# ---- block 1 ----
Fig. 1: block 1, cells by drive strength
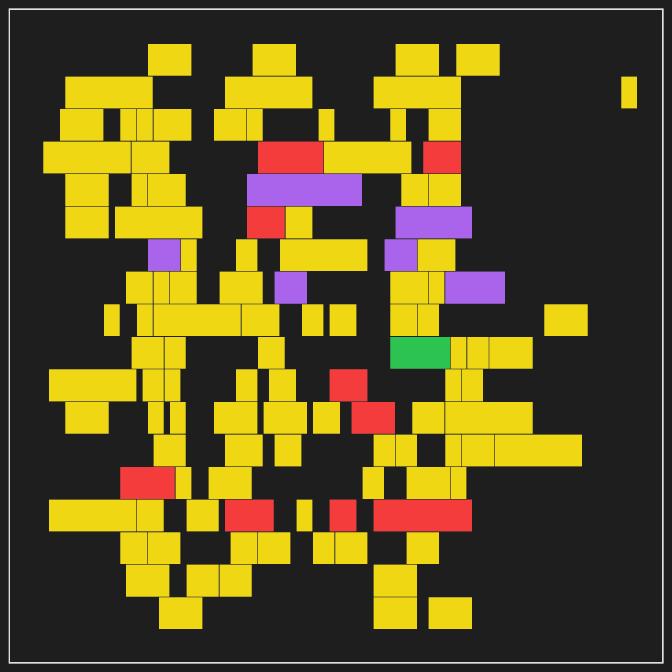
Fig. 2: block 1, clock network drawn from the DEF
Scale bar: 20 um.
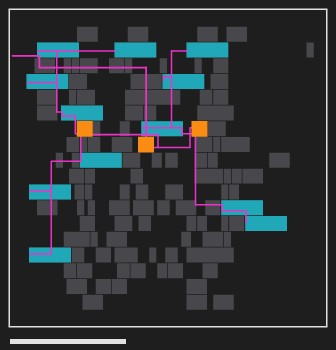
Fig. 3: block 1, register map, names as in the netlist
Scale bar: 20 um.
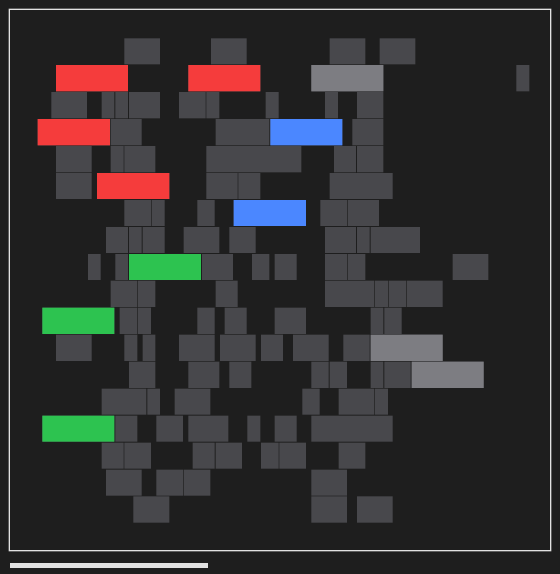
[src/rtl/pci_bus_arbiter_if.sv]
// rtl/pci_bus_arbiter_if.sv - PCI arbiter request/grant bundle
// Signals:
//   req_n       per-master request, active low (masters -> arbiter)
//   frame_n     PCI FRAME#, active low (bus -> arbiter)
//   irdy_n      PCI IRDY#, active low (bus -> arbiter)
//   gnt_n       per-master grant, active low, one-hot or all ones (arbiter -> masters)
//   owner       index of current or last granted master
//   bus_busy    arbiter is tracking a transfer in progress
//   timeout_err one-cycle pulse when an unused grant is revoked
// Modports: slave = arbiter side, master = requester/bus side.
interface pci_bus_arbiter_if #(
    parameter int N_MASTERS = 4
);
    logic [N_MASTERS-1:0] req_n;
    logic                 frame_n;
    logic                 irdy_n;
    logic [N_MASTERS-1:0] gnt_n;
    logic [2:0]           owner;
    logic                 bus_busy;
    logic                 timeout_err;

    modport slave (
        input  req_n, frame_n, irdy_n,
        output gnt_n, owner, bus_busy, timeout_err
    );

    modport master (
        output req_n, frame_n, irdy_n,
        input  gnt_n, owner, bus_busy, timeout_err
    );
endinterface

[src/rtl/pci_bus_arbiter.sv]
// rtl/pci_bus_arbiter.sv - round-robin PCI bus arbiter with parking and grant timeout
// Ports:
//   clk  system clock, rising edge
//   rst  synchronous active-high reset
//   bus  pci_bus_arbiter_if.slave: req_n/frame_n/irdy_n in, gnt_n/owner/bus_busy/timeout_err out
// Optional feature macro: ARB_GNT_TIMEOUT_EN enables the GRANT-state timer that revokes
// an unused grant after GNT_TIMEOUT cycles and pulses timeout_err; undefined, the grant
// waits indefinitely and timeout_err is tied 0.
module pci_bus_arbiter #(
    parameter int N_MASTERS   = 4,
    parameter int PARK_MASTER = 0,
    parameter int GNT_TIMEOUT = 16
) (
    input  logic                   clk,
    input  logic                   rst,
    pci_bus_arbiter_if.slave       bus
);
    localparam int IDX_W = $clog2(N_MASTERS);
    localparam logic [N_MASTERS-1:0] ONE_HOT0 = {{(N_MASTERS-1){1'b0}}, 1'b1};

    if (N_MASTERS < 2 || N_MASTERS > 8) begin : g_bad_n_masters
        $error("pci_bus_arbiter: N_MASTERS out of range 2..8");
    end
    if (PARK_MASTER < 0 || PARK_MASTER >= N_MASTERS) begin : g_bad_park
        $error("pci_bus_arbiter: PARK_MASTER must be below N_MASTERS");
    end
    if (GNT_TIMEOUT < 2 || GNT_TIMEOUT > 255) begin : g_bad_timeout
        $error("pci_bus_arbiter: GNT_TIMEOUT out of range 2..255");
    end

    typedef enum logic [1:0] {S_PARK, S_TURN, S_GRANT, S_BUSY} state_t;

    state_t               r_state, w_state_nxt;
    logic [2:0]           r_owner, w_owner_nxt;
    logic [2:0]           r_last_owner, w_last_nxt;
    logic [N_MASTERS-1:0] r_gnt_n, w_gnt_nxt;
    logic                 r_bus_busy, w_busy_nxt;
    logic [2:0]           w_winner;
    logic                 w_found;
    logic                 w_any_req;
    logic                 w_other_req;
    logic                 w_owner_req;
    logic                 w_bus_idle;
`ifdef ARB_GNT_TIMEOUT_EN
    logic [7:0]           r_timer, w_timer_nxt;
    logic                 r_timeout_err, w_timeout;
`endif

    assign w_bus_idle  = bus.frame_n & bus.irdy_n;
    assign w_any_req   = ~&bus.req_n;
    assign w_owner_req = ~bus.req_n[r_owner[IDX_W-1:0]];
    assign w_other_req = |(~bus.req_n & ~(ONE_HOT0 << r_owner));

    // Round-robin search starting just after the last master that got the bus.
    always_comb begin
        w_found  = 1'b0;
        w_winner = r_last_owner;
        for (int i = 1; i <= N_MASTERS; i++) begin
            if (!w_found && !bus.req_n[IDX_W'((int'(r_last_owner) + i) % N_MASTERS)]) begin
                w_found  = 1'b1;
                w_winner = 3'((int'(r_last_owner) + i) % N_MASTERS);
            end
        end
    end

    // State register, including the registered outputs computed for the next state.
    always_ff @(posedge clk) begin
        if (rst) begin
            r_state       <= S_TURN;
            r_owner       <= 3'(PARK_MASTER);
            r_last_owner  <= 3'(N_MASTERS - 1);
            r_gnt_n       <= '1;
            r_bus_busy    <= 1'b0;
`ifdef ARB_GNT_TIMEOUT_EN
            r_timer       <= 8'd0;
            r_timeout_err <= 1'b0;
`endif
        end else begin
            r_state       <= w_state_nxt;
            r_owner       <= w_owner_nxt;
            r_last_owner  <= w_last_nxt;
            r_gnt_n       <= w_gnt_nxt;
            r_bus_busy    <= w_busy_nxt;
`ifdef ARB_GNT_TIMEOUT_EN
            r_timer       <= w_timer_nxt;
            r_timeout_err <= w_timeout;
`endif
        end
    end

    // Next-state logic.
    always_comb begin
        w_state_nxt = r_state;
        w_owner_nxt = r_owner;
        w_last_nxt  = r_last_owner;
`ifdef ARB_GNT_TIMEOUT_EN
        w_timer_nxt = r_timer;
        w_timeout   = 1'b0;
`endif
        case (r_state)
            S_TURN: begin
                if (w_any_req) begin
                    w_state_nxt = S_GRANT;
                    w_owner_nxt = w_winner;
`ifdef ARB_GNT_TIMEOUT_EN
                    w_timer_nxt = 8'd0;
`endif
                end else begin
                    w_state_nxt = S_PARK;
                    w_owner_nxt = 3'(PARK_MASTER);
                end
            end
            S_PARK: begin
                if (!bus.frame_n) begin
                    // Parked master may start a transfer without having requested.
                    w_state_nxt = S_BUSY;
                    w_last_nxt  = r_owner;
                end else if (w_any_req && w_winner == 3'(PARK_MASTER)) begin
                    // Grant already sits on this master, so no turnaround is needed.
                    w_state_nxt = S_GRANT;
`ifdef ARB_GNT_TIMEOUT_EN
                    w_timer_nxt = 8'd0;
`endif
                end else if (w_any_req) begin
                    w_state_nxt = S_TURN;
                end
            end
            S_GRANT: begin
`ifdef ARB_GNT_TIMEOUT_EN
                w_timer_nxt = r_timer + 8'd1;
`endif
                if (!bus.frame_n) begin
                    w_state_nxt = S_BUSY;
                    w_last_nxt  = r_owner;
`ifdef ARB_GNT_TIMEOUT_EN
                    w_timer_nxt = 8'd0;
`endif
                end else if (!w_owner_req) begin
                    w_state_nxt = S_TURN;
`ifdef ARB_GNT_TIMEOUT_EN
                end else if (r_timer == 8'(GNT_TIMEOUT - 1)) begin
                    w_state_nxt = S_TURN;
                    w_last_nxt  = r_owner;
                    w_timeout   = 1'b1;
`endif
                end
            end
            S_BUSY: begin
                if (w_bus_idle) begin
                    if (w_owner_req && !w_other_req) begin
                        w_state_nxt = S_GRANT;
`ifdef ARB_GNT_TIMEOUT_EN
                        w_timer_nxt = 8'd0;
`endif
                    end else begin
                        w_state_nxt = S_TURN;
                    end
                end
            end
            default: w_state_nxt = S_TURN;
        endcase
    end

    // Output logic: values the registered outputs take in the next state.
    always_comb begin
        w_gnt_nxt  = '1;
        w_busy_nxt = (w_state_nxt == S_BUSY);
        case (w_state_nxt)
            S_PARK:  w_gnt_nxt = ~(ONE_HOT0 << PARK_MASTER);
            S_GRANT: w_gnt_nxt = ~(ONE_HOT0 << w_owner_nxt);
            S_BUSY: begin
                // Hidden arbitration: once dropped during BUSY the grant stays off
                // until the bus goes idle and a fresh decision is made.
                if (r_state == S_BUSY && (!w_owner_req || w_other_req)) begin
                    w_gnt_nxt = '1;
                end else begin
                    w_gnt_nxt = r_gnt_n;
                end
            end
            default: w_gnt_nxt = '1;
        endcase
    end

    assign bus.gnt_n    = r_gnt_n;
    assign bus.owner    = r_owner;
    assign bus.bus_busy = r_bus_busy;
`ifdef ARB_GNT_TIMEOUT_EN
    assign bus.timeout_err = r_timeout_err;
`else
    assign bus.timeout_err = 1'b0;
`endif
endmodule

[src/flat_wrapper.sv]
// flat-port wrapper written by rule: the top's interface ports become plain ports
module pci_bus_arbiter_flat 
#(
    parameter int N_MASTERS   = 4,
    parameter int PARK_MASTER = 0,
    parameter int GNT_TIMEOUT = 16
)
  (clk, rst, bus_req_n, bus_frame_n, bus_irdy_n, bus_gnt_n, bus_owner, bus_bus_busy, bus_timeout_err);
  pci_bus_arbiter_if #(.N_MASTERS(N_MASTERS)) bus_i ();
  input  logic clk;
  input  logic rst;
  input wire logic [$bits(bus_i.req_n)-1:0] bus_req_n;
  input wire logic [$bits(bus_i.frame_n)-1:0] bus_frame_n;
  input wire logic [$bits(bus_i.irdy_n)-1:0] bus_irdy_n;
  output wire logic [$bits(bus_i.gnt_n)-1:0] bus_gnt_n;
  output wire logic [$bits(bus_i.owner)-1:0] bus_owner;
  output wire logic [$bits(bus_i.bus_busy)-1:0] bus_bus_busy;
  output wire logic [$bits(bus_i.timeout_err)-1:0] bus_timeout_err;
  assign bus_i.req_n = bus_req_n;
  assign bus_i.frame_n = bus_frame_n;
  assign bus_i.irdy_n = bus_irdy_n;
  assign bus_gnt_n = bus_i.gnt_n;
  assign bus_owner = bus_i.owner;
  assign bus_bus_busy = bus_i.bus_busy;
  assign bus_timeout_err = bus_i.timeout_err;
  pci_bus_arbiter #(.N_MASTERS(N_MASTERS), .PARK_MASTER(PARK_MASTER), .GNT_TIMEOUT(GNT_TIMEOUT)) u_core (.clk(clk), .rst(rst), .bus(bus_i));
endmodule
[config.mk]
export PLATFORM = sky130hd
export DESIGN_NAME = pci_bus_arbiter_flat
export DESIGN_NICKNAME = d
export VERILOG_FILES = /design/src/rtl/pci_bus_arbiter_if.sv /design/src/rtl/pci_bus_arbiter.sv /design/src/flat_wrapper.sv
export SDC_FILE = /design/constraint.sdc
export NUM_CORES = 1
export LEC_CHECK = 0
export CORE_MARGIN = 2
export CORE_UTILIZATION = 35
export CTS_CLUSTER_DIAMETER = 40
export CTS_CLUSTER_SIZE = 8
export DETAILED_ROUTE_END_ITERATION = 8
export PLACE_DENSITY = 0.55
export SKIP_LAST_GASP = 1
export SLEW_MARGIN = 25
export SYNTH_ARGS = -nofsm -noshare
export SYNTH_HDL_FRONTEND = slang
export SYNTH_SLANG_ARGS = --single-unit
[constraint.sdc]
create_clock -name clk -period 4.65 [get_ports clk]
set_input_delay 0.93 -clock clk [delete_from_list [all_inputs] [get_ports clk]]
set_output_delay 0.93 -clock clk [all_outputs]
set_load 0.05 [all_outputs]
==> out/qor.yml <==
outcome:
  status: "finished, final reports clean"
cts:
  root_buffer_selected_by_cts: "sky130_fd_sc_hd__clkbuf_4"
setup_path:
  arrival_ps: 2960
  critical_path.reg2reg.startpoint: "u_core.bus.owner[0]"
  worstRegToRegCells: 5
  required_ps: 4790
  rrSetupSlack_ps: 2650
cells_and_area:
  nFlopsAndLatches: 12
  post-route-util: 0.433
  logic_gate_count: 77
  nets: 124
  ff_latch_area_um2: 240
  clock_tree_area_fraction: 0.0342
  mostFrequentLayoutCell: "sky130_fd_sc_hd__clkdlybuf4s50_1"
  antenna_cells: 0
  inverters: 7
power_and_ir_drop:
  netSwitchingPower_mw: 0.142
  p_comb_frac: 0.404
  sequentialPowerShare: 0.367
  seq_power_mw: 0.135
  power.ir.vdd_worst_mv: 0.219
global_routing:
  grt_max_degree: 14
  grt_util_met2: 0.259
  groute.layer.met1.usage: 0.241
  overall_fraction_of_global_route_tracks_in_use: 0.172
  via_count_of_the_first_global_routing_pass: 743
  grt_first_pass_wirelength_mm: 3.64
synthesis:
  synth.top_cells.by_count: "sky130_fd_sc_hd__dfxtp_1, sky130_fd_sc_hd__nor2_1, sky130_fd_sc_hd__inv_1"
  post_synth_fa_ha_maj_area_fraction: 0
  aoi_share: 0.338
  netlist_top_cells_area: "sky130_fd_sc_hd__dfxtp_1, sky130_fd_sc_hd__nor2_1, sky130_fd_sc_hd__a311oi_4"
route:
  wl_per_cell_um: 14.4
  met2WireLength_um: 971
  drc: 0
  final_ant_viol_nets: 0
final_timing:
  final.hold.worst_slack_ps: 450
  setup_repair_after_global_routing_missed_its_margin: "false"
  final_max_slew_viol_count: 0
placement:
  place.detailed.hpwl_mm: 1.53
  placed_area_mm2: 0.00103
  numPlacedInstances: 141
min_path:
  holdPathStages: 2
  hold_end: "u_core.bus.gnt_n[1]"
job:
  tool_warnings: 26
About Fig. 1:
Key: yellow = drive 1 or less [cells 99, share 86%, most used clkdlybuf4s50_1]; purple = drive 3 to 4 [cells 6, share 5.2%, most used clkbuf_4]; red = drive 2 [cells 9, share 7.8%]; green = drive 6 and up [cells 1, share 0.87%, most used clkbuf_8]

About Fig. 2:
Key: magenta = clock wires [length 191 um]; orange = cells driving clock nets [count 3]; cyan = flip-flops [count 12]
There are 4 routed clock nets.

About Fig. 3:
Key: green = u_core.bus.owner [placed flops 3]; red = u_core.bus.gnt_n [placed flops 4, where top left]; blue = u_core.r_state [placed flops 2]
Another 3 sequential cells are not colored.


# ---- block 2 ----
Fig. 4: block 2, clock network drawn from the DEF
Scale bar: 20 um.
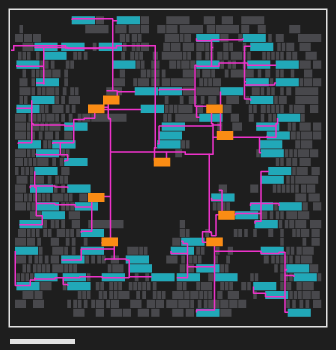
Fig. 5: block 2, routed metal per tile
19 x 19 tiles, from dark blue (low) to red (high), scaled to the fullest tile. Values are wire area over tile area, all layers added.
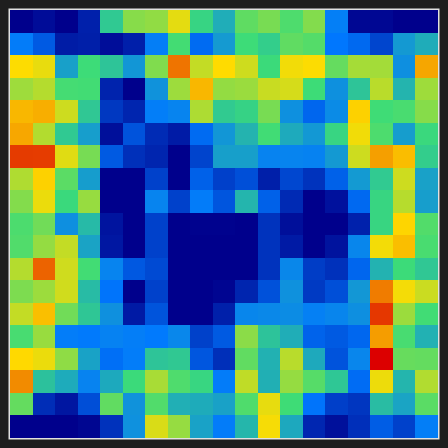
==> config.mk <==
export PLATFORM = sky130hd
export DESIGN_NAME = mem_port_arbiter
export DESIGN_NICKNAME = d
export VERILOG_FILES = /design/src/rtl/mem_port_arbiter.sv
export SDC_FILE = /design/constraint.sdc
export NUM_CORES = 1
export LEC_CHECK = 0
export ABC_AREA = 1
export CAP_MARGIN = 15
export CORE_UTILIZATION = 39
export DETAILED_ROUTE_END_ITERATION = 6
export GPL_ROUTABILITY_DRIVEN = 1
export PLACE_DENSITY = 0.94
export SYNTH_ARGS = -nofsm -noshare
export SYNTH_HDL_FRONTEND = slang
export SYNTH_SLANG_ARGS = --single-unit
==> constraint.sdc <==
create_clock -name clk -period 1.75 [get_ports clk]
set_clock_uncertainty 0.15 [all_clocks]
set_input_delay 0.2625 -clock clk [delete_from_list [all_inputs] [get_ports clk]]
set_output_delay 0.2625 -clock clk [all_outputs]
set_load 0.05 [all_outputs]
==> src/rtl/mem_port_arbiter.sv <==
// Arbitrates the shared single-ported memory between instruction fetch and load/store,
// with a starvation guard that forces one fetch cycle after a run of loads.
module mem_port_arbiter #(
  parameter int STARVE_LIMIT = 4
) (
  input  logic        clk,
  input  logic        rst,
  input  logic        fetch_req,
  input  logic [5:0]  fetch_addr,
  input  logic        data_req,
  input  logic        data_we,
  input  logic [5:0]  data_addr,
  input  logic [2:0]  data_funct3,
  input  logic [31:0] data_wdata,
  input  logic [31:0] mem_data_out,
  input  logic [31:0] mem_instruction,
  output logic        mem_read,
  output logic        mem_write,
  output logic [5:0]  mem_inst_addr,
  output logic [5:0]  mem_data_addr,
  output logic [31:0] mem_data_in,
  output logic [2:0]  mem_funct3,
  output logic        fetch_gnt,
  output logic        data_gnt,
  output logic        fetch_valid,
  output logic [31:0] fetch_instr,
  output logic [5:0]  fetch_pc_q,
  output logic        load_valid,
  output logic [31:0] load_data
);

  localparam int CW = $clog2(STARVE_LIMIT + 1);
  localparam logic [CW:0] LIMIT = (CW + 1)'(STARVE_LIMIT);

  typedef enum logic {NORMAL, FORCE_FETCH} state_t;

  state_t        state_q, state_d;
  logic [CW-1:0] cnt_q, cnt_d;
  logic [CW:0]   cnt_inc;
  logic          is_load, is_store;
  logic          fetch_valid_q, load_valid_q;
  logic [31:0]   fetch_instr_q, load_data_q;
  logic [5:0]    pc_q;

  assign is_load  = data_req & ~data_we;
  assign is_store = data_req & data_we;
  assign cnt_inc  = {1'b0, cnt_q} + {{CW{1'b0}}, 1'b1};

  // Stores never touch the instruction port, so only loads compete with fetch.
  always_comb begin
    fetch_gnt = 1'b0;
    data_gnt  = 1'b0;
    if (!rst) begin
      if (state_q == FORCE_FETCH) begin
        fetch_gnt = fetch_req;
        data_gnt  = is_store;
      end else begin
        data_gnt  = data_req;
        fetch_gnt = fetch_req & ~is_load;
      end
    end
  end

  assign mem_read      = data_gnt & ~data_we;
  assign mem_write     = data_gnt & data_we;
  assign mem_inst_addr = fetch_addr;
  assign mem_data_addr = data_addr;
  assign mem_data_in   = data_wdata;
  assign mem_funct3    = data_funct3;

  // The forced fetch lasts exactly one cycle; the counter only runs while fetch is being starved.
  always_comb begin
    state_d = NORMAL;
    cnt_d   = cnt_q;
    if (fetch_gnt || !fetch_req) begin
      cnt_d = '0;
    end else if (mem_read) begin
      if (cnt_inc == LIMIT) begin
        state_d = FORCE_FETCH;
        cnt_d   = '0;
      end else begin
        cnt_d = cnt_inc[CW-1:0];
      end
    end
  end

  always_ff @(posedge clk) begin
    if (rst) begin
      state_q       <= NORMAL;
      cnt_q         <= '0;
      fetch_valid_q <= 1'b0;
      load_valid_q  <= 1'b0;
      fetch_instr_q <= '0;
      pc_q          <= '0;
      load_data_q   <= '0;
    end else begin
      state_q       <= state_d;
      cnt_q         <= cnt_d;
      fetch_valid_q <= fetch_gnt;
      load_valid_q  <= mem_read;
      if (fetch_gnt) begin
        fetch_instr_q <= mem_instruction;
        pc_q          <= fetch_addr;
      end
      if (mem_read) begin
        load_data_q <= mem_data_out;
      end
    end
  end

  assign fetch_valid = fetch_valid_q;
  assign fetch_instr = fetch_instr_q;
  assign fetch_pc_q  = pc_q;
  assign load_valid  = load_valid_q;
  assign load_data   = load_data_q;

endmodule
==> out/qor.yml <==
outcome:
  status: "finished, final reports clean"
final_timing:
  post-route-worst-setup-slack_ps: 73.2
  final.hold.worst_slack_ps: 204
  finalSetupViolCount: 0
cts:
  worst_setup_hold_path_clk_slew_ps: 80
  cts_setup_buffers: 0
  cts_repair_resized_insts: 2
power_and_ir_drop:
  p_per_area_mw_per_mm2: 911
  seq_power_mw: 1.90
  power_mw: 4.54
synthesis:
  syn_area_mm2: 0.00352
global_routing:
  top_usage_layer: "met2"
  groute.layer.met1.usage: 0.213
setup_path:
  critical_path.reg2reg.startpoint: "state_q"
  worst-path-max-fanout: 3
floorplanning:
  die-area_mm2: 0.00941
cells_and_area:
  ff_latch_area_mm2: 0.00152
## Picture notes: Fig. 4
Key: cyan = flip-flops [count 76]; magenta = clock wires [length 956 um]; orange = cells driving clock nets [count 9]
Position of the flops: all over the die. There are 10 routed clock nets.

## Picture notes: Fig. 5
The fullest tile reaches 0.43. 34% of the tiles are over half the peak. The densest ninth of the die: top middle. The mean over all tiles is 0.16.


# ---- block 3 ----
`src/rtl/control_multi_if.sv`:
```
// Control bundle between the multi-cycle control FSM and its datapath.
// master: the controller; slave: the datapath that supplies instr/mem_ready.
interface control_multi_if;
  logic [31:0] instr;
  logic        mem_ready;
  logic        PCWrite;
  logic        PCWriteCond;
  logic        IorD;
  logic        MemRead;
  logic        MemWrite;
  logic        MemtoReg;
  logic        IRWrite;
  logic        RegDst;
  logic        RegWrite;
  logic        ALUSrcA;
  logic [1:0]  ALUSrcB;
  logic [1:0]  ALUOp;
  logic [1:0]  PCSource;
  logic        mul_start;
  logic        mul_busy;
  logic        illegal_op;
  logic [3:0]  state_dbg;

  modport master (
    input  instr, mem_ready,
    output PCWrite, PCWriteCond, IorD, MemRead, MemWrite, MemtoReg, IRWrite, RegDst,
           RegWrite, ALUSrcA, ALUSrcB, ALUOp, PCSource, mul_start, mul_busy, illegal_op,
           state_dbg
  );

  modport slave (
    output instr, mem_ready,
    input  PCWrite, PCWriteCond, IorD, MemRead, MemWrite, MemtoReg, IRWrite, RegDst,
           RegWrite, ALUSrcA, ALUSrcB, ALUOp, PCSource, mul_start, mul_busy, illegal_op,
           state_dbg
  );
endinterface

```
`src/rtl/control_multi.sv`:
```
// Moore control FSM for the multi-cycle MIPS datapath (R/JR/MULTU, LW, SW, ORI, BEQ, J).
// Controls are registered from the next state; only FETCH's IRWrite/PCWrite see mem_ready.
module control_multi #(
  parameter bit          MEM_HANDSHAKE = 1'b1,
  parameter int unsigned MUL_CYCLES    = 32
) (
  input logic             clk,
  input logic             rst_n,
  control_multi_if.master bus
);

  typedef enum logic [3:0] {
    StIdle     = 4'd0,
    StFetch    = 4'd1,
    StDecode   = 4'd2,
    StMemAddr  = 4'd3,
    StMemRead  = 4'd4,
    StMemWb    = 4'd5,
    StMemWrite = 4'd6,
    StRExec    = 4'd7,
    StRWb      = 4'd8,
    StOriExec  = 4'd9,
    StOriWb    = 4'd10,
    StBranch   = 4'd11,
    StJump     = 4'd12,
    StJr       = 4'd13,
    StMulWait  = 4'd14,
    StTrap     = 4'd15
  } state_e;

  typedef struct packed {
    logic       pc_write;
    logic       pc_write_cond;
    logic       iord;
    logic       mem_read;
    logic       mem_write;
    logic       memto_reg;
    logic       ir_write;
    logic       reg_dst;
    logic       reg_write;
    logic       alu_src_a;
    logic [1:0] alu_src_b;
    logic [1:0] alu_op;
    logic [1:0] pc_source;
  } ctrl_t;

  localparam logic [5:0] OpRtype = 6'd0;
  localparam logic [5:0] OpLw    = 6'd35;
  localparam logic [5:0] OpSw    = 6'd43;
  localparam logic [5:0] OpOri   = 6'd13;
  localparam logic [5:0] OpBeq   = 6'd4;
  localparam logic [5:0] OpJ     = 6'd2;
  localparam logic [5:0] FnJr    = 6'h08;
  localparam logic [5:0] FnMultu = 6'h19;
  localparam logic [7:0] MulLoad = 8'(MUL_CYCLES - 1);

  state_e     state_q, state_d;
  ctrl_t      ctrl_q, ctrl_d;
  logic [7:0] cnt_q, cnt_d;
  logic       mul_start_q, mul_busy_q, illegal_q;
  logic       ready;
  logic [5:0] opcode, funct;
  logic       unused_instr;

  assign opcode       = bus.instr[31:26];
  assign funct        = bus.instr[5:0];
  assign unused_instr = ^bus.instr[25:6];
  assign ready        = MEM_HANDSHAKE ? bus.mem_ready : 1'b1;

  always_comb begin
    state_d = state_q;
    unique case (state_q)
      StIdle:    state_d = StFetch;
      StFetch:   if (ready) state_d = StDecode;
      StDecode: begin
        case (opcode)
          OpRtype: begin
            if (funct == FnJr)         state_d = StJr;
            else if (funct == FnMultu) state_d = StMulWait;
            else                       state_d = StRExec;
          end
          OpLw, OpSw: state_d = StMemAddr;
          OpOri:      state_d = StOriExec;
          OpBeq:      state_d = StBranch;
          OpJ:        state_d = StJump;
          default:    state_d = StTrap;
        endcase
      end
      StMemAddr:  state_d = (opcode == OpSw) ? StMemWrite : StMemRead;
      StMemRead:  if (ready) state_d = StMemWb;
      StMemWrite: if (ready) state_d = StFetch;
      StRExec:    state_d = StRWb;
      StOriExec:  state_d = StOriWb;
      StMemWb, StRWb, StOriWb, StBranch, StJump, StJr: state_d = StFetch;
      StMulWait:  if (cnt_q == 8'd0) state_d = StFetch;
      StTrap:     state_d = StTrap;
    endcase
  end

  always_comb begin
    cnt_d = cnt_q;
    if (state_q != StMulWait && state_d == StMulWait) begin
      cnt_d = MulLoad;
    end else if (state_q == StMulWait && cnt_q != 8'd0) begin
      cnt_d = cnt_q - 8'd1;
    end
  end

  // Controls for the state about to be entered, so they leave a flop.
  always_comb begin
    ctrl_d = '0;
    case (state_d)
      StFetch: begin
        ctrl_d.mem_read  = 1'b1;
        ctrl_d.alu_src_b = 2'b01;
        ctrl_d.ir_write  = 1'b1;
        ctrl_d.pc_write  = 1'b1;
      end
      StDecode:  ctrl_d.alu_src_b = 2'b11;
      StMemAddr: begin
        ctrl_d.alu_src_a = 1'b1;
        ctrl_d.alu_src_b = 2'b10;
      end
      StMemRead: begin
        ctrl_d.mem_read = 1'b1;
        ctrl_d.iord     = 1'b1;
      end
      StMemWb: begin
        ctrl_d.memto_reg = 1'b1;
        ctrl_d.reg_write = 1'b1;
      end
      StMemWrite: begin
        ctrl_d.mem_write = 1'b1;
        ctrl_d.iord      = 1'b1;
      end
      StRExec: begin
        ctrl_d.alu_src_a = 1'b1;
        ctrl_d.alu_op    = 2'b10;
      end
      StRWb: begin
        ctrl_d.reg_dst   = 1'b1;
        ctrl_d.reg_write = 1'b1;
      end
      StOriExec: begin
        ctrl_d.alu_src_a = 1'b1;
        ctrl_d.alu_src_b = 2'b10;
        ctrl_d.alu_op    = 2'b11;
      end
      StOriWb:   ctrl_d.reg_write = 1'b1;
      StBranch: begin
        ctrl_d.alu_src_a     = 1'b1;
        ctrl_d.alu_op        = 2'b01;
        ctrl_d.pc_write_cond = 1'b1;
        ctrl_d.pc_source     = 2'b01;
      end
      StJump: begin
        ctrl_d.pc_write  = 1'b1;
        ctrl_d.pc_source = 2'b10;
      end
      StJr: begin
        ctrl_d.pc_write  = 1'b1;
        ctrl_d.pc_source = 2'b11;
      end
      default: ;
    endcase
  end

  always_ff @(posedge clk or negedge rst_n) begin
    if (!rst_n) begin
      state_q     <= StIdle;
      ctrl_q      <= '0;
      cnt_q       <= 8'd0;
      mul_start_q <= 1'b0;
      mul_busy_q  <= 1'b0;
      illegal_q   <= 1'b0;
    end else begin
      state_q     <= state_d;
      ctrl_q      <= ctrl_d;
      cnt_q       <= cnt_d;
      mul_start_q <= (state_d == StMulWait) && (state_q != StMulWait);
      mul_busy_q  <= (state_d == StMulWait);
      illegal_q   <= illegal_q | (state_d == StTrap);
    end
  end

  // PCWrite is also used by JUMP/JR, where it must not depend on mem_ready.
  assign bus.PCWrite     = ctrl_q.pc_write & (ready | (state_q != StFetch));
  assign bus.IRWrite     = ctrl_q.ir_write & ready;
  assign bus.PCWriteCond = ctrl_q.pc_write_cond;
  assign bus.IorD        = ctrl_q.iord;
  assign bus.MemRead     = ctrl_q.mem_read;
  assign bus.MemWrite    = ctrl_q.mem_write;
  assign bus.MemtoReg    = ctrl_q.memto_reg;
  assign bus.RegDst      = ctrl_q.reg_dst;
  assign bus.RegWrite    = ctrl_q.reg_write;
  assign bus.ALUSrcA     = ctrl_q.alu_src_a;
  assign bus.ALUSrcB     = ctrl_q.alu_src_b;
  assign bus.ALUOp       = ctrl_q.alu_op;
  assign bus.PCSource    = ctrl_q.pc_source;
  assign bus.mul_start   = mul_start_q;
  assign bus.mul_busy    = mul_busy_q;
  assign bus.illegal_op  = illegal_q;
  assign bus.state_dbg   = state_q;

endmodule

```
`src/flat_wrapper.sv`:
```
// flat-port wrapper written by rule: the top's interface ports become plain ports
module control_multi_flat 
#(
  parameter bit          MEM_HANDSHAKE = 1'b1,
  parameter int unsigned MUL_CYCLES    = 32
)
  (clk, rst_n, bus_instr, bus_mem_ready, bus_PCWrite, bus_PCWriteCond, bus_IorD, bus_MemRead, bus_MemWrite, bus_MemtoReg, bus_IRWrite, bus_RegDst, bus_RegWrite, bus_ALUSrcA, bus_ALUSrcB, bus_ALUOp, bus_PCSource, bus_mul_start, bus_mul_busy, bus_illegal_op, bus_state_dbg);
  control_multi_if bus_i ();
  input logic clk;
  input logic rst_n;
  input wire logic [$bits(bus_i.instr)-1:0] bus_instr;
  input wire logic [$bits(bus_i.mem_ready)-1:0] bus_mem_ready;
  output wire logic [$bits(bus_i.PCWrite)-1:0] bus_PCWrite;
  output wire logic [$bits(bus_i.PCWriteCond)-1:0] bus_PCWriteCond;
  output wire logic [$bits(bus_i.IorD)-1:0] bus_IorD;
  output wire logic [$bits(bus_i.MemRead)-1:0] bus_MemRead;
  output wire logic [$bits(bus_i.MemWrite)-1:0] bus_MemWrite;
  output wire logic [$bits(bus_i.MemtoReg)-1:0] bus_MemtoReg;
  output wire logic [$bits(bus_i.IRWrite)-1:0] bus_IRWrite;
  output wire logic [$bits(bus_i.RegDst)-1:0] bus_RegDst;
  output wire logic [$bits(bus_i.RegWrite)-1:0] bus_RegWrite;
  output wire logic [$bits(bus_i.ALUSrcA)-1:0] bus_ALUSrcA;
  output wire logic [$bits(bus_i.ALUSrcB)-1:0] bus_ALUSrcB;
  output wire logic [$bits(bus_i.ALUOp)-1:0] bus_ALUOp;
  output wire logic [$bits(bus_i.PCSource)-1:0] bus_PCSource;
  output wire logic [$bits(bus_i.mul_start)-1:0] bus_mul_start;
  output wire logic [$bits(bus_i.mul_busy)-1:0] bus_mul_busy;
  output wire logic [$bits(bus_i.illegal_op)-1:0] bus_illegal_op;
  output wire logic [$bits(bus_i.state_dbg)-1:0] bus_state_dbg;
  assign bus_i.instr = bus_instr;
  assign bus_i.mem_ready = bus_mem_ready;
  assign bus_PCWrite = bus_i.PCWrite;
  assign bus_PCWriteCond = bus_i.PCWriteCond;
  assign bus_IorD = bus_i.IorD;
  assign bus_MemRead = bus_i.MemRead;
  assign bus_MemWrite = bus_i.MemWrite;
  assign bus_MemtoReg = bus_i.MemtoReg;
  assign bus_IRWrite = bus_i.IRWrite;
  assign bus_RegDst = bus_i.RegDst;
  assign bus_RegWrite = bus_i.RegWrite;
  assign bus_ALUSrcA = bus_i.ALUSrcA;
  assign bus_ALUSrcB = bus_i.ALUSrcB;
  assign bus_ALUOp = bus_i.ALUOp;
  assign bus_PCSource = bus_i.PCSource;
  assign bus_mul_start = bus_i.mul_start;
  assign bus_mul_busy = bus_i.mul_busy;
  assign bus_illegal_op = bus_i.illegal_op;
  assign bus_state_dbg = bus_i.state_dbg;
  control_multi #(.MEM_HANDSHAKE(MEM_HANDSHAKE), .MUL_CYCLES(MUL_CYCLES)) u_core (.clk(clk), .rst_n(rst_n), .bus(bus_i));
endmodule
```
`config.mk`:
```
export PLATFORM = sky130hd
export DESIGN_NAME = control_multi_flat
export DESIGN_NICKNAME = d
export VERILOG_FILES = /design/src/rtl/control_multi_if.sv /design/src/rtl/control_multi.sv /design/src/flat_wrapper.sv
export SDC_FILE = /design/constraint.sdc
export NUM_CORES = 1
export LEC_CHECK = 0
export ABC_AREA = 1
export CAP_MARGIN = 20
export CORE_ASPECT_RATIO = 0.8
export CORE_MARGIN = 8
export CORE_UTILIZATION = 25
export CTS_CLUSTER_SIZE = 28
export DETAILED_ROUTE_END_ITERATION = 16
export PLACE_DENSITY = 0.49
export RECOVER_POWER = 25
export SYNTH_ARGS = -nofsm -noshare
export SYNTH_HDL_FRONTEND = slang
export SYNTH_SLANG_ARGS = --single-unit
```
`constraint.sdc`:
```
create_clock -name clk -period 3.4 [get_ports clk]
set_input_delay 0.85 -clock clk [delete_from_list [all_inputs] [get_ports clk]]
set_output_delay 0.85 -clock clk [all_outputs]
set_load 0.005 [all_outputs]
```
Fig. 6: block 3, register map, names as in the netlist
Scale bar: 20 um.
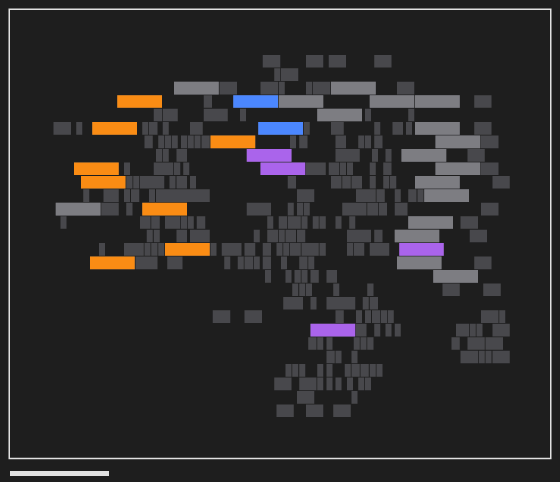
Key: purple = u_core.bus.state_dbg [placed flops 4, where middle]; blue = u_core.ctrl_q [placed flops 2]; orange = u_core.cnt_q [placed flops 8]

Fig. 7: block 3, clock network drawn from the DEF
Scale bar: 20 um.
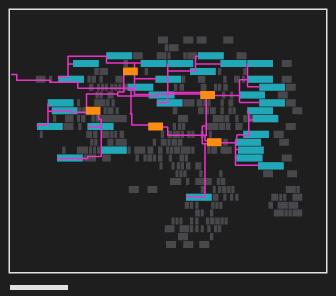
Key: orange = cells driving clock nets [count 5]; magenta = clock wires [length 469 um]; cyan = flip-flops [count 31]
There are 6 routed clock nets.

==> out/qor.yml <==
outcome:
  status: "complete, but fails checks"
  violations: "capacitance limit, slew limit"
cells_and_area:
  layout.buffer.nonclock.area_share: 0.163
  ff_latch_area_um2: 776
  nets: 299
  largest_reg_flops: 8
  nFillCells: 725
  top_area_cell_class: "logic gates"
route:
  num_vias: 1456
  firstDrtPassIters: 4
  routed_length_on_met3_um: 370
setup_path:
  timing.critical_path.slowest_cell_delay_ps: 530
  cpMaxStageDelayCell: "sky130_fd_sc_hd__clkdlybuf4s50_1"
  arrival_ps: 2190
  critPathCapture: "bus_PCWrite"
final_timing:
  finalCritPeriodShare: 0.895
  final_max_slew_viol_count: 32
  post-route-worst-setup-slack_ps: 356
floorplanning:
  well_tap_count: 87
  fp-row-count: 27
  floorplan_core_area_mm2: 0.00682
cts:
  cts_sinks: 31
synthesis:
  postSynthCellCount: 224
  yosys.area.top_type_share: 0.446
  synth_flop_count: 31
  syn_area_mm2: 0.00174
  synth.yosys.num_cells: 224
global_routing:
  global_route.usage.met3: 0.0385
  antenna_found_initial: 0
power_and_ir_drop:
  power_frac_clock: 0.222
  p_comb_frac: 0.450
job:
  maxCapViolations: 1
placement:
  numPlacedInstances: 343

# ---- block 4 ----
Fig. 8: block 4, routed metal per tile
26 x 26 tiles, from dark blue (low) to red (high), scaled to the fullest tile. Values are wire area over tile area, all layers added.
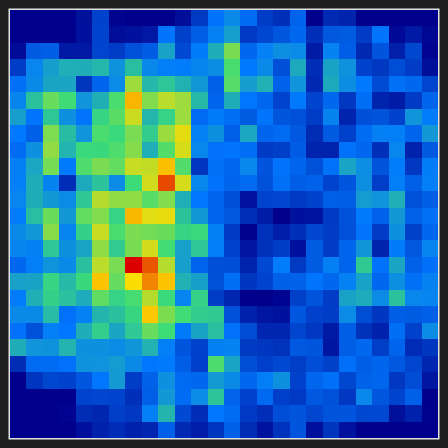
Fig. 9: block 4, clock network drawn from the DEF
Scale bar: 50 um.
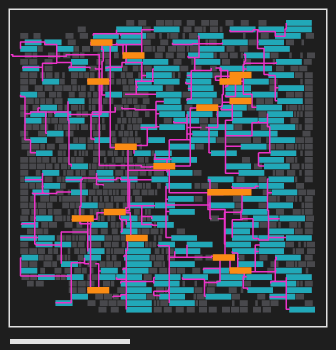
==> config.mk <==
export PLATFORM = sky130hd
export DESIGN_NAME = inst_fetch_unit
export DESIGN_NICKNAME = d
export VERILOG_FILES = /design/src/rtl/fetch_pkg.sv /design/src/rtl/fetch_queue.sv /design/src/rtl/inst_fetch_unit.sv
export SDC_FILE = /design/constraint.sdc
export NUM_CORES = 1
export LEC_CHECK = 0
export CAP_MARGIN = 30
export CORE_MARGIN = 4
export CORE_UTILIZATION = 54
export CTS_CLUSTER_DIAMETER = 200
export DETAILED_ROUTE_END_ITERATION = 8
export GPL_ROUTABILITY_DRIVEN = 1
export PLACE_DENSITY = 0.95
export SLEW_MARGIN = 20
export SYNTH_ARGS = -nofsm -noshare
export SYNTH_HDL_FRONTEND = slang
export SYNTH_SLANG_ARGS = --single-unit
==> constraint.sdc <==
create_clock -name clk -period 15.22 [get_ports clk]
set_input_delay 2.283 -clock clk [delete_from_list [all_inputs] [get_ports clk]]
set_output_delay 2.283 -clock clk [all_outputs]
set_load 0.02 [all_outputs]
==> src/rtl/fetch_pkg.sv <==
// Shared types for the instruction fetch unit: FSM states, queue entry layout
// and the per-instruction PC step.
package fetch_pkg;
  localparam int FETCH_AW = 32;
  localparam int FETCH_IW = 32;
  localparam int PC_INC   = FETCH_IW / 8;

  typedef enum logic {
    RUN   = 1'b0,
    FAULT = 1'b1
  } fetch_state_e;

  typedef struct packed {
    logic [FETCH_AW-1:0] pc;
    logic [FETCH_IW-1:0] inst;
  } fetch_entry_t;
endpackage

==> src/rtl/fetch_queue.sv <==
// Small synchronous FIFO of {pc, inst} entries; flush wins over push and pop.
import fetch_pkg::*;

module fetch_queue #(
  parameter  int QDEPTH = 2,
  localparam int PW     = (QDEPTH > 1) ? $clog2(QDEPTH) : 1,
  localparam int CW     = $clog2(QDEPTH) + 1
) (
  input  logic          clk,
  input  logic          rst,
  input  logic          push,
  input  logic          pop,
  input  logic          flush,
  input  fetch_entry_t  din,
  output fetch_entry_t  dout,
  output logic [CW-1:0] count,
  output logic          full,
  output logic          empty
);
  fetch_entry_t    r_mem [QDEPTH];
  logic [PW-1:0]   r_rd;
  logic [PW-1:0]   r_wr;
  logic [CW-1:0]   r_cnt;

  // Pointers wrap naturally because QDEPTH is a power of two.
  always_ff @(posedge clk) begin
    if (rst || flush) begin
      r_rd  <= '0;
      r_wr  <= '0;
      r_cnt <= '0;
    end else begin
      if (push) r_wr <= r_wr + PW'(1);
      if (pop)  r_rd <= r_rd + PW'(1);
      r_cnt <= r_cnt + CW'(push) - CW'(pop);
    end
  end

  always_ff @(posedge clk) begin
    if (!rst && !flush && push) r_mem[r_wr] <= din;
  end

  assign count = r_cnt;
  assign full  = (r_cnt == CW'(QDEPTH));
  assign empty = (r_cnt == '0);
  assign dout  = empty ? '0 : r_mem[r_rd];
endmodule

==> src/rtl/inst_fetch_unit.sv <==
// Instruction fetch: owns the PC, drives the ROM, queues {pc, inst} pairs for
// decode and traps misaligned redirect targets into a FAULT state.
import fetch_pkg::*;

module inst_fetch_unit #(
  parameter logic [31:0] RESET_VECTOR = 32'h0000_0000,
  parameter int          ADDR_WIDTH   = 32,
  parameter int          INST_WIDTH   = 32,
  parameter int          QDEPTH       = 2
) (
  input  logic                  clk,
  input  logic                  rst,
  output logic                  rom_ce,
  output logic [ADDR_WIDTH-1:0] rom_addr,
  input  logic [INST_WIDTH-1:0] rom_inst,
  input  logic                  fetch_halt,
  input  logic                  redirect_valid,
  input  logic [ADDR_WIDTH-1:0] redirect_pc,
  output logic                  out_valid,
  input  logic                  out_ready,
  output logic [ADDR_WIDTH-1:0] out_pc,
  output logic [INST_WIDTH-1:0] out_inst,
  output logic                  fault,
  output logic [ADDR_WIDTH-1:0] fault_pc
);
  localparam int SHIFT = $clog2(INST_WIDTH / 8);
  localparam int CW    = $clog2(QDEPTH) + 1;

  fetch_state_e          r_state;
  logic [ADDR_WIDTH-1:0] r_pc;
  logic [ADDR_WIDTH-1:0] r_fault_pc;

  fetch_state_e          w_state_nxt;
  logic [ADDR_WIDTH-1:0] w_pc_nxt;
  logic [ADDR_WIDTH-1:0] w_fpc_nxt;
  logic                  w_take;
  logic                  w_pop;
  logic                  w_valid;
  logic                  w_aligned;
  logic                  w_full;
  logic                  w_empty;
  logic [CW-1:0]         w_count;
  fetch_entry_t          w_din;
  fetch_entry_t          w_dout;

  assign w_aligned = (redirect_pc[SHIFT-1:0] == '0);
  assign w_valid   = !rst && (r_state == RUN) && !w_empty;
  assign w_pop     = w_valid && out_ready;
  // A full queue still accepts a fetch when decode drains the head this cycle.
  assign w_take    = !rst && (r_state == RUN) && !fetch_halt && !redirect_valid &&
                     (!w_full || w_pop);

  assign w_din.pc   = r_pc;
  assign w_din.inst = rom_inst;

  fetch_queue #(.QDEPTH(QDEPTH)) u_queue (
    .clk   (clk),
    .rst   (rst),
    .push  (w_take),
    .pop   (w_pop),
    .flush (redirect_valid),
    .din   (w_din),
    .dout  (w_dout),
    .count (w_count),
    .full  (w_full),
    .empty (w_empty)
  );

  always_comb begin
    w_state_nxt = r_state;
    w_pc_nxt    = r_pc;
    w_fpc_nxt   = r_fault_pc;
    if (redirect_valid) begin
      w_pc_nxt = redirect_pc;
      if (w_aligned) begin
        w_state_nxt = RUN;
      end else begin
        w_state_nxt = FAULT;
        w_fpc_nxt   = redirect_pc;
      end
    end else if (w_take) begin
      w_pc_nxt = r_pc + ADDR_WIDTH'(PC_INC);
    end
  end

  always_ff @(posedge clk) begin
    if (rst) begin
      r_state    <= RUN;
      r_pc       <= ADDR_WIDTH'(RESET_VECTOR);
      r_fault_pc <= '0;
    end else begin
      r_state    <= w_state_nxt;
      r_pc       <= w_pc_nxt;
      r_fault_pc <= w_fpc_nxt;
    end
  end

  assign rom_ce    = w_take;
  assign rom_addr  = r_pc;
  assign out_valid = w_valid;
  assign out_pc    = w_valid ? w_dout.pc   : '0;
  assign out_inst  = w_valid ? w_dout.inst : '0;
  assign fault     = !rst && (r_state == FAULT);
  assign fault_pc  = rst ? '0 : r_fault_pc;

  logic unused_ok;
  assign unused_ok = ^w_count;
endmodule

==> out/qor.yml <==
outcome:
  status: "finished, final reports clean"
final_timing:
  tns_ps: 0
  timing.final.hold_violations: 0
  final_max_slew_viol_count: 0
  finalCritPeriodShare: 0.486
  period_minus_slack_ps: 7390
  finalSetupViolCount: 0
setup_path:
  critPathTopFamily: "buffers and inverters"
  critPathBufInv: 4
  crit_chain: "clkdlybuf4s50_1 > buf_4 > or4_1 > nand2b_4 > inv_1 > clkdlybuf4s50_1"
  cp_common_cell: "sky130_fd_sc_hd__clkdlybuf4s50_1"
  timing.critical_path.depth: 6
  timing.critical_path.slowest_cell_delay_ps: 720
synthesis:
  synth.top_cells.by_count: "sky130_fd_sc_hd__edfxtp_1, sky130_fd_sc_hd__nor2_1, sky130_fd_sc_hd__dfxtp_1"
  aoi_share: 0.0950
  logic_family: "simple AND/OR/NAND/NOR gates"
  simple_gate_area_frac: 0.152
  ys_sh_mux: 0.0785
power_and_ir_drop:
  static-leakage-power_nw: 3.64
cells_and_area:
  area.share.sequential: 0.473
  clock_tree_area_fraction: 0.0580
  logic_gate_count: 421
  layoutNonFillerInstCount: 1060
  mostFrequentLayoutCells: "sky130_fd_sc_hd__clkdlybuf4s50_1, sky130_fd_sc_hd__edfxtp_1, sky130_fd_sc_hd__nor2_1"
floorplanning:
  floorplan_core_area_mm2: 0.0151
  die-area_mm2: 0.0174
min_path:
  worstHoldStart: "r_fault_pc[1]"
  min-delay-path-class: "flip-flop to flip-flop"
cts:
  root_buffer_selected_by_cts: "sky130_fd_sc_hd__clkbuf_16"
  worst_setup_hold_path_clk_slew_ps: 70
  tritoncts: "built"
  cts_buffer_depth: 2
global_routing:
  via_count_of_the_first_global_routing_pass: 6183
  grt_util_met2: 0.386
  global_route.usage.met3: 0.0664
job:
  tool_warnings: 26
route:
  final_ant_viol_nets: 0
placement:
  port-buffer-count: 199
## Picture notes: Fig. 8
The mean over all tiles is 0.20. The densest ninth of the die: left middle. The fullest tile reaches 0.76. 11% of the tiles are over half the peak. 6.8% of the tiles are nearly empty.

## Picture notes: Fig. 9
Key: orange = cells driving clock nets [count 17]; cyan = flip-flops [count 198]; magenta = clock wires [length 2080 um]
Position of the flops: all over the die.


# ---- block 5 ----
Fig. 10: block 5, cells by drive strength
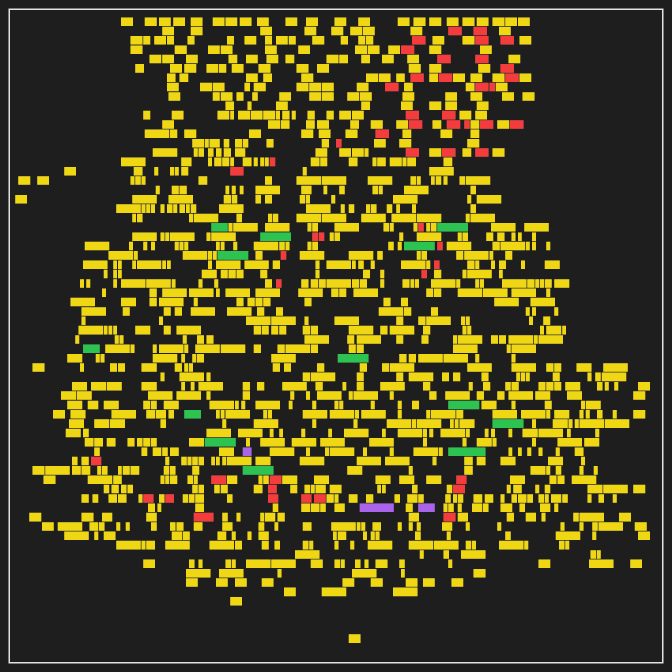
Fig. 11: block 5, routed metal per tile
38 x 38 tiles, from dark blue (low) to red (high), scaled to the fullest tile. Values are wire area over tile area, all layers added.
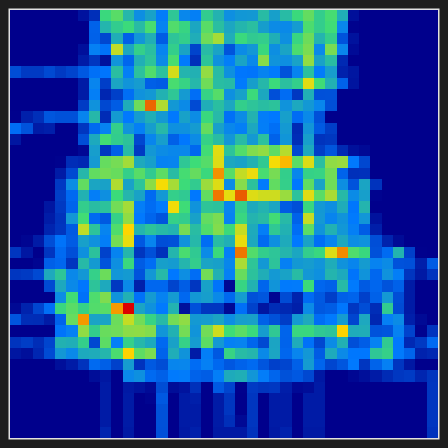
Fig. 12: block 5, placed standard cells
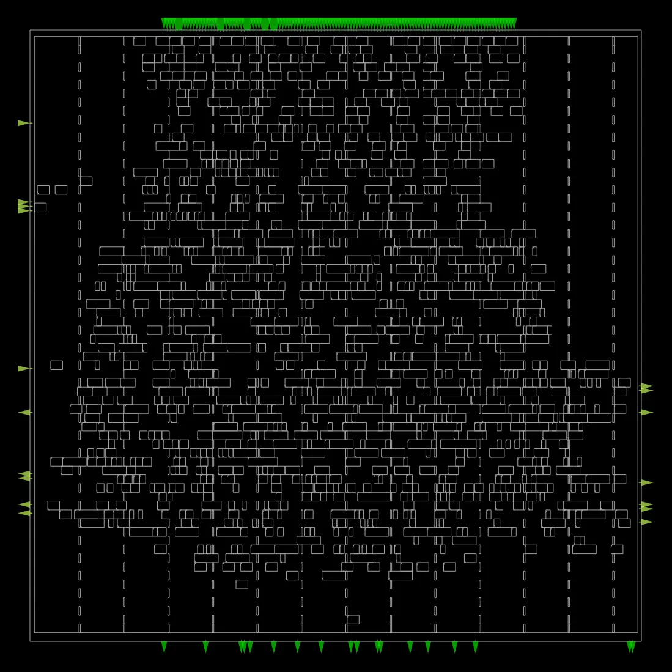
File: src/rtl/mult_share_arbiter.sv
// Shares one 20x8 unsigned multiplier among NUM_REQ requesters: round-robin grant, 2-stage pipeline, ID-tagged results.
// Define MULT_ARB_FIXED_PRIORITY_EN for lowest-index-wins arbitration with no rotation pointer.
module mult_share_arbiter #(
   parameter int NUM_REQ = 4,
   parameter int ID_W    = 2
) (
   input  logic                    clock,
   input  logic                    reset,
   input  logic [NUM_REQ-1:0]      req_valid,
   input  logic [20*NUM_REQ-1:0]   req_a,
   input  logic [8*NUM_REQ-1:0]    req_b,
   output logic [NUM_REQ-1:0]      req_ready,
   output logic                    res_valid,
   input  logic                    res_ready,
   output logic [27:0]             res_product,
   output logic [ID_W-1:0]         res_id
);

   logic [19:0]     a_arr [NUM_REQ];
   logic [7:0]      b_arr [NUM_REQ];

   logic            s1_valid_reg;
   logic [19:0]     s1_a_reg;
   logic [7:0]      s1_b_reg;
   logic [ID_W-1:0] s1_id_reg;

   logic            res_valid_reg;
   logic [27:0]     res_product_reg;
   logic [ID_W-1:0] res_id_reg;

   logic            s2_advance;
   logic            s1_advance;
   logic            can_accept;
   logic            transfer;

   logic            grant_found;
   logic [ID_W-1:0] grant_id;
   logic            found_lo;
   logic [ID_W-1:0] id_lo;
   logic [27:0]     product;

`ifndef MULT_ARB_FIXED_PRIORITY_EN
   logic [ID_W-1:0] rr_ptr_reg;
   logic            found_hi;
   logic [ID_W-1:0] id_hi;
`endif

   genvar gi;
   generate
      for (gi = 0; gi < NUM_REQ; gi++) begin : g_req
         assign a_arr[gi]     = req_a[20*gi +: 20];
         assign b_arr[gi]     = req_b[8*gi +: 8];
         assign req_ready[gi] = transfer && (grant_id == ID_W'(gi));
      end
   endgenerate

   assign s2_advance = !res_valid_reg || res_ready;
   assign s1_advance = s1_valid_reg && s2_advance;
   assign can_accept = !s1_valid_reg || s2_advance;
   assign transfer   = grant_found && can_accept && !reset;

   // Descending scan leaves the lowest matching index; the "hi" search covers indices after rr_ptr.
   always_comb begin
      found_lo = 1'b0;
      id_lo    = '0;
`ifndef MULT_ARB_FIXED_PRIORITY_EN
      found_hi = 1'b0;
      id_hi    = '0;
`endif
      for (int i = NUM_REQ - 1; i >= 0; i--) begin
         if (req_valid[i]) begin
            found_lo = 1'b1;
            id_lo    = ID_W'(i);
`ifndef MULT_ARB_FIXED_PRIORITY_EN
            if (ID_W'(i) > rr_ptr_reg) begin
               found_hi = 1'b1;
               id_hi    = ID_W'(i);
            end
`endif
         end
      end
      grant_found = found_lo;
`ifdef MULT_ARB_FIXED_PRIORITY_EN
      grant_id    = id_lo;
`else
      grant_id    = found_hi ? id_hi : id_lo;
`endif
   end

   assign product = {8'd0, s1_a_reg} * {20'd0, s1_b_reg};

   always_ff @(posedge clock) begin
      if (reset) begin
         s1_valid_reg    <= 1'b0;
         s1_a_reg        <= '0;
         s1_b_reg        <= '0;
         s1_id_reg       <= '0;
         res_valid_reg   <= 1'b0;
         res_product_reg <= '0;
         res_id_reg      <= '0;
`ifndef MULT_ARB_FIXED_PRIORITY_EN
         rr_ptr_reg      <= ID_W'(NUM_REQ - 1);
`endif
      end else begin
         if (transfer) begin
            s1_valid_reg <= 1'b1;
            s1_a_reg     <= a_arr[grant_id];
            s1_b_reg     <= b_arr[grant_id];
            s1_id_reg    <= grant_id;
`ifndef MULT_ARB_FIXED_PRIORITY_EN
            rr_ptr_reg   <= grant_id;
`endif
         end else if (s1_advance) begin
            s1_valid_reg <= 1'b0;
         end

         if (s2_advance) begin
            res_valid_reg <= s1_valid_reg;
            if (s1_valid_reg) begin
               res_product_reg <= product;
               res_id_reg      <= s1_id_reg;
            end
         end
      end
   end

   assign res_valid   = res_valid_reg;
   assign res_product = res_product_reg;
   assign res_id      = res_id_reg;

endmodule
File: config.mk
export PLATFORM = sky130hd
export DESIGN_NAME = mult_share_arbiter
export DESIGN_NICKNAME = d
export VERILOG_FILES = /design/src/rtl/mult_share_arbiter.sv
export SDC_FILE = /design/constraint.sdc
export NUM_CORES = 1
export LEC_CHECK = 0
export CAP_MARGIN = 5
export CORE_UTILIZATION = 23
export DETAILED_ROUTE_END_ITERATION = 10
export GPL_TIMING_DRIVEN = 0
export PLACE_DENSITY = 0.45
export SLEW_MARGIN = 20
export SYNTH_ARGS = -nofsm -noshare
export SYNTH_HDL_FRONTEND = slang
export SYNTH_SLANG_ARGS = --single-unit
File: constraint.sdc
create_clock -name clock -period 5.65 [get_ports clock]
set_clock_uncertainty 0.05 [all_clocks]
set_input_delay 0.8475 -clock clock [delete_from_list [all_inputs] [get_ports clock]]
set_output_delay 0.8475 -clock clock [all_outputs]
set_load 0.05 [all_outputs]
==> out/qor.yml <==
outcome:
  status: "finished, final reports clean"
cells_and_area:
  clock_buffer_count: 12
  mostFrequentLayoutCells: "sky130_fd_sc_hd__clkdlybuf4s50_1, sky130_fd_sc_hd__nand2_1, sky130_fd_sc_hd__inv_1"
  area_delta_synth_final_pct: 29.6
  mostFrequentLayoutCell: "sky130_fd_sc_hd__clkdlybuf4s50_1"
route:
  num_vias: 7053
  routed_length_on_met3_um: 636
  wl_per_cell_um: 17.1
  drt-vias-per-instance: 4.50
synthesis:
  yosys.area.top_type_share: 0.267
power_and_ir_drop:
  p_comb_mw: 1.34
min_path:
  worstHoldStart: "res_product[22]"
global_routing:
  via_count_of_the_first_global_routing_pass: 7288
  antenna_found_initial: 0
setup_path:
  critical_path.reg2reg.endpoint: "res_product[25]"
  crit_path_start_kind: "flip-flop"
floorplanning:
  die-height_um: 190
cts:
  root_buffer_selected_by_cts: "sky130_fd_sc_hd__clkbuf_16"
Notes on Fig. 10 above:
Key: green = drive 6 and up [cells 13, share 1.2%, most used clkbuf_16]; red = drive 2 [cells 50, share 4.5%, most used mux2_2]; purple = drive 3 to 4 [cells 3, share 0.27%]; yellow = drive 1 or less [cells 1048, share 94%, most used clkdlybuf4s50_1]

Notes on Fig. 11 above:
The emptiest ninth of the die: top right. The mean over all tiles is 0.11. 28% of the tiles are nearly empty. The densest ninth of the die: middle. 10% of the tiles are over half the peak.

Notes on Fig. 12 above:
count of inserted tapcells: 455
sequential portion of the cell area: 0.122
Floorplan Core Area: 0.0346 mm2
FF+latch count: 64
fraction of the core area covered by cells at the end of the flow: 0.303


# ---- block 6 ----
$ cat src/rtl/max_scan_ctrl.sv
// Frame maximum-select controller: streams LEN samples through a registered
// unsigned greater-than compare and reports the maximum, its index and a done pulse.
module max_scan_ctrl #(
  parameter int WIDTH = 8,
  parameter int LEN_W = 4
) (
  input  logic             clk,
  input  logic             rst,
  input  logic             start,
  input  logic [LEN_W-1:0] len,
  input  logic [WIDTH-1:0] in_data,
  input  logic             in_valid,
  output logic             in_ready,
  output logic [WIDTH-1:0] max_out,
  output logic [LEN_W-1:0] max_idx,
  output logic             busy,
  output logic             done,
  output logic             out_valid
);

  typedef enum logic [1:0] {
    S_IDLE,
    S_SCAN,
    S_DONE
  } state_t;

  state_t           state, state_nxt;
  logic [LEN_W-1:0] count;
  logic [LEN_W-1:0] len_q;
  logic             accept;
  logic             last;
  logic             start_ok;

  assign in_ready = (state == S_SCAN);
  assign busy     = (state != S_IDLE);
  assign done     = (state == S_DONE);
  assign accept   = in_valid && in_ready;
  assign last     = (count == len_q - LEN_W'(1));
  assign start_ok = (state == S_IDLE) && start;

  // NOTE: combinational blocks assign every output a default first so that
  // no path leaves a variable unassigned, which would infer a latch.
  always_comb begin
    state_nxt = state;
    case (state)
      S_IDLE: if (start) state_nxt = (len == '0) ? S_DONE : S_SCAN;
      S_SCAN: if (accept && last) state_nxt = S_DONE;
      S_DONE: state_nxt = S_IDLE;
      default: state_nxt = S_IDLE;
    endcase
  end

  // NOTE: sequential state uses non-blocking assignments so every register
  // samples pre-edge values, independent of statement order.
  always_ff @(posedge clk or posedge rst) begin
    if (rst) begin
      state     <= S_IDLE;
      count     <= '0;
      len_q     <= '0;
      max_out   <= '0;
      max_idx   <= '0;
      out_valid <= 1'b0;
    end else begin
      state <= state_nxt;
      if (start_ok) begin
        len_q     <= len;
        count     <= '0;
        max_out   <= '0;
        max_idx   <= '0;
        out_valid <= 1'b0;
      end
      if (accept) begin
        count <= count + LEN_W'(1);
        // First sample loads unconditionally; strict compare keeps the earliest index on ties.
        if (count == '0 || in_data > max_out) begin
          max_out <= in_data;
          max_idx <= count;
        end
      end
      if (state == S_DONE) out_valid <= 1'b1;
    end
  end

endmodule

$ cat config.mk
export PLATFORM = sky130hd
export DESIGN_NAME = max_scan_ctrl
export DESIGN_NICKNAME = d
export VERILOG_FILES = /design/src/rtl/max_scan_ctrl.sv
export SDC_FILE = /design/constraint.sdc
export NUM_CORES = 1
export LEC_CHECK = 0
export CORE_MARGIN = 1.5
export CORE_UTILIZATION = 53
export DETAILED_ROUTE_END_ITERATION = 7
export PLACE_DENSITY = 0.84
export RECOVER_POWER = 50
export SLEW_MARGIN = 10
export SYNTH_ARGS = -nofsm -noshare
export SYNTH_HDL_FRONTEND = slang
export SYNTH_SLANG_ARGS = --single-unit
$ cat constraint.sdc
create_clock -name clk -period 4.14 [get_ports clk]
set_input_delay 0.621 -clock clk [delete_from_list [all_inputs] [get_ports clk]]
set_output_delay 0.621 -clock clk [all_outputs]
set_load 0.01 [all_outputs]
Fig. 13: block 6, placed standard cells
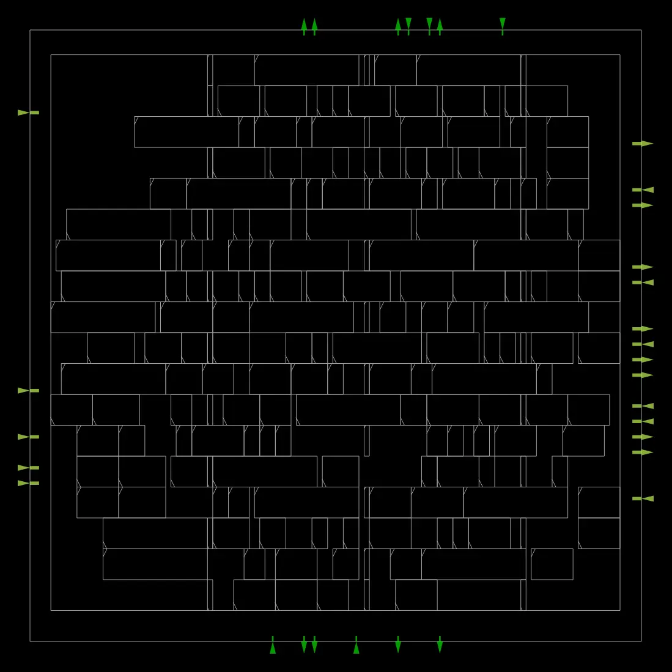
FF+latch count: 23
Floorplan Core Area: 0.00245 mm2
sequential portion of the cell area: 0.337

Fig. 14: block 6, routed metal per tile
11 x 11 tiles, from dark blue (low) to red (high), scaled to the fullest tile. Values are wire area over tile area, all layers added.
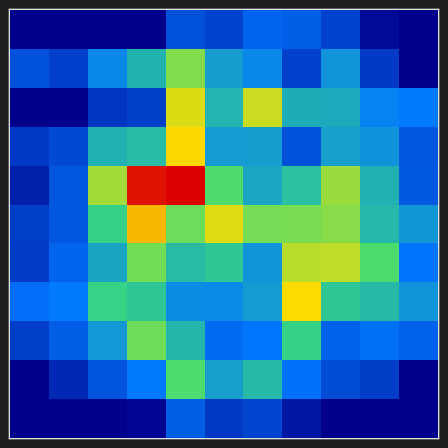
The emptiest ninth of the die: top left. 18% of the tiles are over half the peak. The fullest tile reaches 0.48. 15% of the tiles are nearly empty.

==> out/qor.yml <==
outcome:
  status: "finished, final reports clean"
synthesis:
  aoi_share: 0.125
  synth_sequential_area_ratio: 0.420
  synth.top_cells.by_count: "sky130_fd_sc_hd__dfrtp_1, sky130_fd_sc_hd__inv_1, sky130_fd_sc_hd__nand2_1"
  synth-warning-count: 0
  synth.net_count: 161
  yosysMostFrequentCell: "sky130_fd_sc_hd__dfrtp_1"
  largest_area_cell: "sky130_fd_sc_hd__dfrtp_1"
setup_path:
  cpMaxStageDelayCell: "sky130_fd_sc_hd__o31ai_4"
  required_ps: 4370
  critical_path.reg2reg.startpoint: "max_out[1]"
  critPathTopFamily: "AND-OR/OR-AND gates"
  timing.critical_path.from: "in_data[1]"
  critPathCapture: "max_out[0]"
  arrival_ps: 2780
route:
  final_wirelength_mm: 2.62
  met2WireLength_mm: 1.38
  wl_per_cell_um: 13.4
job:
  tool_warnings: 27
  maxCapViolations: 0
cells_and_area:
  final_layout_size_suffix_gt1_frac: 0.0783
  final-comb-area_um2: 681
  clock_buffer_count: 4
  logic_gate_count: 87
  nFillCells: 190
  post-route-util: 0.696
  comb_area_share: 0.398
  non_clock_buffer_count: 31
placement:
  place.detailed.hpwl_mm: 2.03
cts:
  tritoncts.num_buffers: 3
  clock_tree.htree_level_count: 1
  cts_repair_resized_insts: 0
  root_buffer_selected_by_cts: "sky130_fd_sc_hd__clkbuf_4"
  cts_setup_buffers: 0
  worst_skew_pair_latency_ps: 310
floorplanning:
  die-area_mm2: 0.00290
  floorplan.initialDensity: 0.559
power_and_ir_drop:
  p_comb_mw: 0.620
  clock_net_power_mw: 0.105
  power.ir.vdd_worst_mv: 0.431
  static-leakage-power_nw: 0.826
final_timing:
  setup_repair_after_global_routing_missed_its_margin: "false"
  post-route-worst-setup-slack_ps: 1590
min_path:
  holdPathStages: 1

# ---- block 7 ----
Fig. 15: block 7, clock network drawn from the DEF
Scale bar: 20 um.
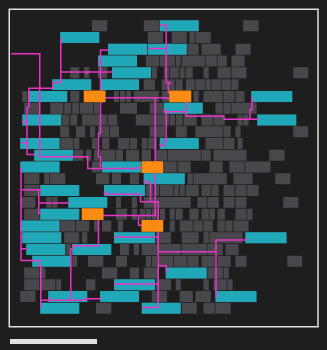
Fig. 16: block 7, placed standard cells
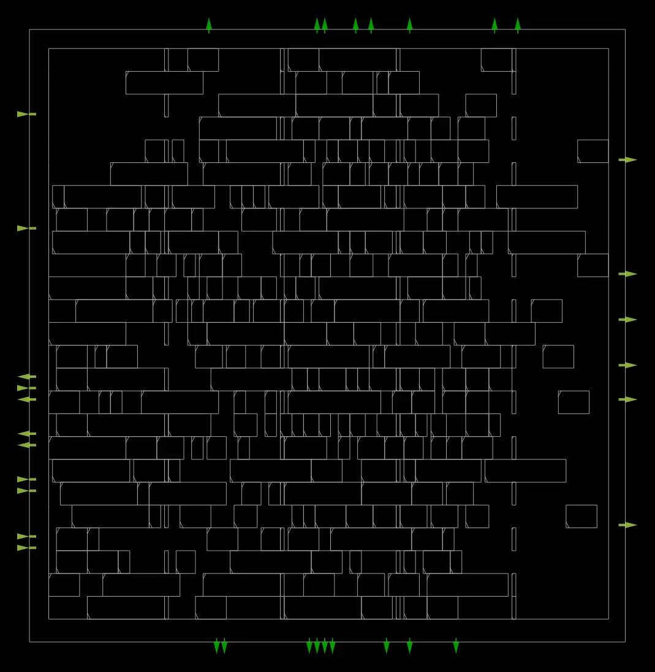
### config.mk
export PLATFORM = sky130hd
export DESIGN_NAME = video_sync_decoder
export DESIGN_NICKNAME = d
export VERILOG_FILES = /design/src/rtl/video_sync_decoder.sv
export SDC_FILE = /design/constraint.sdc
export NUM_CORES = 1
export LEC_CHECK = 0
export CAP_MARGIN = 20
export CORE_AREA = 2 2 69 71
export CTS_BUF_LIST = sky130_fd_sc_hd__clkbuf_8
export CTS_CLUSTER_SIZE = 12
export DETAILED_ROUTE_END_ITERATION = 6
export DIE_AREA = 0 0 71 73
export HOLD_SLACK_MARGIN = 0.03
export PLACE_DENSITY = 0.79
export SETUP_SLACK_MARGIN = 0.5
export SLEW_MARGIN = 0
export SYNTH_ARGS = -nofsm -noshare
export SYNTH_HDL_FRONTEND = slang
export SYNTH_SLANG_ARGS = --single-unit
### constraint.sdc
create_clock -name i_clk -period 3.53 [get_ports i_clk]
set_input_delay 0.706 -clock i_clk [delete_from_list [all_inputs] [get_ports i_clk]]
set_output_delay 0.706 -clock i_clk [all_outputs]
set_load 0.005 [all_outputs]
### src/rtl/video_sync_decoder.sv
// Receive-side sync decoder: recovers pixel position from raw hsync/vsync and tracks timing lock.
// Define VIDEO_SYNC_DECODER_STATS_EN to add frame and sync-error counters.
module video_sync_decoder #(
    parameter int unsigned H_VISIBLE       = 640,
    parameter int unsigned H_FP            = 16,
    parameter int unsigned H_SYNC          = 96,
    parameter int unsigned H_TOTAL         = 800,
    parameter int unsigned V_VISIBLE       = 480,
    parameter int unsigned V_FP            = 10,
    parameter int unsigned V_TOTAL         = 525,
    parameter int unsigned SYNC_ACTIVE_LOW = 1
) (
    input  logic        i_clk,
    input  logic        i_reset,
    input  logic        i_hsync,
    input  logic        i_vsync,
    input  logic [2:0]  i_rgb,
    output logic [9:0]  o_hpos,
    output logic [9:0]  o_vpos,
    output logic        o_visible,
    output logic [2:0]  o_rgb,
    output logic        o_locked,
    output logic        o_frame_start,
    output logic        o_sync_err
`ifdef VIDEO_SYNC_DECODER_STATS_EN
    ,
    output logic [15:0] o_frame_count,
    output logic [7:0]  o_err_count
`endif
);

    if (H_TOTAL > 1024 || V_TOTAL > 1024 || H_VISIBLE + H_FP + H_SYNC > H_TOTAL
        || V_VISIBLE + V_FP >= V_TOTAL) begin : g_bad_params
        $error("video_sync_decoder: inconsistent timing parameters");
    end

    localparam logic [9:0] HsPos = 10'(H_VISIBLE + H_FP);
    localparam logic [9:0] VsLine = 10'(V_VISIBLE + V_FP);
    localparam logic [9:0] HLast = 10'(H_TOTAL - 1);
    localparam logic [9:0] VLast = 10'(V_TOTAL - 1);
    localparam logic [9:0] HVis = 10'(H_VISIBLE);
    localparam logic [9:0] VVis = 10'(V_VISIBLE);

    typedef enum logic [1:0] {StSearch, StTrack, StLocked} state_e;

    logic       hs_n, vs_n;
    logic       hs_q, vs_q, hs_prev_q, vs_prev_q;
    logic [2:0] rgb_q;
    logic [9:0] h_cnt_q, v_cnt_q;
    state_e     state_q;
    logic       err_seen_q;
    logic [9:0] hpos_q, vpos_q;
    logic       visible_q, locked_q, frame_start_q, sync_err_q;
    logic [2:0] out_rgb_q;

    logic       h_wrap, hs_edge, vs_edge, h_err, v_err;
    logic [9:0] h_nom, v_nom, h_d, v_d;
    state_e     state_d;
    logic       err_seen_d, locked_d, visible_d, frame_start_d, sync_err_d;

    assign hs_n = (SYNC_ACTIVE_LOW != 0) ? ~i_hsync : i_hsync;
    assign vs_n = (SYNC_ACTIVE_LOW != 0) ? ~i_vsync : i_vsync;

    always_comb begin
        h_wrap  = (h_cnt_q == HLast);
        h_nom   = h_wrap ? 10'd0 : h_cnt_q + 10'd1;
        v_nom   = v_cnt_q;
        if (h_wrap) begin
            v_nom = (v_cnt_q == VLast) ? 10'd0 : v_cnt_q + 10'd1;
        end
        hs_edge = hs_q & ~hs_prev_q;
        vs_edge = vs_q & ~vs_prev_q;
        // Errors are judged against the free-running position, edge present xor edge expected.
        h_err   = hs_edge != (h_nom == HsPos);
        v_err   = vs_edge != ((v_nom == VsLine) && (h_nom == 10'd0));

        h_d = h_nom;
        v_d = v_nom;
        if (state_q != StLocked) begin
            if (hs_edge) h_d = HsPos;
            if (vs_edge) v_d = VsLine;
        end

        state_d    = state_q;
        err_seen_d = err_seen_q;
        case (state_q)
            StSearch: begin
                if (vs_edge) begin
                    state_d    = StTrack;
                    err_seen_d = 1'b0;
                end
            end
            StTrack: begin
                err_seen_d = err_seen_q | h_err | v_err;
                if (vs_edge) begin
                    if (!err_seen_q && !h_err && !v_err) begin
                        state_d = StLocked;
                    end
                    err_seen_d = 1'b0;
                end
            end
            StLocked: begin
                if (h_err || v_err) state_d = StSearch;
            end
            default: state_d = StSearch;
        endcase

        locked_d      = (state_d == StLocked);
        visible_d     = locked_d && (h_d < HVis) && (v_d < VVis);
        frame_start_d = locked_d && (h_d == 10'd0) && (v_d == 10'd0);
        sync_err_d    = (state_q == StLocked) && (h_err || v_err);
    end

    always_ff @(posedge i_clk or posedge i_reset) begin
        if (i_reset) begin
            hs_q          <= 1'b0;
            vs_q          <= 1'b0;
            hs_prev_q     <= 1'b0;
            vs_prev_q     <= 1'b0;
            rgb_q         <= 3'd0;
            h_cnt_q       <= 10'd0;
            v_cnt_q       <= 10'd0;
            state_q       <= StSearch;
            err_seen_q    <= 1'b0;
            hpos_q        <= 10'd0;
            vpos_q        <= 10'd0;
            visible_q     <= 1'b0;
            out_rgb_q     <= 3'd0;
            locked_q      <= 1'b0;
            frame_start_q <= 1'b0;
            sync_err_q    <= 1'b0;
        end else begin
            hs_q          <= hs_n;
            vs_q          <= vs_n;
            hs_prev_q     <= hs_q;
            vs_prev_q     <= vs_q;
            rgb_q         <= i_rgb;
            h_cnt_q       <= h_d;
            v_cnt_q       <= v_d;
            state_q       <= state_d;
            err_seen_q    <= err_seen_d;
            hpos_q        <= h_d;
            vpos_q        <= v_d;
            visible_q     <= visible_d;
            out_rgb_q     <= visible_d ? rgb_q : 3'd0;
            locked_q      <= locked_d;
            frame_start_q <= frame_start_d;
            sync_err_q    <= sync_err_d;
        end
    end

    assign o_hpos        = hpos_q;
    assign o_vpos        = vpos_q;
    assign o_visible     = visible_q;
    assign o_rgb         = out_rgb_q;
    assign o_locked      = locked_q;
    assign o_frame_start = frame_start_q;
    assign o_sync_err    = sync_err_q;

`ifdef VIDEO_SYNC_DECODER_STATS_EN
    logic [15:0] frame_count_q;
    logic [7:0]  err_count_q;

    always_ff @(posedge i_clk or posedge i_reset) begin
        if (i_reset) begin
            frame_count_q <= 16'd0;
            err_count_q   <= 8'd0;
        end else begin
            if (frame_start_d) frame_count_q <= frame_count_q + 16'd1;
            if (sync_err_d && err_count_q != 8'hFF) err_count_q <= err_count_q + 8'd1;
        end
    end

    assign o_frame_count = frame_count_q;
    assign o_err_count   = err_count_q;
`endif

endmodule
==> out/qor.yml <==
outcome:
  status: "finished, final reports clean"
setup_path:
  setup.worst_path.class: "flip-flop to flip-flop"
  critical_path.reg2reg.startpoint: "o_hpos[7]"
  rrSetupSlack_ps: 640
  required_ps: 3740
placement:
  port-buffer-count: 33
final_timing:
  tns_ps: 0
  final.hold.worst_slack_ps: 377
floorplanning:
  die_w_um: 71
synthesis:
  synth.lib_cells_used.distinct: 58
  yosys.area.top_type_share: 0.434
  post_synth_fa_ha_maj_area_fraction: 0.0176
  netlist_top_cells_area: "sky130_fd_sc_hd__dfrtp_1, sky130_fd_sc_hd__nand2_1, sky130_fd_sc_hd__nor2_1"
  synth.net_count: 229
min_path:
  holdPathStages: 0
cts:
  root_buffer_selected_by_cts: "sky130_fd_sc_hd__clkbuf_8"
  worst_setup_hold_path_clk_slew_ps: 80
route:
  final_ant_viol_nets: 0
global_routing:
  global_route.overflow_total: 0
cells_and_area:
  area.share.sequential: 0.339
  area_delta_synth_final_pct: 29.4
  clock_tree_area_fraction: 0.0404
Notes on Fig. 15 above:
Key: cyan = flip-flops [count 37]; magenta = clock wires [length 482 um]; orange = cells driving clock nets [count 5]
There are 6 routed clock nets.

Notes on Fig. 16 above:
Placement Rows: 25
Floorplan Core Area: 0.00454 mm2
count of inserted tapcells: 54
FF+latch count: 37
layout filler cell count: 363


# ---- block 8 ----
### config.mk
export PLATFORM = sky130hd
export DESIGN_NAME = playlist_playback_controller_flat
export DESIGN_NICKNAME = d
export VERILOG_FILES = /design/src/rtl/playlist_playback_controller_pkg.sv /design/src/rtl/playlist_playback_controller_if.sv /design/src/rtl/play_position_counter.sv /design/src/rtl/playlist_playback_controller.sv /design/src/flat_wrapper.sv
export SDC_FILE = /design/constraint.sdc
export NUM_CORES = 1
export LEC_CHECK = 0
export CAP_MARGIN = 20
export CORE_MARGIN = 2
export CORE_UTILIZATION = 50
export DETAILED_ROUTE_END_ITERATION = 12
export MAX_ROUTING_LAYER = met4
export PLACE_DENSITY_LB_ADDON = 0.3
export REMOVE_ABC_BUFFERS = 1
export SLEW_MARGIN = 20
export SYNTH_ARGS = -nofsm -noshare
export SYNTH_HDL_FRONTEND = slang
export SYNTH_SLANG_ARGS = --single-unit
### constraint.sdc
create_clock -name clk -period 8 [get_ports clk]
set_input_delay 1.6 -clock clk [delete_from_list [all_inputs] [get_ports clk]]
set_output_delay 1.6 -clock clk [all_outputs]
set_load 0.01 [all_outputs]
### src/rtl/playlist_playback_controller_pkg.sv
// Shared types and helpers for the playlist playback controller.
// Holds the play states, repeat encodings, button bit positions and width helper.
package playback_pkg;

   typedef enum logic [1:0] {
      ST_STOPPED = 2'd0,
      ST_PLAYING = 2'd1,
      ST_PAUSED  = 2'd2
   } play_state_t;

   localparam logic [1:0] REPEAT_OFF     = 2'd0;
   localparam logic [1:0] REPEAT_ONE     = 2'd1;
   localparam logic [1:0] REPEAT_ALL     = 2'd2;
   localparam logic [1:0] REPEAT_ALL_ALT = 2'd3;

   localparam logic [7:0] DEFAULT_END_MARKER = 8'hFF;

   localparam int BTN_PLAY_PAUSE = 0;
   localparam int BTN_NEXT       = 1;
   localparam int BTN_PREV       = 2;
   localparam int BTN_FWD_SHORT  = 3;
   localparam int BTN_BACK_SHORT = 4;
   localparam int BTN_FWD_LONG   = 5;
   localparam int BTN_BACK_LONG  = 6;
   localparam int NUM_BTNS       = 7;

   // Bits needed to hold 0..n-1, never less than one.
   function automatic int sel_width(input int n);
      if (n <= 2) begin
         return 1;
      end else begin
         return $clog2(n);
      end
   endfunction

endpackage

### src/rtl/playlist_playback_controller_if.sv
// Bundle of controls, ROM bus and status between the playback core and its surroundings.
// The master modport is the controller side; slave is the board/ROM side.
interface playback_if #(
   parameter int SEL_W       = 2,
   parameter int SONG_ADDR_W = 22
);
   logic                         sample_tick;
   logic                         btn_play_pause;
   logic                         btn_next;
   logic                         btn_prev;
   logic                         btn_fwd_short;
   logic                         btn_back_short;
   logic                         btn_fwd_long;
   logic                         btn_back_long;
   logic [1:0]                   repeat_mode;
   logic [7:0]                   rom_data;
   logic [SEL_W+SONG_ADDR_W-1:0] rom_addr;
   logic [SEL_W-1:0]             song_index;
   logic                         playing;
   logic [11:0]                  elapsed_s;
   logic                         song_start;

   modport master (
      input  sample_tick, btn_play_pause, btn_next, btn_prev,
             btn_fwd_short, btn_back_short, btn_fwd_long, btn_back_long,
             repeat_mode, rom_data,
      output rom_addr, song_index, playing, elapsed_s, song_start
   );

   modport slave (
      output sample_tick, btn_play_pause, btn_next, btn_prev,
             btn_fwd_short, btn_back_short, btn_fwd_long, btn_back_long,
             repeat_mode, rom_data,
      input  rom_addr, song_index, playing, elapsed_s, song_start
   );
endinterface

### src/rtl/play_position_counter.sv
// Position within the current song: sample address, sub-second count and elapsed seconds.
// Commands are mutually exclusive by construction in the controller; load_zero dominates.
module play_position_counter
   import playback_pkg::*;
#(
   parameter int SONG_ADDR_W     = 22,
   parameter int SAMPLES_PER_SEC = 8000
) (
   input  logic                   clk,
   input  logic                   reset,
   input  logic                   advance,
   input  logic                   load_zero,
   input  logic                   seek_fwd,
   input  logic                   seek_back,
   input  logic [11:0]            step_s,
   output logic [SONG_ADDR_W-1:0] sample_addr,
   output logic [11:0]            elapsed_s
);
   localparam int               SUB_W   = sel_width(SAMPLES_PER_SEC);
   localparam logic [SUB_W-1:0] SUB_MAX = SUB_W'(SAMPLES_PER_SEC - 1);

   logic [SONG_ADDR_W-1:0] sample_addr_r;
   logic [SUB_W-1:0]       sub_cnt_r;
   logic [11:0]            elapsed_r;
   logic [SONG_ADDR_W-1:0] step_addr_s;
   logic [12:0]            fwd_sum_s;

   // Address jump for a seek wraps to the per-song address width.
   assign step_addr_s = SONG_ADDR_W'(32'(step_s) * 32'(SAMPLES_PER_SEC));
   assign fwd_sum_s   = {1'b0, elapsed_r} + {1'b0, step_s};

   // Position registers.
   always_ff @(posedge clk or negedge reset) begin
      if (!reset) begin
         sample_addr_r <= '0;
         sub_cnt_r     <= '0;
         elapsed_r     <= 12'd0;
      end else if (load_zero) begin
         sample_addr_r <= '0;
         sub_cnt_r     <= '0;
         elapsed_r     <= 12'd0;
      end else if (seek_fwd) begin
         sample_addr_r <= sample_addr_r + step_addr_s;
         elapsed_r     <= fwd_sum_s[12] ? 12'hFFF : fwd_sum_s[11:0];
      end else if (seek_back) begin
         if (elapsed_r >= step_s) begin
            sample_addr_r <= sample_addr_r - step_addr_s;
            elapsed_r     <= elapsed_r - step_s;
         end else begin
            sample_addr_r <= '0;
            sub_cnt_r     <= '0;
            elapsed_r     <= 12'd0;
         end
      end else if (advance) begin
         sample_addr_r <= sample_addr_r + SONG_ADDR_W'(1);
         if (sub_cnt_r == SUB_MAX) begin
            sub_cnt_r <= '0;
            elapsed_r <= (elapsed_r == 12'hFFF) ? elapsed_r : elapsed_r + 12'd1;
         end else begin
            sub_cnt_r <= sub_cnt_r + SUB_W'(1);
         end
      end
   end

   assign sample_addr = sample_addr_r;
   assign elapsed_s   = elapsed_r;
endmodule

### src/rtl/playlist_playback_controller.sv
// Playback core: button edge detection, play-state FSM, song selection and repeat handling.
// One song/position action per cycle; play_pause is decoded alongside it.
module playlist_playback_controller
   import playback_pkg::*;
#(
   parameter int         NUM_SONGS       = 4,
   parameter int         SONG_ADDR_W     = 22,
   parameter int         SAMPLES_PER_SEC = 8000,
   parameter int         SEEK_SHORT_S    = 10,
   parameter int         SEEK_LONG_S     = 30,
   parameter int         PREV_RESTART_S  = 3,
   parameter logic [7:0] END_MARKER      = DEFAULT_END_MARKER
) (
   input logic       clk,
   input logic       reset,
   playback_if.master bus
);
   localparam int               SEL_W       = sel_width(NUM_SONGS);
   localparam logic [SEL_W-1:0] LAST_SONG   = SEL_W'(NUM_SONGS - 1);
   localparam logic [11:0]      SHORT_STEP  = 12'(SEEK_SHORT_S);
   localparam logic [11:0]      LONG_STEP   = 12'(SEEK_LONG_S);
   localparam logic [11:0]      RESTART_THR = 12'(PREV_RESTART_S);

   play_state_t            state_r, state_nx_s;
   logic [NUM_BTNS-1:0]    btn_s, btn_prev_r, edge_s;
   logic                   armed_r;
   logic [SEL_W-1:0]       song_index_r, song_nx_s;
   logic                   playing_r, song_start_r;
   logic                   load_s, stop_s, advance_s, seek_fwd_s, seek_back_s, eos_s;
   logic [11:0]            step_s, elapsed_s;
   logic [SONG_ADDR_W-1:0] sample_addr_s;

   function automatic logic [SEL_W-1:0] song_inc(input logic [SEL_W-1:0] s);
      return (s == LAST_SONG) ? '0 : s + SEL_W'(1);
   endfunction

   function automatic logic [SEL_W-1:0] song_dec(input logic [SEL_W-1:0] s);
      return (s == '0) ? LAST_SONG : s - SEL_W'(1);
   endfunction

   assign btn_s = {bus.btn_back_long, bus.btn_fwd_long, bus.btn_back_short, bus.btn_fwd_short,
                   bus.btn_prev, bus.btn_next, bus.btn_play_pause};
   // The first cycle out of reset only samples levels, so a held button is not a press.
   assign edge_s = armed_r ? (btn_s & ~btn_prev_r) : '0;
   assign eos_s  = (state_r == ST_PLAYING) && bus.sample_tick && (bus.rom_data == END_MARKER);

   // Button history for rising-edge detection.
   always_ff @(posedge clk or negedge reset) begin
      if (!reset) begin
         btn_prev_r <= '0;
         armed_r    <= 1'b0;
      end else begin
         btn_prev_r <= btn_s;
         armed_r    <= 1'b1;
      end
   end

   // Prioritised song/position action selection.
   always_comb begin
      song_nx_s   = song_index_r;
      load_s      = 1'b0;
      stop_s      = 1'b0;
      advance_s   = 1'b0;
      seek_fwd_s  = 1'b0;
      seek_back_s = 1'b0;
      step_s      = 12'd0;
      if (edge_s[BTN_NEXT]) begin
         song_nx_s = song_inc(song_index_r);
         load_s    = 1'b1;
      end else if (edge_s[BTN_PREV]) begin
         song_nx_s = (elapsed_s >= RESTART_THR) ? song_index_r : song_dec(song_index_r);
         load_s    = 1'b1;
      end else if (eos_s) begin
         load_s = 1'b1;
         case (bus.repeat_mode)
            REPEAT_ONE: song_nx_s = song_index_r;
            REPEAT_OFF: begin
               song_nx_s = song_inc(song_index_r);
               stop_s    = (song_index_r == LAST_SONG);
            end
            default:    song_nx_s = song_inc(song_index_r);
         endcase
      end else if (edge_s[BTN_FWD_LONG]) begin
         seek_fwd_s = 1'b1;
         step_s     = LONG_STEP;
      end else if (edge_s[BTN_BACK_LONG]) begin
         seek_back_s = 1'b1;
         step_s      = LONG_STEP;
      end else if (edge_s[BTN_FWD_SHORT]) begin
         seek_fwd_s = 1'b1;
         step_s     = SHORT_STEP;
      end else if (edge_s[BTN_BACK_SHORT]) begin
         seek_back_s = 1'b1;
         step_s      = SHORT_STEP;
      end else if ((state_r == ST_PLAYING) && bus.sample_tick) begin
         advance_s = 1'b1;
      end else begin
         advance_s = 1'b0;
      end
   end

   // Play-state next-state logic; running off the end of the playlist overrides play_pause.
   always_comb begin
      state_nx_s = state_r;
      if (stop_s) begin
         state_nx_s = ST_STOPPED;
      end else begin
         case (state_r)
            ST_STOPPED: state_nx_s = edge_s[BTN_PLAY_PAUSE] ? ST_PLAYING : ST_STOPPED;
            ST_PLAYING: state_nx_s = edge_s[BTN_PLAY_PAUSE] ? ST_PAUSED  : ST_PLAYING;
            ST_PAUSED:  state_nx_s = edge_s[BTN_PLAY_PAUSE] ? ST_PLAYING : ST_PAUSED;
            default:    state_nx_s = ST_STOPPED;
         endcase
      end
   end

   // State, song index and registered status outputs.
   always_ff @(posedge clk or negedge reset) begin
      if (!reset) begin
         state_r      <= ST_STOPPED;
         song_index_r <= '0;
         playing_r    <= 1'b0;
         song_start_r <= 1'b0;
      end else begin
         state_r      <= state_nx_s;
         song_index_r <= song_nx_s;
         playing_r    <= (state_nx_s == ST_PLAYING);
         song_start_r <= load_s;
      end
   end

   play_position_counter #(
      .SONG_ADDR_W     (SONG_ADDR_W),
      .SAMPLES_PER_SEC (SAMPLES_PER_SEC)
   ) u_position (
      .clk         (clk),
      .reset       (reset),
      .advance     (advance_s),
      .load_zero   (load_s),
      .seek_fwd    (seek_fwd_s),
      .seek_back   (seek_back_s),
      .step_s      (step_s),
      .sample_addr (sample_addr_s),
      .elapsed_s   (elapsed_s)
   );

   assign bus.rom_addr   = {song_index_r, sample_addr_s};
   assign bus.song_index = song_index_r;
   assign bus.playing    = playing_r;
   assign bus.elapsed_s  = elapsed_s;
   assign bus.song_start = song_start_r;
endmodule
### src/flat_wrapper.sv
// flat-port wrapper written by rule: the top's interface ports become plain ports
module playlist_playback_controller_flat import playback_pkg::*;
#(
   parameter int         NUM_SONGS       = 4,
   parameter int         SONG_ADDR_W     = 22,
   parameter int         SAMPLES_PER_SEC = 8000,
   parameter int         SEEK_SHORT_S    = 10,
   parameter int         SEEK_LONG_S     = 30,
   parameter int         PREV_RESTART_S  = 3,
   parameter logic [7:0] END_MARKER      = DEFAULT_END_MARKER
)
  (clk, reset, bus_sample_tick, bus_btn_play_pause, bus_btn_next, bus_btn_prev, bus_btn_fwd_short, bus_btn_back_short, bus_btn_fwd_long, bus_btn_back_long, bus_repeat_mode, bus_rom_data, bus_rom_addr, bus_song_index, bus_playing, bus_elapsed_s, bus_song_start);
  playback_if #(.SONG_ADDR_W(SONG_ADDR_W)) bus_i ();
  input logic clk;
  input logic reset;
  input wire logic [$bits(bus_i.sample_tick)-1:0] bus_sample_tick;
  input wire logic [$bits(bus_i.btn_play_pause)-1:0] bus_btn_play_pause;
  input wire logic [$bits(bus_i.btn_next)-1:0] bus_btn_next;
  input wire logic [$bits(bus_i.btn_prev)-1:0] bus_btn_prev;
  input wire logic [$bits(bus_i.btn_fwd_short)-1:0] bus_btn_fwd_short;
  input wire logic [$bits(bus_i.btn_back_short)-1:0] bus_btn_back_short;
  input wire logic [$bits(bus_i.btn_fwd_long)-1:0] bus_btn_fwd_long;
  input wire logic [$bits(bus_i.btn_back_long)-1:0] bus_btn_back_long;
  input wire logic [$bits(bus_i.repeat_mode)-1:0] bus_repeat_mode;
  input wire logic [$bits(bus_i.rom_data)-1:0] bus_rom_data;
  output wire logic [$bits(bus_i.rom_addr)-1:0] bus_rom_addr;
  output wire logic [$bits(bus_i.song_index)-1:0] bus_song_index;
  output wire logic [$bits(bus_i.playing)-1:0] bus_playing;
  output wire logic [$bits(bus_i.elapsed_s)-1:0] bus_elapsed_s;
  output wire logic [$bits(bus_i.song_start)-1:0] bus_song_start;
  assign bus_i.sample_tick = bus_sample_tick;
  assign bus_i.btn_play_pause = bus_btn_play_pause;
  assign bus_i.btn_next = bus_btn_next;
  assign bus_i.btn_prev = bus_btn_prev;
  assign bus_i.btn_fwd_short = bus_btn_fwd_short;
  assign bus_i.btn_back_short = bus_btn_back_short;
  assign bus_i.btn_fwd_long = bus_btn_fwd_long;
  assign bus_i.btn_back_long = bus_btn_back_long;
  assign bus_i.repeat_mode = bus_repeat_mode;
  assign bus_i.rom_data = bus_rom_data;
  assign bus_rom_addr = bus_i.rom_addr;
  assign bus_song_index = bus_i.song_index;
  assign bus_playing = bus_i.playing;
  assign bus_elapsed_s = bus_i.elapsed_s;
  assign bus_song_start = bus_i.song_start;
  playlist_playback_controller #(.NUM_SONGS(NUM_SONGS), .SONG_ADDR_W(SONG_ADDR_W), .SAMPLES_PER_SEC(SAMPLES_PER_SEC), .SEEK_SHORT_S(SEEK_SHORT_S), .SEEK_LONG_S(SEEK_LONG_S), .PREV_RESTART_S(PREV_RESTART_S), .END_MARKER(END_MARKER)) u_core (.clk(clk), .reset(reset), .bus(bus_i));
endmodule
Fig. 17: block 8, cells by drive strength
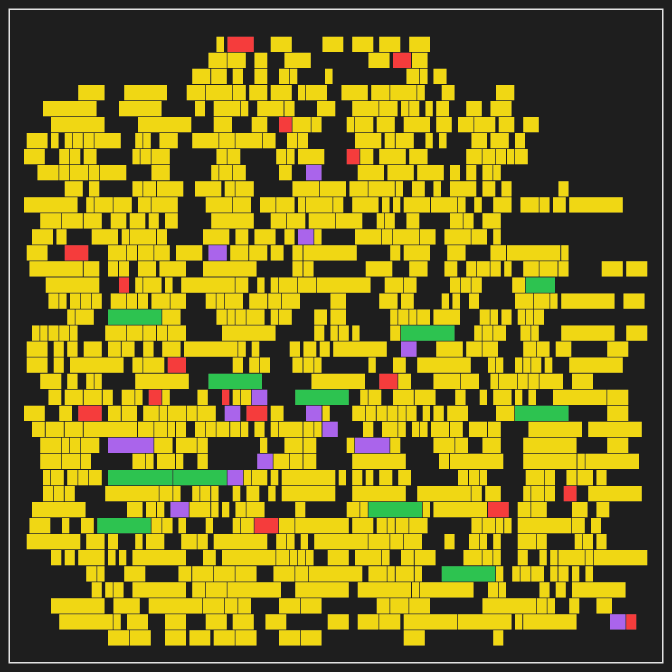
Key: green = drive 6 and up [cells 11, share 1.5%, most used clkbuf_16]; purple = drive 3 to 4 [cells 14, share 1.9%, most used buf_4]; red = drive 2 [cells 16, share 2.1%, most used or2_2]; yellow = drive 1 or less [cells 711, share 95%]

Fig. 18: block 8, routed metal per tile
22 x 22 tiles, from dark blue (low) to red (high), scaled to the fullest tile. Values are wire area over tile area, all layers added.
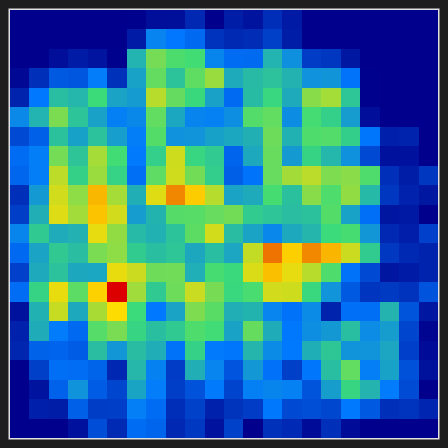
The densest ninth of the die: middle. The fullest tile reaches 0.74. The mean over all tiles is 0.22.

==> out/qor.yml <==
outcome:
  status: "finished, final reports clean"
synthesis:
  post_synth_fa_ha_maj_area_fraction: 0.121
  netlist_top_cells_area: "sky130_fd_sc_hd__dfrtp_1, sky130_fd_sc_hd__ha_1, sky130_fd_sc_hd__o21ai_0"
  syn_area_mm2: 0.00568
  synth.top_cells.by_count: "sky130_fd_sc_hd__dfrtp_1, sky130_fd_sc_hd__nand2_1, sky130_fd_sc_hd__o21ai_0"
  yosys.area.top_type_share: 0.269
  postSynthAreaPerCell_um2: 8.10
  synth.lib_cells_used.distinct: 73
  share_of_flip_flops_with_an_asynchronous_set_or_reset: 1.00
  aoi_share: 0.247
cts:
  post_cts_hold_buffers: 0
  clock_tree.htree_level_count: 3
  worst_skew_pair_latency_ps: 340
min_path:
  worstHoldStart: "u_core.u_position.sub_cnt_r[4]"
  holdPathStages: 1
  min-delay-path-class: "flip-flop to flip-flop"
power_and_ir_drop:
  internal_power_mw: 1.11
  power_mw: 1.96
  p_comb_frac: 0.518
  sequentialPowerShare: 0.279
  netSwitchingFraction: 0.437
setup_path:
  timing.critical_path.depth: 22
  critPathCaptureType: "flip-flop"
  worstRegToRegCells: 21
  critPathTopFamily: "AND-OR/OR-AND gates"
  critPathCapture: "u_core.u_position.sample_addr[21]"
cells_and_area:
  top_area_cell_class: "logic gates"
  post-route-util: 0.607
  clock_buffer_count: 11
  nFlopsAndLatches: 61
  area_delta_synth_final_pct: 16.9
  non_clock_buffer_count: 68
  clock_tree_area_fraction: 0.0456
  nets: 820
  logic_gate_count: 574
  area.share.sequential: 0.230
final_timing:
  clock_skew_ps: 8.73
  worst-slew-pin-transition_ps: 936
  tns_ps: 0
  clock.fmax_mhz: 142
  final_max_slew_viol_count: 0
route:
  m1WireLength_mm: 7.04
  firstDrtPassIters: 5
  final_wirelength_mm: 16.9
job:
  maxCapViolations: 0
placement:
  port-buffer-count: 59
  numPlacedInstances: 876
  gp_routability_congestion: 0.941
  placed_area_mm2: 0.00633
global_routing:
  global_route.usage.met3: 0.0521
  antenna_found_initial: 0
  via_count_of_the_first_global_routing_pass: 5477
  groute.layer.met1.usage: 0.348
  grt_util_met2: 0.468
floorplanning:
  die-height_um: 111
  floorplan_core_area_mm2: 0.0109
Fig. 19: block 8, clock network drawn from the DEF
Scale bar: 20 um.
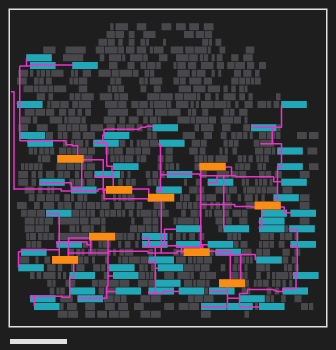
Key: cyan = flip-flops [count 61]; orange = cells driving clock nets [count 9]; magenta = clock wires [length 982 um]
There are 10 routed clock nets.


# ---- block 9 ----
Fig. 20: block 9, placed standard cells
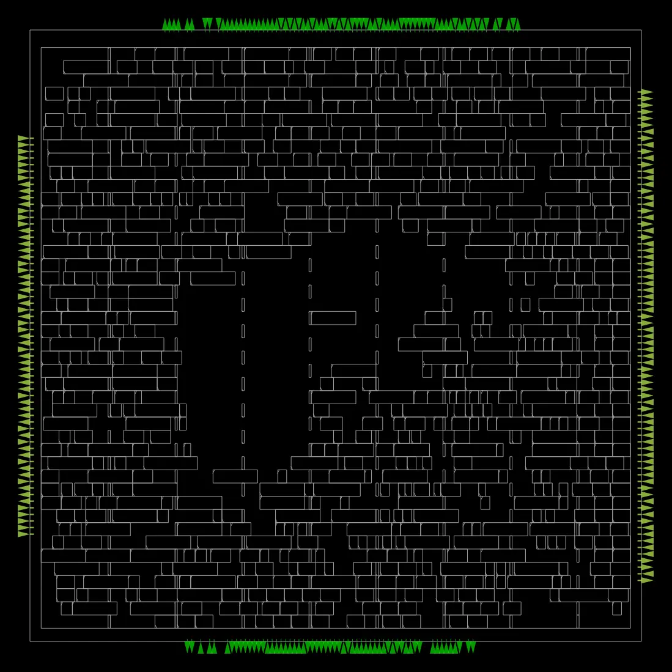
**src/rtl/mem_port_arbiter_if.sv**
```systemverilog
// mem_port_arbiter_if: pipeline-side requests and memory-bus signals of mem_port_arbiter.
// The arbiter takes the slave view; the environment (pipeline + memory) takes the master view.
interface mem_port_arbiter_if;
  logic        if_req_i;
  logic [31:0] if_addr_i;
  logic [31:0] if_data_o;
  logic        if_ready_o;
  logic        mem_enable_i;
  logic        mem_we_i;
  logic [31:0] mem_addr_i;
  logic [31:0] mem_wdata_i;
  logic [31:0] mem_rdata_o;
  logic        mem_ready_o;
  logic        stall_o;
  logic        err_o;
  logic        bus_req_o;
  logic        bus_we_o;
  logic [31:0] bus_addr_o;
  logic [31:0] bus_wdata_o;
  logic [31:0] bus_rdata_i;
  logic        bus_ack_i;
  modport slave (
    input  if_req_i, if_addr_i, mem_enable_i, mem_we_i, mem_addr_i, mem_wdata_i, bus_rdata_i, bus_ack_i,
    output if_data_o, if_ready_o, mem_rdata_o, mem_ready_o, stall_o, err_o,
           bus_req_o, bus_we_o, bus_addr_o, bus_wdata_o
  );
  modport master (
    output if_req_i, if_addr_i, mem_enable_i, mem_we_i, mem_addr_i, mem_wdata_i, bus_rdata_i, bus_ack_i,
    input  if_data_o, if_ready_o, mem_rdata_o, mem_ready_o, stall_o, err_o,
           bus_req_o, bus_we_o, bus_addr_o, bus_wdata_o
  );
endinterface

```
**src/rtl/mem_port_arbiter.sv**
```systemverilog
// mem_port_arbiter: shares one single-port memory bus between IF and MEM with req/ack transactions and timeout abort.
// Define STARVE_GUARD_EN to force an IF grant after STARVE_MAX consecutive MEM grants taken while IF waited.
module mem_port_arbiter #(
  parameter int TIMEOUT_CYC = 16
`ifdef STARVE_GUARD_EN
  ,
  parameter int STARVE_MAX = 4
`endif
) (
  input logic              clk,
  input logic              reset_n,
  mem_port_arbiter_if.slave p
);
  typedef enum logic [1:0] {IDLE, BUSY_IF, BUSY_MEM} state_t;
  localparam int CW = $clog2(TIMEOUT_CYC);
  localparam logic [CW-1:0] CMAX = CW'(TIMEOUT_CYC - 1);
  state_t      state_q, state_d;
  logic [CW-1:0] cnt_q, cnt_d;
  logic        bus_req_q, bus_req_d, bus_we_q, bus_we_d;
  logic [31:0] bus_addr_q, bus_addr_d, bus_wdata_q, bus_wdata_d;
  logic [31:0] if_data_q, if_data_d, mem_rdata_q, mem_rdata_d;
  logic        if_ready_q, if_ready_d, mem_ready_q, mem_ready_d, err_q, err_d;
  logic        force_if, grant_mem, grant_if, busy, tmo, fin;
`ifdef STARVE_GUARD_EN
  localparam int SW = $clog2(STARVE_MAX + 1);
  localparam logic [SW-1:0] SMAX = SW'(STARVE_MAX);
  logic [SW-1:0] stv_q, stv_d;
  assign force_if = p.if_req_i && stv_q == SMAX;
  assign stv_d = grant_if ? '0 : !grant_mem ? stv_q : !p.if_req_i ? '0 : stv_q == SMAX ? stv_q : stv_q + 1'b1;
  always_ff @(posedge clk or negedge reset_n)
    if (!reset_n) stv_q <= '0;
    else stv_q <= stv_d;
`else
  assign force_if = 1'b0;
`endif
  assign busy = state_q != IDLE;
  assign tmo = busy && !p.bus_ack_i && cnt_q == CMAX;
  assign fin = busy && (p.bus_ack_i || tmo);
  assign grant_mem = state_q == IDLE && p.mem_enable_i && !force_if;
  assign grant_if = state_q == IDLE && p.if_req_i && !grant_mem;
  always_ff @(posedge clk or negedge reset_n)
    if (!reset_n) begin
      state_q     <= IDLE;
      cnt_q       <= '0;
      bus_req_q   <= 1'b0;
      bus_we_q    <= 1'b0;
      bus_addr_q  <= '0;
      bus_wdata_q <= '0;
      if_data_q   <= '0;
      mem_rdata_q <= '0;
      if_ready_q  <= 1'b0;
      mem_ready_q <= 1'b0;
      err_q       <= 1'b0;
    end else begin
      state_q     <= state_d;
      cnt_q       <= cnt_d;
      bus_req_q   <= bus_req_d;
      bus_we_q    <= bus_we_d;
      bus_addr_q  <= bus_addr_d;
      bus_wdata_q <= bus_wdata_d;
      if_data_q   <= if_data_d;
      mem_rdata_q <= mem_rdata_d;
      if_ready_q  <= if_ready_d;
      mem_ready_q <= mem_ready_d;
      err_q       <= err_d;
    end
  // wait counter restarts on every grant and parks at CMAX until the abort lands
  always_comb begin
    state_d = grant_mem ? BUSY_MEM : grant_if ? BUSY_IF : fin ? IDLE : state_q;
    cnt_d = (grant_mem || grant_if) ? '0 : (busy && cnt_q != CMAX) ? cnt_q + 1'b1 : cnt_q;
  end
  always_comb begin
    bus_req_d   = (grant_mem || grant_if) ? 1'b1 : fin ? 1'b0 : bus_req_q;
    bus_we_d    = grant_mem ? p.mem_we_i : (grant_if || fin) ? 1'b0 : bus_we_q;
    bus_addr_d  = grant_mem ? p.mem_addr_i : grant_if ? p.if_addr_i : bus_addr_q;
    bus_wdata_d = grant_mem ? p.mem_wdata_i : grant_if ? '0 : bus_wdata_q;
    if_ready_d  = fin && state_q == BUSY_IF;
    mem_ready_d = fin && state_q == BUSY_MEM;
    err_d       = tmo;
    if_data_d   = (state_q == BUSY_IF && p.bus_ack_i) ? p.bus_rdata_i : '0;
    mem_rdata_d = (state_q == BUSY_MEM && p.bus_ack_i && !bus_we_q) ? p.bus_rdata_i : '0;
  end
  assign p.bus_req_o   = bus_req_q;
  assign p.bus_we_o    = bus_we_q;
  assign p.bus_addr_o  = bus_addr_q;
  assign p.bus_wdata_o = bus_wdata_q;
  assign p.if_data_o   = if_data_q;
  assign p.mem_rdata_o = mem_rdata_q;
  assign p.if_ready_o  = if_ready_q;
  assign p.mem_ready_o = mem_ready_q;
  assign p.err_o       = err_q;
  assign p.stall_o     = (p.if_req_i & ~if_ready_q) | (p.mem_enable_i & ~mem_ready_q);
endmodule

```
**src/flat_wrapper.sv**
```systemverilog
// flat-port wrapper written by rule: the top's interface ports become plain ports
module mem_port_arbiter_flat 
#(
  parameter int TIMEOUT_CYC = 16

)
  (clk, reset_n, p_if_req_i, p_if_addr_i, p_mem_enable_i, p_mem_we_i, p_mem_addr_i, p_mem_wdata_i, p_bus_rdata_i, p_bus_ack_i, p_if_data_o, p_if_ready_o, p_mem_rdata_o, p_mem_ready_o, p_stall_o, p_err_o, p_bus_req_o, p_bus_we_o, p_bus_addr_o, p_bus_wdata_o);
  mem_port_arbiter_if p_i ();
  input logic clk;
  input logic reset_n;
  input wire logic [$bits(p_i.if_req_i)-1:0] p_if_req_i;
  input wire logic [$bits(p_i.if_addr_i)-1:0] p_if_addr_i;
  input wire logic [$bits(p_i.mem_enable_i)-1:0] p_mem_enable_i;
  input wire logic [$bits(p_i.mem_we_i)-1:0] p_mem_we_i;
  input wire logic [$bits(p_i.mem_addr_i)-1:0] p_mem_addr_i;
  input wire logic [$bits(p_i.mem_wdata_i)-1:0] p_mem_wdata_i;
  input wire logic [$bits(p_i.bus_rdata_i)-1:0] p_bus_rdata_i;
  input wire logic [$bits(p_i.bus_ack_i)-1:0] p_bus_ack_i;
  output wire logic [$bits(p_i.if_data_o)-1:0] p_if_data_o;
  output wire logic [$bits(p_i.if_ready_o)-1:0] p_if_ready_o;
  output wire logic [$bits(p_i.mem_rdata_o)-1:0] p_mem_rdata_o;
  output wire logic [$bits(p_i.mem_ready_o)-1:0] p_mem_ready_o;
  output wire logic [$bits(p_i.stall_o)-1:0] p_stall_o;
  output wire logic [$bits(p_i.err_o)-1:0] p_err_o;
  output wire logic [$bits(p_i.bus_req_o)-1:0] p_bus_req_o;
  output wire logic [$bits(p_i.bus_we_o)-1:0] p_bus_we_o;
  output wire logic [$bits(p_i.bus_addr_o)-1:0] p_bus_addr_o;
  output wire logic [$bits(p_i.bus_wdata_o)-1:0] p_bus_wdata_o;
  assign p_i.if_req_i = p_if_req_i;
  assign p_i.if_addr_i = p_if_addr_i;
  assign p_i.mem_enable_i = p_mem_enable_i;
  assign p_i.mem_we_i = p_mem_we_i;
  assign p_i.mem_addr_i = p_mem_addr_i;
  assign p_i.mem_wdata_i = p_mem_wdata_i;
  assign p_i.bus_rdata_i = p_bus_rdata_i;
  assign p_i.bus_ack_i = p_bus_ack_i;
  assign p_if_data_o = p_i.if_data_o;
  assign p_if_ready_o = p_i.if_ready_o;
  assign p_mem_rdata_o = p_i.mem_rdata_o;
  assign p_mem_ready_o = p_i.mem_ready_o;
  assign p_stall_o = p_i.stall_o;
  assign p_err_o = p_i.err_o;
  assign p_bus_req_o = p_i.bus_req_o;
  assign p_bus_we_o = p_i.bus_we_o;
  assign p_bus_addr_o = p_i.bus_addr_o;
  assign p_bus_wdata_o = p_i.bus_wdata_o;
  mem_port_arbiter #(.TIMEOUT_CYC(TIMEOUT_CYC)) u_core (.clk(clk), .reset_n(reset_n), .p(p_i));
endmodule
```
**config.mk**
```make
export PLATFORM = sky130hd
export DESIGN_NAME = mem_port_arbiter_flat
export DESIGN_NICKNAME = d
export VERILOG_FILES = /design/src/rtl/mem_port_arbiter_if.sv /design/src/rtl/mem_port_arbiter.sv /design/src/flat_wrapper.sv
export SDC_FILE = /design/constraint.sdc
export NUM_CORES = 1
export LEC_CHECK = 0
export CORE_MARGIN = 2
export CORE_UTILIZATION = 35
export DETAILED_ROUTE_END_ITERATION = 8
export GPL_TIMING_DRIVEN = 0
export PLACE_DENSITY = 0.72
export SLEW_MARGIN = 10
export SYNTH_ARGS = -nofsm -noshare
export SYNTH_HDL_FRONTEND = slang
export SYNTH_SLANG_ARGS = --single-unit
```
**constraint.sdc**
```tcl
create_clock -name clk -period 2.1 [get_ports clk]
set_clock_uncertainty 0.1 [all_clocks]
set_input_delay 0.63 -clock clk [delete_from_list [all_inputs] [get_ports clk]]
set_output_delay 0.63 -clock clk [all_outputs]
set_load 0.1 [all_outputs]
```
==> out/qor.yml <==
placement:
  numPlacedInstances: 846
  placed_area_mm2: 0.00815
  place.detailed.hpwl_mm: 10.9
synthesis:
  largest_area_cell: "sky130_fd_sc_hd__dfrtp_1"
  aoi_share: 0.131
  synth_sequential_area_ratio: 0.668
  post_synth_fa_ha_maj_area_fraction: 0.00240
  yosysMostFrequentCell: "sky130_fd_sc_hd__dfrtp_1"
  logic_family: "AND-OR/OR-AND gates"
  synth.top_cells.by_count: "sky130_fd_sc_hd__dfrtp_1, sky130_fd_sc_hd__and2_1, sky130_fd_sc_hd__o21ai_1"
  yosys-stat-area_mm2: 0.00521
  synth-xor-area-share: 0
  postSynthAreaPerCell_um2: 13.2
  postSynthCellCount: 395
  synth.yosys.num_cells: 395
setup_path:
  cpMaxStageDelayCell: "sky130_fd_sc_hd__clkdlybuf4s15_2"
  critical_path.reg2reg.startpoint: "u_core.cnt_q[0]"
  arrival_ps: 1330
  worstRegToRegCells: 4
  worst-path-max-fanout: 2
  critical_path.reg2reg.endpoint: "u_core.p.bus_we_o"
  required_ps: 1370
  critPathTopFamily: "buffers and inverters"
  critPathBufInv: 1
power_and_ir_drop:
  p_per_area_mw_per_mm2: 1470
  netSwitchingPower_mw: 6.42
  internal_power_mw: 6.47
  static-leakage-power_nw: 3.98
  sequentialPowerShare: 0.278
  p_comb_mw: 6.37
  seq_power_mw: 3.58
  power_frac_clock: 0.227
cells_and_area:
  area.share.sequential: 0.396
  clock_tree_area_fraction: 0.0661
  logic_gate_count: 226
  comb_area_share: 0.181
  layout.buffer.nonclock.area_share: 0.329
  mostFrequentLayoutCells: "sky130_fd_sc_hd__dfrtp_1, sky130_fd_sc_hd__clkdlybuf4s50_1, sky130_fd_sc_hd__clkdlybuf4s15_2"
  non_clock_buffer_count: 295
  final-comb-area_mm2: 0.00159
  area_delta_synth_final_pct: 68.6
route:
  top_layer: "met4"
  final_ant_viol_nets: 0
  drt-vias-per-instance: 4.76
  drc: 0
  met2WireLength_mm: 7.40
  final_wirelength_mm: 14.7
  num_vias: 4171
  m1WireLength_mm: 5.58
  wl_per_cell_um: 16.8
floorplanning:
  well_tap_count: 184
  die-area_mm2: 0.0159
  die_w_um: 126
final_timing:
  post-route-worst-setup-slack_ps: 36.4
  worst-slew-pin-transition_ps: 585
  finalCritPeriodShare: 0.983
  timing.final.hold_violations: 0
  final.hold.worst_slack_ps: 77.5
global_routing:
  global_route.overflow_total: 0
  overall_fraction_of_global_route_tracks_in_use: 0.193
  top_usage_layer: "met2"
  grt_first_pass_wirelength_mm: 24.0
  antenna_found_initial: 0
job:
  tool_warnings: 26
  maxCapViolations: 0
outcome:
  status: "finished, final reports clean"
cts:
  cts_buffer_depth: 2
  root_buffer_selected_by_cts: "sky130_fd_sc_hd__clkbuf_16"
  cts_sinks: 139
min_path:
  min-delay-path-class: "primary input to async pin"
About Fig. 20:
final instance count without filler cells: 876
layout filler cell count: 1177


# ---- block 10 ----
==> config.mk <==
export PLATFORM = sky130hd
export DESIGN_NAME = mem_arbiter
export DESIGN_NICKNAME = d
export VERILOG_FILES = /design/src/rtl/mem_arbiter.sv
export SDC_FILE = /design/constraint.sdc
export NUM_CORES = 1
export LEC_CHECK = 0
export CORE_ASPECT_RATIO = 1.25
export CORE_MARGIN = 5
export CORE_UTILIZATION = 41
export DETAILED_ROUTE_END_ITERATION = 10
export GPL_TIMING_DRIVEN = 1
export HOLD_SLACK_MARGIN = 0.02
export PLACE_DENSITY = 0.81
export SYNTH_ARGS = -nofsm -noshare
export SYNTH_HDL_FRONTEND = slang
export SYNTH_SLANG_ARGS = --single-unit
==> constraint.sdc <==
create_clock -name clk -period 1.57 [get_ports clk]
set_clock_uncertainty 0.1 [all_clocks]
set_input_delay 0.314 -clock clk [delete_from_list [all_inputs] [get_ports clk]]
set_output_delay 0.314 -clock clk [all_outputs]
set_load 0.02 [all_outputs]
==> src/rtl/mem_arbiter.sv <==
// rtl/mem_arbiter.sv - two-port single-access memory arbiter (data port 0, fetch port 1)
// Define MEM_ARBITER_RR_EN for round-robin tie-breaking; default is fixed priority to port 0.
module mem_arbiter #(
    parameter int AW = 8,
    parameter int DW = 32
) (
    input  logic          clk,
    input  logic          rst,
    input  logic          req0,
    input  logic          req1,
    input  logic          we0,
    input  logic          we1,
    input  logic [AW-1:0] addr0,
    input  logic [AW-1:0] addr1,
    input  logic [DW-1:0] wdata0,
    input  logic [DW-1:0] wdata1,
    output logic          gnt0,
    output logic          gnt1,
    output logic          done0,
    output logic          done1,
    output logic [DW-1:0] rdata0,
    output logic [DW-1:0] rdata1,
    output logic [AW-1:0] mem_addr,
    output logic [AW-1:0] mem_waddr,
    output logic [DW-1:0] mem_wdata,
    output logic          mem_we,
    input  logic [DW-1:0] mem_rdata
);

    typedef enum logic [1:0] {
        IDLE = 2'd0,
        ACC0 = 2'd1,
        ACC1 = 2'd2
    } state_t;

    state_t        state;
    state_t        next_state;
    logic          accept;
    logic          win;
    logic          lat_we;
    logic [AW-1:0] lat_addr;
    logic [DW-1:0] lat_wdata;

`ifdef MEM_ARBITER_RR_EN
    logic          last;
`endif

    always_comb begin
        accept     = req0 | req1;
        win        = 1'b0;
        next_state = IDLE;
        if (req0 && req1) begin
`ifdef MEM_ARBITER_RR_EN
            // the port that was not granted most recently takes the tie
            win = ~last;
`else
            win = 1'b0;
`endif
        end else begin
            win = req1;
        end
        if (accept) begin
            next_state = win ? ACC1 : ACC0;
        end
    end

    always_ff @(posedge clk) begin
        if (rst) begin
            state     <= IDLE;
            gnt0      <= 1'b0;
            gnt1      <= 1'b0;
            done0     <= 1'b0;
            done1     <= 1'b0;
            rdata0    <= '0;
            rdata1    <= '0;
            lat_we    <= 1'b0;
            lat_addr  <= '0;
            lat_wdata <= '0;
`ifdef MEM_ARBITER_RR_EN
            last      <= 1'b1;
`endif
        end else begin
            state <= next_state;
            gnt0  <= accept & ~win;
            gnt1  <= accept & win;
            done0 <= (state == ACC0);
            done1 <= (state == ACC1);
            if (state == ACC0 && !lat_we) begin
                rdata0 <= mem_rdata;
            end
            if (state == ACC1 && !lat_we) begin
                rdata1 <= mem_rdata;
            end
            if (accept) begin
                lat_we    <= win ? we1 : we0;
                lat_addr  <= win ? addr1 : addr0;
                lat_wdata <= win ? wdata1 : wdata0;
`ifdef MEM_ARBITER_RR_EN
                last      <= win;
`endif
            end
        end
    end

    // address/data registers only load on accept, so they hold through IDLE
    assign mem_addr  = lat_addr;
    assign mem_waddr = lat_addr;
    assign mem_wdata = lat_wdata;
    assign mem_we    = (state != IDLE) & lat_we & ~rst;

endmodule
Fig. 21: block 10, cells by drive strength
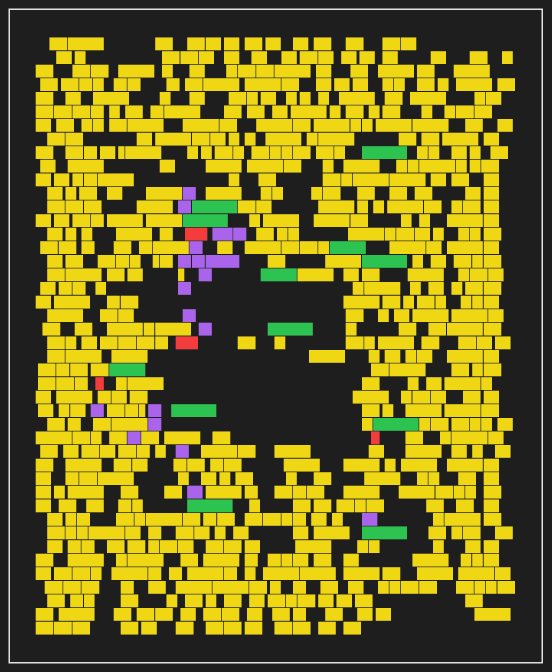
Key: red = drive 2 [cells 4, share 0.60%, most used nor3b_2]; yellow = drive 1 or less [cells 634, share 95%, most used dlygate4sd2_1]; green = drive 6 and up [cells 12, share 1.8%, most used clkbuf_16]; purple = drive 3 to 4 [cells 19, share 2.8%, most used buf_4]

==> out/qor.yml <==
outcome:
  status: "finished, final reports clean"
floorplanning:
  fp-row-count: 44
  die_w_um: 106
  die-area_mm2: 0.0139
cells_and_area:
  postLayoutCellArea_mm2: 0.00731
  mostFrequentLayoutCell: "sky130_fd_sc_hd__dlygate4sd2_1"
  non_clock_buffer_count: 248
  inverters: 1
  area_delta_synth_final_pct: 53.4
setup_path:
  timing.critical_path.depth: 1
  critPathCapture: "mem_wdata[21]"
  crit_path_start_kind: "flip-flop"
  arrival_ps: 1070
  critPathCaptureType: "output pin"
  worst-path-max-fanout: 2
global_routing:
  overall_fraction_of_global_route_tracks_in_use: 0.192
  top_usage_layer: "met2"
  global_route.overflow_total: 0
  via_count_of_the_first_global_routing_pass: 4343
  grt_util_met2: 0.338
  groute.layer.met1.usage: 0.216
synthesis:
  synth_sequential_area_ratio: 0.466
  netlist_top_cells_area: "sky130_fd_sc_hd__dfxtp_1, sky130_fd_sc_hd__mux2i_1, sky130_fd_sc_hd__nand2b_1"
  yosysMostFrequentCell: "sky130_fd_sc_hd__dfxtp_1"
  yosys-stat-area_mm2: 0.00477
  ys_sh_mux: 0.220
  largest_area_cell: "sky130_fd_sc_hd__dfxtp_1"
  syn_area_mm2: 0.00477
route:
  m1WireLength_mm: 5.39
cts:
  post_cts_hold_buffers: 0
  root_buffer_selected_by_cts: "sky130_fd_sc_hd__clkbuf_16"
  worst_setup_hold_path_clk_slew_ps: 70
power_and_ir_drop:
  power_frac_clock: 0.327
  netSwitchingFraction: 0.262
  clock_net_power_mw: 2.07
  static-leakage-power_nw: 3.38
job:
  tool_warnings: 28
placement:
  placed_area_mm2: 0.00719
  port-buffer-count: 234
  pre_cts_slack_ps: -131

# ---- block 11 ----
Fig. 22: block 11, routed metal per tile
17 x 20 tiles, from dark blue (low) to red (high), scaled to the fullest tile. Values are wire area over tile area, all layers added.
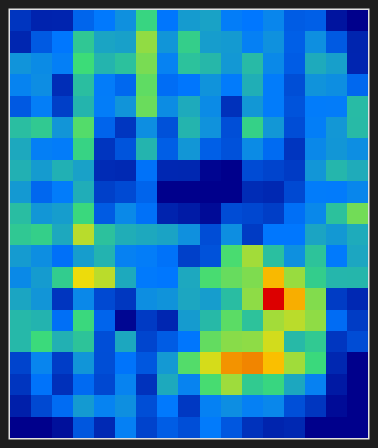
Fig. 23: block 11, placed standard cells
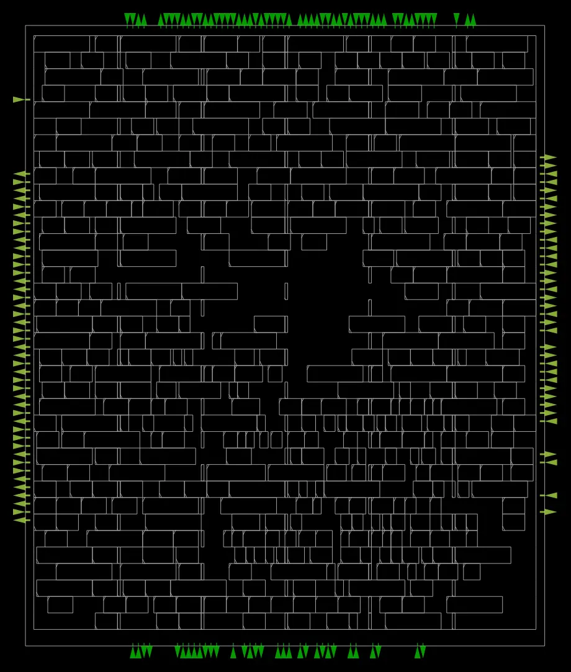
Fig. 24: block 11, a small window of the routed layout
Scale bar: 10 um. Window x 30 to 55, y 59 to 84 um. Cells in gray, sequential cells in the stronger gray; small squares are vias.
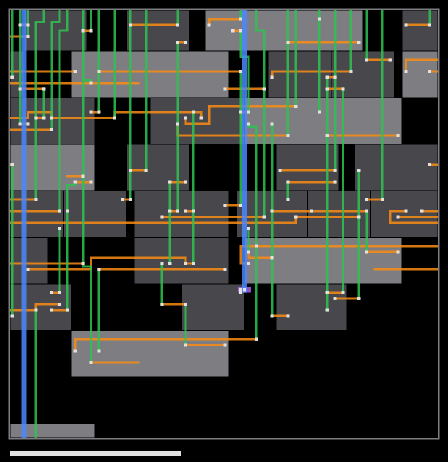
[src/rtl/instr_fetch_if.sv]
// rtl/instr_fetch_if.sv - fetch/decoder handshake and instruction memory bus bundle
// Optional retire_cnt signal is present when IFETCH_RETIRE_CNT_EN is defined.
interface instr_fetch_if;
  logic        cnt_en;
  logic        pc_sload;
  logic [15:0] new_pc;
  logic [15:0] instr_addr1;
  logic [15:0] instr_addr2;
  logic        stall;
  logic [15:0] rdata1;
  logic [15:0] rdata2;
  logic [15:0] mem_addr1;
  logic [15:0] mem_addr2;
  logic [15:0] pc;
  logic [15:0] instr;
  logic [15:0] n_word;
  logic        instr_valid;
  logic        halted;
`ifdef IFETCH_RETIRE_CNT_EN
  logic [31:0] retire_cnt;

  modport master (
    output cnt_en, pc_sload, new_pc, instr_addr1, instr_addr2, stall, rdata1, rdata2,
    input  mem_addr1, mem_addr2, pc, instr, n_word, instr_valid, halted, retire_cnt
  );
  modport slave (
    input  cnt_en, pc_sload, new_pc, instr_addr1, instr_addr2, stall, rdata1, rdata2,
    output mem_addr1, mem_addr2, pc, instr, n_word, instr_valid, halted, retire_cnt
  );
`else
  modport master (
    output cnt_en, pc_sload, new_pc, instr_addr1, instr_addr2, stall, rdata1, rdata2,
    input  mem_addr1, mem_addr2, pc, instr, n_word, instr_valid, halted
  );
  modport slave (
    input  cnt_en, pc_sload, new_pc, instr_addr1, instr_addr2, stall, rdata1, rdata2,
    output mem_addr1, mem_addr2, pc, instr, n_word, instr_valid, halted
  );
`endif
endinterface

[src/rtl/instr_fetch.sv]
// rtl/instr_fetch.sv - PC register and WAIT/EXEC/HALT instruction fetch sequencer
// Optional retired-instruction counter enabled by IFETCH_RETIRE_CNT_EN.
module instr_fetch #(
  parameter logic [15:0] RESET_PC = 16'h0000,
  parameter int unsigned MEM_LAT  = 1
) (
  input  logic        clk,
  input  logic        rst_n,
  instr_fetch_if.slave bus
);

  typedef enum logic [1:0] {
    ST_WAIT = 2'b00,
    ST_EXEC = 2'b01,
    ST_HALT = 2'b10
  } state_t;

  localparam logic [2:0] WAIT_INIT = 3'(MEM_LAT);

  state_t      state_q,    state_d;
  logic [2:0]  wait_cnt_q, wait_cnt_d;
  logic [15:0] pc_q,       pc_d;
  logic [15:0] addr1_q,    addr1_d;
  logic [15:0] addr2_q,    addr2_d;
  logic [15:0] instr_q,    instr_d;
  logic [15:0] n_word_q,   n_word_d;
  logic        instr_valid;
  logic        is_stp;
`ifdef IFETCH_RETIRE_CNT_EN
  logic [31:0] retire_q,   retire_d;
`endif

  assign is_stp = (instr_q[15:11] == 5'b11111);

  always_comb begin
    state_d     = state_q;
    wait_cnt_d  = wait_cnt_q;
    pc_d        = pc_q;
    addr1_d     = addr1_q;
    addr2_d     = addr2_q;
    instr_d     = instr_q;
    n_word_d    = n_word_q;
    instr_valid = 1'b0;
`ifdef IFETCH_RETIRE_CNT_EN
    retire_d    = retire_q;
`endif
    case (state_q)
      ST_WAIT: begin
        if (wait_cnt_q == 3'd0) begin
          instr_d  = bus.rdata1;
          n_word_d = bus.rdata2;
          state_d  = ST_EXEC;
        end else begin
          wait_cnt_d = wait_cnt_q - 3'd1;
        end
      end
      ST_EXEC: begin
        instr_valid = !bus.stall;
        if (!bus.stall) begin
`ifdef IFETCH_RETIRE_CNT_EN
          if (retire_q != 32'hFFFF_FFFF) retire_d = retire_q + 32'd1;
`endif
          if (is_stp) begin
            state_d = ST_HALT;
          end else begin
            // Load wins over increment when the decoder asserts both.
            if (bus.pc_sload)    pc_d = bus.new_pc;
            else if (bus.cnt_en) pc_d = pc_q + 16'd1;
            addr1_d    = bus.instr_addr1;
            addr2_d    = bus.instr_addr2;
            wait_cnt_d = WAIT_INIT;
            state_d    = ST_WAIT;
          end
        end
      end
      ST_HALT: begin
        state_d = ST_HALT;
      end
      default: begin
        state_d = ST_WAIT;
      end
    endcase
  end

  always_ff @(posedge clk or negedge rst_n) begin
    if (!rst_n) begin
      state_q    <= ST_WAIT;
      wait_cnt_q <= WAIT_INIT;
      pc_q       <= RESET_PC;
      addr1_q    <= RESET_PC;
      addr2_q    <= RESET_PC + 16'd1;
      instr_q    <= 16'h0000;
      n_word_q   <= 16'h0000;
    end else begin
      state_q    <= state_d;
      wait_cnt_q <= wait_cnt_d;
      pc_q       <= pc_d;
      addr1_q    <= addr1_d;
      addr2_q    <= addr2_d;
      instr_q    <= instr_d;
      n_word_q   <= n_word_d;
    end
  end

`ifdef IFETCH_RETIRE_CNT_EN
  always_ff @(posedge clk or negedge rst_n) begin
    if (!rst_n) retire_q <= 32'd0;
    else        retire_q <= retire_d;
  end

  assign bus.retire_cnt = retire_q;
`endif

  assign bus.mem_addr1   = addr1_q;
  assign bus.mem_addr2   = addr2_q;
  assign bus.pc          = pc_q;
  assign bus.instr       = instr_q;
  assign bus.n_word      = n_word_q;
  assign bus.instr_valid = instr_valid;
  assign bus.halted      = (state_q == ST_HALT);

endmodule

[src/flat_wrapper.sv]
// flat-port wrapper written by rule: the top's interface ports become plain ports
module instr_fetch_flat 
#(
  parameter logic [15:0] RESET_PC = 16'h0000,
  parameter int unsigned MEM_LAT  = 1
)
  (clk, rst_n, bus_cnt_en, bus_pc_sload, bus_new_pc, bus_instr_addr1, bus_instr_addr2, bus_stall, bus_rdata1, bus_rdata2, bus_mem_addr1, bus_mem_addr2, bus_pc, bus_instr, bus_n_word, bus_instr_valid, bus_halted);
  instr_fetch_if bus_i ();
  input  logic clk;
  input  logic rst_n;
  input wire logic [$bits(bus_i.cnt_en)-1:0] bus_cnt_en;
  input wire logic [$bits(bus_i.pc_sload)-1:0] bus_pc_sload;
  input wire logic [$bits(bus_i.new_pc)-1:0] bus_new_pc;
  input wire logic [$bits(bus_i.instr_addr1)-1:0] bus_instr_addr1;
  input wire logic [$bits(bus_i.instr_addr2)-1:0] bus_instr_addr2;
  input wire logic [$bits(bus_i.stall)-1:0] bus_stall;
  input wire logic [$bits(bus_i.rdata1)-1:0] bus_rdata1;
  input wire logic [$bits(bus_i.rdata2)-1:0] bus_rdata2;
  output wire logic [$bits(bus_i.mem_addr1)-1:0] bus_mem_addr1;
  output wire logic [$bits(bus_i.mem_addr2)-1:0] bus_mem_addr2;
  output wire logic [$bits(bus_i.pc)-1:0] bus_pc;
  output wire logic [$bits(bus_i.instr)-1:0] bus_instr;
  output wire logic [$bits(bus_i.n_word)-1:0] bus_n_word;
  output wire logic [$bits(bus_i.instr_valid)-1:0] bus_instr_valid;
  output wire logic [$bits(bus_i.halted)-1:0] bus_halted;
  assign bus_i.cnt_en = bus_cnt_en;
  assign bus_i.pc_sload = bus_pc_sload;
  assign bus_i.new_pc = bus_new_pc;
  assign bus_i.instr_addr1 = bus_instr_addr1;
  assign bus_i.instr_addr2 = bus_instr_addr2;
  assign bus_i.stall = bus_stall;
  assign bus_i.rdata1 = bus_rdata1;
  assign bus_i.rdata2 = bus_rdata2;
  assign bus_mem_addr1 = bus_i.mem_addr1;
  assign bus_mem_addr2 = bus_i.mem_addr2;
  assign bus_pc = bus_i.pc;
  assign bus_instr = bus_i.instr;
  assign bus_n_word = bus_i.n_word;
  assign bus_instr_valid = bus_i.instr_valid;
  assign bus_halted = bus_i.halted;
  instr_fetch #(.RESET_PC(RESET_PC), .MEM_LAT(MEM_LAT)) u_core (.clk(clk), .rst_n(rst_n), .bus(bus_i));
endmodule
[config.mk]
export PLATFORM = sky130hd
export DESIGN_NAME = instr_fetch_flat
export DESIGN_NICKNAME = d
export VERILOG_FILES = /design/src/rtl/instr_fetch_if.sv /design/src/rtl/instr_fetch.sv /design/src/flat_wrapper.sv
export SDC_FILE = /design/constraint.sdc
export NUM_CORES = 1
export LEC_CHECK = 0
export CAP_MARGIN = 15
export CORE_ASPECT_RATIO = 1.2
export CORE_UTILIZATION = 46
export DETAILED_ROUTE_END_ITERATION = 8
export GPL_TIMING_DRIVEN = 0
export PLACE_DENSITY = 0.83
export SLEW_MARGIN = 20
export SYNTH_ARGS = -nofsm -noshare
export SYNTH_HDL_FRONTEND = slang
export SYNTH_SLANG_ARGS = --single-unit
[constraint.sdc]
create_clock -name clk -period 3.8 [get_ports clk]
set_input_delay 0.76 -clock clk [delete_from_list [all_inputs] [get_ports clk]]
set_output_delay 0.76 -clock clk [all_outputs]
set_load 0.03 [all_outputs]
==> out/qor.yml <==
synthesis:
  yosys.area.top_type_share: 0.538
  ys_sh_mux: 0.221
  largest_area_cell: "sky130_fd_sc_hd__dfrtp_1"
  synth-warning-count: 0
  netlist_top_cells_area: "sky130_fd_sc_hd__dfrtp_1, sky130_fd_sc_hd__mux2_4, sky130_fd_sc_hd__mux2_2"
  synth_flop_count: 85
  synth_sequential_area_ratio: 0.552
  logic_family: "multiplexers"
  simple_gate_area_frac: 0.0752
  yosys_most_used_dff: "sky130_fd_sc_hd__dfrtp_1"
  yosysMostFrequentCell: "sky130_fd_sc_hd__dfrtp_1"
setup_path:
  required_ps: 3040
  critPathCaptureType: "output pin"
  critical_path.reg2reg.startpoint: "u_core.wait_cnt_q[0]"
  worst-path-max-fanout: 7
  cp_common_cell: "sky130_fd_sc_hd__clkdlybuf4s50_1"
  critPathTopFamily: "buffers and inverters"
  timing.critical_path.slowest_cell_delay_ps: 760
  crit_path_start_kind: "primary input"
  rrSetupSlack_ps: 1860
power_and_ir_drop:
  power.ir.vdd_worst_mv: 0.477
  p_comb_mw: 2.92
  netSwitchingPower_mw: 2.14
cells_and_area:
  clock_tree_area_fraction: 0.0286
  inverters: 8
  logic_gate_count: 180
  clock_buffer_count: 11
  antenna_cells: 0
  ff_latch_area_mm2: 0.00213
  area_delta_synth_final_pct: 50.8
  nFillCells: 592
  mostFrequentLayoutCell: "sky130_fd_sc_hd__clkdlybuf4s50_1"
floorplanning:
  well_tap_count: 95
  floorplan.initialDensity: 0.476
route:
  drc: 0
  firstDrtPassIters: 4
  num_vias: 3023
  first_iter_violations: 121
global_routing:
  grt_first_pass_wirelength_mm: 14.9
  grt_util_met2: 0.361
  top_usage_layer: "met2"
job:
  tool_warnings: 27
placement:
  pre_cts_slack_ps: 729
  numPlacedInstances: 549
final_timing:
  final.hold.worst_slack_ps: 383
  finalSetupViolCount: 0
  period_minus_slack_ps: 3080
  worst-slew-pin-transition_ps: 556
  clock_skew_ps: 8.91
  clock.fmax_mhz: 325
cts:
  post_cts_hold_buffers: 0
  worst_setup_hold_path_clk_slew_ps: 80
  root_buffer_selected_by_cts: "sky130_fd_sc_hd__clkbuf_8"
  worst_skew_pair_latency_ps: 360
  tritoncts.num_buffers: 9
outcome:
  status: "finished, final reports clean"
min_path:
  min-delay-path-class: "primary input to async pin"
Notes on Fig. 22 above:
The fullest tile reaches 0.61. 11% of the tiles are over half the peak. 4.7% of the tiles are nearly empty.

Notes on Fig. 23 above:
FF+latch count: 85
Floorplan Core Area: 0.00811 mm2

Notes on Fig. 24 above:
Key: purple = met3; green = met2; orange = met1; blue = met4
26 logic cells have their middle in the window. Netlist names of flops here include u_core.bus.mem_addr1 (3), u_core.bus.mem_addr2 (2). Sequential cells in the window: 6. Most frequent: clkdlybuf4s50_1 (11), dfrtp_1 (6), mux2_4 (5).


# ---- block 12 ----
Fig. 25: block 12, cells by drive strength
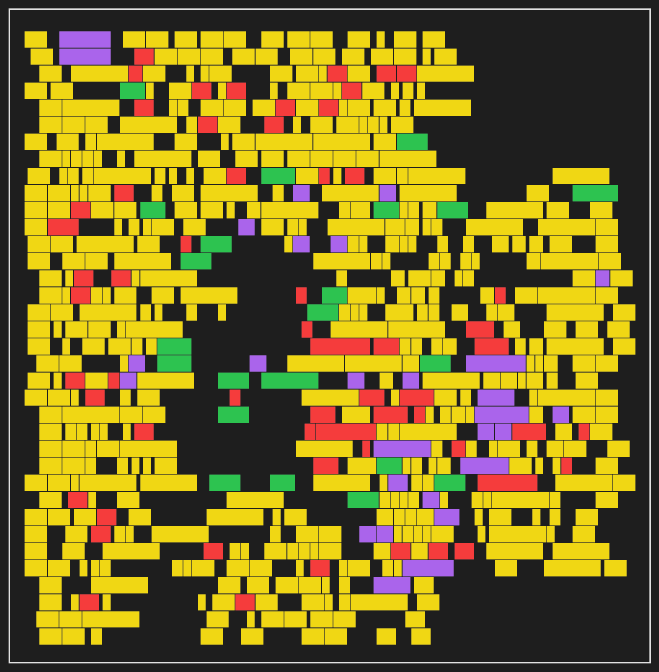
### config.mk
export PLATFORM = sky130hd
export DESIGN_NAME = l2c_tag_arb
export DESIGN_NICKNAME = d
export VERILOG_FILES = /design/src/rtl/l2c_pkg.sv /design/src/rtl/l2c_tag_arb_rr_pick.sv /design/src/rtl/l2c_tag_arb.sv
export SDC_FILE = /design/constraint.sdc
export NUM_CORES = 1
export LEC_CHECK = 0
export CAP_MARGIN = 15
export CORE_AREA = 2 2 100 102
export DETAILED_ROUTE_END_ITERATION = 10
export DIE_AREA = 0 0 102 104
export GPL_TIMING_DRIVEN = 0
export PLACE_DENSITY = 0.82
export SLEW_MARGIN = 20
export SYNTH_ARGS = -nofsm -noshare
export SYNTH_HDL_FRONTEND = slang
export SYNTH_HIERARCHICAL = 1
export SYNTH_SLANG_ARGS = --single-unit
export TNS_END_PERCENT = 30
### constraint.sdc
create_clock -name Clk -period 2.6 [get_ports Clk]
set_clock_uncertainty 0.1 [all_clocks]
set_input_delay 0.78 -clock Clk [delete_from_list [all_inputs] [get_ports Clk]]
set_output_delay 0.78 -clock Clk [all_outputs]
set_load 0.03 [all_outputs]
### src/rtl/l2c_pkg.sv
// Shared definitions for the L2C tag-array arbiter: FSM state encoding,
// requester index constants and common widths.
package l2c_pkg;

  // One-hot state encoding so each state is a single flop bit.
  typedef enum logic [3:0] {
    ST_IDLE   = 4'b0001,
    ST_LOOKUP = 4'b0010,
    ST_WAIT   = 4'b0100,
    ST_HOLD   = 4'b1000
  } l2c_state_e;

  // Requester slots on the arbiter ports.
  localparam int L2C_REQ_L1  = 0;
  localparam int L2C_REQ_NET = 1;
  localparam int L2C_REQ_MNT = 2;

  localparam int L2C_ADR_W = 32;
  localparam int L2C_WAY_W = 3;

endpackage

### src/rtl/l2c_tag_arb_rr_pick.sv
// Combinational round-robin picker: returns the first set request at or
// after ptr, wrapping NREQ-1 -> 0.
module rr_pick #(
  parameter int NREQ = 3,
  parameter int IW   = (NREQ > 1) ? $clog2(NREQ) : 1
) (
  input  logic [NREQ-1:0] req,
  input  logic [IW-1:0]   ptr,
  output logic [NREQ-1:0] onehot,
  output logic [IW-1:0]   idx,
  output logic            any
);

  int            cand;
  logic [IW-1:0] cand_idx;

  // Scan NREQ slots starting at ptr; the first requesting slot wins.
  always_comb begin
    onehot   = '0;
    idx      = '0;
    any      = 1'b0;
    cand     = 0;
    cand_idx = '0;
    for (int i = 0; i < NREQ; i++) begin
      cand = int'(ptr) + i;
      if (cand >= NREQ) cand = cand - NREQ;
      cand_idx = IW'(cand);
      if (!any && req[cand_idx]) begin
        any              = 1'b1;
        idx              = cand_idx;
        onehot[cand_idx] = 1'b1;
      end
    end
  end

endmodule

### src/rtl/l2c_tag_arb.sv
// L2C tag-array arbiter. Grants one requester at a time, issues a single tag
// lookup, returns the result to that requester and then holds the line lock
// until the requester releases it (or the watchdog forces it free).
//
// Handshake: i_req is a level held by a requester until its grant has been
// released. o_gnt (one-hot, registered) marks ownership; o_tag_valid strobes
// for exactly one cycle in the grant cycle. The first cycle in Wait with any
// of i_tag_hit/miss/retry set is the result; o_resp_valid pulses one cycle
// later to the owner. The owner ends Hold by pulsing i_rel or dropping i_req.
module l2c_tag_arb
  import l2c_pkg::*;
#(
  parameter int NREQ     = 3,
  parameter int HOLD_MAX = 255,
  parameter int CNT_W    = 8
) (
  input  logic                   Clk,
  input  logic                   Reset,
  input  logic                   i_ctl_en,
  input  logic [NREQ-1:0]        i_req,
  input  logic [NREQ*32-1:0]     i_adr,
  input  logic [NREQ-1:0]        i_wen,
  input  logic [NREQ-1:0]        i_rel,
  output logic [NREQ-1:0]        o_gnt,
  output logic                   o_tag_valid,
  output logic [L2C_ADR_W-1:0]   o_tag_adr,
  output logic                   o_tag_wen,
  input  logic                   i_tag_hit,
  input  logic                   i_tag_miss,
  input  logic                   i_tag_retry,
  input  logic [L2C_WAY_W-1:0]   i_tag_way,
  output logic [NREQ-1:0]        o_resp_valid,
  output logic                   o_resp_hit,
  output logic                   o_resp_miss,
  output logic                   o_resp_retry,
  output logic [L2C_WAY_W-1:0]   o_resp_way,
  output logic                   o_busy,
  output logic                   o_fault,
  output logic [3:0]             o_dbg_state
);

  localparam int IW = (NREQ > 1) ? $clog2(NREQ) : 1;

  l2c_state_e     state;
  logic [IW-1:0]  rr_ptr;
  logic [IW-1:0]  gnt_idx;
  logic [IW-1:0]  rr_next;
  logic [CNT_W-1:0] wdog;
  logic [CNT_W-1:0] wdog_next;

  logic [NREQ-1:0] pick_onehot;
  logic [IW-1:0]   pick_idx;
  logic            pick_any;

  logic [L2C_ADR_W-1:0] adr_arr [NREQ];
  logic                 tag_any;
  logic                 owner_req;
  logic                 owner_rel;

  rr_pick #(
    .NREQ (NREQ),
    .IW   (IW)
  ) u_pick (
    .req    (i_req),
    .ptr    (rr_ptr),
    .onehot (pick_onehot),
    .idx    (pick_idx),
    .any    (pick_any)
  );

  // Unpack the flat address bus into one word per requester.
  always_comb begin
    for (int k = 0; k < NREQ; k++) begin
      adr_arr[k] = i_adr[32*k +: 32];
    end
  end

  assign rr_next     = (gnt_idx == IW'(NREQ - 1)) ? '0 : gnt_idx + 1'b1;
  assign wdog_next   = wdog + 1'b1;
  assign tag_any     = i_tag_hit | i_tag_miss | i_tag_retry;
  assign owner_req   = i_req[gnt_idx];
  assign owner_rel   = i_rel[gnt_idx];
  assign o_busy      = (state != ST_IDLE);
  assign o_dbg_state = state;

  // Arbiter FSM with registered grant, tag request, result and watchdog.
  always_ff @(posedge Clk or posedge Reset) begin
    if (Reset) begin
      state        <= ST_IDLE;
      rr_ptr       <= '0;
      gnt_idx      <= '0;
      wdog         <= '0;
      o_gnt        <= '0;
      o_tag_valid  <= 1'b0;
      o_tag_adr    <= '0;
      o_tag_wen    <= 1'b0;
      o_resp_valid <= '0;
      o_resp_hit   <= 1'b0;
      o_resp_miss  <= 1'b0;
      o_resp_retry <= 1'b0;
      o_resp_way   <= '0;
      o_fault      <= 1'b0;
    end else begin
      // Result strobe and its qualifiers are single-cycle.
      o_resp_valid <= '0;
      o_resp_hit   <= 1'b0;
      o_resp_miss  <= 1'b0;
      o_resp_retry <= 1'b0;
      o_resp_way   <= '0;

      case (state)
        ST_IDLE: begin
          if (i_ctl_en && pick_any) begin
            state       <= ST_LOOKUP;
            gnt_idx     <= pick_idx;
            o_gnt       <= pick_onehot;
            o_tag_valid <= 1'b1;
            o_tag_adr   <= adr_arr[pick_idx];
            o_tag_wen   <= i_wen[pick_idx];
          end
        end

        ST_LOOKUP: begin
          o_tag_valid <= 1'b0;
          state       <= ST_WAIT;
        end

        ST_WAIT: begin
          if (tag_any) begin
            // retry outranks miss, miss outranks hit.
            o_resp_valid <= o_gnt;
            o_resp_retry <= i_tag_retry;
            o_resp_miss  <= ~i_tag_retry & i_tag_miss;
            o_resp_hit   <= ~i_tag_retry & ~i_tag_miss & i_tag_hit;
            o_resp_way   <= i_tag_way;
            if (i_tag_retry || !owner_req) begin
              // Retried or withdrawn: give the lock back without Hold.
              state  <= ST_IDLE;
              o_gnt  <= '0;
              rr_ptr <= rr_next;
            end else begin
              state <= ST_HOLD;
              wdog  <= '0;
            end
          end
        end

        ST_HOLD: begin
          if (owner_rel || !owner_req) begin
            state  <= ST_IDLE;
            o_gnt  <= '0;
            rr_ptr <= rr_next;
          end else if (wdog_next == CNT_W'(HOLD_MAX)) begin
            // Owner never released: free the line and flag it permanently.
            o_fault <= 1'b1;
            state   <= ST_IDLE;
            o_gnt   <= '0;
            rr_ptr  <= rr_next;
            wdog    <= wdog_next;
          end else begin
            wdog <= wdog_next;
          end
        end

        default: begin
          state <= ST_IDLE;
          o_gnt <= '0;
        end
      endcase
    end
  end

endmodule

==> out/qor.yml <==
cells_and_area:
  logic_gate_count: 302
  clock_tree_area_fraction: 0.0253
  nFlopsAndLatches: 63
  comb_area_share: 0.344
  inverters: 12
  nFillCells: 813
  final-comb-area_mm2: 0.00206
  non_clock_buffer_count: 201
  layout.buffer.nonclock.area_share: 0.330
  top_area_cell_class: "logic gates"
  clock_buffer_count: 11
  ff_latch_area_mm2: 0.00158
placement:
  place.detailed.hpwl_mm: 8.41
  port-buffer-count: 165
outcome:
  status: "finished, final reports clean"
final_timing:
  finalCritPeriodShare: 0.977
  finalSetupViolCount: 0
  maxSlewHeadroom: 0.482
  post-route-worst-setup-slack_ps: 59.1
  clock.fmax_mhz: 394
power_and_ir_drop:
  clock_net_power_mw: 0.717
  power_frac_clock: 0.094
  power.ir.vdd_worst_mv: 0.782
  seq_power_mw: 1.61
  largestPowerGroup: "combinational logic"
  static-leakage-power_nw: 2.43
cts:
  clock_tree.htree_level_count: 3
  worst_setup_hold_path_clk_slew_ps: 70
  root_buffer_selected_by_cts: "sky130_fd_sc_hd__clkbuf_8"
  tritoncts: "built"
  post_cts_hold_buffers: 0
  cts_buffer_depth: 2
synthesis:
  synth.lib_cells_used.distinct: 45
  aoi_share: 0.177
  synth-warning-count: 6
  edf_count: 0
  simple_gate_area_frac: 0.184
  synth-xor-area-share: 0.00491
  synth.yosys.num_cells: 399
  synth_sequential_area_ratio: 0.442
  postSynthCellCount: 399
  synth.top_cells.by_count: "sky130_fd_sc_hd__a21oi_1, sky130_fd_sc_hd__nor2_1, sky130_fd_sc_hd__dfrtp_1"
global_routing:
  global_route.usage.met3: 0.0612
  grt_first_pass_wirelength_mm: 17.7
  overall_fraction_of_global_route_tracks_in_use: 0.211
  groute.layer.met1.usage: 0.240
  antenna_found_initial: 0
  grt_max_degree: 37
setup_path:
  critical_path.reg2reg.startpoint: "rr_ptr[1]"
  critPathCaptureType: "flip-flop"
  worstRegToRegCells: 12
  timing.critical_path.slowest_cell_delay_ps: 490
  timing.critical_path.from: "i_tag_miss"
  timing.critical_path.depth: 5
  crit_path_start_kind: "primary input"
  rrSetupSlack_ps: 60
  cpMaxStageDelayCell: "sky130_fd_sc_hd__clkdlybuf4s50_1"
  worst-path-max-fanout: 5
  crit_chain: "clkdlybuf4s50_1 > or3_1 > a21o_1 > a221oi_2 > mux2_2"
floorplanning:
  die-area_mm2: 0.0106
  die-height_um: 104
  die_w_um: 102
route:
  drc: 0
  top_layer: "met4"
  m1WireLength_mm: 4.48
  wl_per_cell_um: 15.6
  final_ant_viol_nets: 0
job:
  tool_warnings: 32
min_path:
  worstHoldStart: "o_fault"
About Fig. 25:
Key: purple = drive 3 to 4 [cells 28, share 4.7%, most used buf_4]; red = drive 2 [cells 59, share 10%, most used a21oi_2]; yellow = drive 1 or less [cells 482, share 82%, most used clkdlybuf4s50_1]; green = drive 6 and up [cells 22, share 3.7%, most used clkbuf_8]


# ---- block 13 ----
===== config.mk =====
export PLATFORM = sky130hd
export DESIGN_NAME = ncpu32k_ie_lu_wb
export DESIGN_NICKNAME = d
export VERILOG_FILES = /design/src/rtl/ncpu32k_ie_lu_wb.sv
export SDC_FILE = /design/constraint.sdc
export NUM_CORES = 1
export LEC_CHECK = 0
export ABC_AREA = 1
export CAP_MARGIN = 15
export CORE_MARGIN = 2
export CORE_UTILIZATION = 35
export CTS_BUF_LIST = sky130_fd_sc_hd__clkbuf_4
export CTS_CLUSTER_DIAMETER = 200
export DETAILED_ROUTE_END_ITERATION = 10
export PLACE_DENSITY = 0.67
export SLEW_MARGIN = 0
export SYNTH_ARGS = -nofsm -noshare
export SYNTH_HDL_FRONTEND = slang
export SYNTH_SLANG_ARGS = --single-unit

===== constraint.sdc =====
create_clock -name clk -period 10.1 [get_ports clk]
set_clock_uncertainty 0.2 [all_clocks]
set_input_delay 1.01 -clock clk [delete_from_list [all_inputs] [get_ports clk]]
set_output_delay 1.01 -clock clk [all_outputs]
set_load 0.01 [all_outputs]

===== src/rtl/ncpu32k_ie_lu_wb.sv =====
// ncpu32k_ie_lu_wb: LU result select + 2-entry writeback FIFO; optional NCPU_LU_WB_BYPASS_EN zero-latency bypass
`ifndef NCPU_LU_AND
`define NCPU_LU_AND 0
`endif
`ifndef NCPU_LU_OR
`define NCPU_LU_OR 1
`endif
`ifndef NCPU_LU_XOR
`define NCPU_LU_XOR 2
`endif
`ifndef NCPU_LU_LSL
`define NCPU_LU_LSL 3
`endif
`ifndef NCPU_LU_LSR
`define NCPU_LU_LSR 4
`endif
`ifndef NCPU_LU_ASR
`define NCPU_LU_ASR 5
`endif
`ifndef NCPU_LU_IOPW
`define NCPU_LU_IOPW 6
`endif

module ncpu32k_ie_lu_wb #(
  parameter int DW = 32,
  parameter int AW = 5,
  parameter int OPW = `NCPU_LU_IOPW
) (
  input  logic           clk,
  input  logic           rst,
  input  logic           flush,
  input  logic           lu_valid_in,
  output logic           lu_ready_in,
  input  logic [OPW-1:0] lu_opc_bus,
  input  logic [DW-1:0]  lu_and,
  input  logic [DW-1:0]  lu_or,
  input  logic [DW-1:0]  lu_xor,
  input  logic [DW-1:0]  lu_shift,
  input  logic [AW-1:0]  lu_rd_addr,
  output logic           wb_valid,
  input  logic           wb_ready,
  output logic [DW-1:0]  wb_dat,
  output logic [AW-1:0]  wb_addr,
  output logic           wb_err
);
  logic [1:0][DW-1:0] dat_q, dat_d;
  logic [1:0][AW-1:0] addr_q, addr_d;
  logic [1:0]         err_q, err_d;
  logic               rd_q, rd_d, wr_q, wr_d;
  logic [1:0]         cnt_q, cnt_d;
  logic [DW-1:0]      sel_dat;
  logic               sel_err, byp, push, pop;

`ifdef NCPU_LU_WB_BYPASS_EN
  assign byp = lu_valid_in & (cnt_q == 2'd0) & ~flush;
`else
  assign byp = 1'b0;
`endif

  // result select, queue control and outputs; a bypassed op taken by wb_ready never enters the queue
  always_comb begin
    sel_err = !$onehot(lu_opc_bus);
    sel_dat = sel_err ? '0 :
              lu_opc_bus[`NCPU_LU_AND] ? lu_and :
              lu_opc_bus[`NCPU_LU_OR]  ? lu_or :
              lu_opc_bus[`NCPU_LU_XOR] ? lu_xor : lu_shift;
    lu_ready_in = cnt_q != 2'd2;
    wb_valid = (cnt_q != 2'd0) | byp;
    wb_dat  = byp ? sel_dat : dat_q[rd_q];
    wb_addr = byp ? lu_rd_addr : addr_q[rd_q];
    wb_err  = byp ? sel_err : err_q[rd_q];
    push = lu_valid_in & lu_ready_in & ~flush & ~(byp & wb_ready);
    pop  = (cnt_q != 2'd0) & wb_ready & ~flush;
    rd_d = flush ? 1'b0 : rd_q ^ pop;
    wr_d = flush ? 1'b0 : wr_q ^ push;
    cnt_d = flush ? 2'd0 :
            (push & ~pop) ? cnt_q + 2'd1 :
            (pop & ~push) ? cnt_q - 2'd1 : cnt_q;
    dat_d = dat_q;
    addr_d = addr_q;
    err_d = err_q;
    if (push) begin
      dat_d[wr_q]  = sel_dat;
      addr_d[wr_q] = lu_rd_addr;
      err_d[wr_q]  = sel_err;
    end
  end

  // queue pointers and occupancy
  always_ff @(posedge clk) begin
    if (rst) begin
      cnt_q <= 2'd0;
      rd_q  <= 1'b0;
      wr_q  <= 1'b0;
    end else begin
      cnt_q <= cnt_d;
      rd_q  <= rd_d;
      wr_q  <= wr_d;
    end
  end

  // entry storage, never reset: contents are ignored while empty
  always_ff @(posedge clk) begin
    dat_q  <= dat_d;
    addr_q <= addr_d;
    err_q  <= err_d;
  end
endmodule


Fig. 26: block 13, cells by drive strength
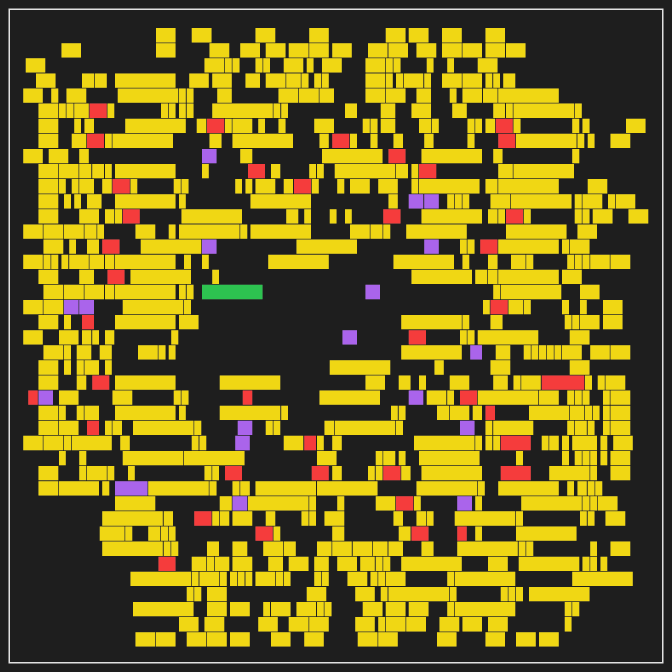
Key: purple = drive 3 to 4 [cells 18, share 2.7%, most used clkbuf_4]; red = drive 2 [cells 39, share 5.8%, most used a21oi_2]; yellow = drive 1 or less [cells 614, share 91%, most used nand2_1]; green = drive 6 and up [cells 1, share 0.15%, most used bufinv_16]

Fig. 27: block 13, placed standard cells
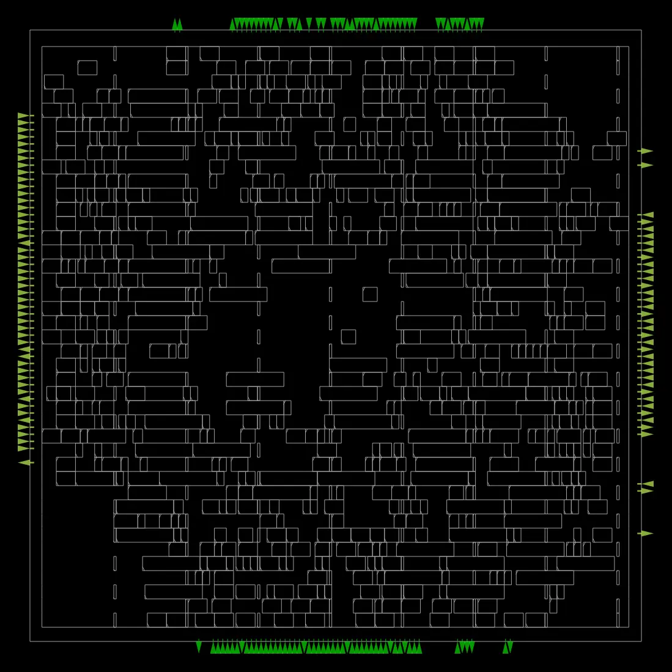
FF+latch count: 80
count of inserted tapcells: 172
layout filler cell count: 1140
sequential portion of the cell area: 0.362
Placement Rows: 41

==> out/qor.yml <==
outcome:
  status: "finished, final reports clean"
synthesis:
  syn_area_mm2: 0.00450
  yosys_most_used_dff: "sky130_fd_sc_hd__edfxtp_1"
  simple_gate_area_frac: 0.214
  ys_sh_mux: 0
  synth.top_cells.by_count: "sky130_fd_sc_hd__nand2_1, sky130_fd_sc_hd__edfxtp_1, sky130_fd_sc_hd__inv_1"
global_routing:
  top_usage_layer: "met2"
  antenna_found_initial: 0
  global_route.usage.met3: 0.0433
setup_path:
  timing.critical_path.depth: 12
  critPathBufInv: 5
  critPathCaptureType: "flip-flop"
  rrSetupSlack_ps: 7850
  critPathCapture: "dat_q[17]"
  critical_path.reg2reg.startpoint: "cnt_q[0]"
  arrival_ps: 5410
route:
  routed_length_on_met3_um: 647
  drc: 0
  wl_per_cell_um: 14.6
  drt-vias-per-instance: 4.67
final_timing:
  tns_ps: 0
  setup_repair_after_global_routing_missed_its_margin: "false"
  final_max_slew_viol_count: 0
  period_minus_slack_ps: 5350
  timing.final.hold_violations: 0
cells_and_area:
  largestRegisters: "dat_q x64, addr_q x10"
  nets: 818
  inverters: 52
  postLayoutCellArea_mm2: 0.00653
floorplanning:
  die-area_mm2: 0.0138
  floorplan_core_area_mm2: 0.0126
min_path:
  holdPathStages: 2
  hold_end: "cnt_q[0]"
cts:
  cts_buffer_depth: 2
placement:
  gp_routability_congestion: 0.794
power_and_ir_drop:
  static-leakage-power_nw: 2.56
  power_mw: 0.769
  netSwitchingFraction: 0.273

# ---- block 14 ----
## src/rtl/tone_seq_pkg.sv

```systemverilog
// Shared types and constants for the tone sequencer: FSM states,
// default field widths and the end/rest marker values of a note entry.
package tone_seq_pkg;

    typedef enum logic [2:0] {
        S_IDLE,
        S_FETCH,
        S_PLAY,
        S_GAP,
        S_ADVANCE
    } state_t;

    localparam int DEF_ADDR_BITS = 4;
    localparam int DEF_STEP_BITS = 6;
    localparam int DEF_DUR_BITS  = 16;

    // A note entry is packed as {step, dur}.
    localparam int END_DUR   = 0;
    localparam int REST_STEP = 0;

    function automatic int entry_bits(input int step_bits, input int dur_bits);
        return step_bits + dur_bits;
    endfunction

endpackage

```

## src/rtl/tick_prescaler.sv

```systemverilog
// Free-running tick divider: tick is high on the terminal count of a
// 0..TICK_DIV-1 counter; clr restarts the count from zero.
module tick_prescaler #(
    parameter int TICK_DIV = 50000
) (
    input  logic clk,
    input  logic rst,
    input  logic clr,
    output logic tick
);

    localparam int CNT_W = (TICK_DIV > 1) ? $clog2(TICK_DIV) : 1;
    localparam logic [CNT_W-1:0] LAST = CNT_W'(TICK_DIV - 1);

    logic [CNT_W-1:0] r_cnt;

    always_ff @(posedge clk) begin
        if (rst || clr) begin
            r_cnt <= '0;
        end else if (r_cnt == LAST) begin
            r_cnt <= '0;
        end else begin
            r_cnt <= r_cnt + CNT_W'(1);
        end
    end

    assign tick = (r_cnt == LAST);

endmodule

```

## src/rtl/tone_sequencer.sv

```systemverilog
// Plays a host-written table of {step, duration} notes onto the sine
// generator's step input, muting during rests and inter-note gaps.
module tone_sequencer
    import tone_seq_pkg::*;
#(
    parameter int ADDR_BITS = DEF_ADDR_BITS,
    parameter int STEP_BITS = DEF_STEP_BITS,
    parameter int DUR_BITS  = DEF_DUR_BITS,
    parameter int TICK_DIV  = 50000,
    parameter int GAP_TICKS = 2
) (
    input  logic                 clk,
    input  logic                 rst,
    input  logic                 start,
    input  logic                 stop,
    input  logic                 loop,
    input  logic                 wr_en,
    input  logic [ADDR_BITS-1:0] wr_addr,
    input  logic [STEP_BITS-1:0] wr_step,
    input  logic [DUR_BITS-1:0]  wr_dur,
    output logic [STEP_BITS-1:0] step,
    output logic                 mute,
    output logic                 busy,
    output logic                 done,
    output logic [ADDR_BITS-1:0] note_idx
);

    localparam int ENTRY_BITS = entry_bits(STEP_BITS, DUR_BITS);
    localparam int DEPTH      = 1 << ADDR_BITS;
    localparam int GAP_W      = (GAP_TICKS > 1) ? $clog2(GAP_TICKS) : 1;
    localparam logic [GAP_W-1:0] GAP_LAST = GAP_W'(GAP_TICKS - 1);
    localparam state_t AFTER_PLAY = (GAP_TICKS == 0) ? S_ADVANCE : S_GAP;

    logic [ENTRY_BITS-1:0] r_table [DEPTH];

    state_t                r_state;
    logic [STEP_BITS-1:0]  r_step;
    logic                  r_mute;
    logic                  r_busy;
    logic                  r_done;
    logic [ADDR_BITS-1:0]  r_note_idx;
    logic [DUR_BITS-1:0]   r_dur_cnt;
    logic [GAP_W-1:0]      r_gap_cnt;

    logic [ENTRY_BITS-1:0] w_entry;
    logic [STEP_BITS-1:0]  w_fetch_step;
    logic [DUR_BITS-1:0]   w_fetch_dur;
    logic                  w_tick;
    logic                  w_presc_clr;

    // Table survives rst so a replay after reset uses the same notes.
    always_ff @(posedge clk) begin
        if (wr_en) begin
            r_table[wr_addr] <= {wr_step, wr_dur};
        end
    end

    assign w_entry      = r_table[r_note_idx];
    assign w_fetch_step = w_entry[ENTRY_BITS-1 -: STEP_BITS];
    assign w_fetch_dur  = w_entry[DUR_BITS-1:0];

    // Prescaler only runs while timing a note or gap, so each note starts on a tick boundary.
    assign w_presc_clr = (r_state != S_PLAY) && (r_state != S_GAP);

    tick_prescaler #(
        .TICK_DIV (TICK_DIV)
    ) u_tick_prescaler (
        .clk  (clk),
        .rst  (rst),
        .clr  (w_presc_clr),
        .tick (w_tick)
    );

    always_ff @(posedge clk) begin
        if (rst) begin
            r_state    <= S_IDLE;
            r_step     <= '0;
            r_mute     <= 1'b1;
            r_busy     <= 1'b0;
            r_done     <= 1'b0;
            r_note_idx <= '0;
            r_dur_cnt  <= '0;
            r_gap_cnt  <= '0;
        end else begin
            r_done <= 1'b0;
            if (stop) begin
                r_state <= S_IDLE;
                r_mute  <= 1'b1;
                r_busy  <= 1'b0;
            end else begin
                case (r_state)
                    S_IDLE: begin
                        if (start) begin
                            r_note_idx <= '0;
                            r_busy     <= 1'b1;
                            r_state    <= S_FETCH;
                        end
                    end
                    S_FETCH: begin
                        if (w_fetch_dur != DUR_BITS'(END_DUR)) begin
                            r_step    <= w_fetch_step;
                            r_mute    <= (w_fetch_step == STEP_BITS'(REST_STEP));
                            r_dur_cnt <= w_fetch_dur;
                            r_state   <= S_PLAY;
                        end else if (loop && (r_note_idx != '0)) begin
                            r_note_idx <= '0;
                        end else begin
                            r_done  <= 1'b1;
                            r_busy  <= 1'b0;
                            r_mute  <= 1'b1;
                            r_state <= S_IDLE;
                        end
                    end
                    S_PLAY: begin
                        if (w_tick) begin
                            r_dur_cnt <= r_dur_cnt - DUR_BITS'(1);
                            if (r_dur_cnt == DUR_BITS'(1)) begin
                                r_mute    <= 1'b1;
                                r_gap_cnt <= '0;
                                r_state   <= AFTER_PLAY;
                            end
                        end
                    end
                    S_GAP: begin
                        if (w_tick) begin
                            if (r_gap_cnt == GAP_LAST) begin
                                r_state <= S_ADVANCE;
                            end else begin
                                r_gap_cnt <= r_gap_cnt + GAP_W'(1);
                            end
                        end
                    end
                    S_ADVANCE: begin
                        // Stepping past the last entry ends the sequence like a dur=0 marker.
                        if (&r_note_idx) begin
                            if (loop) begin
                                r_note_idx <= '0;
                                r_state    <= S_FETCH;
                            end else begin
                                r_done  <= 1'b1;
                                r_busy  <= 1'b0;
                                r_state <= S_IDLE;
                            end
                        end else begin
                            r_note_idx <= r_note_idx + ADDR_BITS'(1);
                            r_state    <= S_FETCH;
                        end
                    end
                    default: r_state <= S_IDLE;
                endcase
            end
        end
    end

    assign step     = r_step;
    assign mute     = r_mute;
    assign busy     = r_busy;
    assign done     = r_done;
    assign note_idx = r_note_idx;

endmodule
```

## config.mk

```make
export PLATFORM = sky130hd
export DESIGN_NAME = tone_sequencer
export DESIGN_NICKNAME = d
export VERILOG_FILES = /design/src/rtl/tone_seq_pkg.sv /design/src/rtl/tick_prescaler.sv /design/src/rtl/tone_sequencer.sv
export SDC_FILE = /design/constraint.sdc
export NUM_CORES = 1
export LEC_CHECK = 0
export CAP_MARGIN = 20
export CELL_PAD_IN_SITES_DETAIL_PLACEMENT = 0
export CELL_PAD_IN_SITES_GLOBAL_PLACEMENT = 1
export CORE_UTILIZATION = 39
export CTS_CLUSTER_DIAMETER = 150
export DETAILED_ROUTE_END_ITERATION = 6
export PLACE_DENSITY = 0.71
export SYNTH_ARGS = -nofsm -noshare
export SYNTH_HDL_FRONTEND = slang
export SYNTH_SLANG_ARGS = --single-unit
```

## constraint.sdc

```tcl
create_clock -name clk -period 4.3 [get_ports clk]
set_input_delay 1.075 -clock clk [delete_from_list [all_inputs] [get_ports clk]]
set_output_delay 1.075 -clock clk [all_outputs]
set_load 0.01 [all_outputs]
```

Fig. 28: block 14, placed standard cells
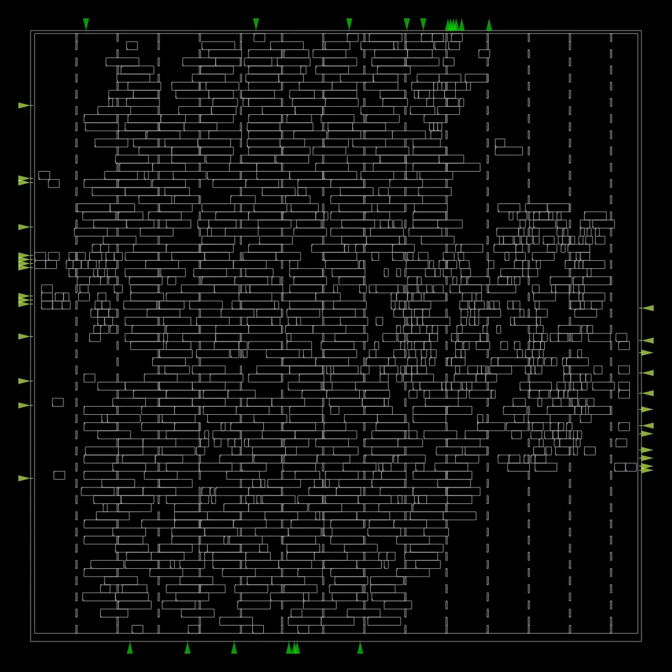
count of inserted tapcells: 532
Placement Rows: 74
final instance count without filler cells: 1516

==> out/qor.yml <==
cells_and_area:
  postLayoutCellArea_mm2: 0.0185
  clock_tree_area_fraction: 0.0657
  top_area_cell_class: "registers"
  inverters: 5
  clock_buffer_count: 53
  final_layout_size_suffix_gt1_frac: 0.208
  nets: 993
  layout.buffer.nonclock.area_share: 0.0375
  registers.top_by_ff_count: "r_table"
  mostFrequentLayoutCell: "sky130_fd_sc_hd__edfxtp_1"
  final-comb-area_mm2: 0.00425
route:
  first_iter_violations: 728
  top_layer: "met5"
  final_wirelength_mm: 35.5
  drt-vias-per-instance: 5.62
  drc: 0
  met2WireLength_mm: 16.3
min_path:
  min-delay-path-class: "flip-flop to flip-flop"
  holdPathStages: 1
outcome:
  status: "finished, final reports clean"
global_routing:
  grt_util_met2: 0.269
  global_route.overflow_total: 0
  grt_first_pass_wirelength_mm: 53.6
  overall_fraction_of_global_route_tracks_in_use: 0.173
  top_usage_layer: "met2"
placement:
  pre_cts_slack_ps: 810
  port-buffer-count: 44
  placed_area_mm2: 0.0173
  numPlacedInstances: 1444
  place.detailed.hpwl_mm: 19.7
  gp_routability_congestion: 0.812
cts:
  worst_skew_pair_latency_ps: 550
  tritoncts: "built"
  cts_sinks: 405
final_timing:
  tns_ps: 0
  finalSetupViolCount: 0
  final_max_slew_viol_count: 0
  setup_repair_after_global_routing_missed_its_margin: "false"
  worst-slew-pin-transition_ps: 911
  period_minus_slack_ps: 3530
synthesis:
  synth.top_cells.by_count: "sky130_fd_sc_hd__edfxtp_1, sky130_fd_sc_hd__mux4_2, sky130_fd_sc_hd__nor2_1"
  postSynthAreaPerCell_um2: 18.2
  aoi_share: 0.0464
  synth_flop_count: 405
  yosys.area.top_type_share: 0.658
  synth_sequential_area_ratio: 0.724
  edf_count: 352
  synth.yosys.num_cells: 885
  share_of_flip_flops_with_an_asynchronous_set_or_reset: 0
  yosys_most_used_dff: "sky130_fd_sc_hd__edfxtp_1"
setup_path:
  setup.worst_path.class: "flip-flop to flip-flop"
  crit_chain: "buf_4 > mux4_2 > a22oi_1 > nand2_1 > nor4_1 > nand2_1 > o21ai_2 > and2_1 > o32ai_1"
  cp_common_cell: "sky130_fd_sc_hd__nand2_1"
power_and_ir_drop:
  netSwitchingPower_mw: 1.64
  power.ir.vdd_worst_mv: 0.293
  internal_power_mw: 6.27
  p_comb_mw: 0.258
  netSwitchingFraction: 0.207
  power_mw: 7.91
  clock_net_power_mw: 3.28
  p_per_area_mw_per_mm2: 428
  largestPowerGroup: "sequential cells"
  static-leakage-power_nw: 5.70
floorplanning:
  top_level_ports: 45

# ---- block 15 ----
[src/rtl/multi_channel_counter_display_if.sv]
// Button/display bus for multi_channel_counter_display.
// slave modport: the counter block (takes buttons and clears, drives the display and counts).
// master modport: whoever supplies buttons and watches the display pins.
interface multi_channel_counter_display_if #(
  parameter int CHANNELS = 4
);
  logic [CHANNELS-1:0]   raw;        // asynchronous buttons, active-high
  logic [CHANNELS-1:0]   clear;      // per-channel synchronous clear, active-high
  logic [CHANNELS-1:0]   anode;      // digit enables, active-low
  logic [7:0]            seg;        // segments a..g on bits 0..6, dp on bit 7, active-low
  logic [4*CHANNELS-1:0] counts;     // channel i count on bits [4i+3:4i]
  logic [CHANNELS-1:0]   inc_pulse;  // one cycle per press-driven count update

  modport master (
    output raw, clear,
    input  anode, seg, counts, inc_pulse
  );

  modport slave (
    input  raw, clear,
    output anode, seg, counts, inc_pulse
  );
endinterface

[src/rtl/multi_channel_counter_display.sv]
// N-channel debounced push-button tally, counts shown time-multiplexed on one 7-seg display.
// Latency: raw rise to count/inc_pulse DEBOUNCE_LIMIT+3 cycles; display follows sel/count by 1 cycle.
// No backpressure: presses are counted as they arrive; the display scan is free-running.
//
// Ports: sysclock (all logic on rising edge), reset (synchronous, active-high),
//        bus (slave modport: raw, clear in; anode, seg, counts, inc_pulse out).
// Optional build macro SCAN_BLANK_EN: blank the display for the first 1/8 of each digit
// slot (anti-ghosting); needs SCAN_BITS >= 3. Undefined: selected digit lit for the whole slot.
module multi_channel_counter_display #(
  parameter int CHANNELS       = 4,
  parameter int MODULUS        = 10,
  parameter int DEBOUNCE_LIMIT = 65535,
  parameter int SCAN_BITS      = 16
) (
  input  logic                             sysclock,
  input  logic                             reset,
  multi_channel_counter_display_if.slave   bus
);

  localparam int DCNT_W = (DEBOUNCE_LIMIT > 1) ? $clog2(DEBOUNCE_LIMIT) : 1;
  localparam int SEL_W  = (CHANNELS > 1) ? $clog2(CHANNELS) : 1;
  localparam logic [DCNT_W-1:0] DCNT_MAX = DCNT_W'(DEBOUNCE_LIMIT - 1);
  localparam logic [3:0]        CNT_MAX  = 4'(MODULUS - 1);
  localparam logic [SEL_W-1:0]  SEL_MAX  = SEL_W'(CHANNELS - 1);
`ifdef SCAN_BLANK_EN
  localparam logic [SCAN_BITS-1:0] BLANK_END = SCAN_BITS'(1) << (SCAN_BITS - 3);
`endif

  // Synchroniser, debouncer and counter state
  logic [CHANNELS-1:0] meta_q, sync_q;
  logic [CHANNELS-1:0] clean_q, clean_d;
  logic [CHANNELS-1:0] clean_dly_q;      // clean one cycle ago, for rising-edge detect
  logic [DCNT_W-1:0]   dcnt_q [CHANNELS];
  logic [DCNT_W-1:0]   dcnt_d [CHANNELS];
  logic [3:0]          cnt_q  [CHANNELS];
  logic [3:0]          cnt_d  [CHANNELS];
  logic [CHANNELS-1:0] ovf_q, ovf_d;
  logic [CHANNELS-1:0] inc_q, inc_d;

  // Scan and display state
  logic [SCAN_BITS-1:0] presc_q, presc_d;
  logic [SEL_W-1:0]     sel_q, sel_d;
  logic [CHANNELS-1:0]  anode_q, anode_d;
  logic [7:0]           seg_q, seg_d;

  // Active-low segment pattern, bit0 = a ... bit6 = g
  function automatic logic [6:0] seg_pattern(input logic [3:0] digit);
    logic [6:0] p;
    case (digit)
      4'd0:    p = 7'b1000000;
      4'd1:    p = 7'b1111001;
      4'd2:    p = 7'b0100100;
      4'd3:    p = 7'b0110000;
      4'd4:    p = 7'b0011001;
      4'd5:    p = 7'b0010010;
      4'd6:    p = 7'b0000010;
      4'd7:    p = 7'b1111000;
      4'd8:    p = 7'b0000000;
      4'd9:    p = 7'b0010000;
      default: p = 7'b1111111;
    endcase
    return p;
  endfunction

  // Per-channel debounce and count next-state
  always_comb begin
    logic rise;
    rise    = 1'b0;
    clean_d = clean_q;
    dcnt_d  = dcnt_q;
    cnt_d   = cnt_q;
    ovf_d   = ovf_q;
    inc_d   = '0;
    for (int i = 0; i < CHANNELS; i++) begin
      // Any cycle where sync agrees with clean restarts the stability run
      if (sync_q[i] == clean_q[i]) begin
        dcnt_d[i] = '0;
      end else if (dcnt_q[i] == DCNT_MAX) begin
        clean_d[i] = sync_q[i];
        dcnt_d[i]  = '0;
      end else begin
        dcnt_d[i] = dcnt_q[i] + DCNT_W'(1);
      end

      rise     = clean_q[i] & ~clean_dly_q[i];
      inc_d[i] = rise;
      if (rise) begin
        if (cnt_q[i] == CNT_MAX) begin
          cnt_d[i] = '0;
          ovf_d[i] = 1'b1;
        end else begin
          cnt_d[i] = cnt_q[i] + 4'd1;
        end
      end
      // Clear overrides a same-cycle increment; the pulse still reports the press
      if (bus.clear[i]) begin
        cnt_d[i] = '0;
        ovf_d[i] = 1'b0;
      end
    end
  end

  // Scan prescaler, digit select and display pattern next-state
  always_comb begin
    presc_d = presc_q + SCAN_BITS'(1);
    sel_d   = sel_q;
    if (presc_q == '1) begin
      sel_d = (sel_q == SEL_MAX) ? '0 : sel_q + SEL_W'(1);
    end
    anode_d = ~(CHANNELS'(1) << sel_q);
    seg_d   = {~ovf_q[sel_q], seg_pattern(cnt_q[sel_q])};
`ifdef SCAN_BLANK_EN
    if (presc_q < BLANK_END) begin
      anode_d = '1;
      seg_d   = 8'hFF;
    end
`endif
  end

  always_ff @(posedge sysclock) begin
    if (reset) begin
      meta_q      <= '0;
      sync_q      <= '0;
      clean_q     <= '0;
      clean_dly_q <= '0;
      ovf_q       <= '0;
      inc_q       <= '0;
      for (int i = 0; i < CHANNELS; i++) begin
        dcnt_q[i] <= '0;
        cnt_q[i]  <= '0;
      end
      presc_q <= '0;
      sel_q   <= '0;
      anode_q <= '1;
      seg_q   <= 8'hFF;
    end else begin
      meta_q      <= bus.raw;
      sync_q      <= meta_q;
      clean_q     <= clean_d;
      clean_dly_q <= clean_q;
      ovf_q       <= ovf_d;
      inc_q       <= inc_d;
      dcnt_q      <= dcnt_d;
      cnt_q       <= cnt_d;
      presc_q     <= presc_d;
      sel_q       <= sel_d;
      anode_q     <= anode_d;
      seg_q       <= seg_d;
    end
  end

  always_comb begin
    bus.counts = '0;
    for (int i = 0; i < CHANNELS; i++) begin
      bus.counts[4*i +: 4] = cnt_q[i];
    end
  end

  assign bus.anode     = anode_q;
  assign bus.seg       = seg_q;
  assign bus.inc_pulse = inc_q;

endmodule

[src/flat_wrapper.sv]
// flat-port wrapper written by rule: the top's interface ports become plain ports
module multi_channel_counter_display_flat 
#(
  parameter int CHANNELS       = 4,
  parameter int MODULUS        = 10,
  parameter int DEBOUNCE_LIMIT = 65535,
  parameter int SCAN_BITS      = 16
)
  (sysclock, reset, bus_raw, bus_clear, bus_anode, bus_seg, bus_counts, bus_inc_pulse);
  multi_channel_counter_display_if #(.CHANNELS(CHANNELS)) bus_i ();
  input  logic sysclock;
  input  logic reset;
  input wire logic [$bits(bus_i.raw)-1:0] bus_raw;
  input wire logic [$bits(bus_i.clear)-1:0] bus_clear;
  output wire logic [$bits(bus_i.anode)-1:0] bus_anode;
  output wire logic [$bits(bus_i.seg)-1:0] bus_seg;
  output wire logic [$bits(bus_i.counts)-1:0] bus_counts;
  output wire logic [$bits(bus_i.inc_pulse)-1:0] bus_inc_pulse;
  assign bus_i.raw = bus_raw;
  assign bus_i.clear = bus_clear;
  assign bus_anode = bus_i.anode;
  assign bus_seg = bus_i.seg;
  assign bus_counts = bus_i.counts;
  assign bus_inc_pulse = bus_i.inc_pulse;
  multi_channel_counter_display #(.CHANNELS(CHANNELS), .MODULUS(MODULUS), .DEBOUNCE_LIMIT(DEBOUNCE_LIMIT), .SCAN_BITS(SCAN_BITS)) u_core (.sysclock(sysclock), .reset(reset), .bus(bus_i));
endmodule
[config.mk]
export PLATFORM = sky130hd
export DESIGN_NAME = multi_channel_counter_display_flat
export DESIGN_NICKNAME = d
export VERILOG_FILES = /design/src/rtl/multi_channel_counter_display_if.sv /design/src/rtl/multi_channel_counter_display.sv /design/src/flat_wrapper.sv
export SDC_FILE = /design/constraint.sdc
export NUM_CORES = 1
export LEC_CHECK = 0
export ABC_AREA = 1
export ABC_CLOCK_PERIOD_IN_PS = 2100
export CAP_MARGIN = 20
export CORE_UTILIZATION = 41
export CTS_CLUSTER_DIAMETER = 50
export CTS_CLUSTER_SIZE = 10
export DETAILED_ROUTE_END_ITERATION = 10
export PLACE_DENSITY = 0.67
export SYNTH_ARGS = -nofsm -noshare
export SYNTH_HDL_FRONTEND = slang
export SYNTH_SLANG_ARGS = --single-unit
[constraint.sdc]
create_clock -name sysclock -period 2.1 [get_ports sysclock]
set_input_delay 0.42 -clock sysclock [delete_from_list [all_inputs] [get_ports sysclock]]
set_output_delay 0.42 -clock sysclock [all_outputs]
set_load 0.005 [all_outputs]
Fig. 29: block 15, cells by drive strength
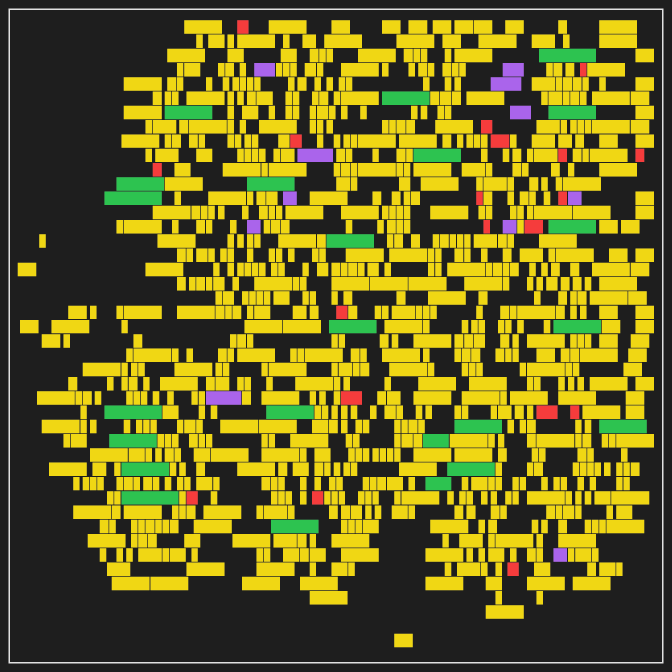
Key: purple = drive 3 to 4 [cells 11, share 1.2%, most used buf_4]; green = drive 6 and up [cells 23, share 2.5%, most used clkbuf_16]; red = drive 2 [cells 19, share 2.1%]; yellow = drive 1 or less [cells 872, share 94%, most used nand2_1]

Fig. 30: block 15, clock network drawn from the DEF
Scale bar: 20 um.
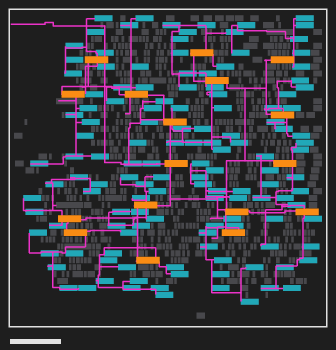
Key: orange = cells driving clock nets [count 17]; cyan = flip-flops [count 134]; magenta = clock wires [length 1690 um]
There are 18 routed clock nets. Position of the flops: all over the die.

==> out/qor.yml <==
final_timing:
  clock_skew_ps: 5.33
route:
  final_ant_viol_nets: 0
  m1WireLength_mm: 5.96
  met2WireLength_mm: 5.21
  drt-vias-per-instance: 4.68
cells_and_area:
  area.share.sequential: 0.366
  top_area_cell_class: "logic gates"
  post-route-util: 0.505
power_and_ir_drop:
  p_comb_mw: 0.102
  power.ir.vdd_worst_mv: 0.597
  sequentialPowerShare: 0.447
synthesis:
  aoi_share: 0.0729
  postSynthCellCount: 861
  synth-xor-area-share: 0.0486
  largest_area_cell: "sky130_fd_sc_hd__dfxtp_1"
  synth.net_count: 889
global_routing:
  top_usage_layer: "met2"
  antenna_found_initial: 0
floorplanning:
  fp-row-count: 44
outcome:
  status: "finished, final reports clean"
cts:
  worst_skew_pair_latency_ps: 420
  clock_tree.htree_level_count: 4

# ---- block 16 ----
`src/rtl/wb_arbiter.sv`:
```
// Write-back arbiter: sole driver of the register-file write port. The pipeline
// write-back has strict priority; long-latency results queue in a FIFO and drain into idle cycles.
module wb_arbiter #(
  parameter int DEPTH = 4
) (
  input  logic                     clk,
  input  logic                     n_rst,
  input  logic                     pri_wen,
  input  logic [4:0]               pri_wsel,
  input  logic [31:0]              pri_wdat,
  input  logic                     sec_valid,
  output logic                     sec_ready,
  input  logic [4:0]               sec_wsel,
  input  logic [31:0]              sec_wdat,
  output logic                     WEN,
  output logic [4:0]               wsel,
  output logic [31:0]              wdat,
  input  logic [4:0]               chk_sel,
  output logic                     chk_pending,
  output logic [$clog2(DEPTH):0]   fifo_count
);
  localparam int AW = $clog2(DEPTH);
  localparam int CW = AW + 1;

  logic [4:0]    fsel_q [DEPTH];
  logic [31:0]   fdat_q [DEPTH];
  logic [AW-1:0] rd_ptr_q, wr_ptr_q;
  logic [CW-1:0] count_q, count_d;
  logic          wen_q, wen_d;
  logic [4:0]    wsel_q, wsel_d;
  logic [31:0]   wdat_q, wdat_d;
  logic          pri_go, push, pop, nempty, hit;
  logic [AW-1:0] idx;

  // Writes to r0 are architecturally void, so they neither queue nor occupy the port.
  assign nempty    = (count_q != '0);
  assign sec_ready = (count_q != CW'(DEPTH));
  assign pri_go    = pri_wen && (pri_wsel != 5'd0);
  assign push      = sec_valid && sec_ready && (sec_wsel != 5'd0);
  assign pop       = !pri_go && nempty;

  always_comb begin
    wen_d  = 1'b0;
    wsel_d = wsel_q;
    wdat_d = wdat_q;
    if (pri_go) begin
      wen_d  = 1'b1;
      wsel_d = pri_wsel;
      wdat_d = pri_wdat;
    end else if (nempty) begin
      wen_d  = 1'b1;
      wsel_d = fsel_q[rd_ptr_q];
      wdat_d = fdat_q[rd_ptr_q];
    end
  end

  always_comb begin
    count_d = count_q;
    case ({push, pop})
      2'b10:   count_d = count_q + CW'(1);
      2'b01:   count_d = count_q - CW'(1);
      default: count_d = count_q;
    endcase
  end

  always_ff @(posedge clk or negedge n_rst) begin
    if (!n_rst) begin
      wen_q    <= 1'b0;
      wsel_q   <= '0;
      wdat_q   <= '0;
      rd_ptr_q <= '0;
      wr_ptr_q <= '0;
      count_q  <= '0;
      for (int i = 0; i < DEPTH; i++) begin
        fsel_q[i] <= '0;
        fdat_q[i] <= '0;
      end
    end else begin
      wen_q   <= wen_d;
      wsel_q  <= wsel_d;
      wdat_q  <= wdat_d;
      count_q <= count_d;
      if (push) begin
        fsel_q[wr_ptr_q] <= sec_wsel;
        fdat_q[wr_ptr_q] <= sec_wdat;
        wr_ptr_q         <= wr_ptr_q + AW'(1);
      end
      if (pop) rd_ptr_q <= rd_ptr_q + AW'(1);
    end
  end

  // Scan only the live window [rd_ptr, rd_ptr+count) so stale slots never alias.
  always_comb begin
    hit = 1'b0;
    idx = '0;
    for (int i = 0; i < DEPTH; i++) begin
      idx = rd_ptr_q + AW'(i);
      if ((CW'(i) < count_q) && (fsel_q[idx] == chk_sel)) hit = 1'b1;
    end
  end

  assign chk_pending = (chk_sel != 5'd0) && (hit || (wen_q && (wsel_q == chk_sel)));
  assign WEN         = wen_q;
  assign wsel        = wsel_q;
  assign wdat        = wdat_q;
  assign fifo_count  = count_q;
endmodule

```
`config.mk`:
```
export PLATFORM = sky130hd
export DESIGN_NAME = wb_arbiter
export DESIGN_NICKNAME = d
export VERILOG_FILES = /design/src/rtl/wb_arbiter.sv
export SDC_FILE = /design/constraint.sdc
export NUM_CORES = 1
export LEC_CHECK = 0
export ABC_AREA = 1
export CORE_MARGIN = 1.5
export CORE_UTILIZATION = 31
export CTS_BUF_LIST = sky130_fd_sc_hd__clkbuf_16
export CTS_CLUSTER_DIAMETER = 100
export DETAILED_ROUTE_END_ITERATION = 12
export PLACE_DENSITY = 0.5
export SETUP_SLACK_MARGIN = 0.15
export SLEW_MARGIN = 25
export SYNTH_ARGS = -nofsm -noshare
export SYNTH_HDL_FRONTEND = slang
export SYNTH_SLANG_ARGS = --single-unit
```
`constraint.sdc`:
```
create_clock -name clk -period 2.1 [get_ports clk]
set_clock_uncertainty 0.05 [all_clocks]
set_input_delay 0.42 -clock clk [delete_from_list [all_inputs] [get_ports clk]]
set_output_delay 0.42 -clock clk [all_outputs]
set_load 0.01 [all_outputs]
```
Fig. 31: block 16, register map, names as in the netlist
Scale bar: 50 um.
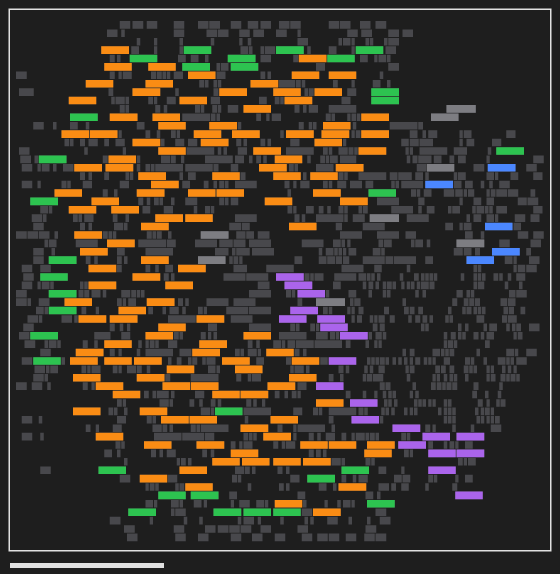
Key: orange = fdat_q [placed flops 128]; blue = wsel [placed flops 5, where right middle]; purple = fsel_q [placed flops 20]; green = wdat [placed flops 32, where all over the die]

==> out/qor.yml <==
outcome:
  status: "complete, but fails checks"
  violations: "setup timing"
synthesis:
  synth.net_count: 1177
  aoi_share: 0.185
  synth_flop_count: 193
  share_of_flip_flops_with_an_asynchronous_set_or_reset: 1.00
  synth-xor-area-share: 0.00478
  netlist_top_cells_area: "sky130_fd_sc_hd__dfrtp_1, sky130_fd_sc_hd__nand2_1, sky130_fd_sc_hd__o21ai_0"
  postSynthCellCount: 1085
  yosys.area.top_type_share: 0.528
  syn_area_mm2: 0.00915
placement:
  numPlacedInstances: 1616
  placed_area_mm2: 0.0114
  gp_routability_congestion: 0.873
  port-buffer-count: 125
cells_and_area:
  layout.buffer.nonclock.area_share: 0.190
  registers.top_by_ff_count: "fdat_q"
  ff_latch_area_mm2: 0.00483
  top_area_cell_class: "registers"
  clock_tree_area_fraction: 0.0462
  area.share.sequential: 0.390
  nFillCells: 2935
  final_layout_size_suffix_gt1_frac: 0.130
  layoutNonFillerInstCount: 1660
floorplanning:
  die-height_um: 175
  floorplan.initialDensity: 0.317
setup_path:
  timing.critical_path.from: "rd_ptr_q[0]"
  critPathCapture: "chk_pending"
  critical_path.reg2reg.endpoint: "wdat[19]"
  crit_chain: "inv_4 > buf_12 > nand2_1 > nand3_1 > nand2_2 > nand2_1 > o21ai_0 > nor2_1 > nand3_1 > nand2_1 > nor2_1 > nor2_1 > buf_2"
  cpMaxStageDelayCell: "sky130_fd_sc_hd__dfrtp_2"
route:
  drt-vias-per-instance: 4.78
  first_iter_violations: 537
  drc: 0
  wl_per_cell_um: 16.3
  final_ant_viol_nets: 0
power_and_ir_drop:
  power_mw: 18.5
  p_per_area_mw_per_mm2: 1490
  seq_power_mw: 6.47
  netSwitchingFraction: 0.404
  power_frac_clock: 0.173
  internal_power_mw: 11.0
  clock_net_power_mw: 3.20
  p_comb_frac: 0.477
final_timing:
  post-route-worst-setup-slack_ps: -451
  maxSlewHeadroom: 0.560
  clock.fmax_mhz: 392
  setup_repair_after_global_routing_missed_its_margin: "true"
  timing.final.hold_violations: 0
  finalSetupViolCount: 1
  final_max_slew_viol_count: 0
  period_minus_slack_ps: 2550
  worst-slew-pin-transition_ps: 659
min_path:
  hold_end: "fdat_q[26]"
  worstHoldStart: "fdat_q[26]"
  min-delay-path-class: "flip-flop to flip-flop"
cts:
  worst_setup_hold_path_clk_slew_ps: 80
  cts_setup_buffers: 0
global_routing:
  overall_fraction_of_global_route_tracks_in_use: 0.179
  grt_util_met2: 0.290
  groute.layer.met1.usage: 0.248
  global_route.usage.met3: 0.0263

# ---- block 17 ----
Fig. 32: block 17, cells by drive strength
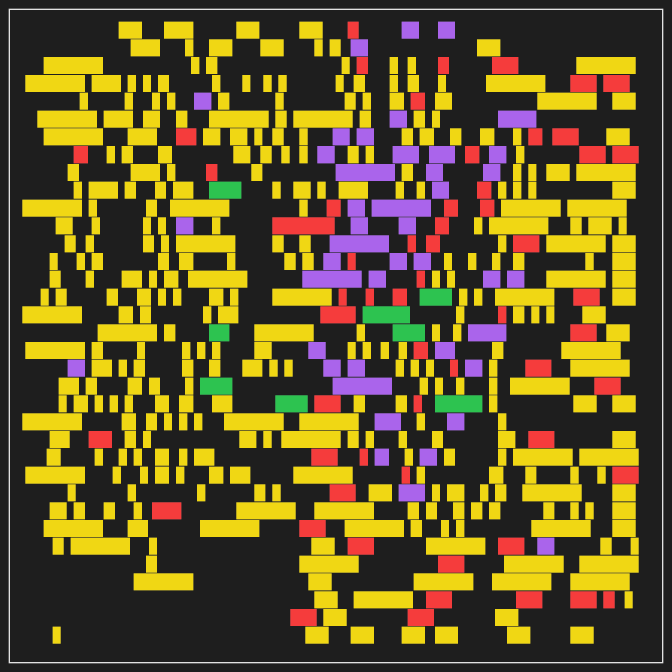
Fig. 33: block 17, clock network drawn from the DEF
Scale bar: 20 um.
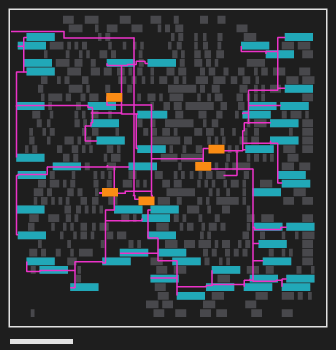
Fig. 34: block 17, placed standard cells
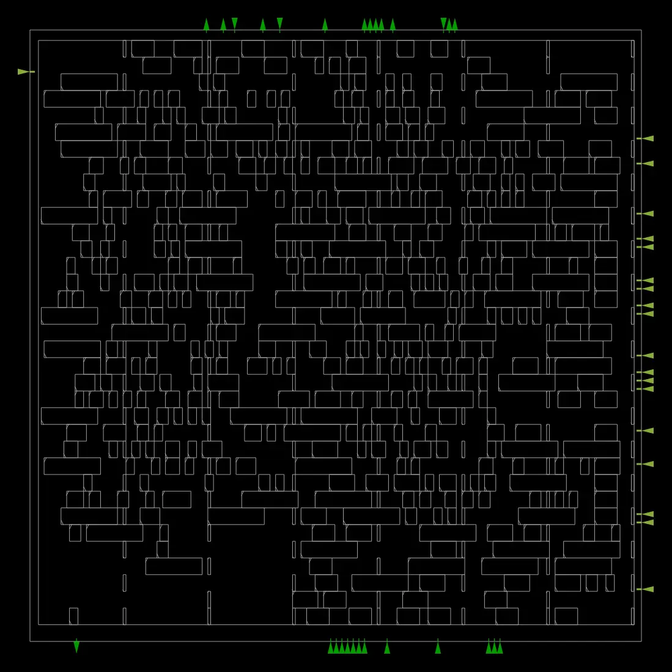
File: src/rtl/banner_uart_reporter_if.sv
// Byte handshake between the banner reporter and a uart_tx instance.
// Ports:
//   tx_start     reporter -> uart_tx : 1-cycle launch pulse for tx_din
//   tx_din       reporter -> uart_tx : byte to transmit, held until acknowledged
//   tx_done_tick uart_tx  -> reporter: current byte fully shifted out
interface banner_uart_reporter_if;
    logic       tx_start;
    logic [7:0] tx_din;
    logic       tx_done_tick;

    modport master (
        output tx_start,
        output tx_din,
        input  tx_done_tick
    );

    modport slave (
        input  tx_start,
        input  tx_din,
        output tx_done_tick
    );
endinterface

File: src/rtl/banner_uart_reporter.sv
// Snapshots the D displayed 5-bit chars on request and sends them as an ASCII line over the UART TX byte handshake.
// Latency: first tx_start the cycle after report_req; next byte's tx_start 2 cycles after each tx_done_tick.
// Backpressure: one byte in flight, waits for tx_done_tick (timeout abort); requests while busy coalesce into one extra line.
// Ports:
//   clk, rst_n      clock, asynchronous active-low reset
//   i_report_req    1-cycle pulse requesting one report line
//   i_disp          display chars, [5*D-1 -: 5] is the leftmost char
//   tx_if           master side of the uart_tx byte handshake
//   o_busy          high from snapshot until line completes or aborts
//   o_line_done     1-cycle pulse after the last byte is acknowledged
//   o_tx_err        1-cycle pulse when a byte times out and the line is aborted
module banner_uart_reporter #(
    parameter int D         = 6,
    parameter int CRLF      = 1,
    parameter int TO_CYCLES = 200_000,
    parameter int TO_W      = 18
) (
    input  logic                   clk,
    input  logic                   rst_n,
    input  logic                   i_report_req,
    input  logic [5*D-1:0]         i_disp,
    banner_uart_reporter_if.master tx_if,
    output logic                   o_busy,
    output logic                   o_line_done,
    output logic                   o_tx_err
);
    localparam int L  = D + 2 * CRLF;
    localparam int IW = (L > 1) ? $clog2(L) : 1;

    typedef enum logic [1:0] {S_IDLE, S_START, S_WAIT, S_NEXT} state_t;

    state_t         r_state;
    state_t         w_next;
    logic [5*D-1:0] r_snap;
    logic [IW-1:0]  r_idx;
    logic [TO_W-1:0] r_cnt;
    logic           r_pending;

    logic           w_last;
    logic           w_timeout;
    logic           w_restart;
    logic [4:0]     w_char;
    logic [7:0]     w_byte;

    function automatic logic [7:0] encode(input logic [4:0] c);
        if (c[4])
            return 8'h20;
        else if (c[3:0] <= 4'd9)
            return 8'h30 + {4'h0, c[3:0]};
        else
            return 8'h37 + {4'h0, c[3:0]};   // 0x41 + (c - 10)
    endfunction

    assign w_last    = (r_idx == IW'(L - 1));
    assign w_timeout = (r_cnt == TO_W'(TO_CYCLES));
    // A request arriving in the completion cycle is treated like a pending one.
    assign w_restart = w_last && (r_pending || i_report_req);

    always_comb begin
        w_char = '0;
        for (int i = 0; i < D; i++) begin
            if (r_idx == IW'(i))
                w_char = r_snap[(D-1-i)*5 +: 5];
        end
        w_byte = encode(w_char);
        if (CRLF != 0 && r_idx == IW'(D))
            w_byte = 8'h0D;
        if (CRLF != 0 && r_idx == IW'(D + 1))
            w_byte = 8'h0A;
    end

    // State register
    always_ff @(posedge clk or negedge rst_n) begin
        if (!rst_n)
            r_state <= S_IDLE;
        else
            r_state <= w_next;
    end

    // Next-state logic
    always_comb begin
        w_next = r_state;
        case (r_state)
            S_IDLE:  if (i_report_req) w_next = S_START;
            S_START: w_next = S_WAIT;
            S_WAIT: begin
                if (tx_if.tx_done_tick)
                    w_next = S_NEXT;
                else if (w_timeout)
                    w_next = S_IDLE;
            end
            S_NEXT:  w_next = (!w_last || w_restart) ? S_START : S_IDLE;
            default: w_next = S_IDLE;
        endcase
    end

    // Outputs; tx_din is only driven while a byte is being launched or awaited.
    always_comb begin
        tx_if.tx_start = (r_state == S_START);
        tx_if.tx_din   = (r_state == S_START || r_state == S_WAIT) ? w_byte : 8'h00;
        o_busy         = (r_state != S_IDLE);
        o_line_done    = (r_state == S_NEXT) && w_last;
        o_tx_err       = (r_state == S_WAIT) && !tx_if.tx_done_tick && w_timeout;
    end

    // Datapath: snapshot, byte index, timeout counter, coalesced pending request
    always_ff @(posedge clk or negedge rst_n) begin
        if (!rst_n) begin
            r_snap    <= '0;
            r_idx     <= '0;
            r_cnt     <= '0;
            r_pending <= 1'b0;
        end else begin
            case (r_state)
                S_IDLE: begin
                    if (i_report_req) begin
                        r_snap <= i_disp;
                        r_idx  <= '0;
                    end
                end
                S_START: begin
                    r_cnt <= '0;
                    if (i_report_req)
                        r_pending <= 1'b1;
                end
                S_WAIT: begin
                    if (!tx_if.tx_done_tick && w_timeout) begin
                        r_pending <= 1'b0;
                    end else begin
                        r_cnt <= r_cnt + TO_W'(1);
                        if (i_report_req)
                            r_pending <= 1'b1;
                    end
                end
                S_NEXT: begin
                    if (w_last) begin
                        r_pending <= 1'b0;
                        if (w_restart) begin
                            r_snap <= i_disp;
                            r_idx  <= '0;
                        end
                    end else begin
                        r_idx <= r_idx + IW'(1);
                        if (i_report_req)
                            r_pending <= 1'b1;
                    end
                end
                default: ;
            endcase
        end
    end
endmodule

File: src/flat_wrapper.sv
// flat-port wrapper written by rule: the top's interface ports become plain ports
module banner_uart_reporter_flat 
#(
    parameter int D         = 6,
    parameter int CRLF      = 1,
    parameter int TO_CYCLES = 200_000,
    parameter int TO_W      = 18
)
  (clk, rst_n, i_report_req, i_disp, o_busy, o_line_done, o_tx_err, tx_if_tx_start, tx_if_tx_din, tx_if_tx_done_tick);
  banner_uart_reporter_if tx_if_i ();
  input  logic clk;
  input  logic rst_n;
  input  logic i_report_req;
  input  logic [5*D-1:0] i_disp;
  output logic o_busy;
  output logic o_line_done;
  output logic o_tx_err;
  output wire logic [$bits(tx_if_i.tx_start)-1:0] tx_if_tx_start;
  output wire logic [$bits(tx_if_i.tx_din)-1:0] tx_if_tx_din;
  input wire logic [$bits(tx_if_i.tx_done_tick)-1:0] tx_if_tx_done_tick;
  assign tx_if_tx_start = tx_if_i.tx_start;
  assign tx_if_tx_din = tx_if_i.tx_din;
  assign tx_if_i.tx_done_tick = tx_if_tx_done_tick;
  banner_uart_reporter #(.D(D), .CRLF(CRLF), .TO_CYCLES(TO_CYCLES), .TO_W(TO_W)) u_core (.clk(clk), .rst_n(rst_n), .i_report_req(i_report_req), .i_disp(i_disp), .tx_if(tx_if_i), .o_busy(o_busy), .o_line_done(o_line_done), .o_tx_err(o_tx_err));
endmodule
File: config.mk
export PLATFORM = sky130hd
export DESIGN_NAME = banner_uart_reporter_flat
export DESIGN_NICKNAME = d
export VERILOG_FILES = /design/src/rtl/banner_uart_reporter_if.sv /design/src/rtl/banner_uart_reporter.sv /design/src/flat_wrapper.sv
export SDC_FILE = /design/constraint.sdc
export NUM_CORES = 1
export LEC_CHECK = 0
export ABC_AREA = 1
export CELL_PAD_IN_SITES_DETAIL_PLACEMENT = 1
export CELL_PAD_IN_SITES_GLOBAL_PLACEMENT = 1
export CORE_MARGIN = 1
export CORE_UTILIZATION = 34
export DETAILED_ROUTE_END_ITERATION = 6
export PLACE_DENSITY_LB_ADDON = 0.1
export SYNTH_ARGS = -nofsm -noshare
export SYNTH_HDL_FRONTEND = slang
export SYNTH_SLANG_ARGS = --single-unit
File: constraint.sdc
create_clock -name clk -period 3.7 [get_ports clk]
set_input_delay 1.11 -clock clk [delete_from_list [all_inputs] [get_ports clk]]
set_output_delay 1.11 -clock clk [all_outputs]
set_load 0.02 [all_outputs]
==> out/qor.yml <==
synthesis:
  simple_gate_area_frac: 0.239
  synth-warning-count: 0
  postSynthAreaPerCell_um2: 8.48
  edf_count: 0
  postSynthCellCount: 382
  yosys_most_used_dff: "sky130_fd_sc_hd__dfrtp_1"
  synth.net_count: 429
  aoi_share: 0.0961
  largest_area_cell: "sky130_fd_sc_hd__dfrtp_1"
cells_and_area:
  registers.top_by_ff_count: "u_core.r_snap"
  mostFrequentLayoutCells: "sky130_fd_sc_hd__nand2_1, sky130_fd_sc_hd__dfrtp_1, sky130_fd_sc_hd__inv_1"
  layout.buffer.nonclock.area_share: 0.150
  largestRegisters: "u_core.r_snap x30, u_core.r_cnt x18, u_core.r_idx x3"
  antenna_cells: 0
  nets: 497
  final_layout_size_suffix_gt1_frac: 0.239
  clock_buffer_count: 5
  top_area_cell_class: "logic gates"
  comb_area_share: 0.414
  area_delta_synth_final_pct: 28.1
  largest_reg_flops: 30
floorplanning:
  floorplan.initialDensity: 0.351
  die-area_mm2: 0.00993
  die_w_um: 99.6
route:
  drt-vias-per-instance: 4.82
  top_layer: "met4"
  num_vias: 2793
  wl_per_cell_um: 14.6
  m1WireLength_mm: 3.74
  final_wirelength_mm: 8.45
final_timing:
  post-route-worst-setup-slack_ps: 74.5
  clock.fmax_mhz: 276
  finalCritPeriodShare: 0.980
cts:
  tritoncts.num_buffers: 5
  cts_sinks: 54
  worst_setup_hold_path_clk_slew_ps: 100
placement:
  gp_routability_congestion: 0.839
power_and_ir_drop:
  p_comb_frac: 0.596
  p_per_area_mw_per_mm2: 768
  power_frac_clock: 0.110
  p_comb_mw: 1.90
  sequentialPowerShare: 0.294
outcome:
  status: "finished, final reports clean"
setup_path:
  cpMaxStageDelayCell: "sky130_fd_sc_hd__dfrtp_1"
  worst-path-max-fanout: 4
job:
  maxCapViolations: 0
global_routing:
  grt_first_pass_wirelength_mm: 14.1
  global_route.overflow_total: 0
About Fig. 32:
Key: yellow = drive 1 or less [cells 343, share 76%, most used nand2_1]; green = drive 6 and up [cells 8, share 1.8%, most used clkbuf_8]; purple = drive 3 to 4 [cells 43, share 9.5%, most used buf_4]; red = drive 2 [cells 57, share 13%, most used mux2_2]

About Fig. 33:
Key: magenta = clock wires [length 768 um]; orange = cells driving clock nets [count 5]; cyan = flip-flops [count 54]
Position of the flops: all over the die.

About Fig. 34:
Placement Rows: 35
count of inserted tapcells: 129
fraction of the core area covered by cells at the end of the flow: 0.449
final instance count without filler cells: 580
layout filler cell count: 1082


# ---- block 18 ----
## src/rtl/sl_pkg.sv

```systemverilog
// Shared definitions for the SL transmitter scheduler: states, register field
// positions, legality limits and the config word builder.
package sl_pkg;

   localparam int unsigned DATA_W   = 32;
   localparam int unsigned LEN_W    = 6;
   localparam int unsigned FREQ_W   = 3;
   localparam int unsigned LEN_LSB  = 0;
   localparam int unsigned FREQ_LSB = 7;
   localparam int unsigned BUSY_BIT = 16;
   localparam int unsigned LEN_MIN  = 8;
   localparam int unsigned LEN_MAX  = 32;
   localparam int unsigned FREQ_MAX = 5;

   typedef enum logic [2:0] {
      S_IDLE,
      S_ARB,
      S_CFG,
      S_DATA,
      S_SETTLE,
      S_WAIT,
      S_DONE
   } sl_state_t;

   typedef struct packed {
      logic [DATA_W-1:0] data;
      logic [LEN_W-1:0]  len;
      logic [FREQ_W-1:0] freq;
   } sl_req_t;

   function automatic logic [DATA_W-1:0] cfg_word(input logic [FREQ_W-1:0] freq,
                                                  input logic [LEN_W-1:0]  len);
      logic [DATA_W-1:0] w;
      w = '0;
      w[FREQ_LSB +: FREQ_W] = freq;
      w[LEN_LSB +: LEN_W]   = len;
      return w;
   endfunction

   // Even length within [LEN_MIN, LEN_MAX] and a supported frequency mode
   function automatic logic req_legal(input sl_req_t r);
      return !r.len[0] &&
             (r.len >= LEN_W'(LEN_MIN)) &&
             (r.len <= LEN_W'(LEN_MAX)) &&
             (r.freq <= FREQ_W'(FREQ_MAX));
   endfunction

endpackage

```

## src/rtl/sl_rr_arbiter.sv

```systemverilog
// Combinational round-robin picker: first asserted request at or after ptr,
// wrapping around.
module sl_rr_arbiter #(
   parameter int unsigned N_REQ = 4,
   parameter int unsigned IW    = $clog2(N_REQ)
) (
   input  logic [N_REQ-1:0] req,
   input  logic [IW-1:0]    ptr,
   output logic [N_REQ-1:0] gnt,
   output logic [IW-1:0]    idx
);

   logic found;

   // Upper pass covers ptr..N_REQ-1, lower pass wraps to 0..ptr-1
   always_comb begin
      gnt   = '0;
      idx   = '0;
      found = 1'b0;
      for (int k = 0; k < N_REQ; k++) begin
         if (!found && req[k] && (IW'(k) >= ptr)) begin
            found  = 1'b1;
            gnt[k] = 1'b1;
            idx    = IW'(k);
         end
      end
      for (int k = 0; k < N_REQ; k++) begin
         if (!found && req[k] && (IW'(k) < ptr)) begin
            found  = 1'b1;
            gnt[k] = 1'b1;
            idx    = IW'(k);
         end
      end
   end

endmodule

```

## src/rtl/sl_tx_scheduler.sv

```systemverilog
// Shares one SL transmitter between N_REQ word requesters: round-robin grant,
// optional config write, data write, then busy polling until the word is out.
module sl_tx_scheduler
   import sl_pkg::*;
#(
   parameter int unsigned N_REQ  = 4,
   parameter int unsigned SETTLE = 2
) (
   input  logic                       clk,
   input  logic                       rst_n,
   input  logic [N_REQ-1:0]           req_valid,
   input  logic [DATA_W*N_REQ-1:0]    req_data,
   input  logic [LEN_W*N_REQ-1:0]     req_len,
   input  logic [FREQ_W*N_REQ-1:0]    req_freq,
   output logic [N_REQ-1:0]           req_ready,
   output logic [N_REQ-1:0]           req_done,
   output logic [N_REQ-1:0]           req_err,
   output logic [DATA_W-1:0]          tx_d_in,
   output logic                       tx_wr_en,
   output logic                       tx_addr,
   input  logic [DATA_W-1:0]          tx_d_out,
   output logic                       sched_busy,
   output logic [$clog2(N_REQ)-1:0]   grant_id
);

   localparam int unsigned IW      = $clog2(N_REQ);
   localparam int unsigned CW      = (SETTLE > 1) ? $clog2(SETTLE) : 1;
   localparam int unsigned CACHE_W = FREQ_W + LEN_W;

   sl_state_t            state_q, state_d;
   logic [IW-1:0]        rr_ptr_q, rr_ptr_d;
   logic [CW-1:0]        settle_q, settle_d;
   sl_req_t              req_q, req_d, sel_req;
   logic                 cache_vld_q, cache_vld_d;
   logic [CACHE_W-1:0]   cache_q, cache_d;
   logic                 err_pend_q, err_pend_d;

   logic [N_REQ-1:0]     ready_d, done_d, err_d;
   logic [DATA_W-1:0]    tx_d_in_d;
   logic                 tx_wr_en_d, tx_addr_d, sched_busy_d;
   logic [IW-1:0]        grant_id_d;

   logic [N_REQ-1:0]     arb_gnt;
   logic [IW-1:0]        arb_idx;
   logic                 tx_busy;
   logic                 unused_d_out;

   assign tx_busy      = tx_d_out[BUSY_BIT];
   assign unused_d_out = ^{tx_d_out[DATA_W-1:BUSY_BIT+1], tx_d_out[BUSY_BIT-1:0]};

   function automatic logic [IW-1:0] ptr_inc(input logic [IW-1:0] p);
      return (p == IW'(N_REQ - 1)) ? '0 : p + IW'(1);
   endfunction

   sl_rr_arbiter #(
      .N_REQ (N_REQ),
      .IW    (IW)
   ) u_arb (
      .req (req_valid),
      .ptr (rr_ptr_q),
      .gnt (arb_gnt),
      .idx (arb_idx)
   );

   // Mux out the granted requester's payload
   always_comb begin
      sel_req = '0;
      for (int i = 0; i < N_REQ; i++) begin
         if (arb_gnt[i]) begin
            sel_req.data = req_data[i*DATA_W +: DATA_W];
            sel_req.len  = req_len[i*LEN_W +: LEN_W];
            sel_req.freq = req_freq[i*FREQ_W +: FREQ_W];
         end
      end
   end

   // Next state, plus registered outputs decoded from the state being entered
   always_comb begin
      state_d      = state_q;
      rr_ptr_d     = rr_ptr_q;
      settle_d     = settle_q;
      req_d        = req_q;
      cache_vld_d  = cache_vld_q;
      cache_d      = cache_q;
      err_pend_d   = 1'b0;
      ready_d      = '0;
      done_d       = '0;
      err_d        = '0;
      tx_d_in_d    = '0;
      tx_wr_en_d   = 1'b0;
      tx_addr_d    = 1'b0;
      grant_id_d   = grant_id;

      if (err_pend_q) err_d[grant_id] = 1'b1;

      unique case (state_q)
         S_IDLE: begin
            if (|req_valid) state_d = S_ARB;
         end
         S_ARB: begin
            if (|req_valid) begin
               ready_d    = arb_gnt;
               grant_id_d = arb_idx;
               req_d      = sel_req;
               if (!req_legal(sel_req)) begin
                  err_pend_d = 1'b1;
                  rr_ptr_d   = ptr_inc(arb_idx);
                  state_d    = S_IDLE;
               end else if (cache_vld_q && (cache_q == {sel_req.freq, sel_req.len})) begin
                  state_d = S_DATA;
               end else begin
                  state_d = S_CFG;
               end
            end else begin
               state_d = S_IDLE;
            end
         end
         S_CFG: begin
            cache_vld_d = 1'b1;
            cache_d     = {req_q.freq, req_q.len};
            state_d     = S_DATA;
         end
         S_DATA: begin
            settle_d = CW'(SETTLE - 1);
            state_d  = (SETTLE == 0) ? S_WAIT : S_SETTLE;
         end
         S_SETTLE: begin
            if (settle_q == '0) state_d = S_WAIT;
            else                settle_d = settle_q - CW'(1);
         end
         S_WAIT: begin
            if (!tx_busy) state_d = S_DONE;
         end
         S_DONE: begin
            rr_ptr_d = ptr_inc(grant_id);
            state_d  = S_IDLE;
         end
         default: state_d = S_IDLE;
      endcase

      unique case (state_d)
         S_CFG: begin
            tx_addr_d  = 1'b1;
            tx_wr_en_d = 1'b1;
            tx_d_in_d  = cfg_word(req_d.freq, req_d.len);
         end
         S_DATA: begin
            tx_wr_en_d = 1'b1;
            tx_d_in_d  = req_d.data;
         end
         S_SETTLE, S_WAIT: tx_addr_d = 1'b1;
         S_DONE:           done_d[grant_id_d] = 1'b1;
         default: ;
      endcase

      sched_busy_d = (state_d != S_IDLE);
   end

   always_ff @(posedge clk or negedge rst_n) begin
      if (!rst_n) begin
         state_q     <= S_IDLE;
         rr_ptr_q    <= '0;
         settle_q    <= '0;
         req_q       <= '0;
         cache_vld_q <= 1'b0;
         cache_q     <= '0;
         err_pend_q  <= 1'b0;
         req_ready   <= '0;
         req_done    <= '0;
         req_err     <= '0;
         tx_d_in     <= '0;
         tx_wr_en    <= 1'b0;
         tx_addr     <= 1'b0;
         sched_busy  <= 1'b0;
         grant_id    <= '0;
      end else begin
         state_q     <= state_d;
         rr_ptr_q    <= rr_ptr_d;
         settle_q    <= settle_d;
         req_q       <= req_d;
         cache_vld_q <= cache_vld_d;
         cache_q     <= cache_d;
         err_pend_q  <= err_pend_d;
         req_ready   <= ready_d;
         req_done    <= done_d;
         req_err     <= err_d;
         tx_d_in     <= tx_d_in_d;
         tx_wr_en    <= tx_wr_en_d;
         tx_addr     <= tx_addr_d;
         sched_busy  <= sched_busy_d;
         grant_id    <= grant_id_d;
      end
   end

endmodule

```

## config.mk

```make
export PLATFORM = sky130hd
export DESIGN_NAME = sl_tx_scheduler
export DESIGN_NICKNAME = d
export VERILOG_FILES = /design/src/rtl/sl_pkg.sv /design/src/rtl/sl_rr_arbiter.sv /design/src/rtl/sl_tx_scheduler.sv
export SDC_FILE = /design/constraint.sdc
export NUM_CORES = 1
export LEC_CHECK = 0
export ABC_AREA = 1
export CAP_MARGIN = 10
export CELL_PAD_IN_SITES_DETAIL_PLACEMENT = 0
export CELL_PAD_IN_SITES_GLOBAL_PLACEMENT = 1
export CORE_MARGIN = 5
export CORE_UTILIZATION = 30
export CTS_CLUSTER_SIZE = 24
export DETAILED_ROUTE_END_ITERATION = 8
export PLACE_DENSITY = 0.82
export RECOVER_POWER = 25
export SETUP_SLACK_MARGIN = 0.4
export SLEW_MARGIN = 10
export SYNTH_ARGS = -nofsm -noshare
export SYNTH_HDL_FRONTEND = slang
export SYNTH_SLANG_ARGS = --single-unit
```

## constraint.sdc

```tcl
create_clock -name clk -period 2.7 [get_ports clk]
set_clock_uncertainty 0.15 [all_clocks]
set_input_delay 0.405 -clock clk [delete_from_list [all_inputs] [get_ports clk]]
set_output_delay 0.405 -clock clk [all_outputs]
set_load 0.02 [all_outputs]
```

==> out/qor.yml <==
outcome:
  status: "complete, but fails checks"
  violations: "setup timing"
route:
  wl_per_cell_um: 17.9
  drc: 0
  final_wirelength_mm: 20.2
  drt-vias-per-instance: 4.77
  num_vias: 5380
  first_iter_violations: 232
  m1WireLength_mm: 8.99
cells_and_area:
  layoutNonFillerInstCount: 1128
  clock_tree_area_fraction: 0.0300
  non_clock_buffer_count: 318
  postLayoutCellArea_mm2: 0.00941
  top_area_cell_class: "non-clock buffers"
  area.share.sequential: 0.285
  clock_buffer_count: 11
  largest_reg_flops: 41
  layout.buffer.nonclock.area_share: 0.346
  mostFrequentLayoutCell: "sky130_fd_sc_hd__clkdlybuf4s50_1"
  ff_latch_area_mm2: 0.00268
power_and_ir_drop:
  static-leakage-power_nw: 4.21
  clock_net_power_mw: 1.30
  internal_power_mw: 5.51
  p_comb_mw: 5.55
  seq_power_mw: 2.41
  power_mw: 9.26
setup_path:
  critPathCaptureType: "flip-flop"
  timing.critical_path.depth: 19
  timing.critical_path.from: "req_valid[1]"
  critPathTopFamily: "simple AND/OR/NAND/NOR gates"
  critical_path.reg2reg.startpoint: "rr_ptr_q[1]"
  setup.worst_path.class: "primary input to flip-flop"
  cpMaxStageDelayCell: "sky130_fd_sc_hd__clkdlybuf4s50_1"
  critical_path.reg2reg.endpoint: "tx_d_in[12]"
synthesis:
  simple_gate_area_frac: 0.174
  yosys-stat-area_mm2: 0.00540
  synth-warning-count: 0
  synth.yosys.num_cells: 598
  logic_family: "AND-OR/OR-AND gates"
  postSynthAreaPerCell_um2: 9.03
  ys_sh_mux: 0
  synth.net_count: 804
  synth_sequential_area_ratio: 0.496
  postSynthCellCount: 598
  synth-xor-area-share: 0.00325
  synth.top_cells.by_count: "sky130_fd_sc_hd__nand2_1, sky130_fd_sc_hd__dfrtp_1, sky130_fd_sc_hd__inv_1"
placement:
  port-buffer-count: 219
cts:
  worst_setup_hold_path_clk_slew_ps: 70
  worst_skew_pair_latency_ps: 340
global_routing:
  via_count_of_the_first_global_routing_pass: 5255
  grt_first_pass_wirelength_mm: 27.8
  grt_max_degree: 42
  groute.layer.met1.usage: 0.231
final_timing:
  timing.final.hold_violations: 0
  finalSetupViolCount: 28
  final_max_slew_viol_count: 0
  setup_repair_after_global_routing_missed_its_margin: "true"
  post-route-worst-setup-slack_ps: -53.1
min_path:
  min-delay-path-class: "flip-flop to flip-flop"
  hold_end: "cache_q[7]"
job:
  tool_warnings: 62
  maxCapViolations: 0
floorplanning:
  floorplan_core_area_mm2: 0.0178
  die_w_um: 144
  die-height_um: 144
  floorplan.initialDensity: 0.303
Fig. 35: block 18, register map, names as in the netlist
Scale bar: 50 um.
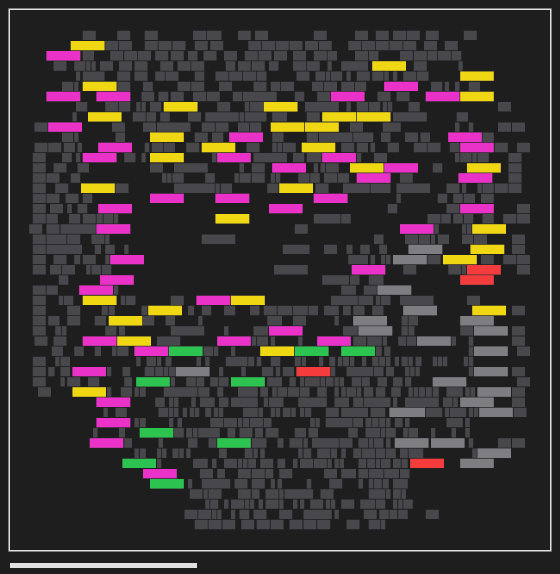
Key: green = cache_q [placed flops 9]; red = req_ready [placed flops 4, where right middle]; magenta = req_q [placed flops 41]; yellow = tx_d_in [placed flops 32]
Another 21 sequential cells are not colored.

Fig. 36: block 18, cells by drive strength
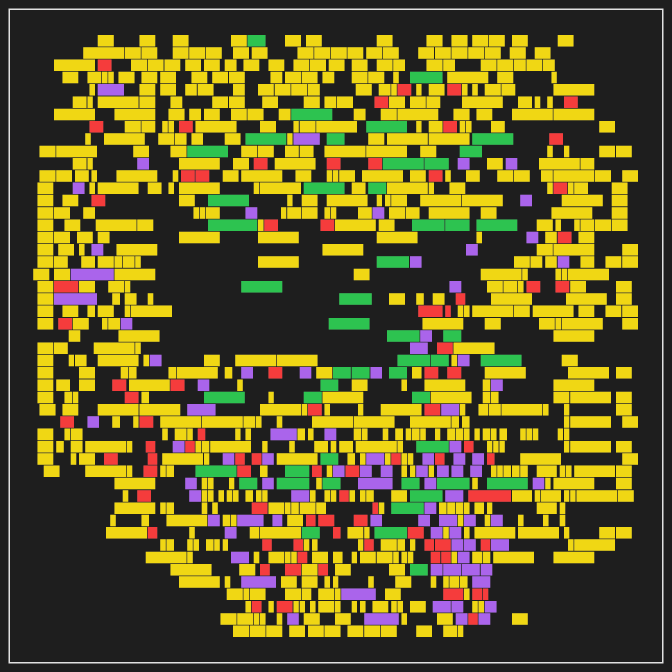
Key: red = drive 2 [cells 82, share 9.1%, most used a21oi_2]; yellow = drive 1 or less [cells 682, share 76%, most used clkdlybuf4s50_1]; green = drive 6 and up [cells 49, share 5.5%, most used buf_6]; purple = drive 3 to 4 [cells 86, share 9.6%, most used buf_4]


# ---- block 19 ----
Fig. 37: block 19, cells by drive strength
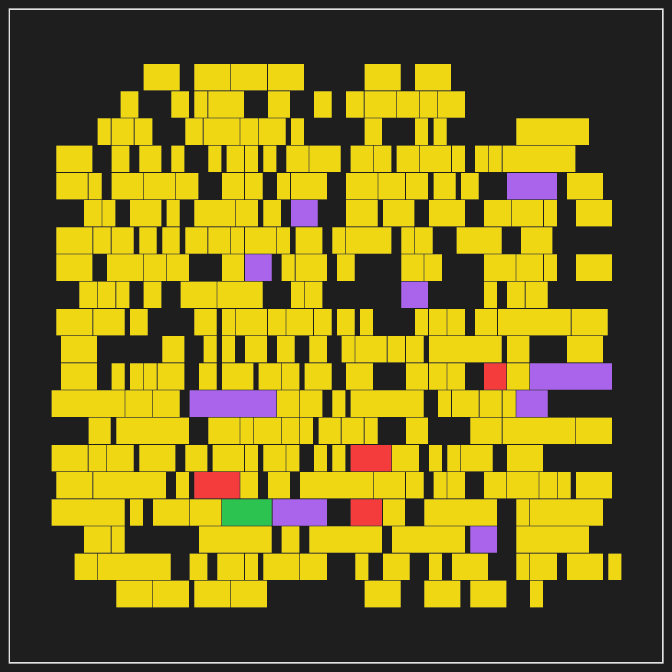
--- src/rtl/traffic_phase_sched_if.sv ---
// Signal bundle for the two-way traffic phase scheduler.
//
// Signalling: there is no valid/ready pairing on this block. tick is a
// one-cycle enable that is honoured on the rising edge where it is high.
// ped_req is a level sampled on every edge. ped_ack is a one-cycle pulse that
// the scheduler drives high in the cycle after it enters the walk phase.
// night is a level. The lamps and ped_ack are registered. count_1/count_2 are
// combinational from state and timer. The *_dbg signals show the FSM state,
// the phase timer and the pending-request flag.
interface traffic_phase_sched_if;
  logic       tick;
  logic       ped_req;
  logic       night;
  logic       xanh_1;
  logic       vang_1;
  logic       do_1;
  logic       xanh_2;
  logic       vang_2;
  logic       do_2;
  logic       walk;
  logic       ped_ack;
  logic [6:0] count_1;
  logic [6:0] count_2;
  logic [2:0] state_dbg;
  logic [4:0] timer_dbg;
  logic       pend_dbg;

  modport master (
    output tick, ped_req, night,
    input  xanh_1, vang_1, do_1, xanh_2, vang_2, do_2, walk, ped_ack,
    input  count_1, count_2, state_dbg, timer_dbg, pend_dbg
  );

  modport slave (
    input  tick, ped_req, night,
    output xanh_1, vang_1, do_1, xanh_2, vang_2, do_2, walk, ped_ack,
    output count_1, count_2, state_dbg, timer_dbg, pend_dbg
  );
endinterface

--- src/rtl/traffic_phase_sched.sv ---
// Two-direction traffic light phase scheduler with a pedestrian walk phase
// and a flashing-yellow night mode. Time advances only on the 1 Hz tick.
module traffic_phase_sched #(
  parameter int T_GREEN  = 7,
  parameter int T_YELLOW = 3,
  parameter int T_ALLRED = 1,
  parameter int T_WALK   = 5
) (
  input logic clk,
  input logic reset,
  traffic_phase_sched_if.slave bus
);

  typedef enum logic [2:0] {
    S_G1    = 3'd0,
    S_Y1    = 3'd1,
    S_AR1   = 3'd2,
    S_G2    = 3'd3,
    S_Y2    = 3'd4,
    S_AR2   = 3'd5,
    S_PED   = 3'd6,
    S_FLASH = 3'd7
  } state_t;

  localparam logic [6:0] TY7 = 7'(T_YELLOW);
  localparam logic [6:0] TA7 = 7'(T_ALLRED);

  // Lamp vector bit order: {xanh_1, vang_1, do_1, xanh_2, vang_2, do_2, walk}
  localparam logic [6:0] L_G1    = 7'b1000010;
  localparam logic [6:0] L_Y1    = 7'b0100010;
  localparam logic [6:0] L_G2    = 7'b0011000;
  localparam logic [6:0] L_Y2    = 7'b0010100;
  localparam logic [6:0] L_AR    = 7'b0010010;
  localparam logic [6:0] L_PED   = 7'b0010011;
  localparam logic [6:0] L_FLASH = 7'b0100100;

  state_t     state_q;
  logic [4:0] timer_q;
  logic       pend_q;
  logic       next_dir2_q;   // 1: the walk phase hands over to G2, 0: to G1
  logic [6:0] lamps_q;
  logic       ped_ack_q;

  state_t     tgt;
  logic       adv;

  // Duration loaded into the timer on entry to each state; FLASH holds 0.
  function automatic logic [4:0] dur(input state_t s);
    case (s)
      S_G1, S_G2:   dur = 5'(T_GREEN);
      S_Y1, S_Y2:   dur = 5'(T_YELLOW);
      S_AR1, S_AR2: dur = 5'(T_ALLRED);
      S_PED:        dur = 5'(T_WALK);
      default:      dur = 5'd0;
    endcase
  endfunction

  // Lamp pattern presented on entry to each state.
  function automatic logic [6:0] lamps_for(input state_t s);
    case (s)
      S_G1:         lamps_for = L_G1;
      S_Y1:         lamps_for = L_Y1;
      S_G2:         lamps_for = L_G2;
      S_Y2:         lamps_for = L_Y2;
      S_AR1, S_AR2: lamps_for = L_AR;
      S_PED:        lamps_for = L_PED;
      default:      lamps_for = L_FLASH;
    endcase
  endfunction

  // Successor state and whether this edge takes the transition.
  always_comb begin
    tgt = state_q;
    adv = bus.tick && (timer_q == 5'd1);
    case (state_q)
      S_G1:    tgt = S_Y1;
      S_Y1:    tgt = S_AR1;
      S_AR1:   tgt = bus.night ? S_FLASH : (pend_q ? S_PED : S_G2);
      S_G2:    tgt = S_Y2;
      S_Y2:    tgt = S_AR2;
      S_AR2:   tgt = bus.night ? S_FLASH : (pend_q ? S_PED : S_G1);
      S_PED:   tgt = next_dir2_q ? S_G2 : S_G1;
      S_FLASH: begin
        tgt = S_AR2;
        adv = bus.tick && !bus.night;
      end
      default: ;
    endcase
  end

  // Phase FSM: state, timer, pending request, hand-over direction and lamps.
  always_ff @(posedge clk) begin
    if (!reset) begin
      state_q     <= S_G1;
      timer_q     <= 5'(T_GREEN);
      pend_q      <= 1'b0;
      next_dir2_q <= 1'b1;
      lamps_q     <= L_G1;
      ped_ack_q   <= 1'b0;
    end else begin
      ped_ack_q <= 1'b0;
      if (bus.ped_req && state_q != S_PED && state_q != S_FLASH)
        pend_q <= 1'b1;
      if (adv) begin
        state_q <= tgt;
        timer_q <= dur(tgt);
        lamps_q <= lamps_for(tgt);
        // Entering PED or FLASH consumes the request, even one arriving now.
        if (tgt == S_PED) begin
          pend_q      <= 1'b0;
          ped_ack_q   <= 1'b1;
          next_dir2_q <= (state_q == S_AR1);
        end
        if (tgt == S_FLASH)
          pend_q <= 1'b0;
      end else if (bus.tick) begin
        if (state_q == S_FLASH) begin
          lamps_q[5] <= ~lamps_q[5];
          lamps_q[2] <= ~lamps_q[2];
        end else begin
          timer_q <= timer_q - 5'd1;
        end
      end
    end
  end

  // Seconds until each direction's next lamp change.
  always_comb begin
    logic [6:0] tm7;
    tm7         = {2'b00, timer_q};
    bus.count_1 = 7'd0;
    bus.count_2 = 7'd0;
    case (state_q)
      S_G1: begin
        bus.count_1 = tm7 + TY7;
        bus.count_2 = tm7 + TY7 + TA7;
      end
      S_Y1: begin
        bus.count_1 = tm7;
        bus.count_2 = tm7 + TA7;
      end
      S_G2: begin
        bus.count_1 = tm7 + TY7 + TA7;
        bus.count_2 = tm7 + TY7;
      end
      S_Y2: begin
        bus.count_1 = tm7 + TA7;
        bus.count_2 = tm7;
      end
      S_AR1, S_AR2, S_PED: begin
        bus.count_1 = tm7;
        bus.count_2 = tm7;
      end
      default: ;
    endcase
  end

  assign bus.xanh_1    = lamps_q[6];
  assign bus.vang_1    = lamps_q[5];
  assign bus.do_1      = lamps_q[4];
  assign bus.xanh_2    = lamps_q[3];
  assign bus.vang_2    = lamps_q[2];
  assign bus.do_2      = lamps_q[1];
  assign bus.walk      = lamps_q[0];
  assign bus.ped_ack   = ped_ack_q;
  assign bus.state_dbg = state_q;
  assign bus.timer_dbg = timer_q;
  assign bus.pend_dbg  = pend_q;

endmodule

--- src/flat_wrapper.sv ---
// flat-port wrapper written by rule: the top's interface ports become plain ports
module traffic_phase_sched_flat 
#(
  parameter int T_GREEN  = 7,
  parameter int T_YELLOW = 3,
  parameter int T_ALLRED = 1,
  parameter int T_WALK   = 5
)
  (clk, reset, bus_tick, bus_ped_req, bus_night, bus_xanh_1, bus_vang_1, bus_do_1, bus_xanh_2, bus_vang_2, bus_do_2, bus_walk, bus_ped_ack, bus_count_1, bus_count_2, bus_state_dbg, bus_timer_dbg, bus_pend_dbg);
  traffic_phase_sched_if bus_i ();
  input logic clk;
  input logic reset;
  input wire logic [$bits(bus_i.tick)-1:0] bus_tick;
  input wire logic [$bits(bus_i.ped_req)-1:0] bus_ped_req;
  input wire logic [$bits(bus_i.night)-1:0] bus_night;
  output wire logic [$bits(bus_i.xanh_1)-1:0] bus_xanh_1;
  output wire logic [$bits(bus_i.vang_1)-1:0] bus_vang_1;
  output wire logic [$bits(bus_i.do_1)-1:0] bus_do_1;
  output wire logic [$bits(bus_i.xanh_2)-1:0] bus_xanh_2;
  output wire logic [$bits(bus_i.vang_2)-1:0] bus_vang_2;
  output wire logic [$bits(bus_i.do_2)-1:0] bus_do_2;
  output wire logic [$bits(bus_i.walk)-1:0] bus_walk;
  output wire logic [$bits(bus_i.ped_ack)-1:0] bus_ped_ack;
  output wire logic [$bits(bus_i.count_1)-1:0] bus_count_1;
  output wire logic [$bits(bus_i.count_2)-1:0] bus_count_2;
  output wire logic [$bits(bus_i.state_dbg)-1:0] bus_state_dbg;
  output wire logic [$bits(bus_i.timer_dbg)-1:0] bus_timer_dbg;
  output wire logic [$bits(bus_i.pend_dbg)-1:0] bus_pend_dbg;
  assign bus_i.tick = bus_tick;
  assign bus_i.ped_req = bus_ped_req;
  assign bus_i.night = bus_night;
  assign bus_xanh_1 = bus_i.xanh_1;
  assign bus_vang_1 = bus_i.vang_1;
  assign bus_do_1 = bus_i.do_1;
  assign bus_xanh_2 = bus_i.xanh_2;
  assign bus_vang_2 = bus_i.vang_2;
  assign bus_do_2 = bus_i.do_2;
  assign bus_walk = bus_i.walk;
  assign bus_ped_ack = bus_i.ped_ack;
  assign bus_count_1 = bus_i.count_1;
  assign bus_count_2 = bus_i.count_2;
  assign bus_state_dbg = bus_i.state_dbg;
  assign bus_timer_dbg = bus_i.timer_dbg;
  assign bus_pend_dbg = bus_i.pend_dbg;
  traffic_phase_sched #(.T_GREEN(T_GREEN), .T_YELLOW(T_YELLOW), .T_ALLRED(T_ALLRED), .T_WALK(T_WALK)) u_core (.clk(clk), .reset(reset), .bus(bus_i));
endmodule
--- config.mk ---
export PLATFORM = sky130hd
export DESIGN_NAME = traffic_phase_sched_flat
export DESIGN_NICKNAME = d
export VERILOG_FILES = /design/src/rtl/traffic_phase_sched_if.sv /design/src/rtl/traffic_phase_sched.sv /design/src/flat_wrapper.sv
export SDC_FILE = /design/constraint.sdc
export NUM_CORES = 1
export LEC_CHECK = 0
export CAP_MARGIN = 0
export CORE_MARGIN = 4
export CORE_UTILIZATION = 56
export DETAILED_ROUTE_END_ITERATION = 16
export PLACE_DENSITY = 0.86
export SLEW_MARGIN = 20
export SYNTH_ARGS = -nofsm -noshare
export SYNTH_HDL_FRONTEND = slang
export SYNTH_SLANG_ARGS = --single-unit
export TNS_END_PERCENT = 1
--- constraint.sdc ---
create_clock -name clk -period 7.3 [get_ports clk]
set_input_delay 1.095 -clock clk [delete_from_list [all_inputs] [get_ports clk]]
set_output_delay 1.095 -clock clk [all_outputs]
set_load 0.01 [all_outputs]
==> out/qor.yml <==
outcome:
  status: "finished, final reports clean"
setup_path:
  rrSetupSlack_ps: 4540
  cpMaxStageDelayCell: "sky130_fd_sc_hd__dfxtp_1"
  timing.critical_path.from: "u_core.bus.timer_dbg[0]"
  timing.critical_path.slowest_cell_delay_ps: 810
  critical_path.reg2reg.endpoint: "u_core.bus.timer_dbg[0]"
  critPathTopFamily: "flip-flops"
  worst-path-max-fanout: 23
  setup.worst_path.class: "flip-flop to output pin"
  crit_chain: "inv_1 > ha_1 > o21ai_0 > xor2_1 > nor2b_1 > a221o_1 > o21ai_0 > clkdlybuf4s50_1"
floorplanning:
  well_tap_count: 44
  die_w_um: 65.2
  floorplan_core_area_mm2: 0.00310
  top_level_ports: 36
  floorplan.initialDensity: 0.591
  die-height_um: 65.2
cells_and_area:
  antenna_cells: 0
  post-route-util: 0.690
  final_layout_size_suffix_gt1_frac: 0.0515
  non_clock_buffer_count: 34
  top_area_cell_class: "logic gates"
  mostFrequentLayoutCell: "sky130_fd_sc_hd__clkdlybuf4s50_1"
  clock_buffer_count: 4
  area.share.sequential: 0.168
  nFillCells: 300
cts:
  cts_setup_buffers: 0
  cts_repair_resized_insts: 0
  worst_skew_pair_latency_ps: 300
  cts_buffer_depth: 2
  worst_setup_hold_path_clk_slew_ps: 110
synthesis:
  synth_sequential_area_ratio: 0.197
  yosys-stat-area_mm2: 0.00183
  netlist_top_cells_area: "sky130_fd_sc_hd__dfxtp_1, sky130_fd_sc_hd__o21ai_0, sky130_fd_sc_hd__nand2_1"
  postSynthCellCount: 259
  logic_family: "AND-OR/OR-AND gates"
  synth.lib_cells_used.distinct: 67
  synth-xor-area-share: 0.0334
  synth_flop_count: 18
  syn_area_mm2: 0.00183
  aoi_share: 0.338
  post_synth_fa_ha_maj_area_fraction: 0.0259
  simple_gate_area_frac: 0.300
  synth.top_cells.by_count: "sky130_fd_sc_hd__nand2_1, sky130_fd_sc_hd__nor2_1, sky130_fd_sc_hd__o21ai_0"
min_path:
  holdPathStages: 2
  worstHoldStart: "u_core.lamps_q[3]"
  hold_end: "u_core.lamps_q[3]"
power_and_ir_drop:
  power_frac_clock: 0.272
  power.ir.vdd_worst_mv: 0.0871
  static-leakage-power_nw: 0.795
  netSwitchingPower_mw: 0.0755
route:
  drc: 0
  wl_per_cell_um: 15.3
  final_wirelength_mm: 4.84
  firstDrtPassIters: 5
  m1WireLength_mm: 2.25
global_routing:
  grt_util_met2: 0.359
  global_route.overflow_total: 0
  global_route.usage.met3: 0.0376
  overall_fraction_of_global_route_tracks_in_use: 0.234
  grt_first_pass_wirelength_mm: 8.15
placement:
  gp_routability_congestion: 0.896
  place.detailed.hpwl_mm: 3.41
  port-buffer-count: 33
final_timing:
  finalCritPeriodShare: 0.597
  maxSlewHeadroom: 0.288
  period_minus_slack_ps: 4360
About Fig. 37:
Key: yellow = drive 1 or less [cells 258, share 95%, most used clkdlybuf4s50_1]; red = drive 2 [cells 4, share 1.5%]; green = drive 6 and up [cells 1, share 0.37%, most used clkbuf_8]; purple = drive 3 to 4 [cells 9, share 3.3%, most used clkbuf_4]


# ---- block 20 ----
==> src/rtl/cpu8_core.sv <==
// cpu8_core: 8-bit register-machine CPU with an 8x8 LED-matrix register display.
//
// The core fetches 16-bit instruction words from a registered-read program
// memory and executes one instruction every two clocks (FETCH then EXEC).
// Registers r0..r7 are scanned onto the matrix one row per counter[12:10] value.
//
// Ports:
//   clk      in   system clock, rising edge
//   rst      in   synchronous reset, active high
//   counter  in   free-running counter; bits [12:10] select the display row
//   dout     in   instruction word from program memory (valid during EXEC)
//   pc_out   out  byte program counter (word address = pc_out/2)
//   led      out  r0[3:0]
//   row      out  one-hot row select, active high
//   col      out  column data, active low (~r[sel])
module cpu8_core (
  input  logic        clk,
  input  logic        rst,
  input  logic [23:0] counter,
  input  logic [15:0] dout,
  output logic [10:0] pc_out,
  output logic [3:0]  led,
  output logic [7:0]  row,
  output logic [7:0]  col
);

  typedef enum logic {
    FETCH = 1'b0,
    EXEC  = 1'b1
  } state_t;

  state_t      state_reg, state_next;
  logic        exec_en;

  logic [10:0] pc_reg, pc_next;
  logic [7:0]  r_reg [8];

  logic [7:0]  instr;
  logic [2:0]  rs_idx;
  logic [3:0]  imm;
  logic [10:0] jump_tgt;
  logic [7:0]  r0_val, rr_val;

  logic        wr_en;
  logic [2:0]  wr_addr;
  logic [7:0]  wr_data;
  logic [7:0]  wr_sel;

  logic [2:0]  sel;

  // Upper instruction byte and unused counter bits are intentionally ignored.
  logic        unused_bits;
  assign unused_bits = ^{counter[23:13], counter[9:0], dout[15:8]};

  // ---------------- phase FSM ----------------
  always_ff @(posedge clk) begin
    if (rst) state_reg <= FETCH;
    else     state_reg <= state_next;
  end

  always_comb begin
    state_next = FETCH;
    case (state_reg)
      FETCH:   state_next = EXEC;
      EXEC:    state_next = FETCH;
      default: state_next = FETCH;
    endcase
  end

  always_comb begin
    exec_en = 1'b0;
    case (state_reg)
      EXEC:    exec_en = 1'b1;
      default: exec_en = 1'b0;
    endcase
  end

  // ---------------- decode / execute ----------------
  assign instr    = dout[7:0];
  assign rs_idx   = instr[2:0];
  assign imm      = instr[3:0];
  assign jump_tgt = {6'b0, imm, 1'b0};
  assign r0_val   = r_reg[0];
  assign rr_val   = r_reg[rs_idx];

  // At most one register write per instruction; ALU operands are the
  // pre-instruction register values, so "add r0" doubles r0.
  always_comb begin
    wr_en   = 1'b0;
    wr_addr = 3'd0;
    wr_data = 8'd0;
    pc_next = pc_reg + 11'd2;
    case (instr[7:6])
      2'b00: begin
        wr_en   = 1'b1;
        wr_addr = instr[5:3];
        wr_data = rr_val;
      end
      2'b01: begin
        wr_en = 1'b1;
        case (instr[5:3])
          3'b000: begin wr_addr = 3'd0;   wr_data = r0_val + rr_val;         end
          3'b001: begin wr_addr = 3'd0;   wr_data = r0_val - rr_val;         end
          3'b010: begin wr_addr = 3'd0;   wr_data = r0_val & rr_val;         end
          3'b011: begin wr_addr = 3'd0;   wr_data = r0_val | rr_val;         end
          3'b100: begin wr_addr = rs_idx; wr_data = rr_val + 8'd1;           end
          3'b101: begin wr_addr = rs_idx; wr_data = rr_val - 8'd1;           end
          3'b110: begin wr_addr = rs_idx; wr_data = {rr_val[0], rr_val[7:1]}; end
          default: begin wr_addr = rs_idx; wr_data = {rr_val[6:0], rr_val[7]}; end
        endcase
      end
      2'b10: begin
        case (instr[5:4])
          2'b00: if (r0_val == 8'd0) pc_next = jump_tgt;
          2'b01: pc_next = jump_tgt;
          2'b10: begin
            wr_en   = 1'b1;
            wr_addr = 3'd0;
            wr_data = {4'b0, imm};
          end
          default: begin
            wr_en   = 1'b1;
            wr_addr = 3'd0;
            wr_data = {imm, r0_val[3:0]};
          end
        endcase
      end
      default: ;  // reserved opcodes behave as nop
    endcase
  end

  // Per-register write strobes, qualified by the EXEC phase.
  genvar gi;
  generate
    for (gi = 0; gi < 8; gi++) begin : g_wr_sel
      assign wr_sel[gi] = exec_en & wr_en & (wr_addr == 3'(gi));
    end
  endgenerate

  // Reset has priority, so a reset landing on EXEC discards the instruction.
  always_ff @(posedge clk) begin
    if (rst) begin
      pc_reg <= 11'd0;
      for (int k = 0; k < 8; k++) r_reg[k] <= 8'd0;
    end else begin
      if (exec_en) pc_reg <= pc_next;
      for (int k = 0; k < 8; k++) begin
        if (wr_sel[k]) r_reg[k] <= wr_data;
      end
    end
  end

  // ---------------- outputs ----------------
  assign sel    = counter[12:10];
  assign row    = 8'b1 << sel;
  assign col    = ~r_reg[sel];
  assign led    = r_reg[0][3:0];
  assign pc_out = pc_reg;

endmodule

==> config.mk <==
export PLATFORM = sky130hd
export DESIGN_NAME = cpu8_core
export DESIGN_NICKNAME = d
export VERILOG_FILES = /design/src/rtl/cpu8_core.sv
export SDC_FILE = /design/constraint.sdc
export NUM_CORES = 1
export LEC_CHECK = 0
export CORE_MARGIN = 2
export CORE_UTILIZATION = 43
export DETAILED_ROUTE_END_ITERATION = 8
export GPL_TIMING_DRIVEN = 0
export HOLD_SLACK_MARGIN = 0.15
export PLACE_DENSITY = 0.71
export SETUP_SLACK_MARGIN = 0.4
export SYNTH_ARGS = -nofsm -noshare
export SYNTH_HDL_FRONTEND = slang
export SYNTH_SLANG_ARGS = --single-unit
==> constraint.sdc <==
create_clock -name clk -period 4.73 [get_ports clk]
set_input_delay 0.946 -clock clk [delete_from_list [all_inputs] [get_ports clk]]
set_output_delay 0.946 -clock clk [all_outputs]
set_load 0.05 [all_outputs]
Fig. 38: block 20, clock network drawn from the DEF
Scale bar: 20 um.
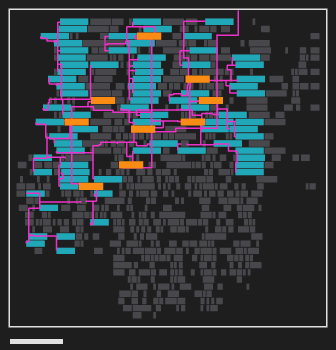
Key: orange = cells driving clock nets [count 9]; cyan = flip-flops [count 75]; magenta = clock wires [length 913 um]
There are 10 routed clock nets.

==> out/qor.yml <==
outcome:
  status: "finished, final reports clean"
synthesis:
  synth.yosys.num_cells: 564
  postSynthAreaPerCell_um2: 10.3
  post_synth_fa_ha_maj_area_fraction: 0.0782
  synth_flop_count: 75
  netlist_top_cells_area: "sky130_fd_sc_hd__edfxtp_1, sky130_fd_sc_hd__mux4_2, sky130_fd_sc_hd__ha_1"
  ys_sh_mux: 0.170
  synth.top_cells.by_count: "sky130_fd_sc_hd__nor2_1, sky130_fd_sc_hd__edfxtp_1, sky130_fd_sc_hd__nand2_1"
  synth.net_count: 641
  synth.lib_cells_used.distinct: 71
  postSynthCellCount: 564
  yosys.area.top_type_share: 0.332
setup_path:
  rrSetupSlack_ps: 1080
  critPathBufInv: 3
  setup.worst_path.class: "primary input to output pin"
  critical_path.reg2reg.endpoint: "r_reg[5][7]"
  crit_path_start_kind: "primary input"
  worstRegToRegCells: 12
  critPathTopFamily: "buffers and inverters"
final_timing:
  period_minus_slack_ps: 4210
  final_max_slew_viol_count: 0
  maxSlewHeadroom: 0.557
  finalSetupViolCount: 0
  setup_repair_after_global_routing_missed_its_margin: "false"
  finalCritPeriodShare: 0.891
  post-route-worst-setup-slack_ps: 517
  final.hold.worst_slack_ps: 535
route:
  final_wirelength_mm: 16.6
  routed_length_on_met3_mm: 1.37
power_and_ir_drop:
  p_comb_frac: 0.292
  internal_power_mw: 1.40
  static-leakage-power_nw: 2.59
  clock_net_power_mw: 0.684
  power_frac_clock: 0.331
  p_comb_mw: 0.603
  seq_power_mw: 0.781
  power.ir.vdd_worst_mv: 0.209
  p_per_area_mw_per_mm2: 306
  netSwitchingPower_mw: 0.666
cells_and_area:
  logic_gate_count: 423
  largest_reg_flops: 64
  nFlopsAndLatches: 75
  comb_area_share: 0.499
  nets: 692
  clock_buffer_count: 9
  non_clock_buffer_count: 75
  antenna_cells: 0
  clock_tree_area_fraction: 0.0443
  top_area_cell_class: "logic gates"
cts:
  worst_setup_hold_path_clk_slew_ps: 60
  tritoncts: "built"
  cts_setup_buffers: 6
  worst_skew_pair_latency_ps: 340
  post_cts_hold_buffers: 0
  cts_repair_resized_insts: 8
  clock_tree.htree_level_count: 3
global_routing:
  grt_util_met2: 0.387
  grt_first_pass_wirelength_mm: 25.6
  top_usage_layer: "met2"
  antenna_found_initial: 0
min_path:
  holdPathStages: 2
  hold_end: "pc_out[10]"
  min-delay-path-class: "flip-flop to flip-flop"
floorplanning:
  die-height_um: 120
  floorplan.initialDensity: 0.439
  floorplan_core_area_mm2: 0.0132
placement:
  place.detailed.hpwl_mm: 12.3

# ---- block 21 ----
Fig. 39: block 21, register map, names as in the netlist
Scale bar: 20 um.
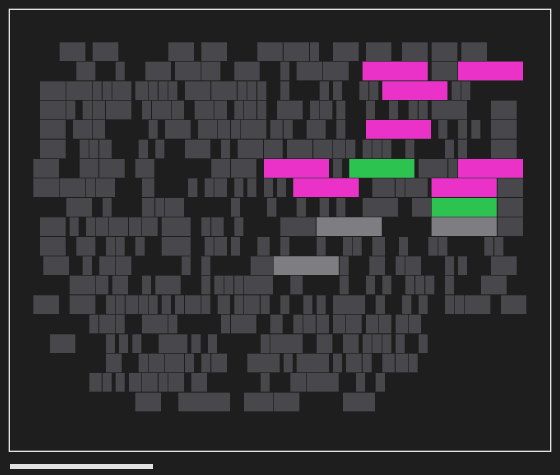
Fig. 40: block 21, placed standard cells
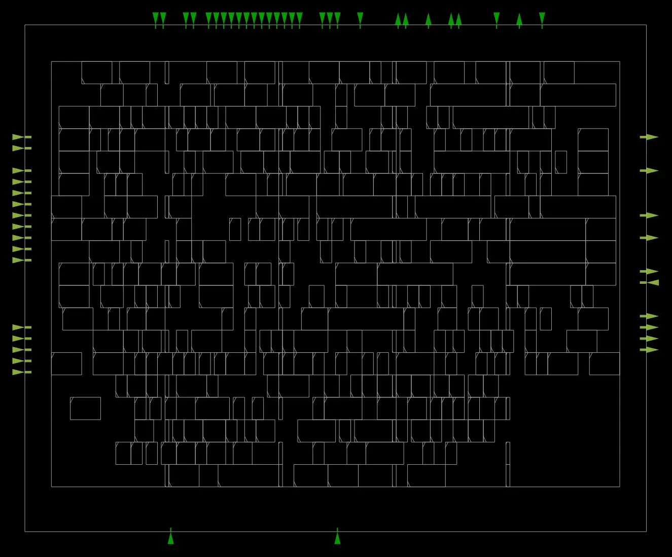
### config.mk
export PLATFORM = sky130hd
export DESIGN_NAME = stream_mux_rr
export DESIGN_NICKNAME = d
export VERILOG_FILES = /design/src/rtl/stream_mux_rr.sv
export SDC_FILE = /design/constraint.sdc
export NUM_CORES = 1
export LEC_CHECK = 0
export ABC_AREA = 1
export CAP_MARGIN = 20
export CORE_ASPECT_RATIO = 0.8
export CORE_MARGIN = 3
export CORE_UTILIZATION = 40
export DETAILED_ROUTE_END_ITERATION = 10
export GPL_TIMING_DRIVEN = 0
export PLACE_DENSITY = 0.73
export SYNTH_ARGS = -nofsm -noshare
export SYNTH_HDL_FRONTEND = slang
export SYNTH_SLANG_ARGS = --single-unit
### constraint.sdc
create_clock -name clk -period 5.9 [get_ports clk]
set_input_delay 0.59 -clock clk [delete_from_list [all_inputs] [get_ports clk]]
set_output_delay 0.59 -clock clk [all_outputs]
set_load 0.02 [all_outputs]
### src/rtl/stream_mux_rr.sv
// N-channel valid/ready stream multiplexer with a registered output stage.
// Channels are selected by round-robin arbitration or by a fixed index.
module stream_mux_rr #(
  parameter  int WIDTH = 8,
  parameter  int NCH   = 4,
  localparam int SELW  = $clog2(NCH)
) (
  input  logic                 clk,
  input  logic                 rst_n,
  input  logic                 mode,
  input  logic [SELW-1:0]      sel,
  input  logic [NCH*WIDTH-1:0] in_data,
  input  logic [NCH-1:0]       in_valid,
  output logic [NCH-1:0]       in_ready,
  output logic [WIDTH-1:0]     out_data,
  output logic                 out_valid,
  input  logic                 out_ready,
  output logic [SELW-1:0]      out_ch
);

  logic [SELW-1:0] rr_ptr;
  logic [SELW-1:0] rr_next;
  logic [NCH-1:0]  grant;
  logic [SELW-1:0] gnt_idx;
  logic            load_en;
  logic            xfer;

  // The output register can take a word when empty or when it drains this cycle.
  assign load_en = !out_valid || out_ready;

  // NOTE: every variable gets a default at the top of always_comb, so no path
  // leaves it unassigned and no latch is inferred.
  always_comb begin
    logic found;
    int   c;
    grant   = '0;
    gnt_idx = '0;
    found   = 1'b0;
    c       = 0;
    if (mode) begin
      // An out-of-range sel matches no channel, so nothing is granted.
      for (int i = 0; i < NCH; i++) begin
        if (int'(sel) == i && in_valid[i]) begin
          grant[i] = 1'b1;
          gnt_idx  = SELW'(i);
        end
      end
    end else begin
      for (int k = 0; k < NCH; k++) begin
        c = (int'(rr_ptr) + k) % NCH;
        if (!found && in_valid[c]) begin
          grant[c] = 1'b1;
          gnt_idx  = SELW'(c);
          found    = 1'b1;
        end
      end
    end
  end

  assign xfer     = (|grant) && load_en;
  assign in_ready = rst_n ? (grant & {NCH{load_en}}) : '0;
  assign rr_next  = (int'(gnt_idx) == NCH - 1) ? '0 : gnt_idx + SELW'(1);

  // NOTE: state registers use non-blocking assignments so every flop samples
  // the values from before the edge, independent of statement order.
  always_ff @(posedge clk or negedge rst_n) begin
    if (!rst_n) begin
      out_valid <= 1'b0;
      out_data  <= '0;
      out_ch    <= '0;
      rr_ptr    <= '0;
    end else if (xfer) begin
      out_valid <= 1'b1;
      out_data  <= in_data[int'(gnt_idx)*WIDTH +: WIDTH];
      out_ch    <= gnt_idx;
      if (!mode) rr_ptr <= rr_next;
    end else if (out_ready) begin
      out_valid <= 1'b0;
    end
  end

endmodule

==> out/qor.yml <==
final_timing:
  post-route-worst-setup-slack_ps: 2470
  finalCritPeriodShare: 0.581
  setup_repair_after_global_routing_missed_its_margin: "false"
  final.hold.worst_slack_ps: 482
  clock_skew_ps: 2.13
floorplanning:
  floorplan.initialDensity: 0.433
  die-height_um: 61.6
  die_w_um: 75.5
power_and_ir_drop:
  static-leakage-power_nw: 1.15
  largestPowerGroup: "combinational logic"
  internal_power_mw: 0.461
  netSwitchingPower_mw: 0.526
  p_comb_mw: 0.739
cts:
  root_buffer_selected_by_cts: "sky130_fd_sc_hd__clkbuf_8"
  cts_sinks: 13
  tritoncts.num_buffers: 3
  post_cts_hold_buffers: 0
  worst_setup_hold_path_clk_slew_ps: 50
  clock_tree.htree_level_count: 1
setup_path:
  critPathCaptureType: "output pin"
  crit_chain: "inv_2 > ha_1 > inv_1 > nand3_1 > nand2_1 > nand2_1 > nor2_2 > nand2_1 > nand3_1 > nand2_1 > nor2_1 > clkdlybuf4s50_1"
  critPathTopFamily: "buffers and inverters"
  worstRegToRegCells: 16
  timing.critical_path.slowest_cell_delay_ps: 610
global_routing:
  via_count_of_the_first_global_routing_pass: 1466
  global_route.usage.met3: 0.0196
synthesis:
  share_of_flip_flops_with_an_asynchronous_set_or_reset: 1.00
  netlist_top_cells_area: "sky130_fd_sc_hd__nand2_1, sky130_fd_sc_hd__dfrtp_1, sky130_fd_sc_hd__nand3_1"
  syn_area_mm2: 0.00154
  synth.top_cells.by_count: "sky130_fd_sc_hd__nand2_1, sky130_fd_sc_hd__inv_1, sky130_fd_sc_hd__nand3_1"
  synth_sequential_area_ratio: 0.211
  postSynthAreaPerCell_um2: 6.08
  yosys_most_used_dff: "sky130_fd_sc_hd__dfrtp_1"
  synth.net_count: 302
cells_and_area:
  antenna_cells: 0
  layout.buffer.nonclock.area_share: 0.276
  layoutNonFillerInstCount: 356
  nets: 363
placement:
  place.detailed.hpwl_mm: 3.36
  pre_cts_slack_ps: 2690
  placed_area_mm2: 0.00216
route:
  drc: 0
  final_wirelength_mm: 4.08
  num_vias: 1750
outcome:
  status: "finished, final reports clean"
## Picture notes: Fig. 39
Key: magenta = out_data [placed flops 8]; green = out_ch [placed flops 2]
Another 3 sequential cells are not colored.

## Picture notes: Fig. 40
sequential portion of the cell area: 0.148
layout filler cell count: 362


# ---- block 22 ----
File: src/rtl/cnn_pkg.sv
// Shared definitions for the systolic-array output path: geometry, widths,
// collector FSM encoding and the sum-to-output narrowing function.
// Optional feature: define OUT_SAT_EN to saturate sums instead of wrapping them.
package cnn_pkg;

    localparam int DW    = 16;              // lane / result width (signed)
    localparam int IMG   = 7;               // output feature-map side
    localparam int PAD   = 1;               // input padding
    localparam int SIZE  = IMG + 2*PAD;     // padded columns per row
    localparam int NPIX  = IMG * IMG;       // results per frame
    localparam int SW    = DW + 2;          // width of the three-lane sum
    localparam int COL_W = $clog2(SIZE);
    localparam int ROW_W = $clog2(IMG + 1); // must also hold IMG after the last row wraps
    localparam int IDX_W = $clog2(NPIX);

    typedef enum logic [1:0] {
        ST_IDLE    = 2'd0,
        ST_COLLECT = 2'd1,
        ST_FULL    = 2'd2,
        ST_READ    = 2'd3
    } state_t;

    // Narrow a three-lane sum to the output width.
    function automatic logic signed [DW-1:0] fit_dw(input logic signed [SW-1:0] s);
`ifdef OUT_SAT_EN
        // The top SW-DW+1 bits must all match the sign for the value to fit.
        if (s[SW-1:DW-1] != {(SW-DW+1){s[SW-1]}})
            fit_dw = s[SW-1] ? {1'b1, {(DW-1){1'b0}}} : {1'b0, {(DW-1){1'b1}}};
        else
            fit_dw = s[DW-1:0];
`else
        fit_dw = s[DW-1:0];
`endif
    endfunction

endpackage

File: src/rtl/sa_deskew.sv
// Re-aligns the three row-skewed SA lanes: lane 0 and its valid are delayed
// two cycles, lane 1 one cycle, lane 2 passes straight through, so all three
// values of one padded column appear together with the aligned valid av.
module sa_deskew
    import cnn_pkg::*;
(
    input  logic                 clk,
    input  logic                 rst,
    input  logic                 clr,
    input  logic                 srt_sig,
    input  logic signed [DW-1:0] in1,
    input  logic signed [DW-1:0] in2,
    input  logic signed [DW-1:0] in3,
    output logic                 av,
    output logic signed [DW-1:0] a1,
    output logic signed [DW-1:0] a2,
    output logic signed [DW-1:0] a3
);

    logic [1:0]           vld_q;
    logic signed [DW-1:0] l0_q0, l0_q1;
    logic signed [DW-1:0] l1_q0;

    // Delay lines; a new frame (clr) discards whatever is in flight.
    always_ff @(posedge clk) begin
        // NOTE: sequential state uses non-blocking assignments so every register samples pre-edge values.
        if (rst || clr) begin
            vld_q <= '0;
            l0_q0 <= '0;
            l0_q1 <= '0;
            l1_q0 <= '0;
        end else begin
            vld_q <= {vld_q[0], srt_sig};
            l0_q0 <= in1;
            l0_q1 <= l0_q0;
            l1_q0 <= in2;
        end
    end

    assign av = vld_q[1];
    assign a1 = l0_q1;
    assign a2 = l1_q0;
    assign a3 = in3;

endmodule

File: src/rtl/sa_output_collector.sv
// Far end of the SA stream: de-skews and sums the three lanes into one result
// per padded column, drops the warm-up columns, buffers an IMG x IMG frame and
// streams it out row-major under valid/ready.
// Optional feature: OUT_SAT_EN selects saturating instead of wrapping sums.
module sa_output_collector
    import cnn_pkg::*;
(
    input  logic                 clk,
    input  logic                 rst,
    input  logic                 load,
    input  logic                 srt_sig,
    input  logic signed [DW-1:0] in1,
    input  logic signed [DW-1:0] in2,
    input  logic signed [DW-1:0] in3,
    input  logic                 rd_req,
    input  logic                 out_ready,
    output logic                 out_valid,
    output logic signed [DW-1:0] out_data,
    output logic                 frame_rdy,
    output logic                 done,
    output logic                 ovf
);

    state_t state_q, state_d;

    logic                 av;
    logic signed [DW-1:0] a1, a2, a3;
    logic signed [SW-1:0] sum;

    logic [COL_W-1:0]     col_q;
    logic [ROW_W-1:0]     row_q;

    logic                 wr_en_q, wr_last_q;
    logic [IDX_W-1:0]     wr_addr_q;
    logic signed [DW-1:0] wr_data_q;

    logic signed [DW-1:0] buf_mem [NPIX];

    logic [IDX_W-1:0]     rd_idx_q;
    logic signed [DW-1:0] out_data_q;
    logic                 done_q, ovf_q;

    logic collecting, take, keep, hs, rd_start, rd_last, store_last, col_end;

    sa_deskew u_deskew (
        .clk     (clk),
        .rst     (rst),
        .clr     (load),
        .srt_sig (srt_sig),
        .in1     (in1),
        .in2     (in2),
        .in3     (in3),
        .av      (av),
        .a1      (a1),
        .a2      (a2),
        .a3      (a3)
    );

    assign sum        = SW'(a1) + SW'(a2) + SW'(a3);
    assign collecting = (state_q == ST_COLLECT);
    // load wins over a coincident aligned sample
    assign take       = av && collecting && !load;
    assign col_end    = (col_q == COL_W'(SIZE - 1));
    assign keep       = take && (col_q >= COL_W'(2)) && (row_q < ROW_W'(IMG));
    assign hs         = out_valid && out_ready;
    assign rd_start   = (state_q == ST_FULL) && rd_req && !load;
    assign rd_last    = hs && (rd_idx_q == IDX_W'(NPIX - 1));
    assign store_last = wr_en_q && wr_last_q && !load;

    // FSM state register
    always_ff @(posedge clk) begin
        if (rst) state_q <= ST_IDLE;
        else     state_q <= state_d;
    end

    // FSM next-state logic; load restarts collection from any state
    always_comb begin
        // NOTE: default first so every path assigns state_d and no latch is inferred.
        state_d = state_q;
        if (load) begin
            state_d = ST_COLLECT;
        end else begin
            case (state_q)
                ST_IDLE:    state_d = ST_IDLE;
                ST_COLLECT: if (store_last) state_d = ST_FULL;
                ST_FULL:    if (rd_req)     state_d = ST_READ;
                ST_READ:    if (rd_last)    state_d = ST_IDLE;
                default:    state_d = ST_IDLE;
            endcase
        end
    end

    // FSM outputs decoded from the current state
    always_comb begin
        out_valid = (state_q == ST_READ);
        frame_rdy = (state_q == ST_FULL);
    end

    // Padded column / row position of the next aligned sample
    always_ff @(posedge clk) begin
        if (rst || load) begin
            col_q <= '0;
            row_q <= '0;
        end else if (take) begin
            if (col_end) begin
                col_q <= '0;
                row_q <= row_q + ROW_W'(1);
            end else begin
                col_q <= col_q + COL_W'(1);
            end
        end
    end

    // Registered sum plus its destination, written one cycle after av
    always_ff @(posedge clk) begin
        if (rst || load) begin
            wr_en_q   <= 1'b0;
            wr_last_q <= 1'b0;
            wr_addr_q <= '0;
            wr_data_q <= '0;
        end else begin
            wr_en_q   <= keep;
            wr_last_q <= col_end && (row_q == ROW_W'(IMG - 1));
            wr_addr_q <= IDX_W'(row_q) * IDX_W'(IMG) + IDX_W'(col_q) - IDX_W'(2);
            wr_data_q <= fit_dw(sum);
        end
    end

    // Result buffer; contents survive load and are simply overwritten
    always_ff @(posedge clk) begin
        // NOTE: the buffer has no reset; every location is written before it can be read.
        if (wr_en_q && !rst && !load)
            buf_mem[wr_addr_q] <= wr_data_q;
    end

    // Readout: out_data is the registered buffer word at rd_idx_q, refetched on each handshake
    always_ff @(posedge clk) begin
        if (rst) begin
            rd_idx_q   <= '0;
            out_data_q <= '0;
        end else if (rd_start) begin
            rd_idx_q   <= '0;
            out_data_q <= buf_mem[0];
        end else if (hs && !rd_last && !load) begin
            rd_idx_q   <= rd_idx_q + IDX_W'(1);
            out_data_q <= buf_mem[rd_idx_q + IDX_W'(1)];
        end
    end

    // done pulse after the final handshake; sticky overflow for stray aligned data
    always_ff @(posedge clk) begin
        if (rst) begin
            done_q <= 1'b0;
            ovf_q  <= 1'b0;
        end else begin
            done_q <= rd_last && !load;
            if (load)                   ovf_q <= 1'b0;
            else if (av && !collecting) ovf_q <= 1'b1;
        end
    end

    assign out_data = out_data_q;
    assign done     = done_q;
    assign ovf      = ovf_q;

endmodule

File: config.mk
export PLATFORM = sky130hd
export DESIGN_NAME = sa_output_collector
export DESIGN_NICKNAME = d
export VERILOG_FILES = /design/src/rtl/cnn_pkg.sv /design/src/rtl/sa_deskew.sv /design/src/rtl/sa_output_collector.sv
export SDC_FILE = /design/constraint.sdc
export NUM_CORES = 1
export LEC_CHECK = 0
export CAP_MARGIN = 20
export CORE_UTILIZATION = 50
export DETAILED_ROUTE_END_ITERATION = 8
export PLACE_DENSITY = 0.77
export SLEW_MARGIN = 20
export SYNTH_ARGS = -nofsm -noshare
export SYNTH_HDL_FRONTEND = slang
export SYNTH_HIERARCHICAL = 1
export SYNTH_SLANG_ARGS = --single-unit
File: constraint.sdc
create_clock -name clk -period 5.6 [get_ports clk]
set_input_delay 0.56 -clock clk [delete_from_list [all_inputs] [get_ports clk]]
set_output_delay 0.56 -clock clk [all_outputs]
set_load 0.005 [all_outputs]
Fig. 41: block 22, placed standard cells
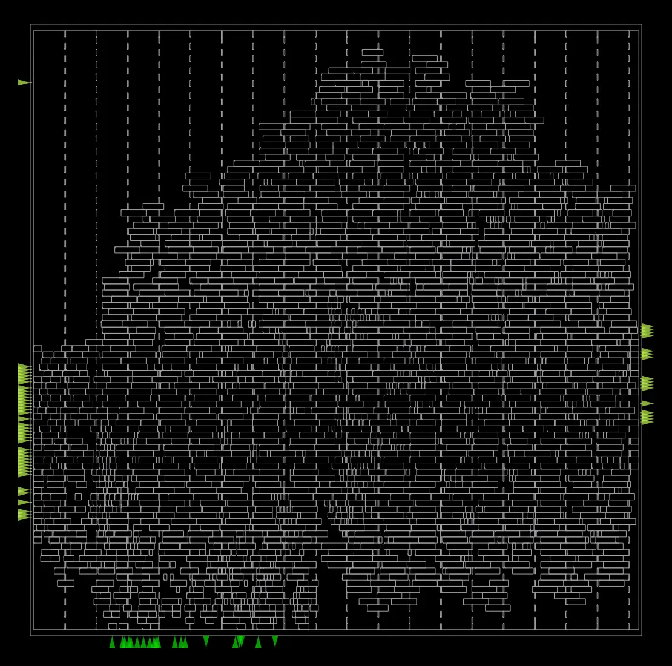
Floorplan Core Area: 0.0704 mm2
sequential portion of the cell area: 0.637
fraction of the core area covered by cells at the end of the flow: 0.574

==> out/qor.yml <==
outcome:
  status: "finished, final reports clean"
final_timing:
  finalCritPeriodShare: 0.658
  setup_repair_after_global_routing_missed_its_margin: "false"
  finalSetupViolCount: 0
power_and_ir_drop:
  power_mw: 13.5
  largestPowerGroup: "sequential cells"
  p_comb_frac: 0.017
  clock_net_power_mw: 5.83
  p_comb_mw: 0.228
  power_frac_clock: 0.432
  netSwitchingFraction: 0.202
  power.ir.vdd_worst_mv: 0.264
synthesis:
  synth-xor-area-share: 0.00853
  yosys-stat-area_mm2: 0.0358
  logic_family: "multiplexers"
  largest_area_cell: "sky130_fd_sc_hd__edfxtp_1"
  edf_count: 784
  yosys.area.top_type_share: 0.658
  postSynthCellCount: 1924
  yosys_most_used_dff: "sky130_fd_sc_hd__edfxtp_1"
  synth.yosys.num_cells: 1924
  netlist_top_cells_area: "sky130_fd_sc_hd__edfxtp_1, sky130_fd_sc_hd__mux4_2, sky130_fd_sc_hd__dfxtp_1"
  synth.lib_cells_used.distinct: 64
placement:
  gp_routability_congestion: 0.865
  port-buffer-count: 73
  placed_area_mm2: 0.0375
  numPlacedInstances: 2878
cells_and_area:
  nets: 2138
  ff_latch_area_mm2: 0.0257
  logic_gate_count: 893
  clock_tree_area_fraction: 0.0703
  top_area_cell_class: "registers"
  non_clock_buffer_count: 131
  postLayoutCellArea_mm2: 0.0404
  nFillCells: 5099
setup_path:
  cpMaxStageDelayCell: "sky130_fd_sc_hd__dfxtp_4"
  setup.worst_path.class: "flip-flop to flip-flop"
  crit_path_start_kind: "flip-flop"
  critPathCapture: "out_data[0]"
  timing.critical_path.slowest_cell_delay_ps: 760
  crit_chain: "inv_1 > ha_4 > buf_12 > buf_4 > mux4_2 > nand2_1 > nand4_1 > nand4_1 > o31ai_1"
global_routing:
  global_route.usage.met3: 0.0447
  grt_max_degree: 101
floorplanning:
  die-area_mm2: 0.0726
  top_level_ports: 74
cts:
  root_buffer_selected_by_cts: "sky130_fd_sc_hd__clkbuf_16"
  post_cts_hold_buffers: 0
  tritoncts: "built"
min_path:
  worstHoldStart: "rst"
  holdPathStages: 2
route:
  top_layer: "met5"
  routed_length_on_met3_mm: 8.37
Fig. 42: block 22, register map, names as in the netlist
Scale bar: 100 um.
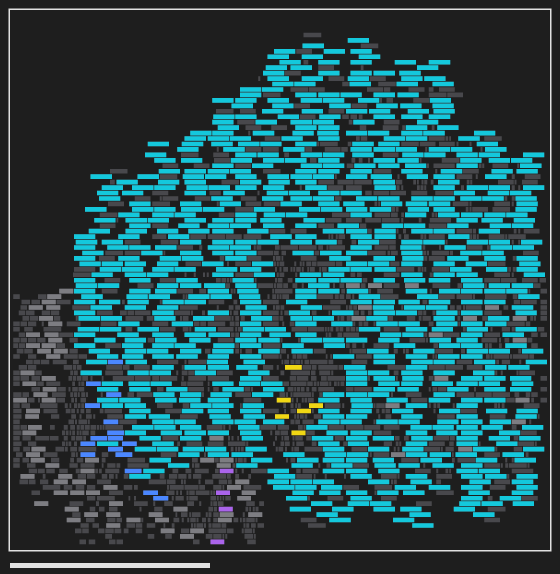
Key: yellow = rd_idx_q [placed flops 6, where bottom middle]; blue = wr_data_q [placed flops 16, where bottom left]; cyan = buf_mem [placed flops 784]; purple = col_q [placed flops 4, where bottom middle]



==> screenshots <==
Placed standard cells.
image #1
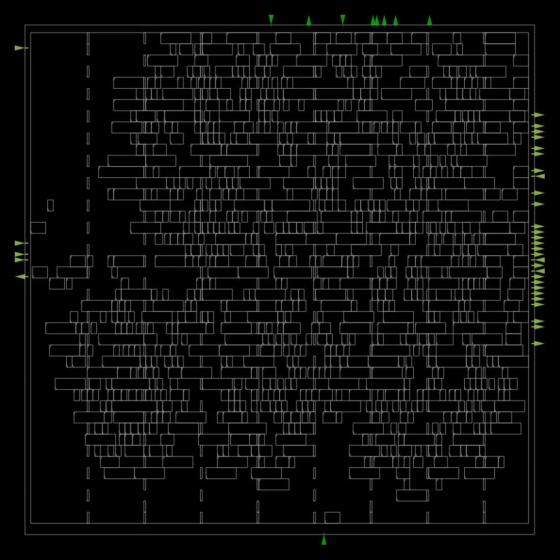
image #2
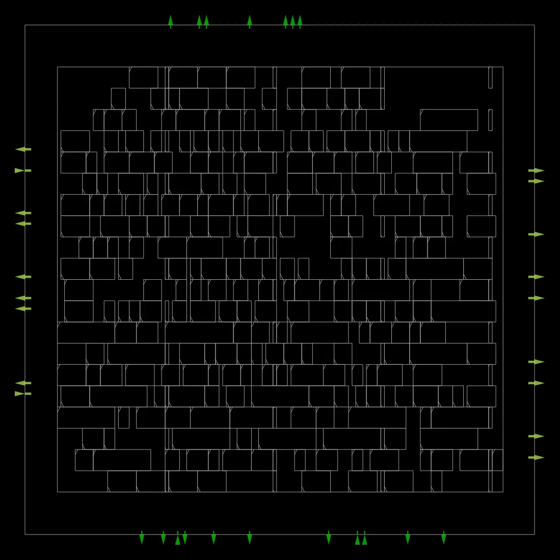
image #3
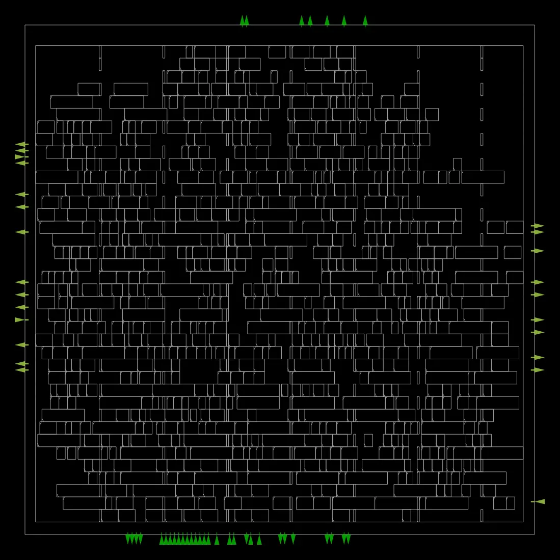
image #4
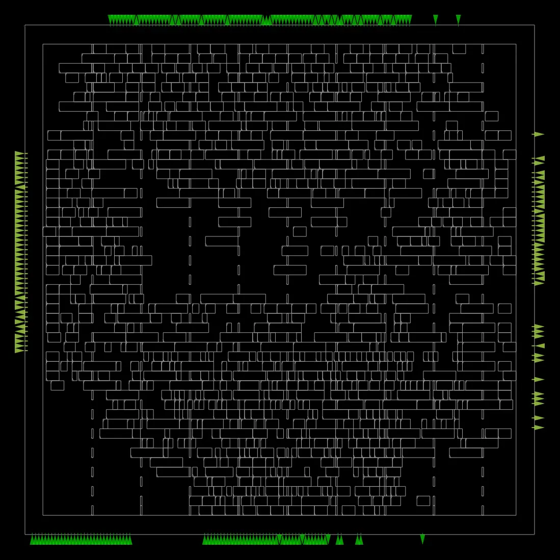
image #5
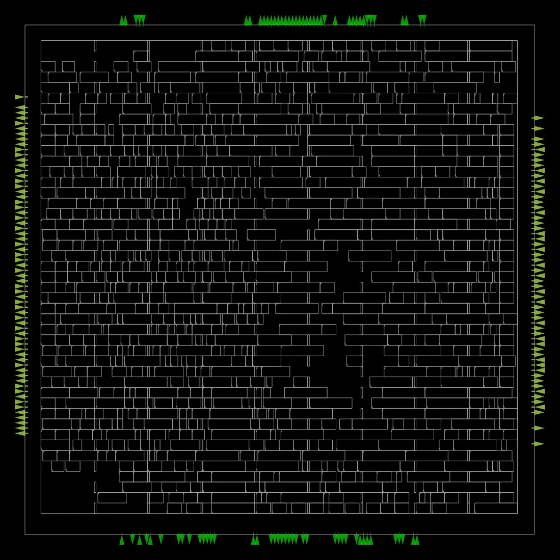
image #6
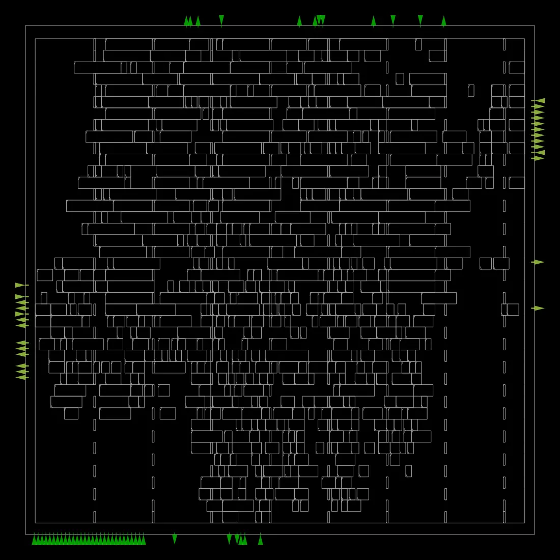
Image #3 comes from block 8.
Image #5 comes from block 4.
Image #4 comes from block 18.
Image #6 comes from block 20.
Image #2 comes from block 19.
Image #1 comes from block 15.


==> notes/layouts.md <==
Pictures saved along the way, in no particular order.

Cells by drive strength.
(a)
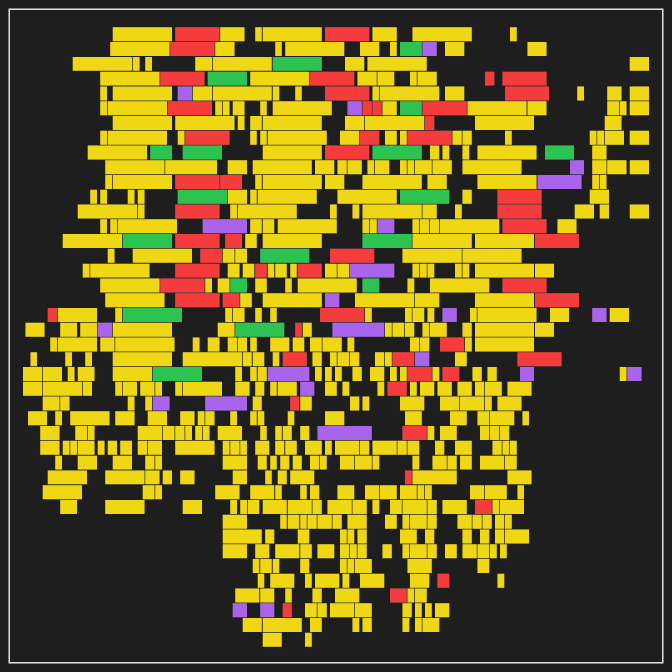
(b)
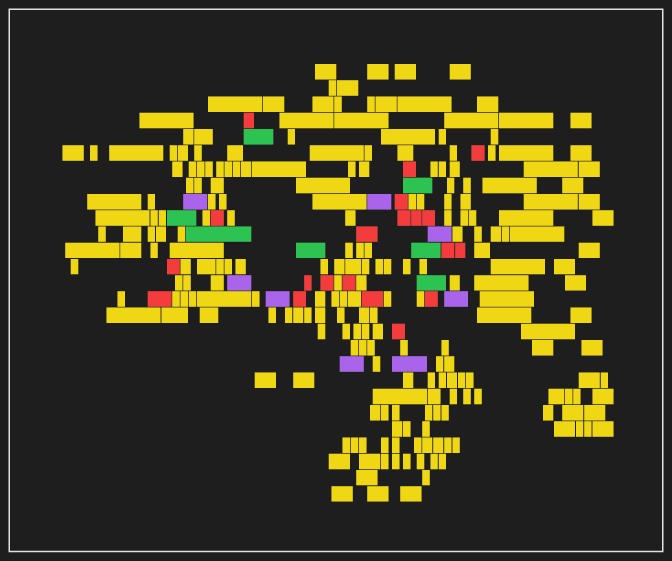
(c)
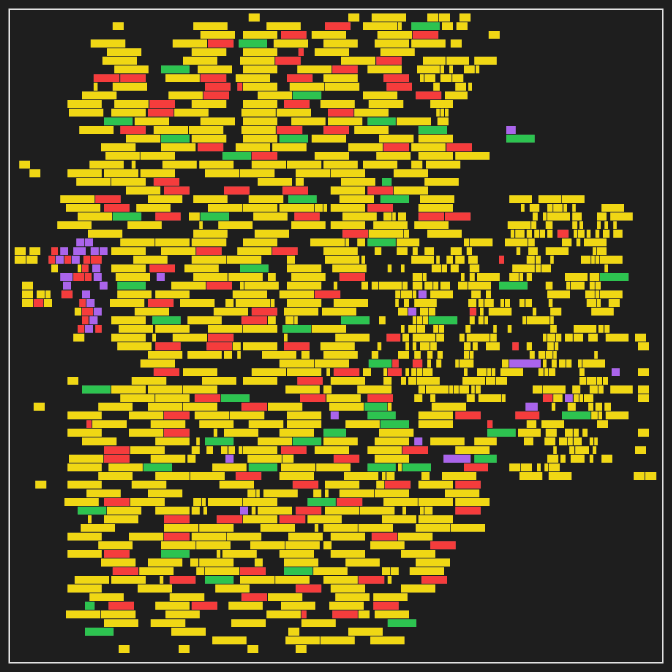
(d)
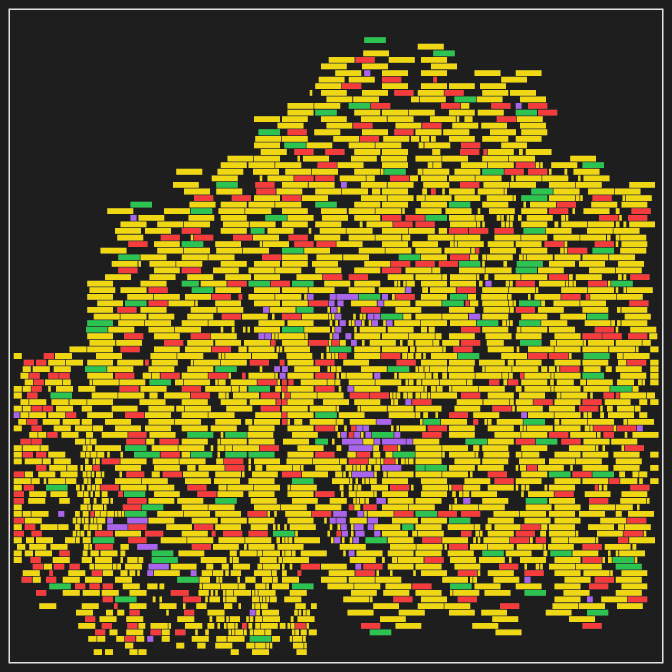
(e)
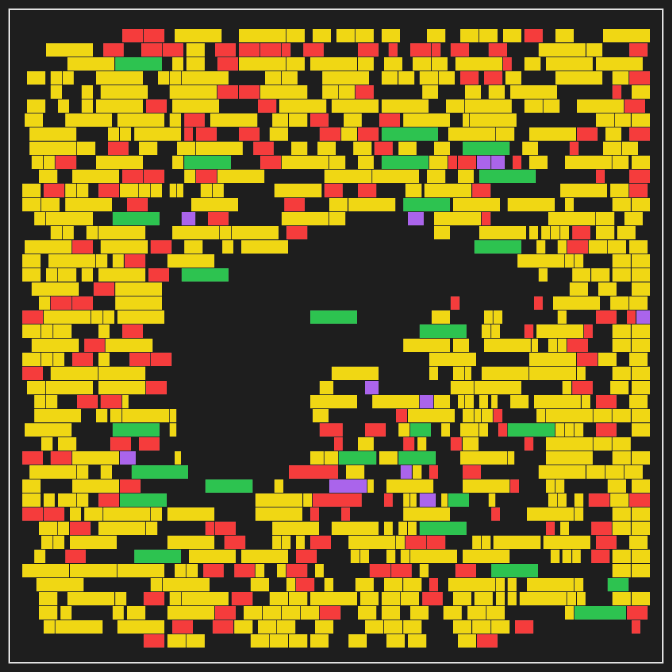
(f)
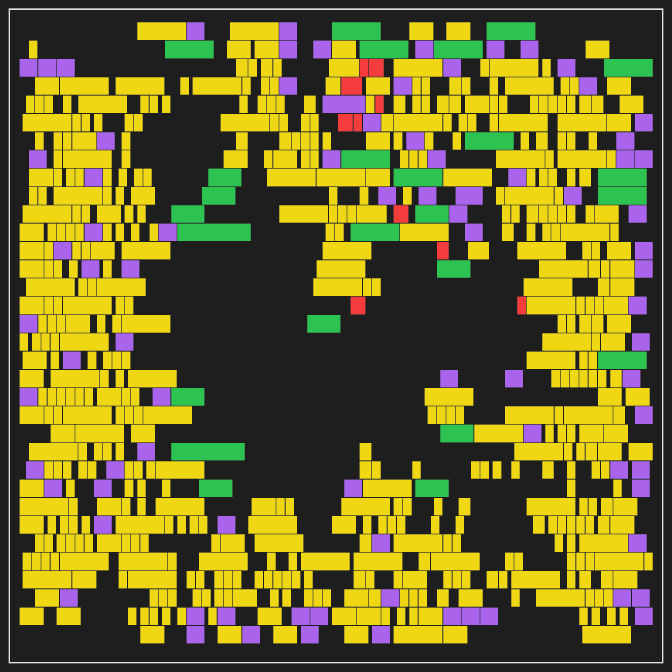
- fewest cells: (b)
| from | picture |
|---|---|
| block 14 | (c) |
| block 3 | (b) |
| block 22 | (d) |
| block 2 | (f) |
| block 9 | (e) |
| block 20 | (a) |

No activity file was given, so power comes from the tool's default toggle rates.
